=== cpu_monitor_flat ===
==> cpu_monitor_flat/metal_stack.png <==
(4 px per um) Only two layers are drawn.
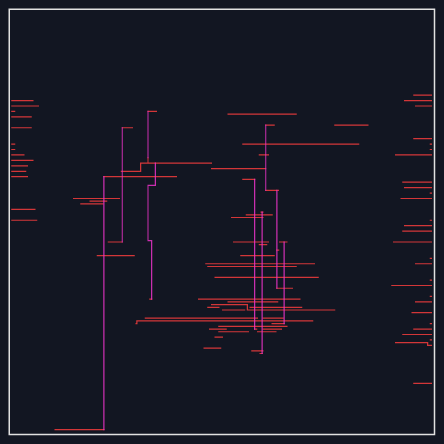
===== src/rtl/cpu_monitor_pkg.sv =====
// Shared constants for the cpu_monitor byte-stream debug monitor.
//   CMD_*          first byte of a command frame
//   RSP_*          single-byte replies sent back on the tx stream
//   REG_DUMP_BASE  memory address where the CPU leaves its register dump
package cpu_monitor_pkg;

   localparam logic [7:0] CMD_LOAD = 8'h4C;
   localparam logic [7:0] CMD_DUMP = 8'h44;
   localparam logic [7:0] CMD_RUN  = 8'h52;

   localparam logic [7:0] RSP_OK   = 8'h4F;
   localparam logic [7:0] RSP_ERR  = 8'h3F;

   localparam int REG_DUMP_BASE = 2;

endpackage


===== src/rtl/cpu_monitor_if.sv =====
// Byte-stream link between the serial front end and the monitor.
//   rx_data/rx_valid/rx_ready  received bytes, front end -> monitor
//   tx_data/tx_valid/tx_ready  bytes to transmit, monitor -> front end
// master = serial front end, slave = monitor.
interface cpu_monitor_if;

   logic [7:0] rx_data;
   logic       rx_valid;
   logic       rx_ready;
   logic [7:0] tx_data;
   logic       tx_valid;
   logic       tx_ready;

   modport master (
      output rx_data, rx_valid, tx_ready,
      input  rx_ready, tx_data, tx_valid
   );

   modport slave (
      input  rx_data, rx_valid, tx_ready,
      output rx_ready, tx_data, tx_valid
   );

endinterface


===== src/rtl/cpu_monitor_mem_port_mux.sv =====
// Memory port selector: sel=1 passes the monitor's port, sel=0 the CPU's.
//   sel                  1 = monitor owns memory
//   mon_*                monitor read/write port
//   cpu_*                CPU read/write port
//   raddr/waddr/data_in/write  port presented to memory
module mem_port_mux #(
   parameter int addr_width = 9
) (
   input  logic                  sel,
   input  logic [addr_width-1:0] mon_raddr,
   input  logic [addr_width-1:0] mon_waddr,
   input  logic [7:0]            mon_data_in,
   input  logic                  mon_write,
   input  logic [addr_width-1:0] cpu_raddr,
   input  logic [addr_width-1:0] cpu_waddr,
   input  logic [7:0]            cpu_data_in,
   input  logic                  cpu_write,
   output logic [addr_width-1:0] raddr,
   output logic [addr_width-1:0] waddr,
   output logic [7:0]            data_in,
   output logic                  write
);

   assign raddr   = sel ? mon_raddr   : cpu_raddr;
   assign waddr   = sel ? mon_waddr   : cpu_waddr;
   assign data_in = sel ? mon_data_in : cpu_data_in;
   assign write   = sel ? mon_write   : cpu_write;

endmodule


===== src/rtl/cpu_monitor.sv =====
// Byte-stream debug monitor: loads/dumps memory while the CPU is held in
// reset, and runs the CPU from a given address until it halts.
//   clk, reset          clock, synchronous active-high reset
//   bus                 rx/tx byte streams (slave side)
//   mem_raddr/mem_waddr memory read/write address
//   mem_data_in         write data, mem_write single-cycle write strobe
//   mem_data_out        synchronous read data
//   mem_sel             1 = monitor owns the memory port
//   cpu_reset           CPU reset (equal to mem_sel)
//   cpu_start_address   CPU start address, cpu_halted CPU halted flag
//
// state  | meaning
// CMD    | wait for command byte
// ADDRH  | receive address high byte
// ADDRL  | receive address low byte
// COUNT  | receive byte count (0 = 256)
// LDATA  | receive load data, one memory write per byte
// DRD    | dump: drive read address
// DW1    | dump: memory read latency
// DLAT   | dump: capture read data
// DTX    | dump: present byte until tx_ready
// RUN    | latch start address, CPU still in reset
// RUN1   | second reset cycle
// RWAIT  | CPU running, wait for cpu_halted
// ACK    | send 'O'
// ERR    | send '?'
module cpu_monitor
   import cpu_monitor_pkg::*;
#(
   parameter int addr_width = 9
) (
   input  logic                  clk,
   input  logic                  reset,
   cpu_monitor_if.slave          bus,
   output logic [addr_width-1:0] mem_raddr,
   output logic [addr_width-1:0] mem_waddr,
   output logic [7:0]            mem_data_in,
   input  logic [7:0]            mem_data_out,
   output logic                  mem_write,
   output logic                  mem_sel,
   output logic                  cpu_reset,
   output logic [addr_width-1:0] cpu_start_address,
   input  logic                  cpu_halted
);

   typedef enum logic [3:0] {
      S_CMD, S_ADDRH, S_ADDRL, S_COUNT, S_LDATA,
      S_DRD, S_DW1, S_DLAT, S_DTX,
      S_RUN, S_RUN1, S_RWAIT, S_ACK, S_ERR
   } state_t;

   state_t state, state_next;

   logic [7:0]            cmd;
   logic [7:0]            addr_hi;
   logic [addr_width-1:0] addr;
   logic [8:0]            remaining;
   logic [7:0]            rd_data;
   logic [addr_width-1:0] mon_raddr, mon_waddr;
   logic [7:0]            mon_data_in;
   logic                  mon_write;
   logic                  mon_owns;
   logic                  rx_fire;
   logic                  last;

   assign rx_fire = bus.rx_valid && bus.rx_ready;
   assign last    = (remaining == 9'd1);

   always_ff @(posedge clk) begin
      if (reset) state <= S_CMD;
      else       state <= state_next;
   end

   always_comb begin
      state_next = state;
      case (state)
         S_CMD:
            if (rx_fire)
               state_next = (bus.rx_data == CMD_LOAD || bus.rx_data == CMD_DUMP ||
                             bus.rx_data == CMD_RUN) ? S_ADDRH : S_ERR;
         S_ADDRH: if (rx_fire) state_next = S_ADDRL;
         S_ADDRL: if (rx_fire) state_next = (cmd == CMD_RUN) ? S_RUN : S_COUNT;
         S_COUNT: if (rx_fire) state_next = (cmd == CMD_LOAD) ? S_LDATA : S_DRD;
         S_LDATA: if (rx_fire && last) state_next = S_ACK;
         S_DRD:   state_next = S_DW1;
         S_DW1:   state_next = S_DLAT;
         S_DLAT:  state_next = S_DTX;
         S_DTX:   if (bus.tx_ready) state_next = last ? S_CMD : S_DRD;
         S_RUN:   state_next = S_RUN1;
         S_RUN1:  state_next = S_RWAIT;
         S_RWAIT: if (cpu_halted) state_next = S_ACK;
         S_ACK, S_ERR: if (bus.tx_ready) state_next = S_CMD;
         default: state_next = S_CMD;
      endcase
   end

   // rx_ready is masked while reset is held so the front end sees 0 in reset.
   always_comb begin
      bus.rx_ready = 1'b0;
      bus.tx_valid = 1'b0;
      bus.tx_data  = 8'h00;
      mon_owns     = 1'b1;
      case (state)
         S_CMD, S_ADDRH, S_ADDRL, S_COUNT, S_LDATA: bus.rx_ready = !reset;
         S_DTX: begin
            bus.tx_valid = 1'b1;
            bus.tx_data  = rd_data;
         end
         S_ACK: begin
            bus.tx_valid = 1'b1;
            bus.tx_data  = RSP_OK;
         end
         S_ERR: begin
            bus.tx_valid = 1'b1;
            bus.tx_data  = RSP_ERR;
         end
         S_RWAIT: mon_owns = 1'b0;
         default: ;
      endcase
   end

   assign mem_sel   = mon_owns;
   assign cpu_reset = mon_owns;

   always_ff @(posedge clk) begin
      if (reset) begin
         cmd               <= 8'h00;
         addr_hi           <= 8'h00;
         addr              <= '0;
         remaining         <= 9'd0;
         rd_data           <= 8'h00;
         mon_raddr         <= '0;
         mon_waddr         <= '0;
         mon_data_in       <= 8'h00;
         mon_write         <= 1'b0;
         cpu_start_address <= '0;
      end else begin
         mon_write <= 1'b0;
         case (state)
            S_CMD:   if (rx_fire) cmd <= bus.rx_data;
            S_ADDRH: if (rx_fire) addr_hi <= bus.rx_data;
            S_ADDRL: if (rx_fire) addr <= addr_width'({addr_hi, bus.rx_data});
            S_COUNT:
               if (rx_fire)
                  remaining <= (bus.rx_data == 8'h00) ? 9'd256 : {1'b0, bus.rx_data};
            S_LDATA:
               if (rx_fire) begin
                  mon_waddr   <= addr;
                  mon_data_in <= bus.rx_data;
                  mon_write   <= 1'b1;
                  addr        <= addr + addr_width'(1);
                  remaining   <= remaining - 9'd1;
               end
            S_DRD:  mon_raddr <= addr;
            S_DLAT: rd_data   <= mem_data_out;
            S_DTX:
               if (bus.tx_ready) begin
                  addr      <= addr + addr_width'(1);
                  remaining <= remaining - 9'd1;
               end
            S_RUN:  cpu_start_address <= addr;
            default: ;
         endcase
      end
   end

   // The CPU side is idle here; the real CPU port is muxed outside on mem_sel.
   // Routing through the selector guarantees no monitor write while the CPU owns memory.
   mem_port_mux #(.addr_width(addr_width)) u_mem_port_mux (
      .sel         (mon_owns),
      .mon_raddr   (mon_raddr),
      .mon_waddr   (mon_waddr),
      .mon_data_in (mon_data_in),
      .mon_write   (mon_write),
      .cpu_raddr   ('0),
      .cpu_waddr   ('0),
      .cpu_data_in (8'h00),
      .cpu_write   (1'b0),
      .raddr       (mem_raddr),
      .waddr       (mem_waddr),
      .data_in     (mem_data_in),
      .write       (mem_write)
   );

endmodule


===== src/flat_wrapper.sv =====
// flat-port wrapper written by rule: the top's interface ports become plain ports
module cpu_monitor_flat import cpu_monitor_pkg::*;
#(
   parameter int addr_width = 9
)
  (clk, reset, mem_raddr, mem_waddr, mem_data_in, mem_data_out, mem_write, mem_sel, cpu_reset, cpu_start_address, cpu_halted, bus_rx_data, bus_rx_valid, bus_tx_ready, bus_rx_ready, bus_tx_data, bus_tx_valid);
  cpu_monitor_if bus_i ();
  input  logic clk;
  input  logic reset;
  output logic [addr_width-1:0] mem_raddr;
  output logic [addr_width-1:0] mem_waddr;
  output logic [7:0] mem_data_in;
  input  logic [7:0] mem_data_out;
  output logic mem_write;
  output logic mem_sel;
  output logic cpu_reset;
  output logic [addr_width-1:0] cpu_start_address;
  input  logic cpu_halted;
  input wire logic [$bits(bus_i.rx_data)-1:0] bus_rx_data;
  input wire logic [$bits(bus_i.rx_valid)-1:0] bus_rx_valid;
  input wire logic [$bits(bus_i.tx_ready)-1:0] bus_tx_ready;
  output wire logic [$bits(bus_i.rx_ready)-1:0] bus_rx_ready;
  output wire logic [$bits(bus_i.tx_data)-1:0] bus_tx_data;
  output wire logic [$bits(bus_i.tx_valid)-1:0] bus_tx_valid;
  assign bus_i.rx_data = bus_rx_data;
  assign bus_i.rx_valid = bus_rx_valid;
  assign bus_i.tx_ready = bus_tx_ready;
  assign bus_rx_ready = bus_i.rx_ready;
  assign bus_tx_data = bus_i.tx_data;
  assign bus_tx_valid = bus_i.tx_valid;
  cpu_monitor #(.addr_width(addr_width)) u_core (.clk(clk), .reset(reset), .bus(bus_i), .mem_raddr(mem_raddr), .mem_waddr(mem_waddr), .mem_data_in(mem_data_in), .mem_data_out(mem_data_out), .mem_write(mem_write), .mem_sel(mem_sel), .cpu_reset(cpu_reset), .cpu_start_address(cpu_start_address), .cpu_halted(cpu_halted));
endmodule

===== config.mk =====
export PLATFORM = sky130hd
export DESIGN_NAME = cpu_monitor_flat
export DESIGN_NICKNAME = d
export VERILOG_FILES = /design/src/rtl/cpu_monitor_pkg.sv /design/src/rtl/cpu_monitor_if.sv /design/src/rtl/cpu_monitor_mem_port_mux.sv /design/src/rtl/cpu_monitor.sv /design/src/flat_wrapper.sv
export SDC_FILE = /design/constraint.sdc
export NUM_CORES = 1
export LEC_CHECK = 0
export CAP_MARGIN = 20
export CORE_MARGIN = 3
export CORE_UTILIZATION = 40
export DETAILED_ROUTE_END_ITERATION = 8
export PLACE_DENSITY = 0.65
export REMOVE_ABC_BUFFERS = 1
export SETUP_SLACK_MARGIN = 0.1
export SYNTH_ARGS = -nofsm -noshare
export SYNTH_HDL_FRONTEND = slang
export SYNTH_SLANG_ARGS = --single-unit
export TNS_END_PERCENT = 5

===== constraint.sdc =====
create_clock -name clk -period 2.7 [get_ports clk]
set_input_delay 0.81 -clock clk [delete_from_list [all_inputs] [get_ports clk]]
set_output_delay 0.81 -clock clk [all_outputs]
set_load 0.03 [all_outputs]

==> run summary <==
status: finished, final reports clean
Worst Hold End: u_core.mon_waddr[3]
invs w/o clock: 12
Comb power frac: 46.8%
Tightest Pin Transition: 1.005 ns
DRC viols: 0
gr ovfl total: 0
largest class: multi-input combinational cells
hold depth: 2
Arr. time, crit path: 1.79 ns
Post-synth area hogs: dfxtp_1 (38%), nand2_1 (9.4%), a21oi_1 (6.1%), and2_1 (4.5%), nor2_1 (2.6%)
port bufs: 68
internal power: 2.483 mW
CTS Hold Bufs: 0
Clock Power Share: 21.0%
Top cell area share: 37.58%
Initial DRC Count: 266
Setup-failing EPs final: 0
n_diodes: 0
worst skew pair latency: 0.36 ns
Non-clock buffer share: 16.87%
Core Footprint: 9459 um^2
Routed WL: 11,240 um
routability congestion estimate: 0.8779
met3 routed WL: 684 um
Post-DP Area: 4793 um^2
max cap viols: 0
## Picture notes: cpu_monitor_flat/metal_stack.png
| color | layer | wire length |
|---|---|---|
| red | met3 | 684 um |
| magenta | met4 | 274 um |

-- sequential cells by signal, summed over array words and instances (netlist names) --
register,cells
u_core.mon_data_in,8
u_core.addr_hi,1
u_core.state,4
u_core.rd_data,8
u_core.addr,9
u_core.mon_raddr,9
u_core.remaining,9
u_core.cmd,8
u_core.mon_waddr,9
u_core.cpu_start_address,9
u_core.mon_write,1
-- power by group through the flow --
stage                     registers, mW  clock network (mW)  logic (mW)
after floorplan                    1.46                   0        1.20
after global placement             1.43                   0        1.98
after detailed placement           1.43                   0        2.00
after CTS                          1.41               0.948        2.03
after global routing               1.44               0.990        2.24
final                              1.42               0.924        2.06
-- per-stage QoR --
| step | setup WS (ns) | instances |
|---|---|---|
| finish | 0.09675 | 710 |
| global route | 0.009520 | 710 |
| CTS | 0.05377 | 710 |
| detailed placement | 0.08378 | 694 |
| global placement | 0.1359 | 694 |
| floorplan | -0.2314 | 470 |
-- synth_stat cells, types with 7 or more instances --
cell type and n:
a21oi_1 49, a21oi_2 9, and2_1 29, buf_2 12, clkbuf_1 21, dfxtp_1 75
inv_1 10, mux2i_1 10, nand2_1 100, nand2_2 9, nand2b_1 8, nand3_1 9
nand4_1 7, nor2_1 28, nor3_1 9, o21ai_0 14

=== m3_phase_drive ===
==> m3_phase_drive/pdn.png <==
(4 px per um) Pins as bars on the die edge.
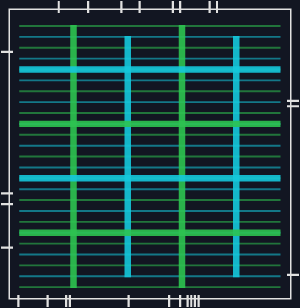
==> m3_phase_drive/cell_classes.png <==
(4 px per um) Fill, decap, tap and diode cells in gray.
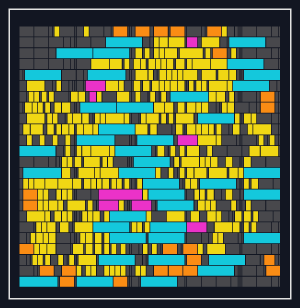
**src/rtl/m3_drive_pkg.sv**
```systemverilog
`default_nettype none
// ==========================================================================
// m3_drive_pkg : shared encodings and sector tables for the phase driver
// Rev 1.0
// ==========================================================================
package m3_drive_pkg;

    typedef enum logic [1:0] {
        ST_OFF   = 2'd0,
        ST_DEAD  = 2'd1,
        ST_DRIVE = 2'd2
    } drive_state_t;

    localparam logic [2:0] SECTOR_NONE = 3'd7;
    localparam logic [3:0] STEP_IDLE   = 4'hF;
    localparam logic [3:0] STEP_LAST   = 4'd11;

    localparam logic [2:0] PH_A = 3'b001;
    localparam logic [2:0] PH_B = 3'b010;
    localparam logic [2:0] PH_C = 3'b100;

    // Forward order, index = sector (element [0] is rightmost)
    localparam logic [5:0][2:0] HI_TABLE = {PH_C, PH_C, PH_B, PH_B, PH_A, PH_A};
    localparam logic [5:0][2:0] LO_TABLE = {PH_B, PH_A, PH_A, PH_C, PH_C, PH_B};

    function automatic logic [2:0] mirror_sector(input logic [2:0] s);
        return 3'd5 - s;
    endfunction

endpackage
`default_nettype wire

```
**src/rtl/m3_sector_decode.sv**
```systemverilog
`default_nettype none
// ==========================================================================
// m3_sector_decode : commutation step -> sector and phase one-hots
// Rev 1.0
// ==========================================================================
module m3_sector_decode
    import m3_drive_pkg::*;
(
    input  logic [3:0] stepI,
    input  logic       m3invRotateI,
    output logic [2:0] sector,
    output logic [2:0] hiSel,
    output logic [2:0] loSel,
    output logic       valid
);

    logic [2:0] fwd_sector;

    assign fwd_sector = stepI[3:1];

    always_comb begin
        valid  = (stepI != STEP_IDLE) && (stepI <= STEP_LAST);
        sector = SECTOR_NONE;
        hiSel  = 3'b000;
        loSel  = 3'b000;
        if (valid) begin
            sector = m3invRotateI ? mirror_sector(fwd_sector) : fwd_sector;
            hiSel  = HI_TABLE[sector];
            loSel  = LO_TABLE[sector];
        end
    end

endmodule
`default_nettype wire

```
**src/rtl/m3_phase_drive.sv**
```systemverilog
`default_nettype none
// ==========================================================================
// m3_phase_drive : 3-phase bridge driver, PWM high side, dead-time FSM
// Rev 1.0
// ==========================================================================
module m3_phase_drive
    import m3_drive_pkg::*;
#(
    parameter int PWM_BITS   = 8,
    parameter int PWM_TOP    = 254,
    parameter int DEADTIME   = 8,
    parameter int POWER_INIT = 32,
    parameter int POWER_STEP = 4,
    parameter int POWER_MAX  = 240,
    parameter int POWER_MIN  = 0
)(
    input  logic                clkI,
    input  logic                nRstI,
    input  logic [3:0]          stepI,
    input  logic                workingI,
    input  logic                m3forceStopI,
    input  logic                m3invRotateI,
    input  logic                m3powerINCi,
    input  logic                m3powerDECi,
    output logic [2:0]          gateHiO,
    output logic [2:0]          gateLoO,
    output logic [PWM_BITS-1:0] powerLevelO,
    output logic                drivingO
);

    localparam int DEAD_W = (DEADTIME > 1) ? $clog2(DEADTIME) : 1;
    localparam int PW     = PWM_BITS + 1;

    localparam logic [DEAD_W-1:0]   DEAD_LOAD = DEAD_W'(DEADTIME - 1);
    localparam logic [PWM_BITS-1:0] CNT_TOP   = PWM_BITS'(PWM_TOP);
    localparam logic [PWM_BITS-1:0] P_INIT    = PWM_BITS'(POWER_INIT);
    localparam logic [PW-1:0]       P_STEP    = PW'(POWER_STEP);
    localparam logic [PW-1:0]       P_MAX     = PW'(POWER_MAX);
    localparam logic [PW-1:0]       P_MIN     = PW'(POWER_MIN);

    logic [2:0]          dec_sector;
    logic [2:0]          dec_hi;
    logic [2:0]          dec_lo;
    logic                dec_valid;

    drive_state_t        state;
    drive_state_t        state_nxt;
    logic [DEAD_W-1:0]   dead_cnt;
    logic [DEAD_W-1:0]   dead_nxt;
    logic                latch_sector;
    logic [2:0]          sec_q;
    logic [2:0]          hi_q;
    logic [2:0]          lo_q;

    logic [PWM_BITS-1:0] pwm_cnt;
    logic [PWM_BITS-1:0] cmp_level;
    logic [PWM_BITS-1:0] power;
    logic [PW-1:0]       inc_sum;
    logic [PWM_BITS-1:0] inc_val;
    logic [PWM_BITS-1:0] dec_val;

    logic                off_req;
    logic                sec_change;
    logic                pwm_on;

    m3_sector_decode u_decode (
        .stepI        (stepI),
        .m3invRotateI (m3invRotateI),
        .sector       (dec_sector),
        .hiSel        (dec_hi),
        .loSel        (dec_lo),
        .valid        (dec_valid)
    );

    assign off_req    = m3forceStopI | ~workingI | ~dec_valid;
    assign sec_change = (dec_sector != sec_q);
    assign pwm_on     = (pwm_cnt < cmp_level);

    // ---------------- FSM ----------------
    always_ff @(posedge clkI or negedge nRstI) begin
        if (!nRstI) begin
            state    <= ST_OFF;
            dead_cnt <= '0;
            sec_q    <= SECTOR_NONE;
            hi_q     <= 3'b000;
            lo_q     <= 3'b000;
        end else begin
            state    <= state_nxt;
            dead_cnt <= dead_nxt;
            if (latch_sector) begin
                sec_q <= dec_sector;
                hi_q  <= dec_hi;
                lo_q  <= dec_lo;
            end
        end
    end

    always_comb begin
        state_nxt    = state;
        dead_nxt     = dead_cnt;
        latch_sector = 1'b0;
        case (state)
            ST_OFF: begin
                if (!off_req) begin
                    state_nxt    = ST_DEAD;
                    dead_nxt     = DEAD_LOAD;
                    latch_sector = 1'b1;
                end
            end
            ST_DEAD: begin
                // A new sector restarts the blanking window from scratch
                if (off_req) begin
                    state_nxt = ST_OFF;
                end else if (sec_change) begin
                    dead_nxt     = DEAD_LOAD;
                    latch_sector = 1'b1;
                end else if (dead_cnt == '0) begin
                    state_nxt = ST_DRIVE;
                end else begin
                    dead_nxt = dead_cnt - 1'b1;
                end
            end
            ST_DRIVE: begin
                if (off_req) begin
                    state_nxt = ST_OFF;
                end else if (sec_change) begin
                    state_nxt    = ST_DEAD;
                    dead_nxt     = DEAD_LOAD;
                    latch_sector = 1'b1;
                end
            end
            default: state_nxt = ST_OFF;
        endcase
    end

    assign drivingO = (state == ST_DRIVE);

    // Gates follow the registered state, so any exit from DRIVE blanks them next edge
    always_ff @(posedge clkI or negedge nRstI) begin
        if (!nRstI) begin
            gateHiO <= 3'b000;
            gateLoO <= 3'b000;
        end else if (state == ST_DRIVE) begin
            gateHiO <= hi_q & {3{pwm_on}};
            gateLoO <= lo_q;
        end else begin
            gateHiO <= 3'b000;
            gateLoO <= 3'b000;
        end
    end

    // ---------------- PWM ----------------
    always_ff @(posedge clkI or negedge nRstI) begin
        if (!nRstI) begin
            pwm_cnt   <= '0;
            cmp_level <= P_INIT;
        end else if (pwm_cnt == CNT_TOP) begin
            pwm_cnt   <= '0;
            cmp_level <= power;
        end else begin
            pwm_cnt   <= pwm_cnt + 1'b1;
        end
    end

    // ---------------- Power level ----------------
    assign inc_sum = {1'b0, power} + P_STEP;
    assign inc_val = (inc_sum > P_MAX) ? P_MAX[PWM_BITS-1:0] : inc_sum[PWM_BITS-1:0];
    assign dec_val = ({1'b0, power} < (P_MIN + P_STEP)) ? P_MIN[PWM_BITS-1:0]
                                                        : power - P_STEP[PWM_BITS-1:0];

    always_ff @(posedge clkI or negedge nRstI) begin
        if (!nRstI) begin
            power <= P_INIT;
        end else if (m3powerINCi && !m3powerDECi) begin
            power <= inc_val;
        end else if (m3powerDECi && !m3powerINCi) begin
            power <= dec_val;
        end
    end

    assign powerLevelO = power;

endmodule
`default_nettype wire

```
**config.mk**
```make
export PLATFORM = sky130hd
export DESIGN_NAME = m3_phase_drive
export DESIGN_NICKNAME = d
export VERILOG_FILES = /design/src/rtl/m3_drive_pkg.sv /design/src/rtl/m3_sector_decode.sv /design/src/rtl/m3_phase_drive.sv
export SDC_FILE = /design/constraint.sdc
export NUM_CORES = 1
export LEC_CHECK = 0
export ABC_AREA = 1
export CORE_AREA = 2 2 68 70
export CTS_CLUSTER_SIZE = 40
export DETAILED_ROUTE_END_ITERATION = 8
export DIE_AREA = 0 0 70 72
export MAX_ROUTING_LAYER = met4
export PLACE_DENSITY = 0.82
export SLEW_MARGIN = 40
export SYNTH_ARGS = -nofsm -noshare
export SYNTH_HDL_FRONTEND = slang
export SYNTH_SLANG_ARGS = --single-unit
```
**constraint.sdc**
```tcl
create_clock -name clkI -period 2.5 [get_ports clkI]
set_input_delay 0.25 -clock clkI [delete_from_list [all_inputs] [get_ports clkI]]
set_output_delay 0.25 -clock clkI [all_outputs]
set_load 0.005 [all_outputs]
```
==> run summary <==
top routing layer in use: met4
Crit Path Max Fanout: 6
Post-Place Cells: 386
Critical Path, Cell by Cell: inv_1 > ha_1 > clkdlybuf4s50_1
most flop-heavy register: pwm_cnt
Worst Setup EP: drivingO
# resized after CTS: 0
gr ovfl total: 0
Setup-failing EPs final: 0
Max-slew headroom: 62.33%
Arr. time, crit path: 1.69 ns
crit path DRT: 2.25 ns
hold slack: 0.4555 ns
Post-synth regs: 40
share of cells above drive strength 1: 10.79%
synth-to-layout area growth: 14.56%
layout filler cell count: 363
YS chip area: 2510 um^2
Met1 Wirelength: 2144 um
met3 routed WL: 168 um
Avg Cell Area, Syn: 7.918 um^2
status: finished, final reports clean
worst skew pair latency: 0.30 ns
Init Core Util: 58.86%
routability congestion estimate: 0.8914
DRC viols: 0
number of enable flip-flop cells: 0
CP max stage delay: 0.56 ns
setup tns final: 0 ns
Tightest Pin Transition: 0.5634 ns
Worst path depth: 3
P_seq: 1.02 mW
grt met3 use: 4.583%
fin crit period: 1.940 ns
root buf cell: clkbuf_8
Async S/R FF share, synth: 100.0%
fmax: 515.6 MHz
Notes on m3_phase_drive/pdn.png above:
| color | net |
|---|---|
| cyan | VDD |
| green | VSS |
met5 straps: 4
signal pins: 26
met4 straps: 4

Notes on m3_phase_drive/cell_classes.png above:
| color | class | cells | share of their area |
|---|---|---|---|
| yellow | all other logic | 272 | 52% |
| orange | other buffers and delay cells | 23 | 8.1% |
| magenta | clock drivers and dummy loads | 8 | 4.0% |
| cyan | flip-flops | 40 | 36% |
Core Footprint: 4264 um^2
Seq area share: 35.03%
final instance area: 2875 um^2
row count: 24

[final cells by class]
class                           instances  area share (%)
Inverter                               48           6.266
Clock inverter                          3           1.480
Multi-Input combinational cell        224           44.65
Clock buffer                            5           2.393
Timing Repair Buffer                   23           7.920
Sequential cell                        40           35.03
Tap cell                               52           2.263
[cells by family after synthesis]
family	Yosys count	synth area share [%]
AND/OR/NAND/NOR	155	28.61
XOR/XNOR	8	3.091
buffers and inverters	54	8.873
other	1	0.1494
adder cells (fa/ha/maj)	22	10.97
AND-OR/OR-AND	37	8.176
flip-flops	40	40.13
[layout by cell type (no fill, tap or decap), types with 3 or more instances in the layout]
cell             count
dfstp_2              5
nand2_2              7
o21ai_0             17
inv_1               45
nand4_1              9
nand2_1             75
clkbuf_8             5
dfrtp_1             35
a21oi_1             12
nor2_1              28
nand3b_1             3
xor2_1               5
nor3_1               5
nand3_1             18
nand2_4              3
a21oi_2              3
ha_1                22
inv_2                3
clkdlybuf4s50_1     21
nand3_2              3

=== flash_burst_prefetch_flat ===
==> flash_burst_prefetch_flat/pdn.png <==
(4 px per um) Pins as bars on the die edge.
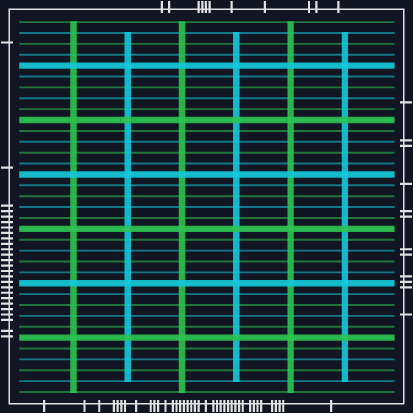
==> flash_burst_prefetch_flat/cell_classes.png <==
(3 px per um) Fill, decap, tap and diode cells in gray.
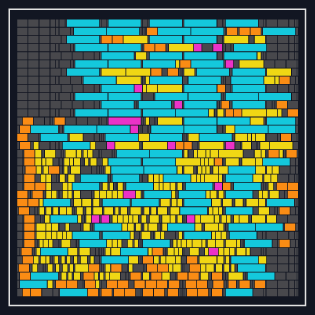
**src/rtl/flash_pkg.sv**
```systemverilog
// Shared constants for the flash prefetch path: bus widths and prefetch FSM encodings.
// State codes are plain localparams so every downstream tool sees fixed values.
package flash_pkg;
    localparam int FLASH_ADDR_W = 24;
    localparam int FLASH_DATA_W = 8;

    localparam logic [1:0] PF_IDLE = 2'd0;
    localparam logic [1:0] PF_REQ  = 2'd1;
    localparam logic [1:0] PF_GAP  = 2'd2;
endpackage

```
**src/rtl/flash_burst_prefetch_if.sv**
```systemverilog
// Read-request bus between the burst prefetcher (master) and qspi_flash (slave).
interface flash_burst_prefetch_if;
    import flash_pkg::*;

    // Handshake: master raises do_read with a stable addr and holds both until the
    // slave pulses data_ready for one cycle with data valid; do_read drops at that same
    // edge. No request may start while setup_done is low.
    logic                    setup_done;
    logic [FLASH_ADDR_W-1:0] addr;
    logic                    do_read;
    logic                    data_ready;
    logic [FLASH_DATA_W-1:0] data;

    modport master (input setup_done, input data_ready, input data, output addr, output do_read);
    modport slave  (output setup_done, output data_ready, output data, input addr, input do_read);
endinterface

```
**src/rtl/flash_burst_prefetch_sync_fifo.sv**
```systemverilog
// Generic synchronous FIFO with flush and occupancy; head word reads as zero when empty.
module sync_fifo #(
    parameter  int DEPTH = 8,
    parameter  int WIDTH = 8,
    localparam int PTR_W = $clog2(DEPTH),
    localparam int LVL_W = PTR_W + 1
) (
    input  logic             clk,
    input  logic             resetn,
    input  logic             i_push,
    input  logic [WIDTH-1:0] i_push_data,
    input  logic             i_pop,
    input  logic             i_flush,
    output logic [WIDTH-1:0] o_pop_data,
    output logic [LVL_W-1:0] o_level,
    output logic             o_empty,
    output logic             o_full
);
    logic [WIDTH-1:0] r_mem [DEPTH];
    logic [PTR_W-1:0] r_wr_ptr;
    logic [PTR_W-1:0] r_rd_ptr;
    logic [LVL_W-1:0] r_level;
    logic             w_push;
    logic             w_pop;

    assign w_push     = i_push && !o_full;
    assign w_pop      = i_pop && !o_empty;
    assign o_empty    = (r_level == '0);
    assign o_full     = (r_level == LVL_W'(DEPTH));
    assign o_level    = r_level;
    assign o_pop_data = o_empty ? '0 : r_mem[r_rd_ptr];

    always_ff @(posedge clk or negedge resetn) begin
        if (!resetn) begin
            r_wr_ptr <= '0;
            r_rd_ptr <= '0;
            r_level  <= '0;
        end else if (i_flush) begin
            r_wr_ptr <= '0;
            r_rd_ptr <= '0;
            r_level  <= '0;
        end else begin
            if (w_push) r_wr_ptr <= r_wr_ptr + PTR_W'(1);
            if (w_pop)  r_rd_ptr <= r_rd_ptr + PTR_W'(1);
            case ({w_push, w_pop})
                2'b10:   r_level <= r_level + LVL_W'(1);
                2'b01:   r_level <= r_level - LVL_W'(1);
                default: r_level <= r_level;
            endcase
        end
    end

    // Storage carries no reset; the zero-when-empty read mux hides stale words.
    always_ff @(posedge clk) begin
        if (w_push && !i_flush) r_mem[r_wr_ptr] <= i_push_data;
    end
endmodule

```
**src/rtl/flash_burst_prefetch.sv**
```systemverilog
// Burst prefetcher: walks a flash address range one byte at a time into a pop-able FIFO.
// Optional FLASH_PREFETCH_ABORT_EN adds an abort input that cancels the burst and flushes.
module flash_burst_prefetch
    import flash_pkg::*;
#(
    parameter  int FIFO_DEPTH = 8,
    parameter  int LEN_W      = 8,
    localparam int LVL_W      = $clog2(FIFO_DEPTH) + 1
) (
    input  logic                    clk,
    input  logic                    resetn,
    input  logic                    start,
    input  logic [FLASH_ADDR_W-1:0] start_addr,
    input  logic [LEN_W-1:0]        burst_len,
    output logic                    busy,
    output logic                    burst_done,
    flash_burst_prefetch_if.master  flash,
    input  logic                    pop,
    output logic [FLASH_DATA_W-1:0] rd_data,
    output logic                    rd_valid,
    output logic [LVL_W-1:0]        fifo_level,
`ifdef FLASH_PREFETCH_ABORT_EN
    input  logic                    abort,
`endif
    output logic [1:0]              dbg_state
);
    logic [1:0]              r_state,     w_state_nxt;
    logic [FLASH_ADDR_W-1:0] r_cur_addr,  w_cur_addr_nxt;
    logic [LEN_W-1:0]        r_remaining, w_remaining_nxt;
    logic                    r_do_read,   w_do_read_nxt;
    logic                    r_burst_done, w_burst_done_nxt;
    logic                    r_discard,   w_discard_nxt;
    logic                    r_busy;
    logic                    w_push, w_flush, w_abort, w_full, w_empty;

`ifdef FLASH_PREFETCH_ABORT_EN
    assign w_abort = abort;
`else
    assign w_abort = 1'b0;
`endif

    always_comb begin
        w_state_nxt      = r_state;
        w_cur_addr_nxt   = r_cur_addr;
        w_remaining_nxt  = r_remaining;
        w_do_read_nxt    = 1'b0;
        w_burst_done_nxt = 1'b0;
        w_discard_nxt    = r_discard;
        w_push           = 1'b0;
        w_flush          = 1'b0;
        case (r_state)
            PF_IDLE: begin
                if (w_abort) begin
                    w_flush = 1'b1;
                end else if (start && flash.setup_done && (burst_len != '0)) begin
                    w_cur_addr_nxt  = start_addr;
                    w_remaining_nxt = burst_len;
                    if (!w_full) begin
                        w_state_nxt   = PF_REQ;
                        w_do_read_nxt = 1'b1;
                    end else begin
                        w_state_nxt = PF_GAP;
                    end
                end
            end
            PF_REQ: begin
                w_do_read_nxt = 1'b1;
                // An aborted request still completes on the bus; its byte is thrown away.
                if (w_abort) begin
                    w_remaining_nxt = '0;
                    w_flush         = 1'b1;
                    w_discard_nxt   = 1'b1;
                end
                if (flash.data_ready) begin
                    w_do_read_nxt = 1'b0;
                    w_state_nxt   = PF_GAP;
                    if (!(r_discard || w_abort)) begin
                        w_push          = 1'b1;
                        w_cur_addr_nxt  = r_cur_addr + FLASH_ADDR_W'(1);
                        w_remaining_nxt = r_remaining - LEN_W'(1);
                    end
                end
            end
            PF_GAP: begin
                if (w_abort || r_discard) begin
                    w_flush         = w_abort;
                    w_remaining_nxt = '0;
                    w_discard_nxt   = 1'b0;
                    w_state_nxt     = PF_IDLE;
                end else if (r_remaining == '0) begin
                    w_burst_done_nxt = 1'b1;
                    w_state_nxt      = PF_IDLE;
                end else if (!w_full && flash.setup_done) begin
                    w_state_nxt   = PF_REQ;
                    w_do_read_nxt = 1'b1;
                end
            end
            default: w_state_nxt = PF_IDLE;
        endcase
    end

    always_ff @(posedge clk or negedge resetn) begin
        if (!resetn) begin
            r_state      <= PF_IDLE;
            r_cur_addr   <= '0;
            r_remaining  <= '0;
            r_do_read    <= 1'b0;
            r_burst_done <= 1'b0;
            r_discard    <= 1'b0;
            r_busy       <= 1'b0;
        end else begin
            r_state      <= w_state_nxt;
            r_cur_addr   <= w_cur_addr_nxt;
            r_remaining  <= w_remaining_nxt;
            r_do_read    <= w_do_read_nxt;
            r_burst_done <= w_burst_done_nxt;
            r_discard    <= w_discard_nxt;
            r_busy       <= (w_state_nxt != PF_IDLE);
        end
    end

    assign flash.addr    = r_cur_addr;
    assign flash.do_read = r_do_read;
    assign busy          = r_busy;
    assign burst_done    = r_burst_done;
    assign dbg_state     = r_state;
    assign rd_valid      = !w_empty;

    sync_fifo #(
        .DEPTH (FIFO_DEPTH),
        .WIDTH (FLASH_DATA_W)
    ) u_fifo (
        .clk         (clk),
        .resetn      (resetn),
        .i_push      (w_push),
        .i_push_data (flash.data),
        .i_pop       (pop),
        .i_flush     (w_flush),
        .o_pop_data  (rd_data),
        .o_level     (fifo_level),
        .o_empty     (w_empty),
        .o_full      (w_full)
    );
endmodule
```
**src/flat_wrapper.sv**
```systemverilog
// flat-port wrapper written by rule: the top's interface ports become plain ports
module flash_burst_prefetch_flat import flash_pkg::*;
#(
    parameter  int FIFO_DEPTH = 8,
    parameter  int LEN_W      = 8,
    localparam int LVL_W      = $clog2(FIFO_DEPTH) + 1
)
  (clk, resetn, start, start_addr, burst_len, busy, burst_done, pop, rd_data, rd_valid, fifo_level, dbg_state, flash_setup_done, flash_data_ready, flash_data, flash_addr, flash_do_read);
  flash_burst_prefetch_if flash_i ();
  input  logic clk;
  input  logic resetn;
  input  logic start;
  input  logic [FLASH_ADDR_W-1:0] start_addr;
  input  logic [LEN_W-1:0] burst_len;
  output logic busy;
  output logic burst_done;
  input  logic pop;
  output logic [FLASH_DATA_W-1:0] rd_data;
  output logic rd_valid;
  output logic [LVL_W-1:0] fifo_level;
  output logic [1:0] dbg_state;
  input wire logic [$bits(flash_i.setup_done)-1:0] flash_setup_done;
  input wire logic [$bits(flash_i.data_ready)-1:0] flash_data_ready;
  input wire logic [$bits(flash_i.data)-1:0] flash_data;
  output wire logic [$bits(flash_i.addr)-1:0] flash_addr;
  output wire logic [$bits(flash_i.do_read)-1:0] flash_do_read;
  assign flash_i.setup_done = flash_setup_done;
  assign flash_i.data_ready = flash_data_ready;
  assign flash_i.data = flash_data;
  assign flash_addr = flash_i.addr;
  assign flash_do_read = flash_i.do_read;
  flash_burst_prefetch #(.FIFO_DEPTH(FIFO_DEPTH), .LEN_W(LEN_W)) u_core (.clk(clk), .resetn(resetn), .start(start), .start_addr(start_addr), .burst_len(burst_len), .busy(busy), .burst_done(burst_done), .flash(flash_i), .pop(pop), .rd_data(rd_data), .rd_valid(rd_valid), .fifo_level(fifo_level), .dbg_state(dbg_state));
endmodule
```
**config.mk**
```make
export PLATFORM = sky130hd
export DESIGN_NAME = flash_burst_prefetch_flat
export DESIGN_NICKNAME = d
export VERILOG_FILES = /design/src/rtl/flash_pkg.sv /design/src/rtl/flash_burst_prefetch_if.sv /design/src/rtl/flash_burst_prefetch_sync_fifo.sv /design/src/rtl/flash_burst_prefetch.sv /design/src/flat_wrapper.sv
export SDC_FILE = /design/constraint.sdc
export NUM_CORES = 1
export LEC_CHECK = 0
export CORE_MARGIN = 2
export CORE_UTILIZATION = 59
export CTS_BUF_LIST = sky130_fd_sc_hd__clkbuf_4
export DETAILED_ROUTE_END_ITERATION = 16
export PLACE_DENSITY = 0.93
export SLEW_MARGIN = 30
export SYNTH_ARGS = -nofsm -noshare
export SYNTH_HDL_FRONTEND = slang
export SYNTH_SLANG_ARGS = --single-unit
```
**constraint.sdc**
```tcl
create_clock -name clk -period 5.37 [get_ports clk]
set_clock_uncertainty 0.15 [all_clocks]
set_input_delay 0.537 -clock clk [delete_from_list [all_inputs] [get_ports clk]]
set_output_delay 0.537 -clock clk [all_outputs]
set_load 0.005 [all_outputs]
```
==> run summary <==
number of enable flip-flop cells: 64
fin crit period: 3.332 ns
Worst Hold End: u_core.r_remaining[3]
worst skew pair latency: 0.46 ns
CP Launch Point: u_core.dbg_state[0]
synth-to-layout area growth: 21.81%
status: finished, final reports clean
Initial DRC Count: 270
Peak VDD IR: 0.0002779 V
Setup CP Type: reg2reg
slowest stage cell on the critical path: dfrtp_1
CLK BUF: 10
number of global-route vias before repair: 3,855
first-pass GRT wire length: 19,090 um
Async S/R FF share, synth: 42.34%
layout filler cell count: 570
fmax: 300.1 MHz
# Cells Yosys: 433
Slew Viols, Final: 0
top logic cells by instance count in the layout: clkdlybuf4s50_1 (86), edfxtp_1 (64), dfrtp_1 (46)
Non-clock buffer share: 14.82%
most common cell in the netlist: edfxtp_1
Commonest flop: edfxtp_1
Init Core Util: 60.37%
Syn Nets: 487
Register Area: 3099 um^2
Clock Sink Count: 111
n_taps: 108
xor/xnor share: 1.505%
most frequent cells after synthesis: edfxtp_1 (64), dfrtp_1 (47), a21oi_1 (44)
via density per instance: 6.294
share of cells above drive strength 1: 9.789%
tool warnings: 28
hold depth: 1
H-tree Lvls: 3
Clock transition at path regs: 0.16 ns
FF-to-FF End: u_core.u_fifo.o_level[2]
largest net degree at the start of global routing: 60
Worst path depth: 12
Worst setup EP type: flop
About flash_burst_prefetch_flat/pdn.png:
| color | net |
|---|---|
| cyan | VDD |
| green | VSS |
met5 straps: 6
met4 straps: 6
Core Footprint: 8678 um^2
Die Ht: 98.23 um
Die W: 98.23 um

About flash_burst_prefetch_flat/cell_classes.png:
| color | class | cells | share of their area |
|---|---|---|---|
| orange | other buffers and delay cells | 97 | 15% |
| yellow | all other logic | 297 | 33% |
| cyan | flip-flops | 111 | 50% |
| magenta | clock drivers and dummy loads | 16 | 2.4% |
row count: 34
final instance area: 6381 um^2
Seq area share: 48.57%
Final Util: 73.53%

[per-layer routing]
metal | vias to the layer above | GRT usage (%) | share of wire, %
met2 | 185 | 41.62 | 50
met4 | 0 | 7.482 | 1.9
met3 | 26 | 5.440 | 6.1
met5 | - | 0 | 0
met1 | 1928 | 33.15 | 42
li1 | 1820 | - | -
[timing repair]
action,4_1_cts,5_1_grt
hold endpoints to repair,47,0
hold buffers,1,0
endpoints found under the setup margin,0,0
buffers inserted,0,0
[through the flow]
step | utilization [%] | total power, mW | std cells | hold WS [ns] | instance area (um^2)
after detailed placement | 71.55 | 2.823 | 612 | 0.3520 | 6210
after global routing | 73.53 | 3.468 | 629 | 0.3947 | 6381
after floorplan | - | 2.213 | 433 | 0.09141 | 5239
final | 73.53 | 3.262 | 629 | 0.3922 | 6381
after CTS | 73.40 | 3.253 | 629 | 0.3843 | 6370
after global placement | 71.51 | 2.755 | 612 | 0.3450 | 6206
[power by group]
part	total [mW]	internal [mW]	switching, mW
sequential	1.45	1.10	0.343
clock	0.433	0.155	0.278
combinational	1.38	0.760	0.622
total	3.26	2.02	1.24

=== cnt_seq ===
==> cnt_seq/pdn.png <==
(8 px per um) Pins as bars on the die edge.
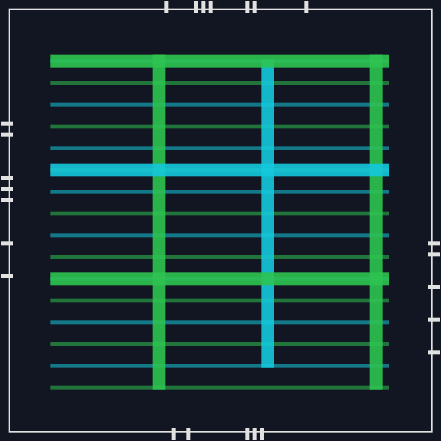
==> cnt_seq/cell_classes.png <==
(6 px per um) Fill, decap, tap and diode cells in gray.
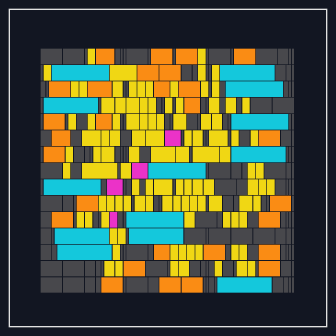
### config.mk
export PLATFORM = sky130hd
export DESIGN_NAME = cnt_seq
export DESIGN_NICKNAME = d
export VERILOG_FILES = /design/src/rtl/cnt_seq.sv
export SDC_FILE = /design/constraint.sdc
export NUM_CORES = 1
export LEC_CHECK = 0
export ABC_AREA = 1
export CAP_MARGIN = 20
export CORE_MARGIN = 5
export CORE_UTILIZATION = 45
export CTS_CLUSTER_SIZE = 12
export DETAILED_ROUTE_END_ITERATION = 12
export GPL_TIMING_DRIVEN = 0
export PLACE_DENSITY = 0.73
export SYNTH_ARGS = -nofsm -noshare
export SYNTH_HDL_FRONTEND = slang
export SYNTH_SLANG_ARGS = --single-unit
### constraint.sdc
create_clock -name sys_clk -period 1.7 [get_ports sys_clk]
set_clock_uncertainty 0.1 [all_clocks]
set_input_delay 0.255 -clock sys_clk [delete_from_list [all_inputs] [get_ports sys_clk]]
set_output_delay 0.255 -clock sys_clk [all_outputs]
set_load 0.005 [all_outputs]
### src/rtl/cnt_seq.sv
// Run sequencer around an N-bit up-counter: loads D, steps once per PRESCALE
// cycles up to target, then stops (one-shot) or reloads (periodic).
module cnt_seq #(
  parameter int N        = 4,
  parameter int PRESCALE = 1
) (
  input  logic         sys_clk,
  input  logic         sys_rst_n,
  input  logic         start,
  input  logic         pause,
  input  logic         abort,
  input  logic         periodic,
  input  logic [N-1:0] D,
  input  logic [N-1:0] target,
  output logic [N-1:0] cnt,
  output logic         done,
  output logic         busy,
  output logic         paused,
  output logic [2:0]   state
);

  // Control inputs are single-cycle strobes with no ready: a strobe is acted on
  // at the edge it is sampled, ranked abort > start > pause > prescaler tick.

  localparam int PW = $clog2(PRESCALE) + 1;
  localparam logic [PW-1:0] PRE_LAST = PW'(PRESCALE - 1);

  typedef enum logic [2:0] {
    S_IDLE  = 3'd0,
    S_LOAD  = 3'd1,
    S_RUN   = 3'd2,
    S_PAUSE = 3'd3,
    S_DONE  = 3'd4
  } state_t;

  state_t        state_q;
  logic [PW-1:0] pre_q;
  logic [N-1:0]  cnt_q;
  logic [N-1:0]  target_q;
  logic          periodic_q;
  logic          done_q;

  always_ff @(posedge sys_clk or negedge sys_rst_n) begin
    if (!sys_rst_n) begin
      state_q    <= S_IDLE;
      pre_q      <= '0;
      cnt_q      <= '0;
      target_q   <= '0;
      periodic_q <= 1'b0;
      done_q     <= 1'b0;
    end else begin
      done_q <= 1'b0;
      if (abort) begin
        state_q <= S_IDLE;
        pre_q   <= '0;
        cnt_q   <= '0;
      end else if (start) begin
        target_q   <= target;
        periodic_q <= periodic;
        state_q    <= S_LOAD;
      end else begin
        unique case (state_q)
          S_LOAD: begin
            cnt_q   <= D;
            pre_q   <= '0;
            state_q <= S_RUN;
          end
          S_RUN: begin
            // A pause landing on a tick edge swallows that tick entirely.
            if (pause) begin
              state_q <= S_PAUSE;
            end else if (pre_q == PRE_LAST) begin
              pre_q <= '0;
              if (cnt_q == target_q) begin
                done_q <= 1'b1;
                if (periodic_q) cnt_q   <= D;
                else            state_q <= S_DONE;
              end else begin
                cnt_q <= cnt_q + N'(1);
              end
            end else begin
              pre_q <= pre_q + PW'(1);
            end
          end
          S_PAUSE: begin
            if (pause) state_q <= S_RUN;
          end
          default: state_q <= state_q;
        endcase
      end
    end
  end

  assign cnt    = cnt_q;
  assign done   = done_q;
  assign state  = state_q;
  assign busy   = (state_q == S_LOAD) || (state_q == S_RUN) || (state_q == S_PAUSE);
  assign paused = (state_q == S_PAUSE);

endmodule

==> run summary <==
first-pass GRT wire length: 3270 um
number of global-route vias before repair: 774
Post-synth area hogs: dfrtp_1 (40%), nand2_1 (18%), inv_1 (8.3%), nand3_1 (6.1%), nand2_2 (4.6%)
Async S/R FF share, synth: 100.0%
Clock Sink Count: 13
fin nets: 166
invs w/o clock: 23
total power: 912.0 uW
Post-DP Area: 1080 um^2
Post-synth regs: 13
max cap viols: 0
gr ovfl total: 0
status: finished, final reports clean
Comb gates: 82
Final ANT Viol Nets: 0
About cnt_seq/pdn.png:
| color | net |
|---|---|
| cyan | VDD |
| green | VSS |
met4 straps: 3
rows: 15

About cnt_seq/cell_classes.png:
| color | class | cells | share of their area |
|---|---|---|---|
| magenta | clock drivers and dummy loads | 4 | 2.3% |
| yellow | all other logic | 105 | 44% |
| orange | other buffers and delay cells | 28 | 24% |
| cyan | flip-flops | 13 | 30% |
final instance area: 1159 um^2
Final Util: 67.10%
row count: 15

## per-layer routing
metal | up-vias | wire [um] | global-route usage, % | share of wire (%)
li1 | 423 | - | - | -
met1 | 371 | 920 | 20.07 | 47
met2 | 23 | 933 | 27.07 | 48
met3 | 6 | 73 | 3.419 | 3.7
met4 | 0 | 31 | 5.106 | 1.6
met5 | - | 0 | 0 | 0
## timing repair
action / in CTS / in global routing
setup endpoints to repair: 2 / 9
setup buffers: 2 / 3
pin swaps: 1 / 1
resized: 6 / 6
## how the worst min path moves through the flow
stage,depth (start not counted),from,slack [ns],endpoint
final,1,sys_rst_n,0.25,target_q[2]
after global routing,1,sys_rst_n,0.30,target_q[2]
after CTS,1,sys_rst_n,0.27,target_q[1]
after detailed placement,2,state[1],0.45,state[1]
after global placement,2,periodic_q,0.44,periodic_q
after floorplan,0,sys_rst_n,-0.14,cnt[0]
## power by group
group	internal (mW)	switching, mW
combinational	0.158	0.158
clock	0.0909	0.105
sequential	0.351	0.0493
## metrics by stage
step / instances / hold slack [ns]
floorplan: 118 / -0.1406
global placement: 166 / 0.4386
detailed placement: 166 / 0.4485
CTS: 172 / 0.2717
global route: 175 / 0.2997
finish: 175 / 0.2549

=== ps2_host_tx ===
<file path="src/rtl/ps2_host_tx.sv">
// Host-to-device PS/2 transmitter: inhibit, request-to-send, then clocks out one byte
// plus odd parity and stop under device clocking, and finally checks the device ACK.
module ps2_host_tx #(
  parameter int unsigned INHIBIT_CYCLES = 12000,
  parameter int unsigned START_TIMEOUT  = 1500000,
  parameter int unsigned XFER_TIMEOUT   = 200000,
  parameter int unsigned FILTER_LEN     = 8
) (
  input  logic       clk,
  input  logic       reset,
  input  logic [7:0] tx_data,
  input  logic       tx_start,
  output logic       tx_busy,
  output logic       tx_done,
  output logic       tx_error,
  output logic [1:0] err_code,
  output logic       rx_inhibit,
  input  logic       ps2_clk_in,
  input  logic       ps2_data_in,
  output logic       ps2_clk_oe,
  output logic       ps2_data_oe
);

  localparam int CNT_W  = 21;
  localparam int FILT_W = $clog2(FILTER_LEN + 1);

  typedef enum logic [3:0] {
    S_IDLE, S_INHIBIT, S_RTS, S_DATA, S_PARITY, S_STOP, S_WAIT_IDLE, S_DONE, S_ERR
  } state_t;

  state_t             state_q;
  logic               clk_s1_q, clk_s2_q, data_s1_q, data_s2_q;
  logic               clk_filt_q;
  logic [FILT_W-1:0]  filt_cnt_q;
  logic [CNT_W-1:0]   timer_q;
  logic [3:0]         bitcnt_q;
  logic [7:0]         data_q;
  logic               par_q;
  logic               busy_q, done_q, error_q, clk_oe_q, data_oe_q;
  logic [1:0]         err_code_q;

  logic               filt_flip_d, fall_d, xfer_expired_d;
  logic [CNT_W-1:0]   timer_inc_d;
  logic [2:0]         next_idx_d;

  // NOTE: the idle bus is pulled high, so the synchronizers and filter reset to 1;
  // resetting them to 0 would manufacture a fake rising edge after reset release.
  always_ff @(posedge clk or negedge reset) begin
    if (!reset) begin
      clk_s1_q  <= 1'b1;
      clk_s2_q  <= 1'b1;
      data_s1_q <= 1'b1;
      data_s2_q <= 1'b1;
    end else begin
      clk_s1_q  <= ps2_clk_in;
      clk_s2_q  <= clk_s1_q;
      data_s1_q <= ps2_data_in;
      data_s2_q <= data_s1_q;
    end
  end

  // The filtered clock flips only after FILTER_LEN consecutive samples disagree with it.
  assign filt_flip_d = (clk_s2_q != clk_filt_q) && (filt_cnt_q == FILT_W'(FILTER_LEN - 1));
  assign fall_d      = filt_flip_d && clk_filt_q;

  always_ff @(posedge clk or negedge reset) begin
    if (!reset) begin
      clk_filt_q <= 1'b1;
      filt_cnt_q <= '0;
    end else if (clk_s2_q == clk_filt_q) begin
      filt_cnt_q <= '0;
    end else if (filt_flip_d) begin
      clk_filt_q <= clk_s2_q;
      filt_cnt_q <= '0;
    end else begin
      filt_cnt_q <= filt_cnt_q + 1'b1;
    end
  end

  assign timer_inc_d    = (&timer_q) ? timer_q : timer_q + 1'b1;
  assign xfer_expired_d = (timer_q == CNT_W'(XFER_TIMEOUT - 1));
  assign next_idx_d     = bitcnt_q[2:0] + 3'd1;

  // NOTE: every register in this FSM uses non-blocking assignment, so each branch
  // reads the pre-edge values of timer_q, bitcnt_q and data_oe_q regardless of order.
  always_ff @(posedge clk or negedge reset) begin
    if (!reset) begin
      state_q    <= S_IDLE;
      timer_q    <= '0;
      bitcnt_q   <= '0;
      data_q     <= '0;
      par_q      <= 1'b0;
      busy_q     <= 1'b0;
      done_q     <= 1'b0;
      error_q    <= 1'b0;
      err_code_q <= 2'b00;
      clk_oe_q   <= 1'b0;
      data_oe_q  <= 1'b0;
    end else begin
      done_q  <= 1'b0;
      error_q <= 1'b0;
      unique case (state_q)
        S_IDLE: begin
          if (tx_start && !busy_q) begin
            data_q   <= tx_data;
            par_q    <= ~^tx_data;
            busy_q   <= 1'b1;
            clk_oe_q <= 1'b1;
            timer_q  <= '0;
            state_q  <= S_INHIBIT;
          end
        end
        S_INHIBIT: begin
          // data_oe_q set means the terminal count passed last cycle: release the clock.
          if (data_oe_q) begin
            clk_oe_q <= 1'b0;
            timer_q  <= '0;
            state_q  <= S_RTS;
          end else if (timer_q == CNT_W'(INHIBIT_CYCLES - 1)) begin
            data_oe_q <= 1'b1;
          end else begin
            timer_q <= timer_inc_d;
          end
        end
        S_RTS: begin
          if (fall_d) begin
            bitcnt_q  <= '0;
            data_oe_q <= ~data_q[0];
            timer_q   <= '0;
            state_q   <= S_DATA;
          end else if (timer_q == CNT_W'(START_TIMEOUT - 1)) begin
            clk_oe_q   <= 1'b0;
            data_oe_q  <= 1'b0;
            busy_q     <= 1'b0;
            error_q    <= 1'b1;
            err_code_q <= 2'b01;
            state_q    <= S_ERR;
          end else begin
            timer_q <= timer_inc_d;
          end
        end
        S_DATA, S_PARITY, S_STOP, S_WAIT_IDLE: begin
          timer_q <= timer_inc_d;
          if (xfer_expired_d) begin
            data_oe_q  <= 1'b0;
            busy_q     <= 1'b0;
            error_q    <= 1'b1;
            err_code_q <= 2'b10;
            state_q    <= S_ERR;
          end else begin
            unique case (state_q)
              S_DATA: begin
                if (fall_d) begin
                  if (bitcnt_q == 4'd7) begin
                    data_oe_q <= ~par_q;
                    state_q   <= S_PARITY;
                  end else begin
                    bitcnt_q  <= bitcnt_q + 4'd1;
                    data_oe_q <= ~data_q[next_idx_d];
                  end
                end
              end
              S_PARITY: begin
                if (fall_d) begin
                  data_oe_q <= 1'b0;
                  state_q   <= S_STOP;
                end
              end
              S_STOP: begin
                if (fall_d) begin
                  if (!data_s2_q) begin
                    state_q <= S_WAIT_IDLE;
                  end else begin
                    busy_q     <= 1'b0;
                    error_q    <= 1'b1;
                    err_code_q <= 2'b11;
                    state_q    <= S_ERR;
                  end
                end
              end
              default: begin
                if (clk_filt_q && data_s2_q) begin
                  busy_q  <= 1'b0;
                  done_q  <= 1'b1;
                  state_q <= S_DONE;
                end
              end
            endcase
          end
        end
        S_DONE, S_ERR: state_q <= S_IDLE;
        default:       state_q <= S_IDLE;
      endcase
    end
  end

  assign tx_busy     = busy_q;
  assign rx_inhibit  = busy_q;
  assign tx_done     = done_q;
  assign tx_error    = error_q;
  assign err_code    = err_code_q;
  assign ps2_clk_oe  = clk_oe_q;
  assign ps2_data_oe = data_oe_q;

endmodule
</file>
<file path="config.mk">
export PLATFORM = sky130hd
export DESIGN_NAME = ps2_host_tx
export DESIGN_NICKNAME = d
export VERILOG_FILES = /design/src/rtl/ps2_host_tx.sv
export SDC_FILE = /design/constraint.sdc
export NUM_CORES = 1
export LEC_CHECK = 0
export CAP_MARGIN = 20
export CELL_PAD_IN_SITES_DETAIL_PLACEMENT = 1
export CELL_PAD_IN_SITES_GLOBAL_PLACEMENT = 2
export CORE_MARGIN = 2
export CORE_UTILIZATION = 41
export DETAILED_ROUTE_END_ITERATION = 10
export PLACE_DENSITY = 0.82
export SLEW_MARGIN = 5
export SYNTH_ARGS = -nofsm -noshare
export SYNTH_HDL_FRONTEND = slang
export SYNTH_SLANG_ARGS = --single-unit
</file>
<file path="constraint.sdc">
create_clock -name clk -period 4 [get_ports clk]
set_input_delay 0.8 -clock clk [delete_from_list [all_inputs] [get_ports clk]]
set_output_delay 0.8 -clock clk [all_outputs]
set_load 0.02 [all_outputs]
</file>
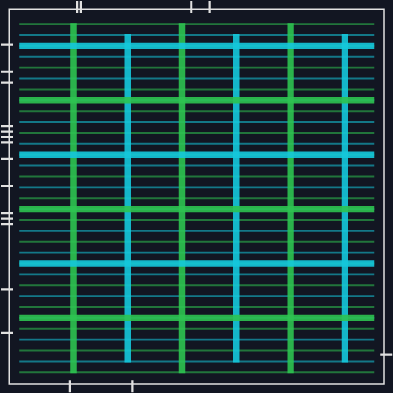
(ps2_host_tx/pdn.png)
(4 px per um) Pins as bars on the die edge.
| color | net |
|---|---|
| green | VSS |
| cyan | VDD |
met4 straps: 6
met1 rails: 33
signal pins: 21
met5 straps: 6
Die W: 93.30 um
Core Footprint: 7727 um^2
Die Ht: 93.30 um

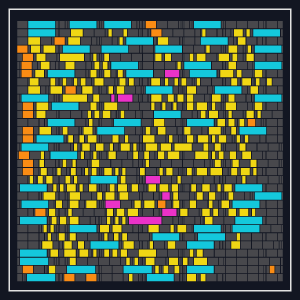
(ps2_host_tx/cell_classes.png)
(3 px per um) Fill, decap, tap and diode cells in gray.
| color | class | cells | share of their area |
|---|---|---|---|
| cyan | flip-flops | 54 | 39% |
| magenta | clock drivers and dummy loads | 8 | 3.2% |
| yellow | all other logic | 273 | 52% |
| orange | other buffers and delay cells | 22 | 6.0% |

==> run summary <==
sum of buffers and inverters on the critical path: 1
overall routing resource usage: 20.85%
Async S/R FF share, synth: 100.0%
Arr. time, crit path: 2.97 ns
share of cells above drive strength 1: 11.76%
Reg power frac: 40.2%
YS chip area: 3269 um^2
GRT busiest layer: met2
Post-synth regs: 54
drt wl/cell: 18.25 um
DRC viols: 0
hold depth: 0
Crit Path Max Fanout: 5
Hold Startpoint: clk_s1_q
crit path DRT: 4.24 ns
status: finished, final reports clean
aoi share: 14.24%
P_seq: 824 uW
Synth Seq Share: 41.52%
WL met2: 4135 um
switching power: 821.8 uW
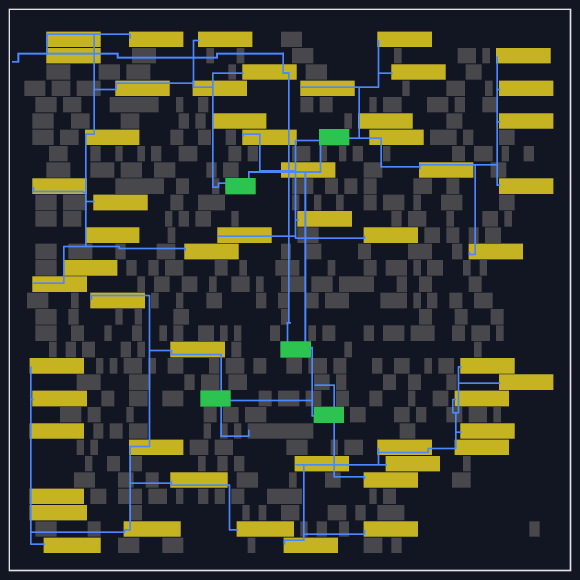
(ps2_host_tx/clock_map.png)
(6 px per um)
[yellow] flip-flops | count: 54
[blue] clock wires | length: 783 um
[green] cells driving clock nets | count: 5
flops lie: widely spread

[how the worst max path moves through the flow]
stage	to	cells after the start	slack, ns	from
2_1_floorplan	timer_q[17]	7	1.59	tx_start
3_3_place_gp	timer_q[17]	7	0.98	tx_start
3_5_place_dp	timer_q[17]	7	0.93	tx_start
4_1_cts	timer_q[17]	7	1.27	tx_start
5_1_grt	timer_q[17]	6	1.14	state_q[0]
6_report	timer_q[17]	7	1.26	tx_start
[through the flow]
stage | instances | power, mW | util (%) | hold WS [ns] | area, um^2
after floorplan | 344 | 1.442 | - | 0.3452 | 3269
after global placement | 451 | 1.668 | 45.40 | 0.3462 | 3508
after detailed placement | 451 | 1.687 | 45.40 | 0.3509 | 3508
after CTS | 459 | 2.072 | 46.83 | 0.3668 | 3618
after global routing | 459 | 2.210 | 46.83 | 0.3703 | 3618
final | 459 | 2.050 | 46.83 | 0.3647 | 3618
[final cells by class]
cell class | instances | area (um^2)
Fill cell | 872 | 4109
Multi-Input combinational cell | 268 | 1794
Sequential cell | 54 | 1358
Timing Repair Buffer | 22 | 210.2
Tap cell | 102 | 127.6
Clock buffer | 6 | 72.57
Clock inverter | 2 | 37.54
Inverter | 5 | 18.77

=== acc_transfer_ctrl ===
==> acc_transfer_ctrl/pdn.png <==
(1.5 px per um) Pins as bars on the die edge.
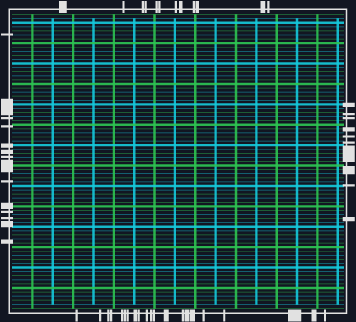
==> acc_transfer_ctrl/cell_classes.png <==
(1 px per um) Fill, decap, tap and diode cells in gray.
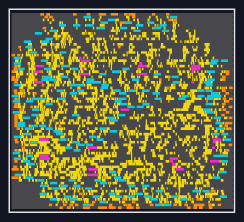
[src/rtl/acc_transfer_ctrl.sv]
// acc_transfer_ctrl
//   Moves one accelerator's data block: reads `filesize` words starting at
//   `offset` and feeds them to the selected accelerator, then writes the same
//   number of result words to the block that follows the input block in RAM.
//   Returns per-channel read/write done flags to the high-level control array.
//
// Ports
//   clk, reset                 clock, synchronous active-high reset
//   {fft,fir,iir}_put_req      channel wants input data (read phase)
//   {fft,fir,iir}_get_req      channel has results (write phase)
//   offset, filesize           base address / word count, latched at start
//   acc_out_valid              accelerator presents a result word this cycle
//   ram_addr                   RAM word address
//   ram_read_enable            one RAM read this cycle
//   ram_write_enable           one RAM write this cycle
//   acc_in_valid               RAM read data valid (read enable delayed 1)
//   {fft,fir,iir}_read_done    input block fully read for that channel
//   {fft,fir,iir}_write_done   result block fully written for that channel
module acc_transfer_ctrl #(
  parameter int ADDR_W = 32
) (
  input  logic              clk,
  input  logic              reset,
  input  logic              fft_put_req,
  input  logic              fir_put_req,
  input  logic              iir_put_req,
  input  logic              fft_get_req,
  input  logic              fir_get_req,
  input  logic              iir_get_req,
  input  logic [ADDR_W-1:0] offset,
  input  logic [ADDR_W-1:0] filesize,
  input  logic              acc_out_valid,
  output logic [ADDR_W-1:0] ram_addr,
  output logic              ram_read_enable,
  output logic              ram_write_enable,
  output logic              acc_in_valid,
  output logic              fft_read_done,
  output logic              fir_read_done,
  output logic              iir_read_done,
  output logic              fft_write_done,
  output logic              fir_write_done,
  output logic              iir_write_done
);

  typedef enum logic [2:0] {IDLE, LOAD, READ, WRITE, DONE} state_t;

  state_t            state;
  logic [2:0]        ch_oh;      // selected channel, one-hot {iir,fir,fft}
  logic [ADDR_W-1:0] off_q, fs_q, rd_cnt, wr_cnt, addr_q;
  logic              re_q, aiv_q;
  logic [2:0]        rd_done_q, wr_done_q;

  logic [2:0]        put_v, get_v, put_first;
  logic              sel_active, abort, wr_fire;
  logic [ADDR_W-1:0] wr_addr;

  assign put_v = {iir_put_req, fir_put_req, fft_put_req};
  assign get_v = {iir_get_req, fir_get_req, fft_get_req};

  // Lowest set bit wins: FFT > FIR > IIR.
  assign put_first = put_v & (~put_v + 3'd1);

  // The selected channel keeps the transfer alive while either request is up.
  assign sel_active = |((put_v | get_v) & ch_oh);
  assign abort      = (state inside {LOAD, READ, WRITE}) && !sel_active;

  // Writes follow acc_out_valid in the same cycle so a result word is stored
  // the cycle it is presented; the address register only tracks the last
  // issued access so the bus holds steady through valid gaps.
  assign wr_fire  = (state == WRITE) && acc_out_valid && sel_active;
  assign wr_addr  = off_q + fs_q + wr_cnt;
  assign ram_addr = wr_fire ? wr_addr : addr_q;

  assign ram_read_enable  = re_q;
  assign ram_write_enable = wr_fire;
  assign acc_in_valid     = aiv_q;

  assign fft_read_done  = rd_done_q[0];
  assign fir_read_done  = rd_done_q[1];
  assign iir_read_done  = rd_done_q[2];
  assign fft_write_done = wr_done_q[0];
  assign fir_write_done = wr_done_q[1];
  assign iir_write_done = wr_done_q[2];

  always_ff @(posedge clk) begin
    if (reset) begin
      state     <= IDLE;
      ch_oh     <= '0;
      off_q     <= '0;
      fs_q      <= '0;
      rd_cnt    <= '0;
      wr_cnt    <= '0;
      addr_q    <= '0;
      re_q      <= 1'b0;
      aiv_q     <= 1'b0;
      rd_done_q <= '0;
      wr_done_q <= '0;
    end else begin
      aiv_q <= re_q;
      if (abort) begin
        // Partial transfer is dropped; nothing further reaches RAM.
        state     <= IDLE;
        re_q      <= 1'b0;
        rd_done_q <= '0;
        wr_done_q <= '0;
      end else begin
        case (state)
          IDLE: begin
            if (|put_v) begin
              ch_oh <= put_first;
              off_q <= offset;
              fs_q  <= filesize;
              state <= LOAD;
            end
          end
          LOAD: begin
            rd_cnt <= '0;
            wr_cnt <= '0;
            if (fs_q == '0) begin
              rd_done_q <= ch_oh;
              wr_done_q <= ch_oh;
              state     <= DONE;
            end else begin
              re_q   <= 1'b1;
              addr_q <= off_q;
              state  <= READ;
            end
          end
          READ: begin
            // rd_cnt is the index of the read on the bus this cycle.
            if (rd_cnt == fs_q - ADDR_W'(1)) begin
              re_q      <= 1'b0;
              rd_done_q <= ch_oh;
              state     <= WRITE;
            end else begin
              rd_cnt <= rd_cnt + ADDR_W'(1);
              addr_q <= off_q + rd_cnt + ADDR_W'(1);
            end
          end
          WRITE: begin
            if (wr_fire) begin
              addr_q <= wr_addr;
              wr_cnt <= wr_cnt + ADDR_W'(1);
              if (wr_cnt == fs_q - ADDR_W'(1)) begin
                wr_done_q <= ch_oh;
                state     <= DONE;
              end
            end
          end
          DONE: begin
            if (!sel_active) begin
              rd_done_q <= '0;
              wr_done_q <= '0;
              state     <= IDLE;
            end
          end
          default: state <= IDLE;
        endcase
      end
    end
  end

endmodule
[config.mk]
export PLATFORM = sky130hd
export DESIGN_NAME = acc_transfer_ctrl
export DESIGN_NICKNAME = d
export VERILOG_FILES = /design/src/rtl/acc_transfer_ctrl.sv
export SDC_FILE = /design/constraint.sdc
export NUM_CORES = 1
export LEC_CHECK = 0
export ABC_AREA = 1
export ABC_CLOCK_PERIOD_IN_PS = 10200
export CORE_ASPECT_RATIO = 0.9
export CORE_MARGIN = 1
export CORE_UTILIZATION = 35
export DETAILED_ROUTE_END_ITERATION = 8
export PLACE_DENSITY = 0.58
export SLEW_MARGIN = 20
export SYNTH_ARGS = -nofsm -noshare
export SYNTH_HDL_FRONTEND = slang
export SYNTH_SLANG_ARGS = --single-unit
[constraint.sdc]
create_clock -name clk -period 10.2 [get_ports clk]
set_input_delay 2.04 -clock clk [delete_from_list [all_inputs] [get_ports clk]]
set_output_delay 2.04 -clock clk [all_outputs]
set_load 0.05 [all_outputs]
==> run summary <==
status: finished, final reports clean
Tightest Pin Transition: 1.047 ns
Mapped Cells: 2,563
most common cell in the netlist: nand2_1
Arr. time, crit path: 5.35 ns
Crit path top cell by count: clkdlybuf4s50_1
Tightest Hold Check Type: reg2reg
fmax: 135.4 MHz
Top cell area share: 22.48%
Setup Fix Bufs, Post-CTS: 0
drt wl/cell: 20.78 um
aoi share: 15.95%
Clock transition at path regs: 0.07 ns
Max-slew headroom: 29.55%
M1 GR Usage: 39.71%
RSZ-0062 raised after global routing: no
Synth Seq Share: 22.48%
antenna violations before repair: 0
Post-synth area hogs: dfxtp_1 (22%), nand2_1 (16%), nor2_1 (8.9%), a21oi_1 (7.0%), nand3_1 (6.7%)
Clock Tree Buf Depth: 2
met3 routed WL: 4606 um
FF-to-FF Start: fs_q[2]
Notes on acc_transfer_ctrl/pdn.png above:
| color | net |
|---|---|
| cyan | VDD |
| green | VSS |
signal pins: 114
met4 straps: 16
met1 rails: 73

Notes on acc_transfer_ctrl/cell_classes.png above:
| color | class | cells | share of their area |
|---|---|---|---|
| magenta | clock drivers and dummy loads | 30 | 3.4% |
| cyan | flip-flops | 174 | 21% |
| yellow | all other logic | 2,319 | 69% |
| orange | other buffers and delay cells | 124 | 7.1% |
row count: 72
final instance area: 17,720 um^2

[cell type report]
| cell class | instances | area [um^2] |
|---|---|---|
| fillers | 4793 | 25610 |
| multi-input cells | 2060 | 10740 |
| flip-flops and latches | 174 | 3483 |
| repair buffers | 124 | 1209 |
| inverters | 259 | 972.2 |
| well taps | 592 | 740.7 |
| clock buffers | 20 | 446.7 |
| clock inverters | 10 | 128.9 |
[power groups by stage]
stage	Clock, mW	Sequential, mW	Combinational, mW
3_5_place_dp	0	1.18	3.00
5_1_grt	0.734	1.19	3.37
2_1_floorplan	0	1.07	2.11
6_report	0.694	1.17	3.06
4_1_cts	0.706	1.17	3.01
3_3_place_gp	0	1.18	2.99
[critical path, delay by kind of cell]
family	cells	cell delay, ns
compound gates	2	0.33
buf+inv	4	2.36
simple gates	3	0.58
[stage by stage]
step	std cells	util, %
after floorplan	2563	-
after global placement	3209	39.56
after detailed placement	3209	39.56
after CTS	3239	40.89
after global routing	3239	40.89
final	3239	40.89
[cells by family after synthesis]
family | count (synthesis)
DFF | 174
and+or+nand+nor | 1452
buffers and inverters | 329
xor gates and xnor gates | 61
adders and majority gates | 98
AOI/OAI and AO/OA | 449

=== reorder_buffer ===
==> reorder_buffer/clock_map.png <==
(1 px per um)
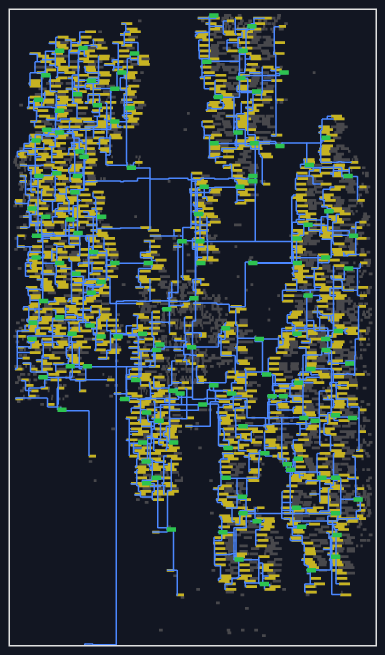
**config.mk**
```make
export PLATFORM = sky130hd
export DESIGN_NAME = reorder_buffer
export DESIGN_NICKNAME = d
export VERILOG_FILES = /design/src/rtl/reorder_buffer.sv
export SDC_FILE = /design/constraint.sdc
export NUM_CORES = 2
export LEC_CHECK = 0
export CORE_ASPECT_RATIO = 1.75
export CORE_MARGIN = 3
export CORE_UTILIZATION = 25
export DETAILED_ROUTE_END_ITERATION = 10
export MAX_ROUTING_LAYER = met4
export SLEW_MARGIN = 20
export SYNTH_ARGS = -nofsm -noshare
export SYNTH_HDL_FRONTEND = slang
export SYNTH_SLANG_ARGS = --single-unit
```
**constraint.sdc**
```tcl
create_clock -name clk -period 21.3 [get_ports clk]
set_clock_uncertainty 0.2 [all_clocks]
set_input_delay 4.26 -clock clk [delete_from_list [all_inputs] [get_ports clk]]
set_output_delay 4.26 -clock clk [all_outputs]
set_load 0.03 [all_outputs]
```
**src/rtl/reorder_buffer.sv**
```systemverilog
// ---------------------------------------------------------------------------
// reorder_buffer
//
// In-order retirement queue sitting between the decoder, the common data bus
// (CDB) and the register file. Issuing instructions receive a tag (the tail
// pointer). Results broadcast on the CDB are captured by tag. The oldest
// entry retires as soon as its result is present, driving the register
// file's commit port. A branch that retires with a wrong predicted direction
// flushes every entry and pulses out_clear_all together with the correct PC.
//
// Tag 0 is reserved as "no tag". Pointers therefore cycle through
// 1..ROB_SIZE-1, so the capacity is ROB_SIZE-1 entries.
//
// Ports
//   clk, rst                  clock; synchronous active-high reset
//   ena                       global enable; low freezes all state and idles
//                             the commit port
//   in_issue_*                decoder issue request (valid, rd, branch info)
//   out_alloc_tag, out_full   tag handed to the issuing instruction, and
//                             "no free entry" (both combinational)
//   in_cdb_*                  result broadcast (tag, value, branch outcome)
//   in_query_tag1/2           operand lookups from the decoder
//   out_query_ready1/2,
//   out_query_value1/2        combinational lookup results
//   out_commit_*              registered commit port (reg index, tag, value);
//                             reg index and tag are 0 when nothing retires
//   out_clear_all             registered one-cycle flush pulse
//   out_redirect_pc           registered correct PC, valid with out_clear_all
// ---------------------------------------------------------------------------
module reorder_buffer #(
    parameter int ROB_SIZE   = 16,
    parameter int ROB_WIDTH  = 4,
    parameter int DATA_WIDTH = 32,
    parameter int REG_WIDTH  = 5
) (
    input  logic                  clk,
    input  logic                  rst,
    input  logic                  ena,

    input  logic                  in_issue_valid,
    input  logic [REG_WIDTH-1:0]  in_issue_rd,
    input  logic                  in_issue_is_branch,
    input  logic                  in_issue_pred_taken,
    output logic [ROB_WIDTH-1:0]  out_alloc_tag,
    output logic                  out_full,

    input  logic                  in_cdb_valid,
    input  logic [ROB_WIDTH-1:0]  in_cdb_tag,
    input  logic [DATA_WIDTH-1:0] in_cdb_value,
    input  logic                  in_cdb_taken,
    input  logic [DATA_WIDTH-1:0] in_cdb_target,

    input  logic [ROB_WIDTH-1:0]  in_query_tag1,
    input  logic [ROB_WIDTH-1:0]  in_query_tag2,
    output logic                  out_query_ready1,
    output logic [DATA_WIDTH-1:0] out_query_value1,
    output logic                  out_query_ready2,
    output logic [DATA_WIDTH-1:0] out_query_value2,

    output logic [REG_WIDTH-1:0]  out_commit_reg_index,
    output logic [ROB_WIDTH-1:0]  out_commit_tag,
    output logic [DATA_WIDTH-1:0] out_commit_value,
    output logic                  out_clear_all,
    output logic [DATA_WIDTH-1:0] out_redirect_pc
);

    localparam logic [ROB_WIDTH-1:0] FIRST_TAG = ROB_WIDTH'(1);
    localparam logic [ROB_WIDTH-1:0] LAST_TAG  = ROB_WIDTH'(ROB_SIZE - 1);

    // -----------------------------------------------------------------------
    // Entry storage, indexed directly by tag. Index 0 is never allocated.
    // Control bits (valid/ready) are reset; payload fields are not.
    // -----------------------------------------------------------------------
    logic [ROB_SIZE-1:0]   entry_valid;
    logic [ROB_SIZE-1:0]   entry_ready;
    logic [ROB_SIZE-1:0]   entry_is_branch;
    logic [ROB_SIZE-1:0]   entry_pred_taken;
    logic [ROB_SIZE-1:0]   entry_taken;
    logic [REG_WIDTH-1:0]  entry_rd     [ROB_SIZE];
    logic [DATA_WIDTH-1:0] entry_value  [ROB_SIZE];
    logic [DATA_WIDTH-1:0] entry_target [ROB_SIZE];

    logic [ROB_WIDTH-1:0]  head;
    logic [ROB_WIDTH-1:0]  tail;
    logic [ROB_WIDTH-1:0]  count;

    // Event strobes for the current cycle.
    logic issue_fire;
    logic cdb_fire;
    logic commit_fire;
    logic mispredict;

    // Pointer increment that skips the reserved tag 0.
    function automatic logic [ROB_WIDTH-1:0] next_ptr(input logic [ROB_WIDTH-1:0] ptr);
        return (ptr == LAST_TAG) ? FIRST_TAG : ptr + FIRST_TAG;
    endfunction

    // -----------------------------------------------------------------------
    // Allocation side
    // -----------------------------------------------------------------------
    assign out_alloc_tag = tail;
    assign out_full      = (count == LAST_TAG);

    // -----------------------------------------------------------------------
    // Event decode
    // -----------------------------------------------------------------------
    always_comb begin
        // NOTE: every output of this block gets a default before any branch,
        // so no path leaves a signal unassigned and no latch is inferred.
        issue_fire  = 1'b0;
        cdb_fire    = 1'b0;
        commit_fire = 1'b0;
        mispredict  = 1'b0;
        if (ena) begin
            // Issue is blocked during the flush pulse: the front end is being
            // redirected and whatever it presents belongs to the wrong path.
            issue_fire  = in_issue_valid && !out_full && !out_clear_all;
            cdb_fire    = in_cdb_valid && (in_cdb_tag != '0) && entry_valid[in_cdb_tag];
            commit_fire = entry_valid[head] && entry_ready[head];
            mispredict  = commit_fire && entry_is_branch[head] &&
                          (entry_taken[head] != entry_pred_taken[head]);
        end
    end

    // -----------------------------------------------------------------------
    // Control state: pointers, occupancy, valid/ready bits
    // -----------------------------------------------------------------------
    always_ff @(posedge clk) begin
        // NOTE: sequential state uses non-blocking assignments only, so every
        // right-hand side below sees the pre-edge value regardless of order.
        if (rst) begin
            head        <= FIRST_TAG;
            tail        <= FIRST_TAG;
            count       <= '0;
            entry_valid <= '0;
            entry_ready <= '0;
        end else if (mispredict) begin
            // Wrong-path flush wins over any same-cycle issue or CDB write.
            head        <= FIRST_TAG;
            tail        <= FIRST_TAG;
            count       <= '0;
            entry_valid <= '0;
            entry_ready <= '0;
        end else begin
            if (issue_fire) begin
                entry_valid[tail] <= 1'b1;
                entry_ready[tail] <= 1'b0;
                tail              <= next_ptr(tail);
            end
            if (cdb_fire) begin
                entry_ready[in_cdb_tag] <= 1'b1;
            end
            // Placed after the CDB write so a late broadcast to the retiring
            // entry cannot leave a stale ready bit behind.
            if (commit_fire) begin
                entry_valid[head] <= 1'b0;
                entry_ready[head] <= 1'b0;
                head              <= next_ptr(head);
            end
            case ({issue_fire, commit_fire})
                2'b10:   count <= count + FIRST_TAG;
                2'b01:   count <= count - FIRST_TAG;
                default: count <= count;
            endcase
        end
    end

    // -----------------------------------------------------------------------
    // Payload storage
    // -----------------------------------------------------------------------
    // NOTE: the payload arrays are deliberately left out of reset; an entry's
    // fields are only ever read while its valid bit is set, and valid bits
    // are reset above, so stale contents are never observed.
    always_ff @(posedge clk) begin
        if (!mispredict) begin
            if (issue_fire) begin
                entry_rd[tail]         <= in_issue_rd;
                entry_is_branch[tail]  <= in_issue_is_branch;
                entry_pred_taken[tail] <= in_issue_pred_taken;
            end
            if (cdb_fire) begin
                entry_value[in_cdb_tag]  <= in_cdb_value;
                entry_taken[in_cdb_tag]  <= in_cdb_taken;
                entry_target[in_cdb_tag] <= in_cdb_target;
            end
        end
    end

    // -----------------------------------------------------------------------
    // Registered commit port and flush pulse
    // -----------------------------------------------------------------------
    always_ff @(posedge clk) begin
        if (rst) begin
            out_commit_reg_index <= '0;
            out_commit_tag       <= '0;
            out_commit_value     <= '0;
            out_clear_all        <= 1'b0;
            out_redirect_pc      <= '0;
        end else begin
            out_clear_all <= mispredict;
            if (mispredict) begin
                out_redirect_pc <= entry_target[head];
            end
            if (commit_fire) begin
                out_commit_reg_index <= entry_rd[head];
                out_commit_tag       <= head;
                out_commit_value     <= entry_value[head];
            end else begin
                // Index/tag of 0 make the register file write a no-op; the
                // value is left as is to avoid needless toggling.
                out_commit_reg_index <= '0;
                out_commit_tag       <= '0;
            end
        end
    end

    // -----------------------------------------------------------------------
    // Operand queries. Tag 0 never matches because entry 0 is never valid,
    // but it is excluded explicitly so the "no tag" meaning is obvious.
    // -----------------------------------------------------------------------
    assign out_query_ready1 = (in_query_tag1 != '0) && entry_valid[in_query_tag1] &&
                              entry_ready[in_query_tag1];
    assign out_query_ready2 = (in_query_tag2 != '0) && entry_valid[in_query_tag2] &&
                              entry_ready[in_query_tag2];
    assign out_query_value1 = out_query_ready1 ? entry_value[in_query_tag1] : '0;
    assign out_query_value2 = out_query_ready2 ? entry_value[in_query_tag2] : '0;

endmodule

```
==> run summary <==
WL met2: 89,320 um
Setup-failing EPs final: 0
Tightest Hold Check Type: reg2reg
Top cell area share: 61.18%
CP Launch Point: in_query_tag2[0]
Synth Seq Share: 65.36%
met3 routed WL: 11,080 um
Reg2Reg Depth: 12
Tightest Pin Transition: 1.103 ns
synth-to-layout area growth: 19.34%
most frequent cells after synthesis: edfxtp_1 (1,152), mux4_2 (687), clkbuf_1 (129)
Pwr Density: 80.53 nW/um^2
adder share: 0.2434%
Final ANT Viol Nets: 0
Worst path depth: 6
share of cells above drive strength 1: 33.13%
status: finished, final reports clean
Initial DRC Count: 2,534
drt wl/cell: 28.34 um
final hold vios: 0
sum of buffers and inverters on the critical path: 3
number of enable flip-flop cells: 1,152
Register Area: 36,970 um^2
setup tns final: 0 ns
routability congestion estimate: 0.8114
Notes on reorder_buffer/clock_map.png above:
[yellow] flip-flops | count: 1,270
[blue] clock wires | length: 17,800 um
[green] cells driving clock nets | count: 140
routed clock nets: 141
flops lie: widely spread
Clock Power Share: 45.4%
Clock net power: 2.46 mW
worst skew pair latency: 0.80 ns

==> power breakdown <==
group | total, mW | switching, mW | internal [mW]
Sequential | 2.73 | 0.00675 | 2.73
Clock | 2.46 | 1.03 | 1.44
Combinational | 0.234 | 0.131 | 0.104
Total | 5.43 | 1.16 | 4.27
==> final cells by class <==
type / instances / share of cell area, %
Sequential cell: 1270 / 54.79
Multi-Input combinational cell: 1264 / 28.27
Clock buffer: 176 / 5.663
Tap cell: 3016 / 5.593
Timing Repair Buffer: 311 / 4.406
Clock inverter: 66 / 1.126
Inverter: 13 / 0.07974
Antenna cell: 20 / 0.07417
==> routing by layer <==
layer	global-route usage (%)	vias to the layer above
met4	5.427	0
met5	-	-
li1	-	12260
met3	3.523	343
met2	26.02	1030
met1	17.69	16530
==> state kept, by name, indices dropped and copies added, names as in the netlist <==
name / cells
out_alloc_tag: 4
entry_target: 512
out_redirect_pc: 32
entry_valid: 16
entry_pred_taken: 16
entry_is_branch: 16
out_commit_tag: 4
count: 4
head: 4
out_commit_reg_index: 5
entry_rd: 80
entry_taken: 16
out_clear_all: 1
entry_value: 512
out_commit_value: 32
entry_ready: 16

=== tmvp_axis_packer ===
**src/rtl/tmvp_pkg.sv**
```systemverilog
// Shared constants and the output word layout for the TMVP coefficient packer.
// The packer parameters default to these values.
package tmvp_pkg;

    localparam int DATA_WIDTH = 8;
    localparam int REAL_N     = 509;
    localparam int LANES      = 4;

    localparam int WORDS_PER_FRAME = (REAL_N + LANES - 1) / LANES;

    // Low (real_n mod lanes) bits set, or every lane when the frame divides evenly.
    function automatic int unsigned keep_mask(input int real_n, input int lanes);
        int rem;
        rem = real_n % lanes;
        return (rem == 0) ? ((32'd1 << lanes) - 32'd1) : ((32'd1 << rem) - 32'd1);
    endfunction

    localparam logic [LANES-1:0] LAST_KEEP = LANES'(keep_mask(REAL_N, LANES));

    typedef struct packed {
        logic [LANES*DATA_WIDTH-1:0] tdata;
        logic [LANES-1:0]            tkeep;
        logic                        tlast;
    } word_t;

endpackage

```
**src/rtl/tmvp_sync_fifo.sv**
```systemverilog
// First-word-fall-through FIFO with a registered head; DEPTH counts the head slot,
// so the backing memory only ever holds DEPTH-1 entries.
module tmvp_sync_fifo #(
    parameter int WIDTH = 37,
    parameter int DEPTH = 64
) (
    input  logic             clk,
    input  logic             reset,
    input  logic             push,
    input  logic [WIDTH-1:0] push_data,
    input  logic             pop,
    output logic [WIDTH-1:0] head_data,
    output logic             head_valid,
    output logic             full
);

    localparam int AW = $clog2(DEPTH);

    logic [WIDTH-1:0] mem [DEPTH];
    logic [AW-1:0]    wr_ptr;
    logic [AW-1:0]    rd_ptr;
    logic [AW:0]      mem_count;

    logic pop_ok;
    logic push_ok;
    logic head_free;
    logic mem_has;
    logic mem_pop;
    logic push_to_mem;

    assign full        = head_valid && (mem_count == (AW+1)'(DEPTH - 1));
    assign pop_ok      = pop && head_valid;
    assign push_ok     = push && (!full || pop_ok);
    assign head_free   = !head_valid || pop_ok;
    assign mem_has     = (mem_count != '0);
    assign mem_pop     = head_free && mem_has;
    // An incoming word bypasses the memory only when head and memory are both free.
    assign push_to_mem = push_ok && !(head_free && !mem_has);

    always_ff @(posedge clk) begin
        if (push_to_mem) begin
            mem[wr_ptr] <= push_data;
        end
    end

    always_ff @(posedge clk) begin
        if (!reset) begin
            wr_ptr     <= '0;
            rd_ptr     <= '0;
            mem_count  <= '0;
            head_valid <= 1'b0;
            head_data  <= '0;
        end else begin
            if (head_free) begin
                if (mem_has) begin
                    head_data  <= mem[rd_ptr];
                    head_valid <= 1'b1;
                    rd_ptr     <= rd_ptr + 1'b1;
                end else if (push_ok) begin
                    head_data  <= push_data;
                    head_valid <= 1'b1;
                end else begin
                    head_valid <= 1'b0;
                end
            end
            if (push_to_mem) begin
                wr_ptr <= wr_ptr + 1'b1;
            end
            case ({push_to_mem, mem_pop})
                2'b10:   mem_count <= mem_count + 1'b1;
                2'b01:   mem_count <= mem_count - 1'b1;
                default: mem_count <= mem_count;
            endcase
        end
    end

endmodule

```
**src/rtl/tmvp_axis_packer.sv**
```systemverilog
// Packs the unstallable TMVP coefficient stream into LANES-wide AXI4-Stream words,
// buffering them against host backpressure and flagging any dropped word.
module tmvp_axis_packer #(
    parameter int DATA_WIDTH = tmvp_pkg::DATA_WIDTH,
    parameter int REAL_N     = tmvp_pkg::REAL_N,
    parameter int LANES      = tmvp_pkg::LANES,
    parameter int FIFO_DEPTH = 64
) (
    input  logic                          clk,
    input  logic                          reset,
    input  logic [DATA_WIDTH-1:0]         s_axis_tdata,
    input  logic                          s_axis_tvalid,
    output logic [LANES*DATA_WIDTH-1:0]   m_axis_tdata,
    output logic [LANES-1:0]              m_axis_tkeep,
    output logic                          m_axis_tlast,
    output logic                          m_axis_tvalid,
    input  logic                          m_axis_tready,
    output logic                          overflow,
    output logic                          frame_done,
    output logic [$clog2(REAL_N+1)-1:0]   coef_count
);

    import tmvp_pkg::*;

    localparam int WORD_W = LANES * DATA_WIDTH;
    localparam int BEAT_W = WORD_W + LANES + 1;
    localparam int LW     = (LANES > 1) ? $clog2(LANES) : 1;
    localparam int CW     = $clog2(REAL_N + 1);
    localparam logic [LANES-1:0] FINAL_KEEP = LANES'(keep_mask(REAL_N, LANES));

    typedef struct packed {
        logic [WORD_W-1:0] tdata;
        logic [LANES-1:0]  tkeep;
        logic              tlast;
    } beat_t;

    logic [LW-1:0]     lane_idx;
    logic [WORD_W-1:0] pack_reg;
    logic [WORD_W-1:0] word_next;
    logic              is_last;
    logic              word_done;
    logic              push;
    logic              pop;
    logic              full;
    beat_t             push_beat;
    beat_t             head_beat;

    assign is_last   = (coef_count == CW'(REAL_N - 1));
    assign word_done = is_last || (lane_idx == LW'(LANES - 1));
    assign push      = s_axis_tvalid && word_done;
    assign pop       = m_axis_tvalid && m_axis_tready;

    // Lanes above the current one are still zero because pack_reg clears on every push.
    always_comb begin
        word_next = pack_reg;
        word_next[lane_idx*DATA_WIDTH +: DATA_WIDTH] = s_axis_tdata;
    end

    always_comb begin
        push_beat.tdata = word_next;
        push_beat.tkeep = is_last ? FINAL_KEEP : '1;
        push_beat.tlast = is_last;
    end

    tmvp_sync_fifo #(
        .WIDTH (BEAT_W),
        .DEPTH (FIFO_DEPTH)
    ) u_fifo (
        .clk        (clk),
        .reset      (reset),
        .push       (push),
        .push_data  (push_beat),
        .pop        (pop),
        .head_data  (head_beat),
        .head_valid (m_axis_tvalid),
        .full       (full)
    );

    assign m_axis_tdata = head_beat.tdata;
    assign m_axis_tkeep = head_beat.tkeep;
    assign m_axis_tlast = head_beat.tlast;

    // Framing advances even when the word is dropped, so later frames stay aligned.
    always_ff @(posedge clk) begin
        if (!reset) begin
            lane_idx   <= '0;
            coef_count <= '0;
            pack_reg   <= '0;
            overflow   <= 1'b0;
            frame_done <= 1'b0;
        end else begin
            frame_done <= pop && head_beat.tlast;
            if (push && full && !pop) begin
                overflow <= 1'b1;
            end
            if (s_axis_tvalid) begin
                pack_reg <= word_done ? '0 : word_next;
                if (is_last) begin
                    lane_idx   <= '0;
                    coef_count <= '0;
                end else begin
                    lane_idx   <= word_done ? '0 : lane_idx + 1'b1;
                    coef_count <= coef_count + 1'b1;
                end
            end
        end
    end

endmodule

```
**config.mk**
```make
export PLATFORM = sky130hd
export DESIGN_NAME = tmvp_axis_packer
export DESIGN_NICKNAME = d
export VERILOG_FILES = /design/src/rtl/tmvp_pkg.sv /design/src/rtl/tmvp_sync_fifo.sv /design/src/rtl/tmvp_axis_packer.sv
export SDC_FILE = /design/constraint.sdc
export NUM_CORES = 2
export LEC_CHECK = 0
export CAP_MARGIN = 0
export CORE_MARGIN = 2
export CORE_UTILIZATION = 55
export DETAILED_ROUTE_END_ITERATION = 6
export GPL_TIMING_DRIVEN = 0
export PLACE_DENSITY_LB_ADDON = 0.05
export SYNTH_ARGS = -nofsm -noshare
export SYNTH_HDL_FRONTEND = slang
export SYNTH_SLANG_ARGS = --single-unit
```
**constraint.sdc**
```tcl
create_clock -name clk -period 6.2 [get_ports clk]
set_clock_uncertainty 0.1 [all_clocks]
set_input_delay 1.55 -clock clk [delete_from_list [all_inputs] [get_ports clk]]
set_output_delay 1.55 -clock clk [all_outputs]
set_load 0.005 [all_outputs]
```
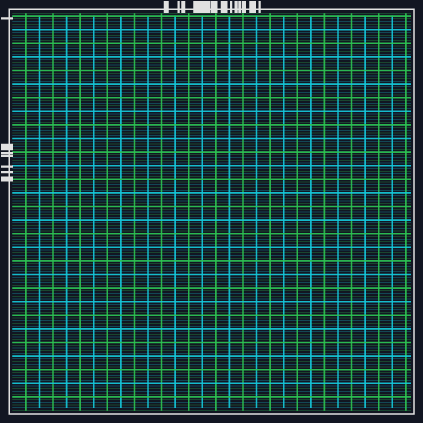
(tmvp_axis_packer/pdn.png)
(1 px per um) Pins as bars on the die edge.
| color | net |
|---|---|
| cyan | VDD |
| green | VSS |
met5 straps: 29
met4 straps: 29
signal pins: 61
met1 rails: 147

==> run summary <==
root buf cell: clkbuf_16
worst skew pair latency: 0.85 ns
Mapped Cells: 4,132
Post-synth regs: 2,282
status: complete, but fails checks
failing checks: max-capacitance violations
YS chip area: 87,650 um^2
Clock Sink Count: 2,282
Setup Fix Bufs, Post-CTS: 0
share of cells above drive strength 1: 25.28%
CP delay by family, top: buffers and inverters
Non-clock buffers: 403
1st-pass router iterations: 5
overall routing resource usage: 30.93%
Slew Viols, Final: 0
max cap viols: 2
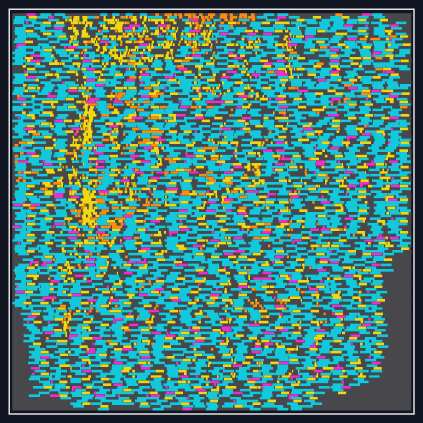
(tmvp_axis_packer/cell_classes.png)
(1 px per um) Fill, decap, tap and diode cells in gray.
| color | class | cells | share of their area |
|---|---|---|---|
| yellow | all other logic | 1,608 | 20% |
| cyan | flip-flops | 2,282 | 69% |
| orange | other buffers and delay cells | 403 | 3.9% |
| magenta | clock drivers and dummy loads | 415 | 7.2% |
Seq area share: 67.17%
Core Footprint: 158,400 um^2
final instance area: 100,400 um^2

-- kinds of logic after synthesis --
family	Yosys count	synth area share [%]
xor gates and xnor gates	24	0.2398
and+or+nand+nor	422	2.385
DFF	2282	76.97
adders and majority gates	13	0.1856
AOI/OAI and AO/OA	497	4.013
muxes	611	14.62
buffers and inverters	283	1.587
-- per-stage QoR --
stage | setup slack (ns) | std cells
detailed placement | -0.1083 | 6365
finish | 0.6624 | 6782
global route | 0.3992 | 6780
CTS | 0.7804 | 6780
floorplan | 1.458 | 4132
global placement | -2.037 | 6263
-- power groups by stage --
| stage | logic (mW) | clock network, mW | registers, mW |
|---|---|---|---|
| after floorplan | 0.138 | 0 | 17.1 |
| after global placement | 0.273 | 0 | 17.1 |
| after detailed placement | 0.324 | 0 | 17.1 |
| after CTS | 0.324 | 13.2 | 16.8 |
| after global routing | 0.346 | 13.8 | 16.8 |
| final | 0.323 | 13.1 | 16.8 |
-- synth_stat cells, types with 38 or more instances --
library cell,number
edfxtp_1,2176
buf_4,38
a22o_1,51
mux4_2,535
mux2i_1,70
a21oi_1,113
clkbuf_1,102
dfxtp_1,106
nand2_1,85
nor2_1,128
nor2b_1,58
buf_2,67
inv_1,39
a22oi_1,186
and2_1,43

=== io_dma_buffer ===
==> io_dma_buffer/pdn.png <==
(1 px per um) Pins as bars on the die edge.
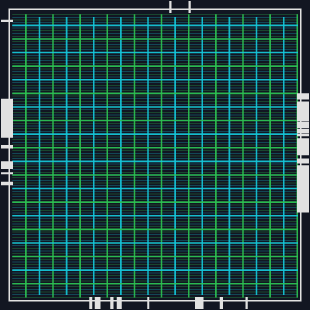
**src/rtl/io_dma_buffer.sv**
```systemverilog
// Peripheral buffer FIFO: filled by a device port or CPU writes, drained by CPU reads or
// by a dreq/dack DMA burst that is requested once the fill level reaches a threshold.
module io_dma_buffer #(
  parameter int DATA_W    = 32,
  parameter int DEPTH     = 32,
  parameter int BURST_MAX = 16
) (
  input  logic              clk,
  input  logic              rst,
  input  logic              cs,
  input  logic              wr,
  input  logic [1:0]        addr,
  input  logic [DATA_W-1:0] wdata,
  output logic [DATA_W-1:0] rdata,
  input  logic              dev_valid,
  input  logic [DATA_W-1:0] dev_data,
  output logic              dev_ready,
  output logic              dreq,
  input  logic              dack,
  output logic              dma_valid,
  output logic [DATA_W-1:0] dma_data,
  output logic              dma_last
);
  localparam int CNT_W = $clog2(DEPTH + 1);
  localparam int PTR_W = $clog2(DEPTH);
  localparam int BL_W  = $clog2(BURST_MAX + 1);

  typedef enum logic [1:0] {S_IDLE, S_REQ, S_BURST, S_DONE} state_t;

  state_t              state_q, state_d;
  logic [DATA_W-1:0]   mem_q [DEPTH];
  logic [PTR_W-1:0]    wptr_q, wptr_d, rptr_q, rptr_d;
  logic [CNT_W-1:0]    count_q, count_d;
  logic                en_q, en_d, ovf_q, ovf_d;
  logic [7:0]          thresh_q, thresh_d, thresh_eff;
  logic [BL_W-1:0]     blen_q, blen_d, beat_q, beat_d, blen_new;
  logic [DATA_W-1:0]   rdata_q, rdata_d, dma_data_q, dma_data_d;
  logic                dma_valid_q, dma_valid_d, dma_last_q, dma_last_d;
  logic [DATA_W-1:0]   status, ctrl_rd, head, push_data;
  logic                cpu_rd, cpu_wr, clr_wr, abort, empty, full, thr_met;
  logic                dma_hold, cpu_pop_req, cpu_push_req, cpu_pop, dma_pop;
  logic                push, pop, ovf_set;

  function automatic logic [PTR_W-1:0] ptr_inc(input logic [PTR_W-1:0] p);
    return (p == PTR_W'(DEPTH - 1)) ? '0 : p + PTR_W'(1);
  endfunction

  assign cpu_rd       = cs & ~wr;
  assign cpu_wr       = cs & wr;
  assign clr_wr       = cpu_wr & (addr == 2'd1) & wdata[1];
  assign en_d         = (cpu_wr && addr == 2'd1) ? wdata[0] : en_q;
  assign thresh_d     = (cpu_wr && addr == 2'd1) ? wdata[15:8] : thresh_q;
  assign abort        = clr_wr | ~en_d;
  assign empty        = (count_q == '0);
  assign full         = (count_q == CNT_W'(DEPTH));
  assign thresh_eff   = (thresh_q == 8'd0) ? 8'd1 : thresh_q;
  assign thr_met      = 32'(count_q) >= 32'(thresh_eff);
  assign head         = mem_q[rptr_q];
  assign dev_ready    = ~full & ~(cpu_wr & (addr == 2'd2)) & ~clr_wr;

  // The grant cycle already belongs to the burst, so blen never exceeds the words present.
  assign dma_hold     = ~abort & ((state_q == S_BURST) | ((state_q == S_REQ) & dack));
  assign cpu_pop_req  = cpu_rd & (addr == 2'd2);
  assign cpu_push_req = cpu_wr & (addr == 2'd2);
  assign cpu_pop      = cpu_pop_req & ~empty & ~dma_hold;
  assign dma_pop      = (state_q == S_BURST) & dack & ~abort & ~empty;
  assign pop          = cpu_pop | dma_pop;
  assign push         = (cpu_push_req | (dev_valid & dev_ready)) & (~full | pop);
  assign push_data    = cpu_push_req ? wdata : dev_data;
  assign ovf_set      = (cpu_push_req & full & ~pop) | (cpu_pop_req & dma_hold);
  assign blen_new     = (32'(count_q) >= BURST_MAX) ? BL_W'(BURST_MAX) : BL_W'(count_q);

  always_comb begin
    status            = '0;
    status[CNT_W-1:0] = count_q;
    status[16]        = empty;
    status[17]        = full;
    status[18]        = ovf_q;
    status[19]        = dreq;
    ctrl_rd           = '0;
    ctrl_rd[0]        = en_q;
    ctrl_rd[15:8]     = thresh_q;
  end

  always_comb begin
    wptr_d  = wptr_q;
    rptr_d  = rptr_q;
    count_d = count_q;
    ovf_d   = ovf_q;
    rdata_d = rdata_q;
    if (push) wptr_d = ptr_inc(wptr_q);
    if (pop)  rptr_d = ptr_inc(rptr_q);
    if (push && !pop)      count_d = count_q + CNT_W'(1);
    else if (pop && !push) count_d = count_q - CNT_W'(1);
    if (clr_wr) begin
      wptr_d  = '0;
      rptr_d  = '0;
      count_d = '0;
    end
    if (cpu_rd && addr == 2'd0) ovf_d = 1'b0;
    if (ovf_set)                ovf_d = 1'b1;
    if (cpu_rd) begin
      case (addr)
        2'd0:    rdata_d = status;
        2'd1:    rdata_d = ctrl_rd;
        2'd2:    rdata_d = cpu_pop ? head : '0;
        default: rdata_d = '0;
      endcase
    end
  end

  always_comb begin
    state_d     = state_q;
    blen_d      = blen_q;
    beat_d      = beat_q;
    dma_valid_d = 1'b0;
    dma_last_d  = 1'b0;
    dma_data_d  = dma_data_q;
    case (state_q)
      S_IDLE: if (thr_met) state_d = S_REQ;
      S_REQ: begin
        if (dack) begin
          blen_d  = blen_new;
          beat_d  = '0;
          state_d = S_BURST;
        end else if (!thr_met) begin
          state_d = S_IDLE;
        end
      end
      S_BURST: begin
        if (dma_pop) begin
          dma_valid_d = 1'b1;
          dma_data_d  = head;
          beat_d      = beat_q + BL_W'(1);
          if (beat_q == blen_q - BL_W'(1)) begin
            dma_last_d = 1'b1;
            state_d    = S_DONE;
          end
        end
      end
      default: state_d = S_IDLE;
    endcase
    if (abort) begin
      state_d     = S_IDLE;
      dma_valid_d = 1'b0;
      dma_last_d  = 1'b0;
    end
  end

  always_ff @(posedge clk or posedge rst) begin
    if (rst) begin
      state_q     <= S_IDLE;
      wptr_q      <= '0;
      rptr_q      <= '0;
      count_q     <= '0;
      en_q        <= 1'b0;
      thresh_q    <= '0;
      ovf_q       <= 1'b0;
      blen_q      <= '0;
      beat_q      <= '0;
      rdata_q     <= '0;
      dma_valid_q <= 1'b0;
      dma_data_q  <= '0;
      dma_last_q  <= 1'b0;
    end else begin
      state_q     <= state_d;
      wptr_q      <= wptr_d;
      rptr_q      <= rptr_d;
      count_q     <= count_d;
      en_q        <= en_d;
      thresh_q    <= thresh_d;
      ovf_q       <= ovf_d;
      blen_q      <= blen_d;
      beat_q      <= beat_d;
      rdata_q     <= rdata_d;
      dma_valid_q <= dma_valid_d;
      dma_data_q  <= dma_data_d;
      dma_last_q  <= dma_last_d;
    end
  end

  always_ff @(posedge clk) begin
    if (push) mem_q[wptr_q] <= push_data;
  end

  assign dreq      = (state_q == S_REQ) || (state_q == S_BURST);
  assign rdata     = rdata_q;
  assign dma_valid = dma_valid_q;
  assign dma_data  = dma_data_q;
  assign dma_last  = dma_last_q;

endmodule

```
**config.mk**
```make
export PLATFORM = sky130hd
export DESIGN_NAME = io_dma_buffer
export DESIGN_NICKNAME = d
export VERILOG_FILES = /design/src/rtl/io_dma_buffer.sv
export SDC_FILE = /design/constraint.sdc
export NUM_CORES = 1
export LEC_CHECK = 0
export CAP_MARGIN = 0
export CORE_MARGIN = 2
export CORE_UTILIZATION = 54
export DETAILED_ROUTE_END_ITERATION = 12
export PLACE_DENSITY = 0.71
export SYNTH_ARGS = -nofsm -noshare
export SYNTH_HDL_FRONTEND = slang
export SYNTH_SLANG_ARGS = --single-unit
```
**constraint.sdc**
```tcl
create_clock -name clk -period 4.65 [get_ports clk]
set_input_delay 0.465 -clock clk [delete_from_list [all_inputs] [get_ports clk]]
set_output_delay 0.465 -clock clk [all_outputs]
set_load 0.005 [all_outputs]
```
==> run summary <==
CP delay by family, top: AND-OR/OR-AND gates
Die Ht: 290.1 um
final hold vios: 0
Crit Path Max Fanout: 9
simple-gate area share of the yosys netlist: 2.919%
M1 GR Usage: 35.71%
mux frac, synth: 17.31%
via count: 21,760
Max-slew headroom: 14.22%
sum of buffers and inverters on the critical path: 0
Pwr Density: 535.4 nW/um^2
row count: 104
Initial DRC Count: 2,530
aoi share: 2.152%
share of cells above drive strength 1: 26.81%
tool warnings: 33
max cap viols: 0
Routed WL: 102,800 um
Final WS setup: 0.9458 ns
number of enable flip-flop cells: 1,024
total power: 27.67 mW
n_diodes: 0
antenna violations before repair: 5
Setup-failing EPs final: 0
xor/xnor share: 0.2378%
# resized after CTS: 0
Clock Tree Buf Depth: 3
Critical Path, Cell by Cell: or4_4 > or3_4 > a31oi_4 > or3_1 > ha_1 > a211oi_1 > o21bai_1 > a21oi_1 > o211ai_1 > o2111ai_1 > o311ai_1
Post-DP Area: 47,810 um^2
adder share: 0.6964%
fmax: 270.0 MHz
port bufs: 139
hpwl dp: 63,990 um
# Cells Yosys: 2,098
drt wl/cell: 29.49 um
Async S/R FF share, synth: 9.220%
first-pass GRT wire length: 152,800 um
Avg Cell Area, Syn: 21.07 um^2
post-synth cell types: 63
CTS Hold Bufs: 0
Post-Layout Cell Count: 3,488
Final ANT Viol Nets: 0
status: finished, final reports clean
RSZ-0062 raised after global routing: no
Dominant comb cell: multiplexers
About io_dma_buffer/pdn.png:
| color | net |
|---|---|
| green | VSS |
| cyan | VDD |
met5 straps: 20
rows: 104
met1 rails: 105
met4 straps: 21

[flip-flops by register name, indices dropped and copies added, names as in the netlist, 2 cells and up]
register and cells:
rdata 32, dma_data 32, thresh_q 8, wptr_q 5
count_q 6, mem_q 1024, blen_q 5, state_q 2
beat_q 5, rptr_q 5
[layout make-up]
class	instances	area (um^2)	share of cell area (%)
tap	1060	1326	2.567
clock inverter	78	1008	1.952
inverter	23	92.59	0.1792
clock buffer	126	2854	5.524
multi-input combinational	840	10560	20.43
sequential	1128	33360	64.57
timing repair buffer	233	2472	4.785
[path summary, 6_finish.rpt]
check,startpoint,end,slack [ns],cells after the start
worst max-delay path,count_q[1],count_q[5],0.95,11
worst min-delay path,rst,dma_data[11],0.37,2
worst max register to register,count_q[1],count_q[5],0.95,11
worst min register to register,rdata[7],rdata[7],0.48,2
max in group asynchronous,rst,rdata[24],3.33,3
min in group clk,wdata[8],thresh_q[0],0.39,3
[power by group]
group	switching, mW	internal, mW
Clock	3.75	5.67
Combinational	3.19	2.77
Sequential	0.468	11.8
Total	7.41	20.3

=== fetch_stage ===
==> fetch_stage/pdn.png <==
(3 px per um) Pins as bars on the die edge.
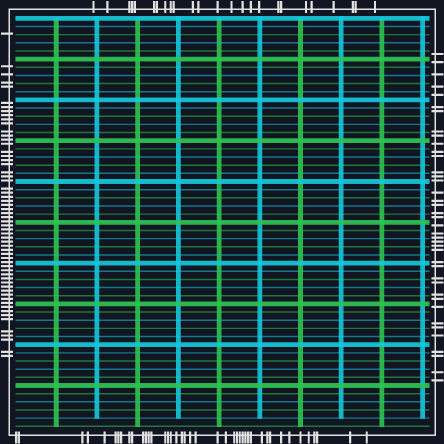
==> fetch_stage/cell_classes.png <==
(2 px per um) Fill, decap, tap and diode cells in gray.
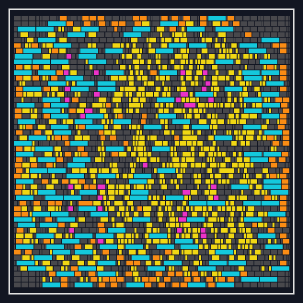
==> fetch_stage/clock_map.png <==
(4 px per um)
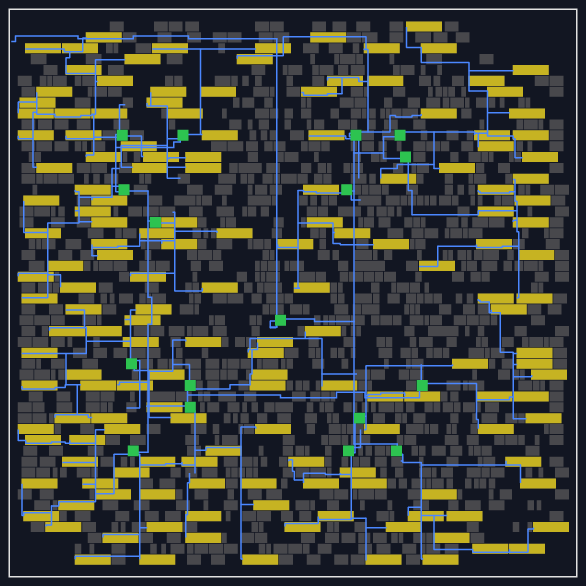
===== config.mk =====
export PLATFORM = sky130hd
export DESIGN_NAME = fetch_stage
export DESIGN_NICKNAME = d
export VERILOG_FILES = /design/src/rtl/fetch_stage.sv
export SDC_FILE = /design/constraint.sdc
export NUM_CORES = 1
export LEC_CHECK = 0
export CORE_MARGIN = 1.5
export CORE_UTILIZATION = 50
export CTS_BUF_LIST = sky130_fd_sc_hd__clkbuf_4
export CTS_CLUSTER_DIAMETER = 30
export DETAILED_ROUTE_END_ITERATION = 16
export HOLD_SLACK_MARGIN = 0.08
export PLACE_DENSITY_LB_ADDON = 0.12
export SYNTH_ARGS = -nofsm -noshare
export SYNTH_HDL_FRONTEND = slang
export SYNTH_SLANG_ARGS = --single-unit

===== constraint.sdc =====
create_clock -name clk -period 5.64 [get_ports clk]
set_input_delay 1.128 -clock clk [delete_from_list [all_inputs] [get_ports clk]]
set_output_delay 1.128 -clock clk [all_outputs]
set_load 0.005 [all_outputs]

===== src/rtl/fetch_stage.sv =====
// -----------------------------------------------------------------------------
// fetch_stage
//
// Instruction-fetch stage with an IF/ID pipeline register. It keeps the PC,
// issues one instruction-memory request at a time and holds the address steady
// until the memory answers. It handles ID-stage stalls and branch redirects.
//
//   FETCH : a request is outstanding at PC.
//   DRAIN : a redirect arrived while a request was in flight. The returning
//           word is thrown away, then fetching resumes at redirect_addr.
//   HOLD  : a word arrived while ID was stalled. It waits in the hold buffer
//           and no new request is issued until the stall clears.
//
// Ports
//   clk               in   clock, rising edge
//   reset             in   asynchronous, active-high reset
//   stall             in   hazard stall from ID; IF/ID holds while high
//   DoBranch          in   redirect request from ID (highest priority)
//   BranchAddress     in   redirect target; bits [1:0] are ignored
//   imem_req          out  instruction memory request
//   imem_addr         out  fetch address (the PC)
//   imem_ready        in   imem_rdata is valid this cycle
//   imem_rdata        in   fetched instruction word
//   if_id_instruction out  IF/ID instruction register
//   if_id_pc4         out  IF/ID PC+4 register
//   if_id_valid       out  IF/ID holds a real instruction (0 = bubble)
// -----------------------------------------------------------------------------
module fetch_stage #(
    parameter logic [31:0] RESET_PC = 32'h0000_0000
) (
    input  logic        clk,
    input  logic        reset,
    input  logic        stall,
    input  logic        DoBranch,
    input  logic [31:0] BranchAddress,
    output logic        imem_req,
    output logic [31:0] imem_addr,
    input  logic        imem_ready,
    input  logic [31:0] imem_rdata,
    output logic [31:0] if_id_instruction,
    output logic [31:0] if_id_pc4,
    output logic        if_id_valid
);

    typedef enum logic [1:0] {
        FETCH = 2'd0,
        DRAIN = 2'd1,
        HOLD  = 2'd2
    } state_t;

    state_t      state, state_next;
    logic [31:0] pc, pc_next;
    logic [31:0] hold_buf, hold_buf_next;
    logic [31:0] redirect_addr, redirect_next;
    logic [31:0] instr_next, pc4_next;
    logic        valid_next;

    logic [31:0] pc_plus4;
    logic [31:0] branch_target;

    // Modulo-2^32 arithmetic: 0xFFFF_FFFC + 4 wraps to 0.
    assign pc_plus4      = pc + 32'd4;
    assign branch_target = BranchAddress & ~32'd3;

    // The request is gated by reset so that the memory sees no request while
    // reset is held. The asynchronous reset forces the state to FETCH.
    assign imem_req  = (state != HOLD) && !reset;
    assign imem_addr = pc;

    // NOTE: every signal driven here gets a default first. This means no path
    // leaves a value unassigned, so no latch is inferred.
    always_comb begin
        state_next    = state;
        pc_next       = pc;
        hold_buf_next = hold_buf;
        redirect_next = redirect_addr;
        instr_next    = if_id_instruction;
        pc4_next      = if_id_pc4;
        valid_next    = if_id_valid;

        case (state)
            FETCH: begin
                if (DoBranch) begin
                    valid_next = 1'b0;
                    if (imem_ready) begin
                        pc_next = branch_target;            // returned word dropped
                    end else begin
                        redirect_next = branch_target;      // wait for the in-flight word
                        state_next    = DRAIN;
                    end
                end else if (imem_ready) begin
                    if (!stall) begin
                        instr_next = imem_rdata;
                        pc4_next   = pc_plus4;
                        valid_next = 1'b1;
                        pc_next    = pc_plus4;
                    end else begin
                        hold_buf_next = imem_rdata;
                        state_next    = HOLD;
                    end
                end else if (!stall) begin
                    valid_next = 1'b0;                      // bubble while memory waits
                end
            end

            DRAIN: begin
                // If DoBranch and imem_ready arrive together, the newest
                // target wins and is used directly.
                if (DoBranch) begin
                    if (imem_ready) begin
                        pc_next    = branch_target;
                        state_next = FETCH;
                    end else begin
                        redirect_next = branch_target;
                    end
                end else if (imem_ready) begin
                    pc_next    = redirect_addr;
                    state_next = FETCH;
                end
            end

            HOLD: begin
                if (DoBranch) begin
                    pc_next    = branch_target;             // buffered word discarded
                    valid_next = 1'b0;
                    state_next = FETCH;
                end else if (!stall) begin
                    instr_next = hold_buf;
                    pc4_next   = pc_plus4;
                    valid_next = 1'b1;
                    pc_next    = pc_plus4;
                    state_next = FETCH;
                end
            end

            default: state_next = FETCH;
        endcase
    end

    always_ff @(posedge clk or posedge reset) begin
        if (reset) begin
            state <= FETCH;
        end else begin
            state <= state_next;
        end
    end

    // NOTE: sequential state uses non-blocking assignments. This way every
    // register samples the values from before the edge, whatever the order.
    always_ff @(posedge clk or posedge reset) begin
        if (reset) begin
            pc                <= RESET_PC;
            hold_buf          <= '0;
            redirect_addr     <= '0;
            if_id_instruction <= '0;
            if_id_pc4         <= '0;
            if_id_valid       <= 1'b0;
        end else begin
            pc                <= pc_next;
            hold_buf          <= hold_buf_next;
            redirect_addr     <= redirect_next;
            if_id_instruction <= instr_next;
            if_id_pc4         <= pc4_next;
            if_id_valid       <= valid_next;
        end
    end

endmodule


==> run summary <==
Setup Fix Bufs, Post-CTS: 0
aoi share: 18.85%
Synth Seq Share: 42.01%
Mapped Cells: 1,023
Top cell excl fill/tap: clkdlybuf4s50_1
FF-to-FF Start: state[0]
overall routing resource usage: 27.94%
sw frac: 41.83%
Avg Cell Area, Syn: 9.374 um^2
M1 GR Usage: 36.96%
die area: 20,020 um^2
hold depth: 1
status: finished, final reports clean
max cap viols: 0
CP max stage delay: 0.61 ns
GRT met2 Usage: 43.99%
final hold vios: 0
Flops: 161
fin crit share: 61.30%
Clock transition at path regs: 0.15 ns
Notes on fetch_stage/pdn.png above:
| color | net |
|---|---|
| green | VSS |
| cyan | VDD |
met4 straps: 10
signal pins: 167

Notes on fetch_stage/cell_classes.png above:
| color | class | cells | share of their area |
|---|---|---|---|
| orange | other buffers and delay cells | 177 | 16% |
| yellow | all other logic | 767 | 46% |
| magenta | clock drivers and dummy loads | 32 | 2.5% |
| cyan | flip-flops | 161 | 36% |
Final Util: 61.43%
row count: 50

Notes on fetch_stage/clock_map.png above:
[green] cells driving clock nets | count: 17
[yellow] flip-flops | count: 161
[blue] clock wires | length: 2,260 um
flops lie: widely spread
routed clock nets: 18

## worst max-delay path by stage
| stage | startpoint | end | cells after the start |
|---|---|---|---|
| global route | state[0] | imem_req | 4 |
| global placement | DoBranch | imem_addr[18] | 7 |
| detailed placement | stall | if_id_pc4[4] | 7 |
| finish | state[0] | imem_req | 4 |
| floorplan | reset | hold_buf[0] | 1 |
| CTS | state[0] | imem_req | 4 |
## state kept, by name, summed over array words and instances, names as in the netlist
signal             cells
if_id_pc4             32
if_id_valid            1
imem_addr             32
if_id_instruction     32
redirect_addr         30
hold_buf              32
state                  2
## worst register-to-register path, delay by kind of cell, from the launching register on
| kind | cells | cell delay [ns] |
|---|---|---|
| multiplexers | 1 | 0.24 |
| AND-OR/OR-AND | 1 | 0.14 |
| flip-flops | 1 | 0.43 |
| AND/OR/NAND/NOR | 2 | 0.65 |
| adder cells (fa/ha/maj) | 1 | 0.61 |
| buffers and inverters | 3 | 0.94 |
## logic make-up after synthesis
family | after synthesis
AND/OR/NAND/NOR | 298
AND-OR/OR-AND | 282
flip-flops | 161
multiplexers | 136
buffers and inverters | 108
XOR/XNOR | 33
adder cells (fa/ha/maj) | 5

=== vector_op_scheduler ===
--- src/rtl/vector_op_scheduler.sv ---
// Round-robin sequencer for the shared vector unit.
// Accepts one command at a time, issues it, and returns a tagged status/cycle-count response.
module vector_op_scheduler #(
  parameter int NUM_REQ = 2,
  parameter int MAX_N   = 128,
  parameter int TIMEOUT = 1024,
  localparam int IDW    = (NUM_REQ > 2) ? $clog2(NUM_REQ) : 1
) (
  input  logic                     clk,
  input  logic                     rst_n,
  input  logic [NUM_REQ-1:0]       req_valid,
  output logic [NUM_REQ-1:0]       req_ready,
  input  logic [NUM_REQ-1:0][7:0]  req_opcode,
  input  logic [NUM_REQ-1:0][31:0] req_n,
  output logic                     vu_start,
  output logic [7:0]               vu_opcode,
  output logic [31:0]              vu_n,
  input  logic                     vu_done,
  output logic                     rsp_valid,
  input  logic                     rsp_ready,
  output logic [IDW-1:0]           rsp_id,
  output logic [1:0]               rsp_status,
  output logic [15:0]              rsp_cycles,
  output logic                     busy
);

  // state | meaning
  // IDLE  | waiting for a request; grant round-robin and accept in the same cycle
  // ISSUE | one-cycle vu_start pulse
  // WAIT  | counting cycles until vu_done or timeout
  // RESP  | holding the response until rsp_ready
  typedef enum logic [1:0] {IDLE, ISSUE, WAIT, RESP} state_t;

  localparam logic [1:0]     ST_OK      = 2'd0;
  localparam logic [1:0]     ST_BADLEN  = 2'd1;
  localparam logic [1:0]     ST_TIMEOUT = 2'd2;
  localparam logic [15:0]    TIMEOUT_C  = 16'(TIMEOUT);
  localparam logic [IDW-1:0] LAST_INIT  = IDW'(NUM_REQ - 1);

  state_t         state, state_nxt;
  logic [IDW-1:0] last_grant;
  logic [15:0]    cnt;
  logic [16:0]    cnt_inc;
  logic           grant_vld;
  logic [IDW-1:0] grant;
  logic           len_bad;
  logic           timeout_hit;
  int             idx;

  // first valid requester after last_grant, wrapping
  always_comb begin
    grant_vld = 1'b0;
    grant     = '0;
    idx       = 0;
    for (int k = 1; k <= NUM_REQ; k++) begin
      idx = (int'(last_grant) + k) % NUM_REQ;
      if (!grant_vld && req_valid[IDW'(idx)]) begin
        grant_vld = 1'b1;
        grant     = IDW'(idx);
      end
    end
  end

  assign len_bad     = (req_n[grant] == 32'd0) || (req_n[grant] > 32'(MAX_N));
  assign cnt_inc     = {1'b0, cnt} + 17'd1;
  assign timeout_hit = (cnt_inc == {1'b0, TIMEOUT_C});
  assign busy        = (state != IDLE);

  always_comb begin
    state_nxt = state;
    req_ready = '0;
    vu_start  = 1'b0;
    rsp_valid = 1'b0;
    case (state)
      IDLE: begin
        if (grant_vld) begin
          // keep the accept quiet while reset is asserted
          req_ready[grant] = rst_n;
          state_nxt        = len_bad ? RESP : ISSUE;
        end
      end
      ISSUE: begin
        vu_start  = 1'b1;
        state_nxt = WAIT;
      end
      WAIT: begin
        if (vu_done || timeout_hit) state_nxt = RESP;
      end
      RESP: begin
        rsp_valid = 1'b1;
        if (rsp_ready) state_nxt = IDLE;
      end
      default: state_nxt = IDLE;
    endcase
  end

  always_ff @(posedge clk or negedge rst_n) begin
    if (!rst_n) begin
      state      <= IDLE;
      last_grant <= LAST_INIT;
      cnt        <= '0;
      vu_opcode  <= '0;
      vu_n       <= '0;
      rsp_id     <= '0;
      rsp_status <= ST_OK;
      rsp_cycles <= '0;
    end else begin
      state <= state_nxt;
      case (state)
        IDLE: begin
          if (grant_vld) begin
            last_grant <= grant;
            rsp_id     <= grant;
            vu_opcode  <= req_opcode[grant];
            vu_n       <= req_n[grant];
            if (len_bad) begin
              rsp_status <= ST_BADLEN;
              rsp_cycles <= '0;
            end
          end
        end
        ISSUE: cnt <= '0;
        WAIT: begin
          cnt <= cnt_inc[15:0];
          // done takes priority over a coincident timeout
          if (vu_done) begin
            rsp_status <= ST_OK;
            rsp_cycles <= cnt_inc[16] ? 16'hFFFF : cnt_inc[15:0];
          end else if (timeout_hit) begin
            rsp_status <= ST_TIMEOUT;
            rsp_cycles <= TIMEOUT_C;
          end
        end
        default: ;
      endcase
    end
  end

endmodule

--- config.mk ---
export PLATFORM = sky130hd
export DESIGN_NAME = vector_op_scheduler
export DESIGN_NICKNAME = d
export VERILOG_FILES = /design/src/rtl/vector_op_scheduler.sv
export SDC_FILE = /design/constraint.sdc
export NUM_CORES = 1
export LEC_CHECK = 0
export ABC_AREA = 1
export CORE_ASPECT_RATIO = 0.7
export CORE_MARGIN = 2
export CORE_UTILIZATION = 25
export CTS_CLUSTER_DIAMETER = 100
export CTS_CLUSTER_SIZE = 14
export DETAILED_ROUTE_END_ITERATION = 8
export SYNTH_ARGS = -nofsm -noshare
export SYNTH_HDL_FRONTEND = slang
export SYNTH_SLANG_ARGS = --single-unit
export TNS_END_PERCENT = 30
--- constraint.sdc ---
create_clock -name clk -period 3 [get_ports clk]
set_clock_uncertainty 0.1 [all_clocks]
set_input_delay 0.6 -clock clk [delete_from_list [all_inputs] [get_ports clk]]
set_output_delay 0.6 -clock clk [all_outputs]
set_load 0.03 [all_outputs]
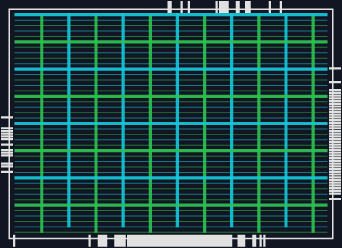
(vector_op_scheduler/pdn.png)
(2 px per um) Pins as bars on the die edge.
| color | net |
|---|---|
| cyan | VDD |
| green | VSS |
signal pins: 150
rows: 40
met5 straps: 8
met4 straps: 11

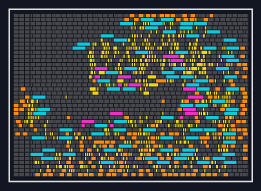
(vector_op_scheduler/cell_classes.png)
(1.5 px per um) Fill, decap, tap and diode cells in gray.
| color | class | cells | share of their area |
|---|---|---|---|
| yellow | all other logic | 493 | 36% |
| magenta | clock drivers and dummy loads | 16 | 5.4% |
| cyan | flip-flops | 78 | 32% |
| orange | other buffers and delay cells | 167 | 27% |

==> run summary <==
status: finished, final reports clean
Crit path top cell by count: nand2_1
first-pass GRT wire length: 22,630 um
Worst path depth: 11
fin crit share: 89.35%
YS chip area: 4312 um^2
met3 routed WL: 836 um
die area: 18,330 um^2
Seq area share: 30.29%
Syn Nets: 689
H-tree Lvls: 3
Reg power frac: 27.3%
overall routing resource usage: 15.73%
grt met3 use: 3.236%
power of the combinational group: 2.96 mW
# IOs: 150
Routed WL: 14,380 um
fin crit period: 2.681 ns
FF-to-FF End: rsp_status[0]
Yosys warnings: 0
[cell families after synthesis]
| kind of cell | Yosys count | share of synthesized area (%) |
|---|---|---|
| XOR/XNOR | 3 | 0.6095 |
| AND-OR/OR-AND | 87 | 11.52 |
| flip-flops | 78 | 45.30 |
| AND/OR/NAND/NOR | 344 | 33.02 |
| adder cells (fa/ha/maj) | 6 | 1.741 |
| buffers and inverters | 79 | 7.806 |
[metrics by stage]
| step | util [%] | hold WS, ns | instances | TNS [ns] | area (um^2) |
|---|---|---|---|---|---|
| 6_report | 37.89 | 0.2786 | 985 | 0 | 6447 |
| 5_1_grt | 37.89 | 0.3243 | 985 | 0 | 6447 |
| 4_1_cts | 37.89 | 0.3125 | 985 | 0 | 6447 |
| 3_5_place_dp | 35.95 | 0.3605 | 969 | -0.09351 | 6117 |
| 3_3_place_gp | 35.95 | 0.3578 | 969 | 0 | 6117 |
| 2_1_floorplan | - | 0.2044 | 597 | 0 | 4312 |
[flip-flops by register name, summed over array words and instances (netlist names)]
name and count:
cnt 16, last_grant 1, rsp_cycles 16, rsp_id 1, rsp_status 2, state 2, vu_n 32, vu_opcode 8

=== program_memory_loader ===
==> program_memory_loader/pdn.png <==
(3 px per um) Pins as bars on the die edge.
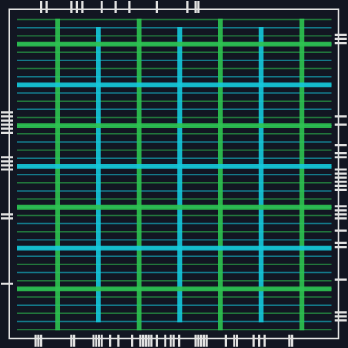
==> program_memory_loader/cell_classes.png <==
(2 px per um) Fill, decap, tap and diode cells in gray.
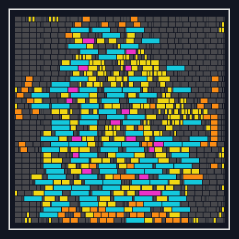
==> program_memory_loader/clock_map.png <==
(4 px per um)
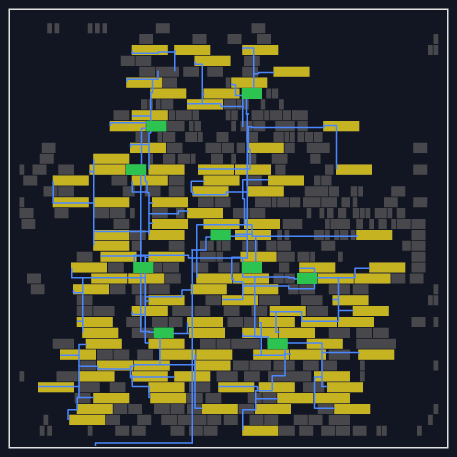
===== src/rtl/program_loader_pkg.sv =====
// ---------------------------------------------------------------------------
// program_loader_pkg
// Shared types and constants for the program memory loader.
//   loader_state_t  : loader FSM states (CHECK is only reachable when the
//                     design is built with LOADER_CHECKSUM_EN defined)
//   BYTES_PER_WORD  : stream bytes packed into one instruction word
//   LEN_BYTES       : bytes in the little-endian word-count header
// ---------------------------------------------------------------------------
package program_loader_pkg;

    typedef enum logic [2:0] {
        IDLE   = 3'd0,
        LEN_LO = 3'd1,
        LEN_HI = 3'd2,
        DATA   = 3'd3,
        CHECK  = 3'd4,
        DONE   = 3'd5,
        ERROR  = 3'd6
    } loader_state_t;

    localparam int BYTES_PER_WORD = 4;
    localparam int LEN_BYTES      = 2;

    // States in which the loader takes bytes from the stream.
    function automatic logic takes_bytes(input loader_state_t s);
        return (s == LEN_LO) || (s == LEN_HI) || (s == DATA) || (s == CHECK);
    endfunction

endpackage


===== src/rtl/byte_word_packer.sv =====
// ---------------------------------------------------------------------------
// byte_word_packer
// Collects stream bytes into little-endian 32-bit words (first byte lands in
// word[7:0]).
//   clk, reset  : clock, asynchronous active-high reset
//   clear       : drop any partial word (start of a new session)
//   take        : a data byte is transferred this cycle
//   byte_data   : the byte being transferred
//   word_valid  : combinational, high in the cycle the 4th byte is taken
//   word        : combinational, the completed word while word_valid is high
// The first three bytes are held in a shift register; the 4th byte is
// inserted on the fly so the caller can register the word in the same cycle.
// ---------------------------------------------------------------------------
module byte_word_packer
    import program_loader_pkg::*;
(
    input  logic        clk,
    input  logic        reset,
    input  logic        clear,
    input  logic        take,
    input  logic [7:0]  byte_data,
    output logic        word_valid,
    output logic [31:0] word
);

    localparam int CNT_W = $clog2(BYTES_PER_WORD);

    logic [CNT_W-1:0] count;
    logic [23:0]      lower;

    always_ff @(posedge clk or posedge reset) begin
        if (reset) begin
            count <= '0;
            lower <= '0;
        end else if (clear) begin
            count <= '0;
        end else if (take) begin
            count <= count + CNT_W'(1);
            // Shift right so that after three bytes the oldest sits in [7:0].
            lower <= {byte_data, lower[23:8]};
        end
    end

    assign word_valid = take && (count == CNT_W'(BYTES_PER_WORD - 1));
    assign word       = {byte_data, lower};

endmodule


===== src/rtl/program_memory_loader.sv =====
// ---------------------------------------------------------------------------
// program_memory_loader
// Receives a byte stream (LEN_LO, LEN_HI, then 4*N little-endian instruction
// bytes), writes the words to sequential addresses of the program memory and
// holds the CPU in reset while loading.
// Optional feature macro: LOADER_CHECKSUM_EN -- one trailer byte follows the
// data; it must equal the 8-bit wrapping sum of the length and data bytes,
// otherwise the session ends in ERROR (words already written stay written).
// Ports:
//   clk, reset        clock, asynchronous active-high reset
//   start             1-cycle pulse that opens a session (ignored while busy)
//   byte_data/valid   incoming stream byte
//   byte_ready        loader accepts a byte this cycle
//   wr_en/address/data  registered word write, wr_address is a byte address
//   busy, cpu_hold    session in progress (covers the final write cycle)
//   done, load_error  sticky session result, cleared by the next start
//   dbg_state         current FSM state
// Handshake: a byte moves exactly in a cycle where byte_valid && byte_ready;
// byte_ready depends only on the FSM state (never on byte_valid) and the
// loader never stalls, so a source may present one byte every cycle.
// ---------------------------------------------------------------------------
module program_memory_loader
    import program_loader_pkg::*;
#(
    parameter int MEMORY_DEPTH = 64,
    parameter int DATA_WIDTH   = 32
) (
    input  logic                  clk,
    input  logic                  reset,
    input  logic                  start,
    input  logic [7:0]            byte_data,
    input  logic                  byte_valid,
    output logic                  byte_ready,
    output logic                  wr_en,
    output logic [DATA_WIDTH-1:0] wr_address,
    output logic [DATA_WIDTH-1:0] wr_data,
    output logic                  busy,
    output logic                  done,
    output logic                  load_error,
    output logic                  cpu_hold,
    output loader_state_t         dbg_state
);

    localparam int IDX_W = $clog2(MEMORY_DEPTH + 1);

`ifdef LOADER_CHECKSUM_EN
    localparam loader_state_t AFTER_DATA = CHECK;
`else
    localparam loader_state_t AFTER_DATA = DONE;
`endif

    loader_state_t    state;
    loader_state_t    next_state;
    logic [7:0]       len_lo;
    logic [15:0]      len_words;
    logic [IDX_W-1:0] word_index;
    logic [15:0]      len_now;
    logic             take;
    logic             session_start;
    logic             last_word;
    logic             pack_valid;
    logic [31:0]      pack_word;

    assign take          = byte_valid && byte_ready;
    assign session_start = start && !busy;
    assign len_now       = {byte_data, len_lo};
    // word_index counts words already written, so this is the final word.
    assign last_word     = (16'(word_index) + 16'd1) == len_words;
    assign dbg_state     = state;

`ifdef LOADER_CHECKSUM_EN
    logic [7:0] sum;

    always_ff @(posedge clk or posedge reset) begin
        if (reset) begin
            sum <= '0;
        end else if (session_start) begin
            sum <= '0;
        end else if (take && (state != CHECK)) begin
            sum <= sum + byte_data;
        end
    end
`endif

    byte_word_packer u_packer (
        .clk        (clk),
        .reset      (reset),
        .clear      (session_start),
        .take       (take && (state == DATA)),
        .byte_data  (byte_data),
        .word_valid (pack_valid),
        .word       (pack_word)
    );

    // State register.
    always_ff @(posedge clk or posedge reset) begin
        if (reset) begin
            state <= IDLE;
        end else begin
            state <= next_state;
        end
    end

    // Next-state logic.
    always_comb begin
        next_state = state;
        case (state)
            IDLE, DONE, ERROR: begin
                if (session_start) begin
                    next_state = LEN_LO;
                end
            end
            LEN_LO: begin
                if (take) begin
                    next_state = LEN_HI;
                end
            end
            LEN_HI: begin
                if (take) begin
                    if (len_now == 16'd0) begin
                        next_state = AFTER_DATA;
                    end else if (len_now > 16'(MEMORY_DEPTH)) begin
                        next_state = ERROR;
                    end else begin
                        next_state = DATA;
                    end
                end
            end
            DATA: begin
                if (pack_valid && last_word) begin
                    next_state = AFTER_DATA;
                end
            end
`ifdef LOADER_CHECKSUM_EN
            CHECK: begin
                if (take) begin
                    next_state = (byte_data == sum) ? DONE : ERROR;
                end
            end
`endif
            default: next_state = IDLE;
        endcase
    end

    // Outputs. The final word write happens one cycle after DONE/CHECK is
    // entered, so busy is extended by wr_en and done waits for it to clear.
    always_comb begin
        byte_ready = takes_bytes(state);
        busy       = byte_ready || wr_en;
        cpu_hold   = busy;
        done       = ((state == DONE) || (state == ERROR)) && !wr_en;
        load_error = (state == ERROR);
    end

    // Length capture, word index and registered memory write port.
    always_ff @(posedge clk or posedge reset) begin
        if (reset) begin
            len_lo     <= '0;
            len_words  <= '0;
            word_index <= '0;
            wr_en      <= 1'b0;
            wr_address <= '0;
            wr_data    <= '0;
        end else begin
            wr_en <= 1'b0;
            if (session_start) begin
                word_index <= '0;
            end
            if (take && (state == LEN_LO)) begin
                len_lo <= byte_data;
            end
            if (take && (state == LEN_HI)) begin
                len_words <= len_now;
            end
            if (pack_valid) begin
                wr_en      <= 1'b1;
                wr_data    <= DATA_WIDTH'(pack_word);
                wr_address <= DATA_WIDTH'(word_index) << 2;
                word_index <= word_index + IDX_W'(1);
            end
        end
    end

endmodule


===== config.mk =====
export PLATFORM = sky130hd
export DESIGN_NAME = program_memory_loader
export DESIGN_NICKNAME = d
export VERILOG_FILES = /design/src/rtl/program_loader_pkg.sv /design/src/rtl/byte_word_packer.sv /design/src/rtl/program_memory_loader.sv
export SDC_FILE = /design/constraint.sdc
export NUM_CORES = 1
export LEC_CHECK = 0
export CAP_MARGIN = 20
export CELL_PAD_IN_SITES_DETAIL_PLACEMENT = 0
export CELL_PAD_IN_SITES_GLOBAL_PLACEMENT = 1
export CORE_MARGIN = 2
export CORE_UTILIZATION = 42
export CTS_CLUSTER_SIZE = 25
export DETAILED_ROUTE_END_ITERATION = 6
export PLACE_DENSITY = 0.87
export SYNTH_ARGS = -nofsm -noshare
export SYNTH_HDL_FRONTEND = slang
export SYNTH_HIERARCHICAL = 1
export SYNTH_SLANG_ARGS = --single-unit

===== constraint.sdc =====
create_clock -name clk -period 3.2 [get_ports clk]
set_input_delay 0.48 -clock clk [delete_from_list [all_inputs] [get_ports clk]]
set_output_delay 0.48 -clock clk [all_outputs]
set_load 0.02 [all_outputs]

==> run summary <==
Die Ht: 109.3 um
Dominant comb cell: multiplexers
Leak: 2.455 nW
Final Util: 50.13%
Mapped Cells: 349
Comb/total area: 34.19%
Syn Std Cell Area: 4654 um^2
simple-gate area share of the yosys netlist: 8.306%
Setup CP Type: reg2out
RSZ-0062 raised after global routing: no
Reg2Reg Depth: 7
Tightest Hold Check Type: in2async
Setup Fix Bufs, Post-CTS: 0
Die W: 109.3 um
total power: 4.699 mW
synth-to-layout area growth: 16.75%
status: finished, final reports clean
Comb gates: 220
largest class: registers
Yosys warnings: 6
sw frac: 33.63%
first-pass GRT wire length: 13,720 um
FF-to-FF Start: dbg_state[1]
Init Core Util: 42.94%
n_taps: 140
logic area: 1858 um^2
power of the combinational group: 1.76 mW
overall routing resource usage: 15.02%
Initial DRC Count: 107
CTS buffer count: 9
Non-clock buffers: 65
via density per instance: 4.993
# IOs: 85
Async S/R FF share, synth: 100.0%
Avg Cell Area, Syn: 13.34 um^2
Core Footprint: 10,840 um^2
Clock transition at path regs: 0.10 ns
internal power: 3.119 mW
drt wl/cell: 15.40 um
top routing layer in use: met4
worst skew pair latency: 0.37 ns
Register Area: 2502 um^2
grt met3 use: 2.331%
Notes on program_memory_loader/pdn.png above:
| color | net |
|---|---|
| green | VSS |
| cyan | VDD |
rows: 38
met4 straps: 7
met1 rails: 39
met5 straps: 7
signal pins: 85

Notes on program_memory_loader/cell_classes.png above:
| color | class | cells | share of their area |
|---|---|---|---|
| cyan | flip-flops | 100 | 48% |
| orange | other buffers and delay cells | 65 | 13% |
| magenta | clock drivers and dummy loads | 16 | 4.1% |
| yellow | all other logic | 224 | 36% |

Notes on program_memory_loader/clock_map.png above:
[green] cells driving clock nets | count: 9
[blue] clock wires | length: 1,100 um
[yellow] flip-flops | count: 100
routed clock nets: 10
Clock Power Share: 18.2%
clock skew: 0.005924 ns

[registers in the layout, summed over array words and instances (netlist names)]
register,count
len_words,16
dbg_state,3
wr_data,32
u_packer/lower,24
wr_address,7
len_lo,8
u_packer/count,2
word_index,7
wr_en,1
[synthesized netlist by cell type, types with 2 or more instances]
cell / count / area, um^2
a21boi_0: 2 / 15.01
a21oi_1: 3 / 15.01
buf_12: 2 / 40.04
buf_2: 3 / 15.01
buf_4: 35 / 262.8
clkbuf_1: 7 / 26.28
dfrtp_1: 100 / 2502
ha_1: 2 / 25.02
inv_1: 4 / 15.01
mux2_2: 66 / 743.2
mux2_4: 20 / 300.3
mux2i_1: 3 / 30.03
nand2_1: 20 / 75.07
nand2b_1: 3 / 18.77
nand3_1: 4 / 20.02
nand4_1: 3 / 18.77
nor2_1: 16 / 60.06
nor3_1: 2 / 10.01
nor3b_1: 2 / 15.01
nor4_1: 3 / 18.77
o21ai_0: 7 / 35.03
or2_2: 3 / 18.77
xnor2_1: 11 / 96.34
xor2_1: 4 / 35.03
[worst max-delay path: stages, from the launching register on]
cell and delay (ns):
dfrtp_1 0.56, nor2_1 0.11, xnor2_1 0.16, or2_2 0.30, clkdlybuf4s50_1 0.54

=== fdc_bus_if ===
==> fdc_bus_if/final_placement.png <==
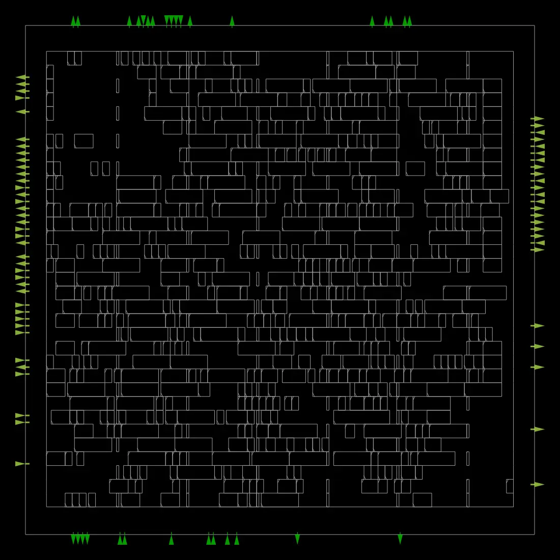
### config.mk
export PLATFORM = sky130hd
export DESIGN_NAME = fdc_bus_if
export DESIGN_NICKNAME = d
export VERILOG_FILES = /design/src/rtl/fdc_pkg.sv /design/src/rtl/fdc_sync_edge.sv /design/src/rtl/fdc_bus_if.sv
export SDC_FILE = /design/constraint.sdc
export NUM_CORES = 1
export LEC_CHECK = 0
export ABC_AREA = 1
export CORE_MARGIN = 4
export CORE_UTILIZATION = 45
export DETAILED_ROUTE_END_ITERATION = 10
export HOLD_SLACK_MARGIN = 0.03
export PLACE_DENSITY_LB_ADDON = 0.15
export SETUP_SLACK_MARGIN = 0.05
export SLEW_MARGIN = 20
export SYNTH_ARGS = -nofsm -noshare
export SYNTH_HDL_FRONTEND = slang
export SYNTH_SLANG_ARGS = --single-unit
### constraint.sdc
create_clock -name CLK -period 2.1 [get_ports CLK]
set_input_delay 0.42 -clock CLK [delete_from_list [all_inputs] [get_ports CLK]]
set_output_delay 0.42 -clock CLK [all_outputs]
set_load 0.05 [all_outputs]
### src/rtl/fdc_pkg.sv
`default_nettype none
// ============================================================================
// Module      : fdc_pkg
// Description : Shared types, address map and decode helper for the FDC bus
//               front end.
// Revision    : 1.0 - initial release
// ============================================================================
package fdc_pkg;

  typedef enum logic [1:0] {
    IDLE    = 2'd0,
    ACCESS  = 2'd1,
    COMMIT  = 2'd2,
    STRETCH = 2'd3
  } fdc_bus_state_t;

  typedef enum logic [1:0] {
    NONE = 2'd0,
    CTRL = 2'd1,
    WD   = 2'd2
  } fdc_kind_t;

  localparam logic [15:0] FDC_CTRL_BASE = 16'hFF40;
  localparam logic [15:0] FDC_WD_BASE   = 16'hFF48;

  // FF40-FF47 is the control register (mirrored), FF48-FF4B the WD1793.
  function automatic fdc_kind_t fdc_decode(input logic en, input logic [15:0] addr);
    fdc_decode = NONE;
    if (en && (addr[15:3] == FDC_CTRL_BASE[15:3])) begin
      fdc_decode = CTRL;
    end else if (en && (addr[15:2] == FDC_WD_BASE[15:2])) begin
      fdc_decode = WD;
    end
  endfunction

endpackage
`default_nettype wire

### src/rtl/fdc_sync_edge.sv
`default_nettype none
// ============================================================================
// Module      : fdc_sync_edge
// Description : Two-flop synchronizer with one-cycle rise/fall pulses taken
//               from the synchronized level.
// Revision    : 1.0 - initial release
// ============================================================================
module fdc_sync_edge (
  input  logic clk_i,
  input  logic rst_i,
  input  logic d_i,
  output logic rise_o,
  output logic fall_o
);

  // s_q[1:0] is the synchronizer proper; s_q[2] is the edge-detect history.
  logic [2:0] s_q;

  always_ff @(posedge clk_i) begin
    if (rst_i) begin
      s_q <= 3'b000;
    end else begin
      s_q <= {s_q[1:0], d_i};
    end
  end

  assign rise_o =  s_q[1] & ~s_q[2];
  assign fall_o = ~s_q[1] &  s_q[2];

endmodule
`default_nettype wire

### src/rtl/fdc_bus_if.sv
`default_nettype none
// ============================================================================
// Module      : fdc_bus_if
// Description : 6809 bus front end for the floppy controller: decodes the
//               FF40-FF4B window and generates the FDC strobes. Define
//               FDC_ACCESS_CNT_EN to build the WD1793 access counters.
// Revision    : 1.0 - initial release
// ============================================================================
module fdc_bus_if
  import fdc_pkg::*;
#(
  parameter int STRETCH_LEN    = 8,
  parameter int FF40_PULSE_LEN = 2
) (
  input  logic        CLK,
  input  logic        RESET,
  input  logic        DISK_EN,
  input  logic        CPU_E,
  input  logic        CPU_RW,
  input  logic [15:0] CPU_ADDR,
  input  logic [7:0]  CPU_DIN,
  output logic [7:0]  CPU_DOUT,
  output logic        CPU_DOUT_OE,
  input  logic [7:0]  FDC_DATA,
  output logic [1:0]  FDC_ADDR,
  output logic [7:0]  FDC_DIN,
  output logic        FF40_CLK,
  output logic        FF40_ENA,
  output logic        FF40_RD,
  output logic        WD1793_RD,
  output logic        WD1793_RD_CTRL,
  output logic        WD1793_WR_CTRL,
  output logic [15:0] ACC_CNT_RD,
  output logic [15:0] ACC_CNT_WR
);

  localparam logic [3:0] c_STRETCH_LEN = 4'(STRETCH_LEN);
  localparam logic [2:0] c_PULSE_LEN   = 3'(FF40_PULSE_LEN);

  logic w_e_rise;
  logic w_e_fall;

  fdc_sync_edge u_e_sync (
    .clk_i  (CLK),
    .rst_i  (RESET),
    .d_i    (CPU_E),
    .rise_o (w_e_rise),
    .fall_o (w_e_fall)
  );

  // Bus fields delayed two cycles so they line up with the synchronized E.
  logic [24:0] bus_p1_q;
  logic [24:0] bus_p2_q;

  always_ff @(posedge CLK) begin
    if (RESET) begin
      bus_p1_q <= '0;
      bus_p2_q <= '0;
    end else begin
      bus_p1_q <= {CPU_RW, CPU_ADDR, CPU_DIN};
      bus_p2_q <= bus_p1_q;
    end
  end

  logic        w_rw;
  logic [15:0] w_addr;
  logic [7:0]  w_din;
  fdc_kind_t   w_kind;

  assign {w_rw, w_addr, w_din} = bus_p2_q;
  assign w_kind = fdc_decode(DISK_EN, w_addr);

  fdc_bus_state_t state_q;
  fdc_kind_t      kind_q;
  logic           rw_q;
  logic [7:0]     din_hold_q;
  logic [7:0]     dout_q;
  logic           oe_q;
  logic [1:0]     fdc_addr_q;
  logic [7:0]     fdc_din_q;
  logic           ff40_clk_q;
  logic           ff40_ena_q;
  logic           ff40_rd_q;
  logic           wd_rd_q;
  logic           rd_ctrl_q;
  logic           wr_ctrl_q;
  logic [3:0]     scnt_q;
  logic [2:0]     pcnt_q;

  logic w_take;
  logic w_rd_launch;
  logic w_wr_launch;
  logic w_ctrl_wr;
  logic w_quiet;

  assign w_take      = w_e_rise && (w_kind != NONE) &&
                       ((state_q == IDLE) || (state_q == STRETCH));
  assign w_rd_launch = w_take && w_rw && (w_kind == WD);
  assign w_wr_launch = (state_q == COMMIT) && !rw_q && (kind_q == WD);
  assign w_ctrl_wr   = (state_q == COMMIT) && !rw_q && (kind_q == CTRL);
  assign w_quiet     = !rd_ctrl_q && !wr_ctrl_q && ff40_clk_q && !ff40_ena_q;

  always_ff @(posedge CLK) begin
    if (RESET) begin
      state_q    <= IDLE;
      kind_q     <= NONE;
      rw_q       <= 1'b1;
      din_hold_q <= 8'h00;
      dout_q     <= 8'h00;
      oe_q       <= 1'b0;
      fdc_addr_q <= 2'd0;
      fdc_din_q  <= 8'h00;
      ff40_clk_q <= 1'b1;
      ff40_ena_q <= 1'b0;
      ff40_rd_q  <= 1'b0;
      wd_rd_q    <= 1'b0;
      rd_ctrl_q  <= 1'b0;
      wr_ctrl_q  <= 1'b0;
      scnt_q     <= 4'd0;
      pcnt_q     <= 3'd0;
    end else begin
      // Strobe timers run independently of the state so a read strobe can
      // expire while E is still high.
      if (rd_ctrl_q || wr_ctrl_q) begin
        if (scnt_q == c_STRETCH_LEN) begin
          rd_ctrl_q <= 1'b0;
          wr_ctrl_q <= 1'b0;
        end else begin
          scnt_q <= scnt_q + 4'd1;
        end
      end

      if (!ff40_clk_q) begin
        if (pcnt_q == c_PULSE_LEN) begin
          ff40_clk_q <= 1'b1;
        end else begin
          pcnt_q <= pcnt_q + 3'd1;
        end
      end else if (ff40_ena_q) begin
        ff40_ena_q <= 1'b0;
      end

      case (state_q)
        IDLE, STRETCH: begin
          if ((state_q == STRETCH) && w_quiet) begin
            state_q <= IDLE;
          end
          if (w_take) begin
            // A new access cuts any pulse still in flight.
            rd_ctrl_q  <= 1'b0;
            wr_ctrl_q  <= 1'b0;
            ff40_clk_q <= 1'b1;
            ff40_ena_q <= 1'b0;
            kind_q     <= w_kind;
            rw_q       <= w_rw;
            fdc_addr_q <= w_addr[1:0];
            state_q    <= ACCESS;
            if (w_rd_launch) begin
              wd_rd_q   <= 1'b1;
              rd_ctrl_q <= 1'b1;
              scnt_q    <= 4'd1;
            end
            if (w_rw && (w_kind == CTRL)) begin
              ff40_rd_q <= 1'b1;
            end
          end
        end

        ACCESS: begin
          if (rw_q) begin
            dout_q <= FDC_DATA;
            oe_q   <= 1'b1;
          end else if (!w_e_fall) begin
            // Capture write data only while E is still high; the CPU may
            // release the bus right after E falls.
            din_hold_q <= w_din;
          end
          if (w_e_fall) begin
            state_q <= COMMIT;
          end
        end

        COMMIT: begin
          oe_q      <= 1'b0;
          ff40_rd_q <= 1'b0;
          wd_rd_q   <= 1'b0;
          if (!rw_q) begin
            fdc_din_q <= din_hold_q;
          end
          if (w_wr_launch) begin
            wr_ctrl_q <= 1'b1;
            scnt_q    <= 4'd1;
          end
          if (w_ctrl_wr) begin
            ff40_ena_q <= 1'b1;
            ff40_clk_q <= 1'b0;
            pcnt_q     <= 3'd1;
          end
          state_q <= (!rw_q || rd_ctrl_q) ? STRETCH : IDLE;
        end

        default: state_q <= IDLE;
      endcase
    end
  end

  assign CPU_DOUT       = dout_q;
  assign CPU_DOUT_OE    = oe_q;
  assign FDC_ADDR       = fdc_addr_q;
  assign FDC_DIN        = fdc_din_q;
  assign FF40_CLK       = ff40_clk_q;
  assign FF40_ENA       = ff40_ena_q;
  assign FF40_RD        = ff40_rd_q;
  assign WD1793_RD      = wd_rd_q;
  assign WD1793_RD_CTRL = rd_ctrl_q;
  assign WD1793_WR_CTRL = wr_ctrl_q;

`ifdef FDC_ACCESS_CNT_EN
  logic [15:0] acc_rd_q;
  logic [15:0] acc_wr_q;

  always_ff @(posedge CLK) begin
    if (RESET) begin
      acc_rd_q <= 16'd0;
      acc_wr_q <= 16'd0;
    end else begin
      if (w_rd_launch) acc_rd_q <= acc_rd_q + 16'd1;
      if (w_wr_launch) acc_wr_q <= acc_wr_q + 16'd1;
    end
  end

  assign ACC_CNT_RD = acc_rd_q;
  assign ACC_CNT_WR = acc_wr_q;
`else
  assign ACC_CNT_RD = 16'd0;
  assign ACC_CNT_WR = 16'd0;
`endif

endmodule
`default_nettype wire

==> run summary <==
layout filler cell count: 776
Commonest flop: dfxtp_1
status: finished, final reports clean
Setup CP Type: reg2out
Crit Path Max Fanout: 3
gr ovfl total: 0
number of enable flip-flop cells: 0
via count: 2,813
sw frac: 31.34%
Core Footprint: 8258 um^2
post-synth cell types: 37
Die Ht: 100.3 um
Post-synth regs: 98
fin crit period: 1.971 ns
slowest stage cell on the critical path: clkdlybuf4s50_1
top routing layer in use: met4
Reg2Reg Depth: 5
H-tree Lvls: 3
r2r setup slk: 0.36 ns
via density per instance: 4.256
Clock Power Share: 29.2%
tool warnings: 30
Initial DRC Count: 77
Slew Viols, Final: 0
Clock Tree Buf Depth: 2
largest net degree at the start of global routing: 52
About fdc_bus_if/final_placement.png:
Seq area share: 42.42%
Flops: 98

-- per-stage QoR --
stage               worst slack (ns)  hold WS (ns)  area [um^2]
finish                        0.1291        0.3736         4624
global route                 0.06700        0.3690         4624
CTS                          0.06546        0.3588         4622
detailed placement            0.1544        0.3920         4410
global placement              0.2002        0.3906         4410
floorplan                     0.6271        0.3883         3950
-- per-layer routing --
layer,global-route usage (%),up-vias
li1,-,1525
met3,3.822,12
met2,21.20,95
met1,16.41,1181
met4,6.425,0
met5,0,-
-- cells by family (layout without fill, tap and decap cells) --
logic type,count (synthesis),in the layout,synth area share [%]
and+or+nand+nor,199,199,21.83
DFF,98,98,51.17
buffers and inverters,131,167,16.42
xor gates and xnor gates,2,2,0.4570
adders and majority gates,7,7,2.284
other,1,32,0.09782
AOI/OAI and AO/OA,51,51,7.735
-- worst register-to-register path, cell delays in order, from the launching register on --
cell and delay [ns]:
dfxtp_1 0.39, inv_1 0.06, ha_1 0.30, nand2_1 0.27, clkinv_1 0.28, o221a_2 0.33
-- what timing repair did --
item	CTS	global route
setup buffers	0	0
hold buffers	0	0
gates resized	0	1
setup endpoints to repair	0	1

=== seeg_seq_ctrl ===
==> seeg_seq_ctrl/pdn.png <==
(3 px per um) Pins as bars on the die edge.
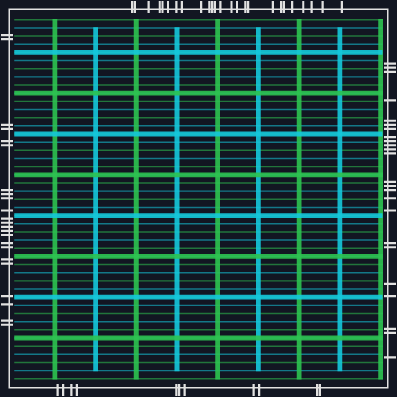
==> seeg_seq_ctrl/cell_classes.png <==
(2 px per um) Fill, decap, tap and diode cells in gray.
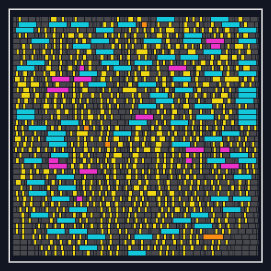
$ cat config.mk
export PLATFORM = sky130hd
export DESIGN_NAME = seeg_seq_ctrl
export DESIGN_NICKNAME = d
export VERILOG_FILES = /design/src/rtl/seeg_seq_ctrl.sv
export SDC_FILE = /design/constraint.sdc
export NUM_CORES = 1
export LEC_CHECK = 0
export ABC_AREA = 1
export CELL_PAD_IN_SITES_DETAIL_PLACEMENT = 2
export CELL_PAD_IN_SITES_GLOBAL_PLACEMENT = 2
export CORE_UTILIZATION = 38
export DETAILED_ROUTE_END_ITERATION = 10
export DONT_BUFFER_PORTS = 1
export MAX_ROUTING_LAYER = met4
export PLACE_DENSITY = 0.84
export SLEW_MARGIN = 20
export SYNTH_ARGS = -nofsm -noshare
export SYNTH_HDL_FRONTEND = slang
export SYNTH_SLANG_ARGS = --single-unit
$ cat constraint.sdc
create_clock -name clk -period 4.72 [get_ports clk]
set_input_delay 0.472 -clock clk [delete_from_list [all_inputs] [get_ports clk]]
set_output_delay 0.472 -clock clk [all_outputs]
set_load 0.005 [all_outputs]
$ cat src/rtl/seeg_seq_ctrl.sv
// sEEG acquisition sequencer: masked impedance-check sweep or continuous frame recording, one req/ack conversion per slot.
// Optional macro SEEG_ACK_TIMEOUT_EN: a request unacked for ACK_TIMEOUT cycles is dropped and flagged on ack_err.
module seeg_seq_ctrl #(
  parameter int NUM_CH       = 32,
  parameter int CH_W         = $clog2(NUM_CH),
  parameter int SLOT_CYCLES  = 39,
  parameter int ZCHECK_DWELL = 390,
  parameter int FRAME_W      = 32,
  parameter int ACK_TIMEOUT  = 255
) (
  input  logic               clk,
  input  logic               rstn,
  input  logic               record_start,
  input  logic               record_stop,
  input  logic               zcheck_start,
  input  logic [NUM_CH-1:0]  ch_enable,
  input  logic               conv_ack,
  output logic               conv_req,
  output logic [CH_W-1:0]    conv_ch,
  output logic               conv_zmode,
  output logic               record_active,
  output logic               zcheck_active,
  output logic               frame_start,
  output logic [FRAME_W-1:0] frame_count,
  output logic               zcheck_done,
  output logic               overrun,
  output logic               ack_err
);

  localparam int MAXC = (ZCHECK_DWELL > SLOT_CYCLES) ? ZCHECK_DWELL : SLOT_CYCLES;
  localparam int CNT_W = $clog2(MAXC + 1);
  localparam logic [CNT_W-1:0] CNT_MAX    = CNT_W'(MAXC);
  localparam logic [CNT_W-1:0] DWELL_LAST = CNT_W'(ZCHECK_DWELL - 1);
  localparam logic [CNT_W-1:0] SLOT_LAST  = CNT_W'(SLOT_CYCLES - 1);
  localparam logic [CNT_W-1:0] SLOT_END   = CNT_W'(SLOT_CYCLES);

  typedef enum logic [2:0] {S_IDLE, S_ZDWELL, S_ZREQ, S_RREQ, S_RWAIT} state_e;

  state_e             state_q, state_d;
  logic [CH_W-1:0]    ch_q, ch_d;
  logic [NUM_CH-1:0]  mask_q, mask_d;
  logic [CNT_W-1:0]   cnt_q, cnt_d;
  logic [FRAME_W-1:0] frame_q, frame_d;
  logic               stop_q, stop_d;
  logic               ovr_q, ovr_d;
  logic               fstart_q, fstart_d;
  logic               zdone_q, zdone_d;

  logic [NUM_CH-1:0]  hi_mask;
  logic [CH_W-1:0]    first_ch, next_ch;
  logic               is_last, req_st, hs_done, timeout, stop_now;
  logic               start_ok, zstart_go, rstart_go;

  function automatic logic [CH_W-1:0] lowest_ch(input logic [NUM_CH-1:0] m);
    lowest_ch = '0;
    for (int i = NUM_CH - 1; i >= 0; i--) begin
      if (m[i]) lowest_ch = CH_W'(i);
    end
  endfunction

  // Enabled channels strictly above the current one; empty means the current channel ends the scan.
  always_comb begin
    hi_mask = '0;
    for (int i = 0; i < NUM_CH; i++) begin
      hi_mask[i] = mask_q[i] && (CH_W'(i) > ch_q);
    end
  end

  assign first_ch  = lowest_ch(mask_q);
  assign next_ch   = lowest_ch(hi_mask);
  assign is_last   = (hi_mask == '0);
  assign req_st    = (state_q == S_ZREQ) || (state_q == S_RREQ);
  assign hs_done   = req_st && (conv_ack || timeout);
  assign stop_now  = record_stop || stop_q;
  assign start_ok  = (state_q == S_IDLE) && (ch_enable != '0);
  assign zstart_go = start_ok && zcheck_start;
  assign rstart_go = start_ok && record_start && !zcheck_start;

`ifdef SEEG_ACK_TIMEOUT_EN
  localparam int TO_W = $clog2(ACK_TIMEOUT + 1);
  logic [TO_W-1:0] wait_q, wait_d;
  logic            ack_err_q, ack_err_d;

  assign timeout = req_st && !conv_ack && (wait_q == TO_W'(ACK_TIMEOUT - 1));

  always_comb begin
    wait_d    = (req_st && !hs_done) ? wait_q + TO_W'(1) : '0;
    ack_err_d = ack_err_q;
    if (zstart_go || rstart_go) ack_err_d = 1'b0;
    if (timeout) ack_err_d = 1'b1;
  end

  always_ff @(posedge clk or negedge rstn) begin
    if (!rstn) begin
      wait_q    <= '0;
      ack_err_q <= 1'b0;
    end else begin
      wait_q    <= wait_d;
      ack_err_q <= ack_err_d;
    end
  end

  assign ack_err = ack_err_q;
`else
  logic unused_cfg;
  assign unused_cfg = (ACK_TIMEOUT == 0);
  assign timeout    = 1'b0;
  assign ack_err    = 1'b0;
`endif

  always_ff @(posedge clk or negedge rstn) begin
    if (!rstn) state_q <= S_IDLE;
    else       state_q <= state_d;
  end

  // cnt_q doubles as dwell counter and slot timer; it saturates so a late ack cannot wrap it.
  always_comb begin
    state_d  = state_q;
    ch_d     = ch_q;
    mask_d   = mask_q;
    cnt_d    = cnt_q;
    stop_d   = stop_q;
    frame_d  = frame_q;
    ovr_d    = ovr_q;
    fstart_d = 1'b0;
    zdone_d  = 1'b0;
    if (cnt_q != CNT_MAX) cnt_d = cnt_q + CNT_W'(1);
    case (state_q)
      S_IDLE: begin
        if (zstart_go) begin
          state_d = S_ZDWELL;
          mask_d  = ch_enable;
          ch_d    = lowest_ch(ch_enable);
          cnt_d   = '0;
        end else if (rstart_go) begin
          state_d  = S_RREQ;
          mask_d   = ch_enable;
          ch_d     = lowest_ch(ch_enable);
          cnt_d    = '0;
          fstart_d = 1'b1;
          frame_d  = '0;
          ovr_d    = 1'b0;
        end
      end
      S_ZDWELL: begin
        if (record_stop)              state_d = S_IDLE;
        else if (cnt_q == DWELL_LAST) state_d = S_ZREQ;
      end
      S_ZREQ: begin
        if (record_stop) stop_d = 1'b1;
        if (hs_done) begin
          if (is_last) begin
            state_d = S_IDLE;
            zdone_d = 1'b1;
          end else if (stop_now) begin
            state_d = S_IDLE;
          end else begin
            state_d = S_ZDWELL;
            ch_d    = next_ch;
            cnt_d   = '0;
          end
        end
      end
      S_RREQ: begin
        if (record_stop) stop_d = 1'b1;
        if (hs_done) begin
          if (conv_ack && (cnt_q >= SLOT_END)) ovr_d = 1'b1;
          if (is_last) frame_d = frame_q + FRAME_W'(1);
          if (stop_now) begin
            state_d = S_IDLE;
          end else begin
            ch_d = is_last ? first_ch : next_ch;
            if (cnt_q >= SLOT_LAST) begin
              state_d  = S_RREQ;
              cnt_d    = '0;
              fstart_d = is_last;
            end else begin
              state_d = S_RWAIT;
            end
          end
        end
      end
      S_RWAIT: begin
        if (record_stop) begin
          state_d = S_IDLE;
        end else if (cnt_q == SLOT_LAST) begin
          state_d  = S_RREQ;
          cnt_d    = '0;
          fstart_d = (ch_q == first_ch);
        end
      end
      default: state_d = S_IDLE;
    endcase
    if (state_d == S_IDLE) stop_d = 1'b0;
  end

  always_ff @(posedge clk or negedge rstn) begin
    if (!rstn) begin
      ch_q     <= '0;
      mask_q   <= '0;
      cnt_q    <= '0;
      frame_q  <= '0;
      stop_q   <= 1'b0;
      ovr_q    <= 1'b0;
      fstart_q <= 1'b0;
      zdone_q  <= 1'b0;
    end else begin
      ch_q     <= ch_d;
      mask_q   <= mask_d;
      cnt_q    <= cnt_d;
      frame_q  <= frame_d;
      stop_q   <= stop_d;
      ovr_q    <= ovr_d;
      fstart_q <= fstart_d;
      zdone_q  <= zdone_d;
    end
  end

  always_comb begin
    conv_req      = req_st;
    zcheck_active = (state_q == S_ZDWELL) || (state_q == S_ZREQ);
    record_active = (state_q == S_RREQ) || (state_q == S_RWAIT);
    conv_zmode    = zcheck_active;
    conv_ch       = (state_q != S_IDLE) ? ch_q : '0;
    frame_start   = fstart_q;
    frame_count   = frame_q;
    zcheck_done   = zdone_q;
    overrun       = ovr_q;
  end

endmodule

==> run summary <==
status: complete, but fails checks
failing checks: design-rule violations
Clock Tree Buf Depth: 2
Clock transition at path regs: 0.07 ns
fin crit share: 79.91%
Final WS setup: 0.9481 ns
1st-pass router iterations: 7
overall routing resource usage: 29.09%
# resized after CTS: 0
power of the combinational group: 1.87 mW
mux frac, synth: 0%
Worst setup EP type: flop
Post-Layout Cell Count: 1,071
total power: 3.816 mW
max cap viols: 0
number of global-route vias before repair: 6,663
crit path DRT: 4.97 ns
crit start category: flop
Leak: 3.219 nW
xor/xnor share: 0.7537%
hpwl dp: 16,190 um
Worst Setup EP: frame_count[25]
Async S/R FF share, synth: 100.0%
fin crit period: 3.772 ns
gr ovfl total: 0
share of cells above drive strength 1: 6.539%
Max-slew headroom: 46.46%
CP Launch Point: ch_q[3]
tool warnings: 28
DRC viols: 8
via count: 5,828
# Cells Yosys: 883
Pwr Density: 602.1 nW/um^2
Reg2Reg Depth: 21
Arr. time, crit path: 4.02 ns
YS chip area: 5811 um^2
routability congestion estimate: 0.9120
fmax: 265.1 MHz
most common cell in the netlist: nand2_1
post-synth cell types: 55
Clock net power: 774 uW
Post-DP Area: 5989 um^2
## Picture notes: seeg_seq_ctrl/pdn.png
| color | net |
|---|---|
| green | VSS |
| cyan | VDD |
met5 straps: 8
signal pins: 83
met4 straps: 9
rows: 44
met1 rails: 45
Core Footprint: 14,700 um^2
Die Ht: 125.7 um
Peak VDD IR: 0.0002541 V
Die W: 125.7 um

## Picture notes: seeg_seq_ctrl/cell_classes.png
| color | class | cells | share of their area |
|---|---|---|---|
| magenta | clock drivers and dummy loads | 16 | 5.3% |
| cyan | flip-flops | 85 | 35% |
| yellow | all other logic | 782 | 59% |
| orange | other buffers and delay cells | 4 | 0.82% |
Final Util: 43.12%
row count: 44
Seq area share: 33.56%
final instance area: 6339 um^2

## layout make-up
type	instances	area, um^2	share of cell area (%)
multi-input combinational	618	2994	47.24
sequential	85	2127	33.56
inverter	164	615.6	9.712
clock buffer	12	266.5	4.205
tap	184	230.2	3.632
clock inverter	4	55.05	0.8685
timing repair buffer	4	50.05	0.7896
## critical path, cell delays in order, from the launching register on
cell	delay (ns)
dfrtp_1	0.62
nand2_1	0.20
inv_2	0.17
nand2_1	0.11
o21ai_1	0.21
nand2_1	0.11
nor2_1	0.17
nor3b_2	0.24
nand2_2	0.12
nand2_2	0.10
nand3b_4	0.13
nor3_1	0.16
inv_1	0.07
nor2_2	0.15
inv_1	0.09
nor2_2	0.14
nand2_1	0.11
nor2_2	0.19
inv_2	0.07
nor3_4	0.19
a21oi_1	0.11
nor3_1	0.20
## layer usage
layer	vias up	part of all wire, %	global-route usage, %
li1	2797	-	-
met4	0	1.3	5.452
met1	2897	44	35.43
met2	107	49	48.99
met3	27	5.4	7.264
met5	-	0	-
## registers in the layout, indices dropped and copies added (netlist names)
signal       flops
frame_count     32
cnt_q            9
stop_q           1
overrun          1
ch_q             5
zcheck_done      1
mask_q          32
state_q          3
frame_start      1

=== shared_mem_arbiter_flat ===
===== src/rtl/shared_mem_arbiter_if.sv =====
// shared_mem_arbiter_if
//   Bundles the master-facing request/grant/response signals and the
//   single-port memory strobe bus that sit around shared_mem_arbiter.
//   slave  : the arbiter's view (takes requests and mem_data_out, drives grants and strobes)
//   master : the environment's view (requesting masters plus the memory)
//   Signals: req, req_write, req_addr, req_wdata (packed, master i at slice i),
//            gnt, rvalid, rdata, busy,
//            mem_enable, mem_write, mem_read, mem_address, mem_data_in, mem_data_out
interface shared_mem_arbiter_if #(
   parameter int NUM_REQ = 3,
   parameter int ADDR_W  = 8,
   parameter int DATA_W  = 8
);
   logic [NUM_REQ-1:0]        req;
   logic [NUM_REQ-1:0]        req_write;
   logic [NUM_REQ*ADDR_W-1:0] req_addr;
   logic [NUM_REQ*DATA_W-1:0] req_wdata;
   logic [NUM_REQ-1:0]        gnt;
   logic [NUM_REQ-1:0]        rvalid;
   logic [DATA_W-1:0]         rdata;
   logic                      busy;
   logic                      mem_enable;
   logic                      mem_write;
   logic                      mem_read;
   logic [ADDR_W-1:0]         mem_address;
   logic [DATA_W-1:0]         mem_data_in;
   logic [DATA_W-1:0]         mem_data_out;

   modport slave (
      input  req, req_write, req_addr, req_wdata, mem_data_out,
      output gnt, rvalid, rdata, busy,
             mem_enable, mem_write, mem_read, mem_address, mem_data_in
   );

   modport master (
      output req, req_write, req_addr, req_wdata, mem_data_out,
      input  gnt, rvalid, rdata, busy,
             mem_enable, mem_write, mem_read, mem_address, mem_data_in
   );
endinterface


===== src/rtl/shared_mem_arbiter.sv =====
// shared_mem_arbiter
//   Round-robin arbiter in front of the shared 256x8 IO/RAM register file.
//   Grants one of NUM_REQ masters at a time, issues its access on the memory's
//   single-port strobe bus and, for reads, returns the registered memory data
//   with a one-cycle rvalid pulse. Every output is registered.
//   Ports:
//     clk  - rising-edge clock
//     rst  - synchronous active-high reset
//     bus  - shared_mem_arbiter_if.slave: request fields in, gnt/rvalid/rdata/busy
//            and the mem_* strobes out, mem_data_out in
module shared_mem_arbiter #(
   parameter int NUM_REQ = 3,
   parameter int ADDR_W  = 8,
   parameter int DATA_W  = 8
) (
   input  logic                 clk,
   input  logic                 rst,
   shared_mem_arbiter_if.slave  bus
);

   localparam int IDX_W = $clog2(NUM_REQ);

   typedef enum logic [1:0] {
      IDLE  = 2'd0,
      ISSUE = 2'd1,
      WAIT  = 2'd2,
      RESP  = 2'd3
   } state_t;

   state_t             state, state_nxt;
   logic [IDX_W-1:0]   last, last_nxt;
   logic [IDX_W-1:0]   win, win_nxt;
   logic               wr_op, wr_op_nxt;
   logic [IDX_W-1:0]   pick_idx;

   logic [ADDR_W-1:0]  addr_arr  [NUM_REQ];
   logic [DATA_W-1:0]  wdata_arr [NUM_REQ];

   logic [NUM_REQ-1:0] gnt_p0, gnt_p1;
   logic [NUM_REQ-1:0] rvalid_p0, rvalid_p1;
   logic [DATA_W-1:0]  rdata_p0, rdata_p1;
   logic               busy_p0, busy_p1;
   logic               en_p0, en_p1;
   logic               write_p0, write_p1;
   logic               read_p0, read_p1;
   logic [ADDR_W-1:0]  addr_p0, addr_p1;
   logic [DATA_W-1:0]  wdata_p0, wdata_p1;

   for (genvar g = 0; g < NUM_REQ; g++) begin : g_unpack
      assign addr_arr[g]  = bus.req_addr[g*ADDR_W +: ADDR_W];
      assign wdata_arr[g] = bus.req_wdata[g*DATA_W +: DATA_W];
   end

   // Nearest requester strictly after ptr, wrapping modulo NUM_REQ. The walk
   // runs from the farthest candidate (ptr itself) to the nearest, so the last
   // hit is the nearest one. Idle masters are simply skipped.
   function automatic logic [IDX_W-1:0] rr_pick(input logic [NUM_REQ-1:0] r,
                                                input logic [IDX_W-1:0]   ptr);
      logic [IDX_W-1:0] sel;
      logic [IDX_W-1:0] cand;
      int               c;
      sel = ptr;
      for (int k = NUM_REQ; k >= 1; k--) begin
         c = int'(ptr) + k;
         if (c >= NUM_REQ) c = c - NUM_REQ;
         cand = IDX_W'(c);
         if (r[cand]) sel = cand;
      end
      return sel;
   endfunction

   assign pick_idx = rr_pick(bus.req, last);

   // Stage p0: decision from the current state and sampled request fields.
   // The mem_* registers double as the latched address/write data, since they
   // are only needed during the ISSUE cycle.
   always_comb begin
      state_nxt = state;
      last_nxt  = last;
      win_nxt   = win;
      wr_op_nxt = wr_op;
      gnt_p0    = '0;
      rvalid_p0 = '0;
      rdata_p0  = rdata_p1;
      en_p0     = 1'b0;
      write_p0  = 1'b0;
      read_p0   = 1'b0;
      addr_p0   = '0;
      wdata_p0  = '0;

      case (state)
         IDLE: begin
            if (|bus.req) begin
               state_nxt        = ISSUE;
               last_nxt         = pick_idx;
               win_nxt          = pick_idx;
               wr_op_nxt        = bus.req_write[pick_idx];
               gnt_p0[pick_idx] = 1'b1;
               en_p0            = 1'b1;
               addr_p0          = addr_arr[pick_idx];
               if (bus.req_write[pick_idx]) begin
                  write_p0 = 1'b1;
                  wdata_p0 = wdata_arr[pick_idx];
               end else begin
                  read_p0  = 1'b1;
               end
            end
         end
         ISSUE: begin
            state_nxt = wr_op ? IDLE : WAIT;
         end
         WAIT: begin
            // The memory's registered data_out is valid now; capturing it here
            // makes rdata and rvalid appear together in RESP.
            rdata_p0       = bus.mem_data_out;
            rvalid_p0[win] = 1'b1;
            state_nxt      = RESP;
         end
         RESP: begin
            state_nxt = IDLE;
         end
         default: begin
            state_nxt = IDLE;
         end
      endcase

      busy_p0 = (state_nxt != IDLE);
   end

   // Stage p1: registered control and outputs.
   always_ff @(posedge clk) begin
      if (rst) begin
         state     <= IDLE;
         last      <= IDX_W'(NUM_REQ - 1);
         gnt_p1    <= '0;
         rvalid_p1 <= '0;
         rdata_p1  <= '0;
         busy_p1   <= 1'b0;
         en_p1     <= 1'b0;
         write_p1  <= 1'b0;
         read_p1   <= 1'b0;
         addr_p1   <= '0;
         wdata_p1  <= '0;
      end else begin
         state     <= state_nxt;
         last      <= last_nxt;
         gnt_p1    <= gnt_p0;
         rvalid_p1 <= rvalid_p0;
         rdata_p1  <= rdata_p0;
         busy_p1   <= busy_p0;
         en_p1     <= en_p0;
         write_p1  <= write_p0;
         read_p1   <= read_p0;
         addr_p1   <= addr_p0;
         wdata_p1  <= wdata_p0;
      end
   end

   // Winner index and op type are only consulted after IDLE has loaded them.
   always_ff @(posedge clk) begin
      win   <= win_nxt;
      wr_op <= wr_op_nxt;
   end

   assign bus.gnt         = gnt_p1;
   assign bus.rvalid      = rvalid_p1;
   assign bus.rdata       = rdata_p1;
   assign bus.busy        = busy_p1;
   assign bus.mem_enable  = en_p1;
   assign bus.mem_write   = write_p1;
   assign bus.mem_read    = read_p1;
   assign bus.mem_address = addr_p1;
   assign bus.mem_data_in = wdata_p1;

endmodule

===== src/flat_wrapper.sv =====
// flat-port wrapper written by rule: the top's interface ports become plain ports
module shared_mem_arbiter_flat 
#(
   parameter int NUM_REQ = 3,
   parameter int ADDR_W  = 8,
   parameter int DATA_W  = 8
)
  (clk, rst, bus_req, bus_req_write, bus_req_addr, bus_req_wdata, bus_mem_data_out, bus_gnt, bus_rvalid, bus_rdata, bus_busy, bus_mem_enable, bus_mem_write, bus_mem_read, bus_mem_address, bus_mem_data_in);
  shared_mem_arbiter_if #(.NUM_REQ(NUM_REQ), .ADDR_W(ADDR_W), .DATA_W(DATA_W)) bus_i ();
  input  logic clk;
  input  logic rst;
  input wire logic [$bits(bus_i.req)-1:0] bus_req;
  input wire logic [$bits(bus_i.req_write)-1:0] bus_req_write;
  input wire logic [$bits(bus_i.req_addr)-1:0] bus_req_addr;
  input wire logic [$bits(bus_i.req_wdata)-1:0] bus_req_wdata;
  input wire logic [$bits(bus_i.mem_data_out)-1:0] bus_mem_data_out;
  output wire logic [$bits(bus_i.gnt)-1:0] bus_gnt;
  output wire logic [$bits(bus_i.rvalid)-1:0] bus_rvalid;
  output wire logic [$bits(bus_i.rdata)-1:0] bus_rdata;
  output wire logic [$bits(bus_i.busy)-1:0] bus_busy;
  output wire logic [$bits(bus_i.mem_enable)-1:0] bus_mem_enable;
  output wire logic [$bits(bus_i.mem_write)-1:0] bus_mem_write;
  output wire logic [$bits(bus_i.mem_read)-1:0] bus_mem_read;
  output wire logic [$bits(bus_i.mem_address)-1:0] bus_mem_address;
  output wire logic [$bits(bus_i.mem_data_in)-1:0] bus_mem_data_in;
  assign bus_i.req = bus_req;
  assign bus_i.req_write = bus_req_write;
  assign bus_i.req_addr = bus_req_addr;
  assign bus_i.req_wdata = bus_req_wdata;
  assign bus_i.mem_data_out = bus_mem_data_out;
  assign bus_gnt = bus_i.gnt;
  assign bus_rvalid = bus_i.rvalid;
  assign bus_rdata = bus_i.rdata;
  assign bus_busy = bus_i.busy;
  assign bus_mem_enable = bus_i.mem_enable;
  assign bus_mem_write = bus_i.mem_write;
  assign bus_mem_read = bus_i.mem_read;
  assign bus_mem_address = bus_i.mem_address;
  assign bus_mem_data_in = bus_i.mem_data_in;
  shared_mem_arbiter #(.NUM_REQ(NUM_REQ), .ADDR_W(ADDR_W), .DATA_W(DATA_W)) u_core (.clk(clk), .rst(rst), .bus(bus_i));
endmodule

===== config.mk =====
export PLATFORM = sky130hd
export DESIGN_NAME = shared_mem_arbiter_flat
export DESIGN_NICKNAME = d
export VERILOG_FILES = /design/src/rtl/shared_mem_arbiter_if.sv /design/src/rtl/shared_mem_arbiter.sv /design/src/flat_wrapper.sv
export SDC_FILE = /design/constraint.sdc
export NUM_CORES = 1
export LEC_CHECK = 0
export ABC_AREA = 0
export CAP_MARGIN = 20
export CORE_MARGIN = 4
export CORE_UTILIZATION = 62
export DETAILED_ROUTE_END_ITERATION = 10
export DONT_BUFFER_PORTS = 1
export MAX_ROUTING_LAYER = met4
export PLACE_DENSITY = 0.78
export SLEW_MARGIN = 20
export SYNTH_ARGS = -nofsm -noshare
export SYNTH_HDL_FRONTEND = slang
export SYNTH_SLANG_ARGS = --single-unit

===== constraint.sdc =====
create_clock -name clk -period 2.75 [get_ports clk]
set_input_delay 0.55 -clock clk [delete_from_list [all_inputs] [get_ports clk]]
set_output_delay 0.55 -clock clk [all_outputs]
set_load 0.01 [all_outputs]

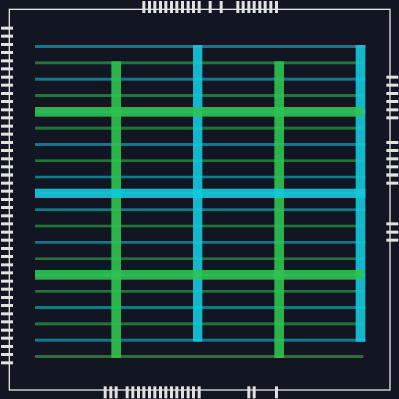
(shared_mem_arbiter_flat/pdn.png)
(6 px per um) Pins as bars on the die edge.
| color | net |
|---|---|
| green | VSS |
| cyan | VDD |
met5 straps: 3
rows: 19
met4 straps: 4
met1 rails: 20
Die Ht: 63.20 um
Core Footprint: 2829 um^2
Die W: 63.20 um
Peak VDD IR: 0.0005677 V

==> run summary <==
Clock transition at path regs: 0.13 ns
Clock Sink Count: 41
Init Core Util: 66.78%
Clock Tree Buf Depth: 2
layout filler cell count: 212
top logic cells by instance count in the layout: nand2_1 (43), dfxtp_1 (37), a21oi_1 (14)
simple-gate area share of the yosys netlist: 17.35%
CTS Hold Bufs: 0
switching power: 878.2 uW
fin crit share: 93.02%
Async S/R FF share, synth: 0%
worst skew pair latency: 0.35 ns
logic area: 950.9 um^2
Setup-failing EPs final: 0
RSZ-0062 raised after global routing: no
adder share: 1.987%
n_diodes: 0
most frequent cells after synthesis: nand2_1 (43), dfxtp_1 (38), a21oi_1 (14)
Syn Std Cell Area: 1889 um^2
1st-pass router iterations: 4
status: finished, final reports clean
crit start category: flop
Comb gates: 137
CLK BUF: 5
Top Consumer: combinational cells
Arr. time, crit path: 2.84 ns
tool warnings: 29
via count: 1,496
Final ANT Viol Nets: 0
Tightest Pin Transition: 0.5522 ns
CP delay by family, top: multiplexers
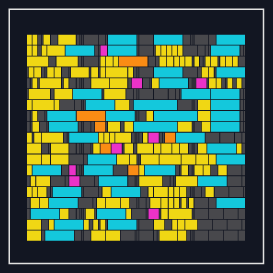
(shared_mem_arbiter_flat/cell_classes.png)
(4 px per um) Fill, decap, tap and diode cells in gray.
| color | class | cells | share of their area |
|---|---|---|---|
| yellow | all other logic | 145 | 50% |
| orange | other buffers and delay cells | 6 | 3.6% |
| magenta | clock drivers and dummy loads | 8 | 2.8% |
| cyan | flip-flops | 41 | 44% |
row count: 19
Final Util: 70.59%
Seq area share: 42.67%
final instance area: 1997 um^2

[worst register-to-register path: cells and delay by family, from the launching register on]
kind	cells	cell delay, ns
AND/OR/NAND/NOR	1	0.07
AND-OR/OR-AND	2	0.44
flip-flops	1	0.43
buffers and inverters	3	0.51
multiplexers	2	0.63
adder cells (fa/ha/maj)	1	0.44
[worst paths after layout]
check	start	slack, ns	cells past startpoint	to
max reg2reg	u_core.last[1]	0.19	9	u_core.bus.mem_data_in[1]
min reg2reg	u_core.win[1]	0.48	1	u_core.bus.rvalid[0]
max	u_core.last[1]	0.19	9	u_core.bus.mem_data_in[1]
min	rst	0.25	1	u_core.bus.rdata[2]
[flip-flops by register name, indices dropped and copies added (netlist names)]
register,flops
u_core.bus.rvalid,3
u_core.win,2
u_core.bus.mem_enable,1
u_core.bus.rdata,8
u_core.bus.busy,1
u_core.bus.mem_read,1
u_core.bus.mem_data_in,8
u_core.bus.mem_address,8
u_core.wr_op,1
u_core.last,2
u_core.state,2
u_core.bus.gnt,3
u_core.bus.mem_write,1
[per-layer routing]
layer  track usage [%]  share of wire [%]
met2             38.87                 50
met4             11.32                4.5
met1             22.67                 37
met3             6.927                8.8
met5                 -                  0

=== mem_wb_skid_reg ===
==> mem_wb_skid_reg/pdn.png <==
(3 px per um) Pins as bars on the die edge.
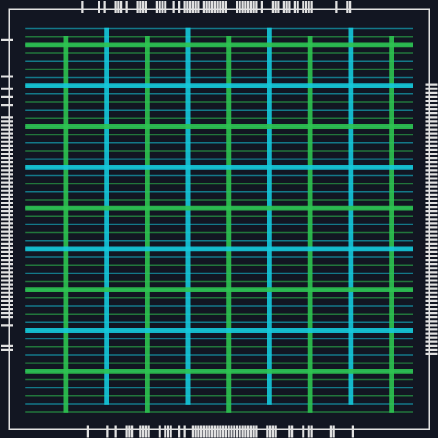
==> mem_wb_skid_reg/cell_classes.png <==
(2 px per um) Fill, decap, tap and diode cells in gray.
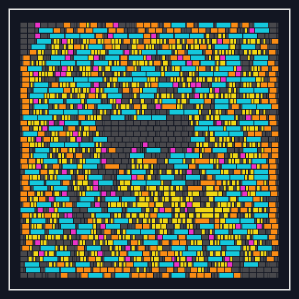
`src/rtl/mem_wb_skid_reg.sv`:
```
// MEM/WB pipeline register with a two-entry skid buffer, synchronous flush
// and a saturating back-pressure (stall) counter.
//
// Handshake: a bundle moves across an interface in any cycle where valid and
// ready are both high at the rising edge (push on the _m side, pop on the _w
// side). valid never depends combinationally on ready; ready_m is derived
// only from the registered occupancy, so there is no path from ready_w.
module mem_wb_skid_reg #(
  parameter int XLEN  = 32,
  parameter int REG_W = 5,
  parameter int SRC_W = 2,
  parameter int CNT_W = 16
) (
  input  logic             clk,
  input  logic             rst_n,
  input  logic             flush,
  input  logic             valid_m,
  output logic             ready_m,
  input  logic             reg_write_m,
  input  logic [SRC_W-1:0] result_src_m,
  input  logic [REG_W-1:0] rd_m,
  input  logic [XLEN-1:0]  alu_result_m,
  input  logic [XLEN-1:0]  read_data_m,
  input  logic [XLEN-1:0]  pc_plus_4_m,
  output logic             valid_w,
  input  logic             ready_w,
  output logic             reg_write_w,
  output logic [SRC_W-1:0] result_src_w,
  output logic [REG_W-1:0] rd_w,
  output logic [XLEN-1:0]  alu_result_w,
  output logic [XLEN-1:0]  read_data_w,
  output logic [XLEN-1:0]  pc_plus_4_w,
  output logic [CNT_W-1:0] stall_cnt,
  output logic [1:0]       state_dbg
);

  typedef enum logic [1:0] {
    EMPTY = 2'd0,
    ONE   = 2'd1,
    FULL  = 2'd2
  } state_t;

  typedef struct packed {
    logic             reg_write;
    logic [SRC_W-1:0] result_src;
    logic [REG_W-1:0] rd;
    logic [XLEN-1:0]  alu_result;
    logic [XLEN-1:0]  read_data;
    logic [XLEN-1:0]  pc_plus_4;
  } payload_t;

  localparam logic [CNT_W-1:0] CNT_MAX = '1;

  state_t   state;
  state_t   next_state;
  payload_t head;
  payload_t skid;
  payload_t in_bundle;

  logic push;
  logic pop;
  logic load_head_in;
  logic load_skid_in;
  logic load_head_skid;

  assign in_bundle = '{
    reg_write:  reg_write_m,
    result_src: result_src_m,
    rd:         rd_m,
    alu_result: alu_result_m,
    read_data:  read_data_m,
    pc_plus_4:  pc_plus_4_m
  };

  assign ready_m   = (state != FULL);
  assign valid_w   = (state != EMPTY);
  assign push      = valid_m & ready_m;
  assign pop       = valid_w & ready_w;
  assign state_dbg = state;

  // Occupancy transitions and register load selects; flush discards everything.
  always_comb begin
    next_state     = state;
    load_head_in   = 1'b0;
    load_skid_in   = 1'b0;
    load_head_skid = 1'b0;
    case (state)
      EMPTY: begin
        if (push) begin
          load_head_in = 1'b1;
          next_state   = ONE;
        end
      end
      ONE: begin
        if (push && pop) begin
          load_head_in = 1'b1;
        end else if (push) begin
          load_skid_in = 1'b1;
          next_state   = FULL;
        end else if (pop) begin
          next_state = EMPTY;
        end
      end
      FULL: begin
        if (pop) begin
          load_head_skid = 1'b1;
          next_state     = ONE;
        end
      end
      default: next_state = EMPTY;
    endcase
    if (flush) begin
      next_state     = EMPTY;
      load_head_in   = 1'b0;
      load_skid_in   = 1'b0;
      load_head_skid = 1'b0;
    end
  end

  // Occupancy state register.
  always_ff @(posedge clk) begin
    if (!rst_n) begin
      state <= EMPTY;
    end else begin
      state <= next_state;
    end
  end

  // Head and skid payload registers; contents hold while not loaded.
  always_ff @(posedge clk) begin
    if (!rst_n) begin
      head <= '0;
      skid <= '0;
    end else begin
      if (load_head_in) begin
        head <= in_bundle;
      end else if (load_head_skid) begin
        head <= skid;
      end
      if (load_skid_in) begin
        skid <= in_bundle;
      end
    end
  end

  // Saturating count of cycles where Writeback holds off a valid head.
  always_ff @(posedge clk) begin
    if (!rst_n) begin
      stall_cnt <= '0;
    end else if (valid_w && !ready_w && (stall_cnt != CNT_MAX)) begin
      stall_cnt <= stall_cnt + 1'b1;
    end
  end

  // A bubble must never write the register file.
  assign reg_write_w  = head.reg_write & valid_w;
  assign result_src_w = head.result_src;
  assign rd_w         = head.rd;
  assign alu_result_w = head.alu_result;
  assign read_data_w  = head.read_data;
  assign pc_plus_4_w  = head.pc_plus_4;

endmodule

```
`config.mk`:
```
export PLATFORM = sky130hd
export DESIGN_NAME = mem_wb_skid_reg
export DESIGN_NICKNAME = d
export VERILOG_FILES = /design/src/rtl/mem_wb_skid_reg.sv
export SDC_FILE = /design/constraint.sdc
export NUM_CORES = 1
export LEC_CHECK = 0
export CORE_MARGIN = 5
export CORE_UTILIZATION = 55
export CTS_BUF_LIST = sky130_fd_sc_hd__clkbuf_4
export CTS_CLUSTER_SIZE = 16
export DETAILED_ROUTE_END_ITERATION = 16
export MAX_ROUTING_LAYER = met4
export PLACE_DENSITY_LB_ADDON = 0.3
export SYNTH_ARGS = -nofsm -noshare
export SYNTH_HDL_FRONTEND = slang
export SYNTH_SLANG_ARGS = --single-unit
export TNS_END_PERCENT = 50
```
`constraint.sdc`:
```
create_clock -name clk -period 3.1 [get_ports clk]
set_input_delay 0.31 -clock clk [delete_from_list [all_inputs] [get_ports clk]]
set_output_delay 0.31 -clock clk [all_outputs]
set_load 0.02 [all_outputs]
```
==> run summary <==
post-synth cell types: 39
Comb power frac: 10.5%
simple-gate area share of the yosys netlist: 16.35%
aoi share: 21.88%
Init Core Util: 55.79%
Arr. time, crit path: 2.11 ns
worst skew pair latency: 0.65 ns
most frequent cells after synthesis: nand2_1 (323), dfxtp_1 (226), a21oi_1 (222)
antenna violations before repair: 1
slowest stage cell on the critical path: clkdlybuf4s50_1
Setup-failing EPs final: 0
gr ovfl total: 0
# Cells Yosys: 1,131
status: finished, final reports clean
CTS Hold Bufs: 0
Top cell excl fill/tap: nand2_1
crit start category: flop
Setup CP Type: reg2out
Clock Tree Buf Depth: 3
Crit Path Max Fanout: 10
Mapped Cells: 1,131
Yosys warnings: 0
Slew Viols, Final: 0
Tightest Pin Transition: 0.6319 ns
share of cells above drive strength 1: 9.034%
CP Launch Point: state_dbg[0]
Initial DRC Count: 584
synth-to-layout area growth: 26.52%
fmax: 414.0 MHz
overall routing resource usage: 23.36%
Max-slew headroom: 57.78%
via count: 8,123
internal power: 4.570 mW
About mem_wb_skid_reg/pdn.png:
| color | net |
|---|---|
| cyan | VDD |
| green | VSS |
met1 rails: 48
met5 straps: 9
signal pins: 233
rows: 47
Die W: 139.5 um
Peak VDD IR: 0.0004131 V
Core Footprint: 16,520 um^2
Die Ht: 139.5 um

About mem_wb_skid_reg/cell_classes.png:
| color | class | cells | share of their area |
|---|---|---|---|
| cyan | flip-flops | 226 | 40% |
| yellow | all other logic | 718 | 32% |
| magenta | clock drivers and dummy loads | 92 | 6.0% |
| orange | other buffers and delay cells | 248 | 22% |
Final Util: 70.58%
Seq area share: 38.79%
final instance area: 11,660 um^2
row count: 47

## cell type report
| class | count | area, um^2 |
|---|---|---|
| clock inverters | 3 | 11.26 |
| fillers | 1368 | 4861 |
| diodes | 2 | 5.005 |
| flip-flops and latches | 226 | 4524 |
| repair buffers | 248 | 2530 |
| clock buffers | 89 | 668.1 |
| inverters | 2 | 12.51 |
| multi-input cells | 716 | 3637 |
| well taps | 220 | 275.3 |
## worst register-to-register path, cell delays in order (launching register included)
cell      delay, ns
dfxtp_1        0.53
o21bai_2       0.26
or4_4          0.63
or4_1          0.48
a21oi_1        0.14
## sequential cells by signal, indices dropped and copies added, names as in the netlist
signal	cells
rd_w	5
stall_cnt	16
pc_plus_4_w	32
result_src_w	2
alu_result_w	32
read_data_w	32
state_dbg	2
skid	104
head	1
## layer usage
layer	vias to the layer above	global-route usage (%)	wire length, um
met5	-	-	0
met4	0	6.437	436
met3	45	6.895	1969
met2	309	37.07	11220
met1	3736	29.19	9872
li1	4033	-	-
## metrics by stage
step	worst slack, ns	cells	power, mW
finish	0.6848	1506	6.050
global route	0.5614	1506	6.331
CTS	0.6210	1504	6.124
detailed placement	0.5752	1412	3.727
global placement	0.6347	1412	3.721
floorplan	1.031	1131	3.445


==> screenshots <==
Clock network drawn from the DEF.
picture 1
(1.5 px per um)
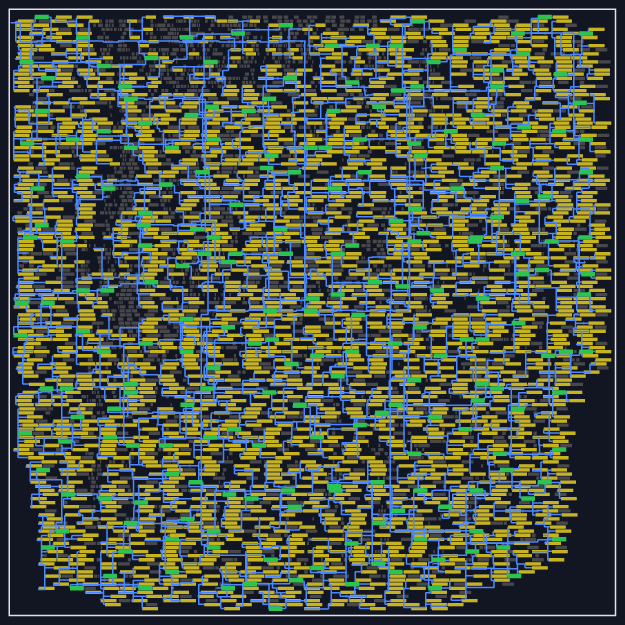
picture 2
(4 px per um)
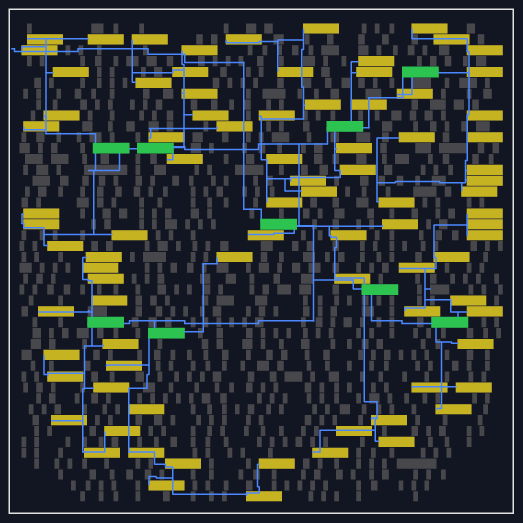
picture 3
(4 px per um)
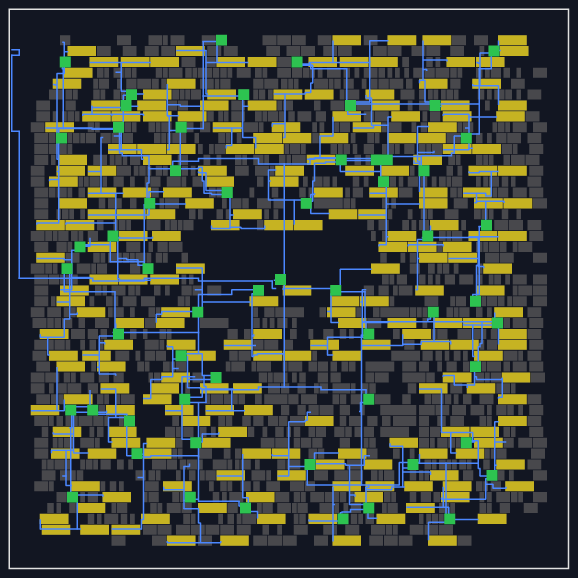
picture 4
(8 px per um)
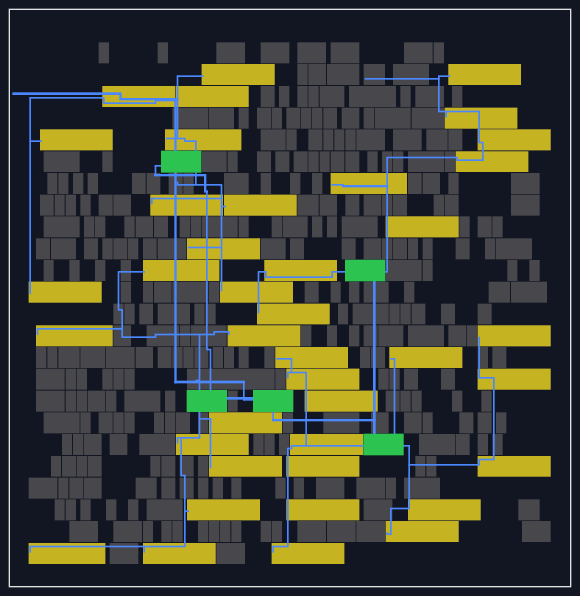
picture 5
(10 px per um)
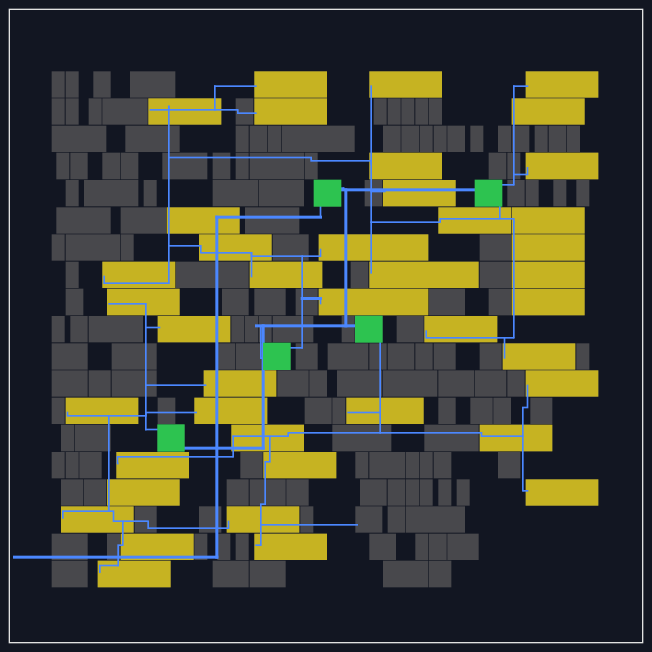
picture 6
(4 px per um)
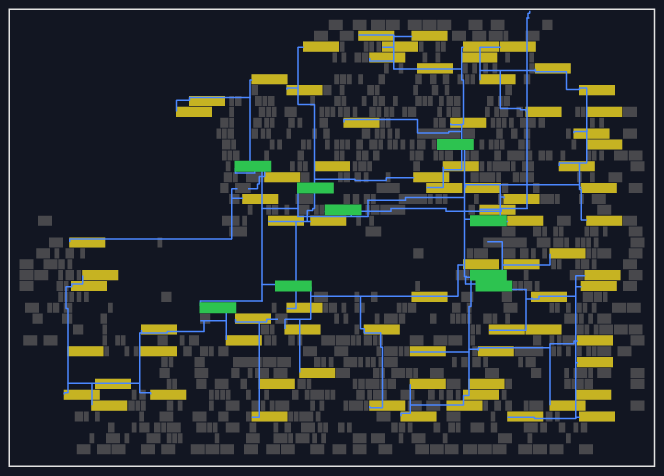
The one with the smallest die is picture 5.
The one with the most sequential cells is picture 1.
Picture 3 comes from mem_wb_skid_reg.
Picture 6 comes from vector_op_scheduler.
Picture 4 comes from m3_phase_drive.
Picture 5 comes from shared_mem_arbiter_flat.
Picture 1 comes from tmvp_axis_packer.
Picture 2 comes from seeg_seq_ctrl.

Key to picture 4:
[yellow] flip-flops | count: 40
[green] cells driving clock nets | count: 5
[blue] clock wires | length: 542 um
flops lie: widely spread


==> layout pictures side by side <==
Floorplan with the power grid.
image #1
Pins as bars on the die edge.
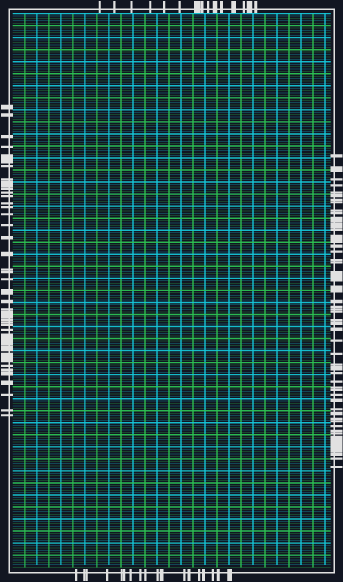
image #2
(4 px per um) Pins as bars on the die edge.
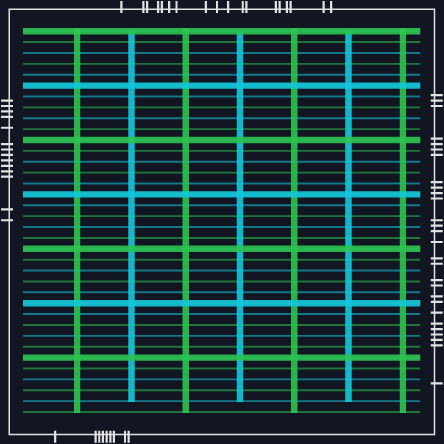
image #3
(4 px per um) Pins as bars on the die edge.
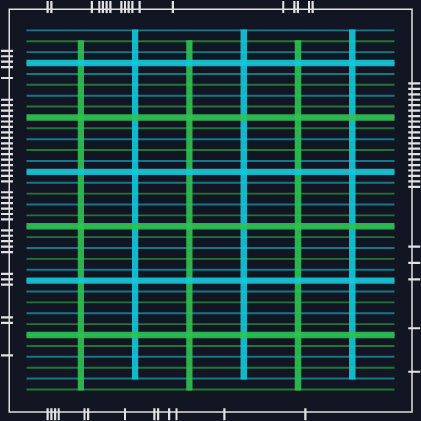
- largest die: image #1
- most pins: image #1
Image #1 is reorder_buffer.
Image #2 is cpu_monitor_flat.
Image #3 is fdc_bus_if.

Key to image #1:
| color | net |
|---|---|
| green | VSS |
| cyan | VDD |
met4 straps: 26
rows: 230
met1 rails: 231

No activity file was given, so power comes from the tool's default toggle rates.
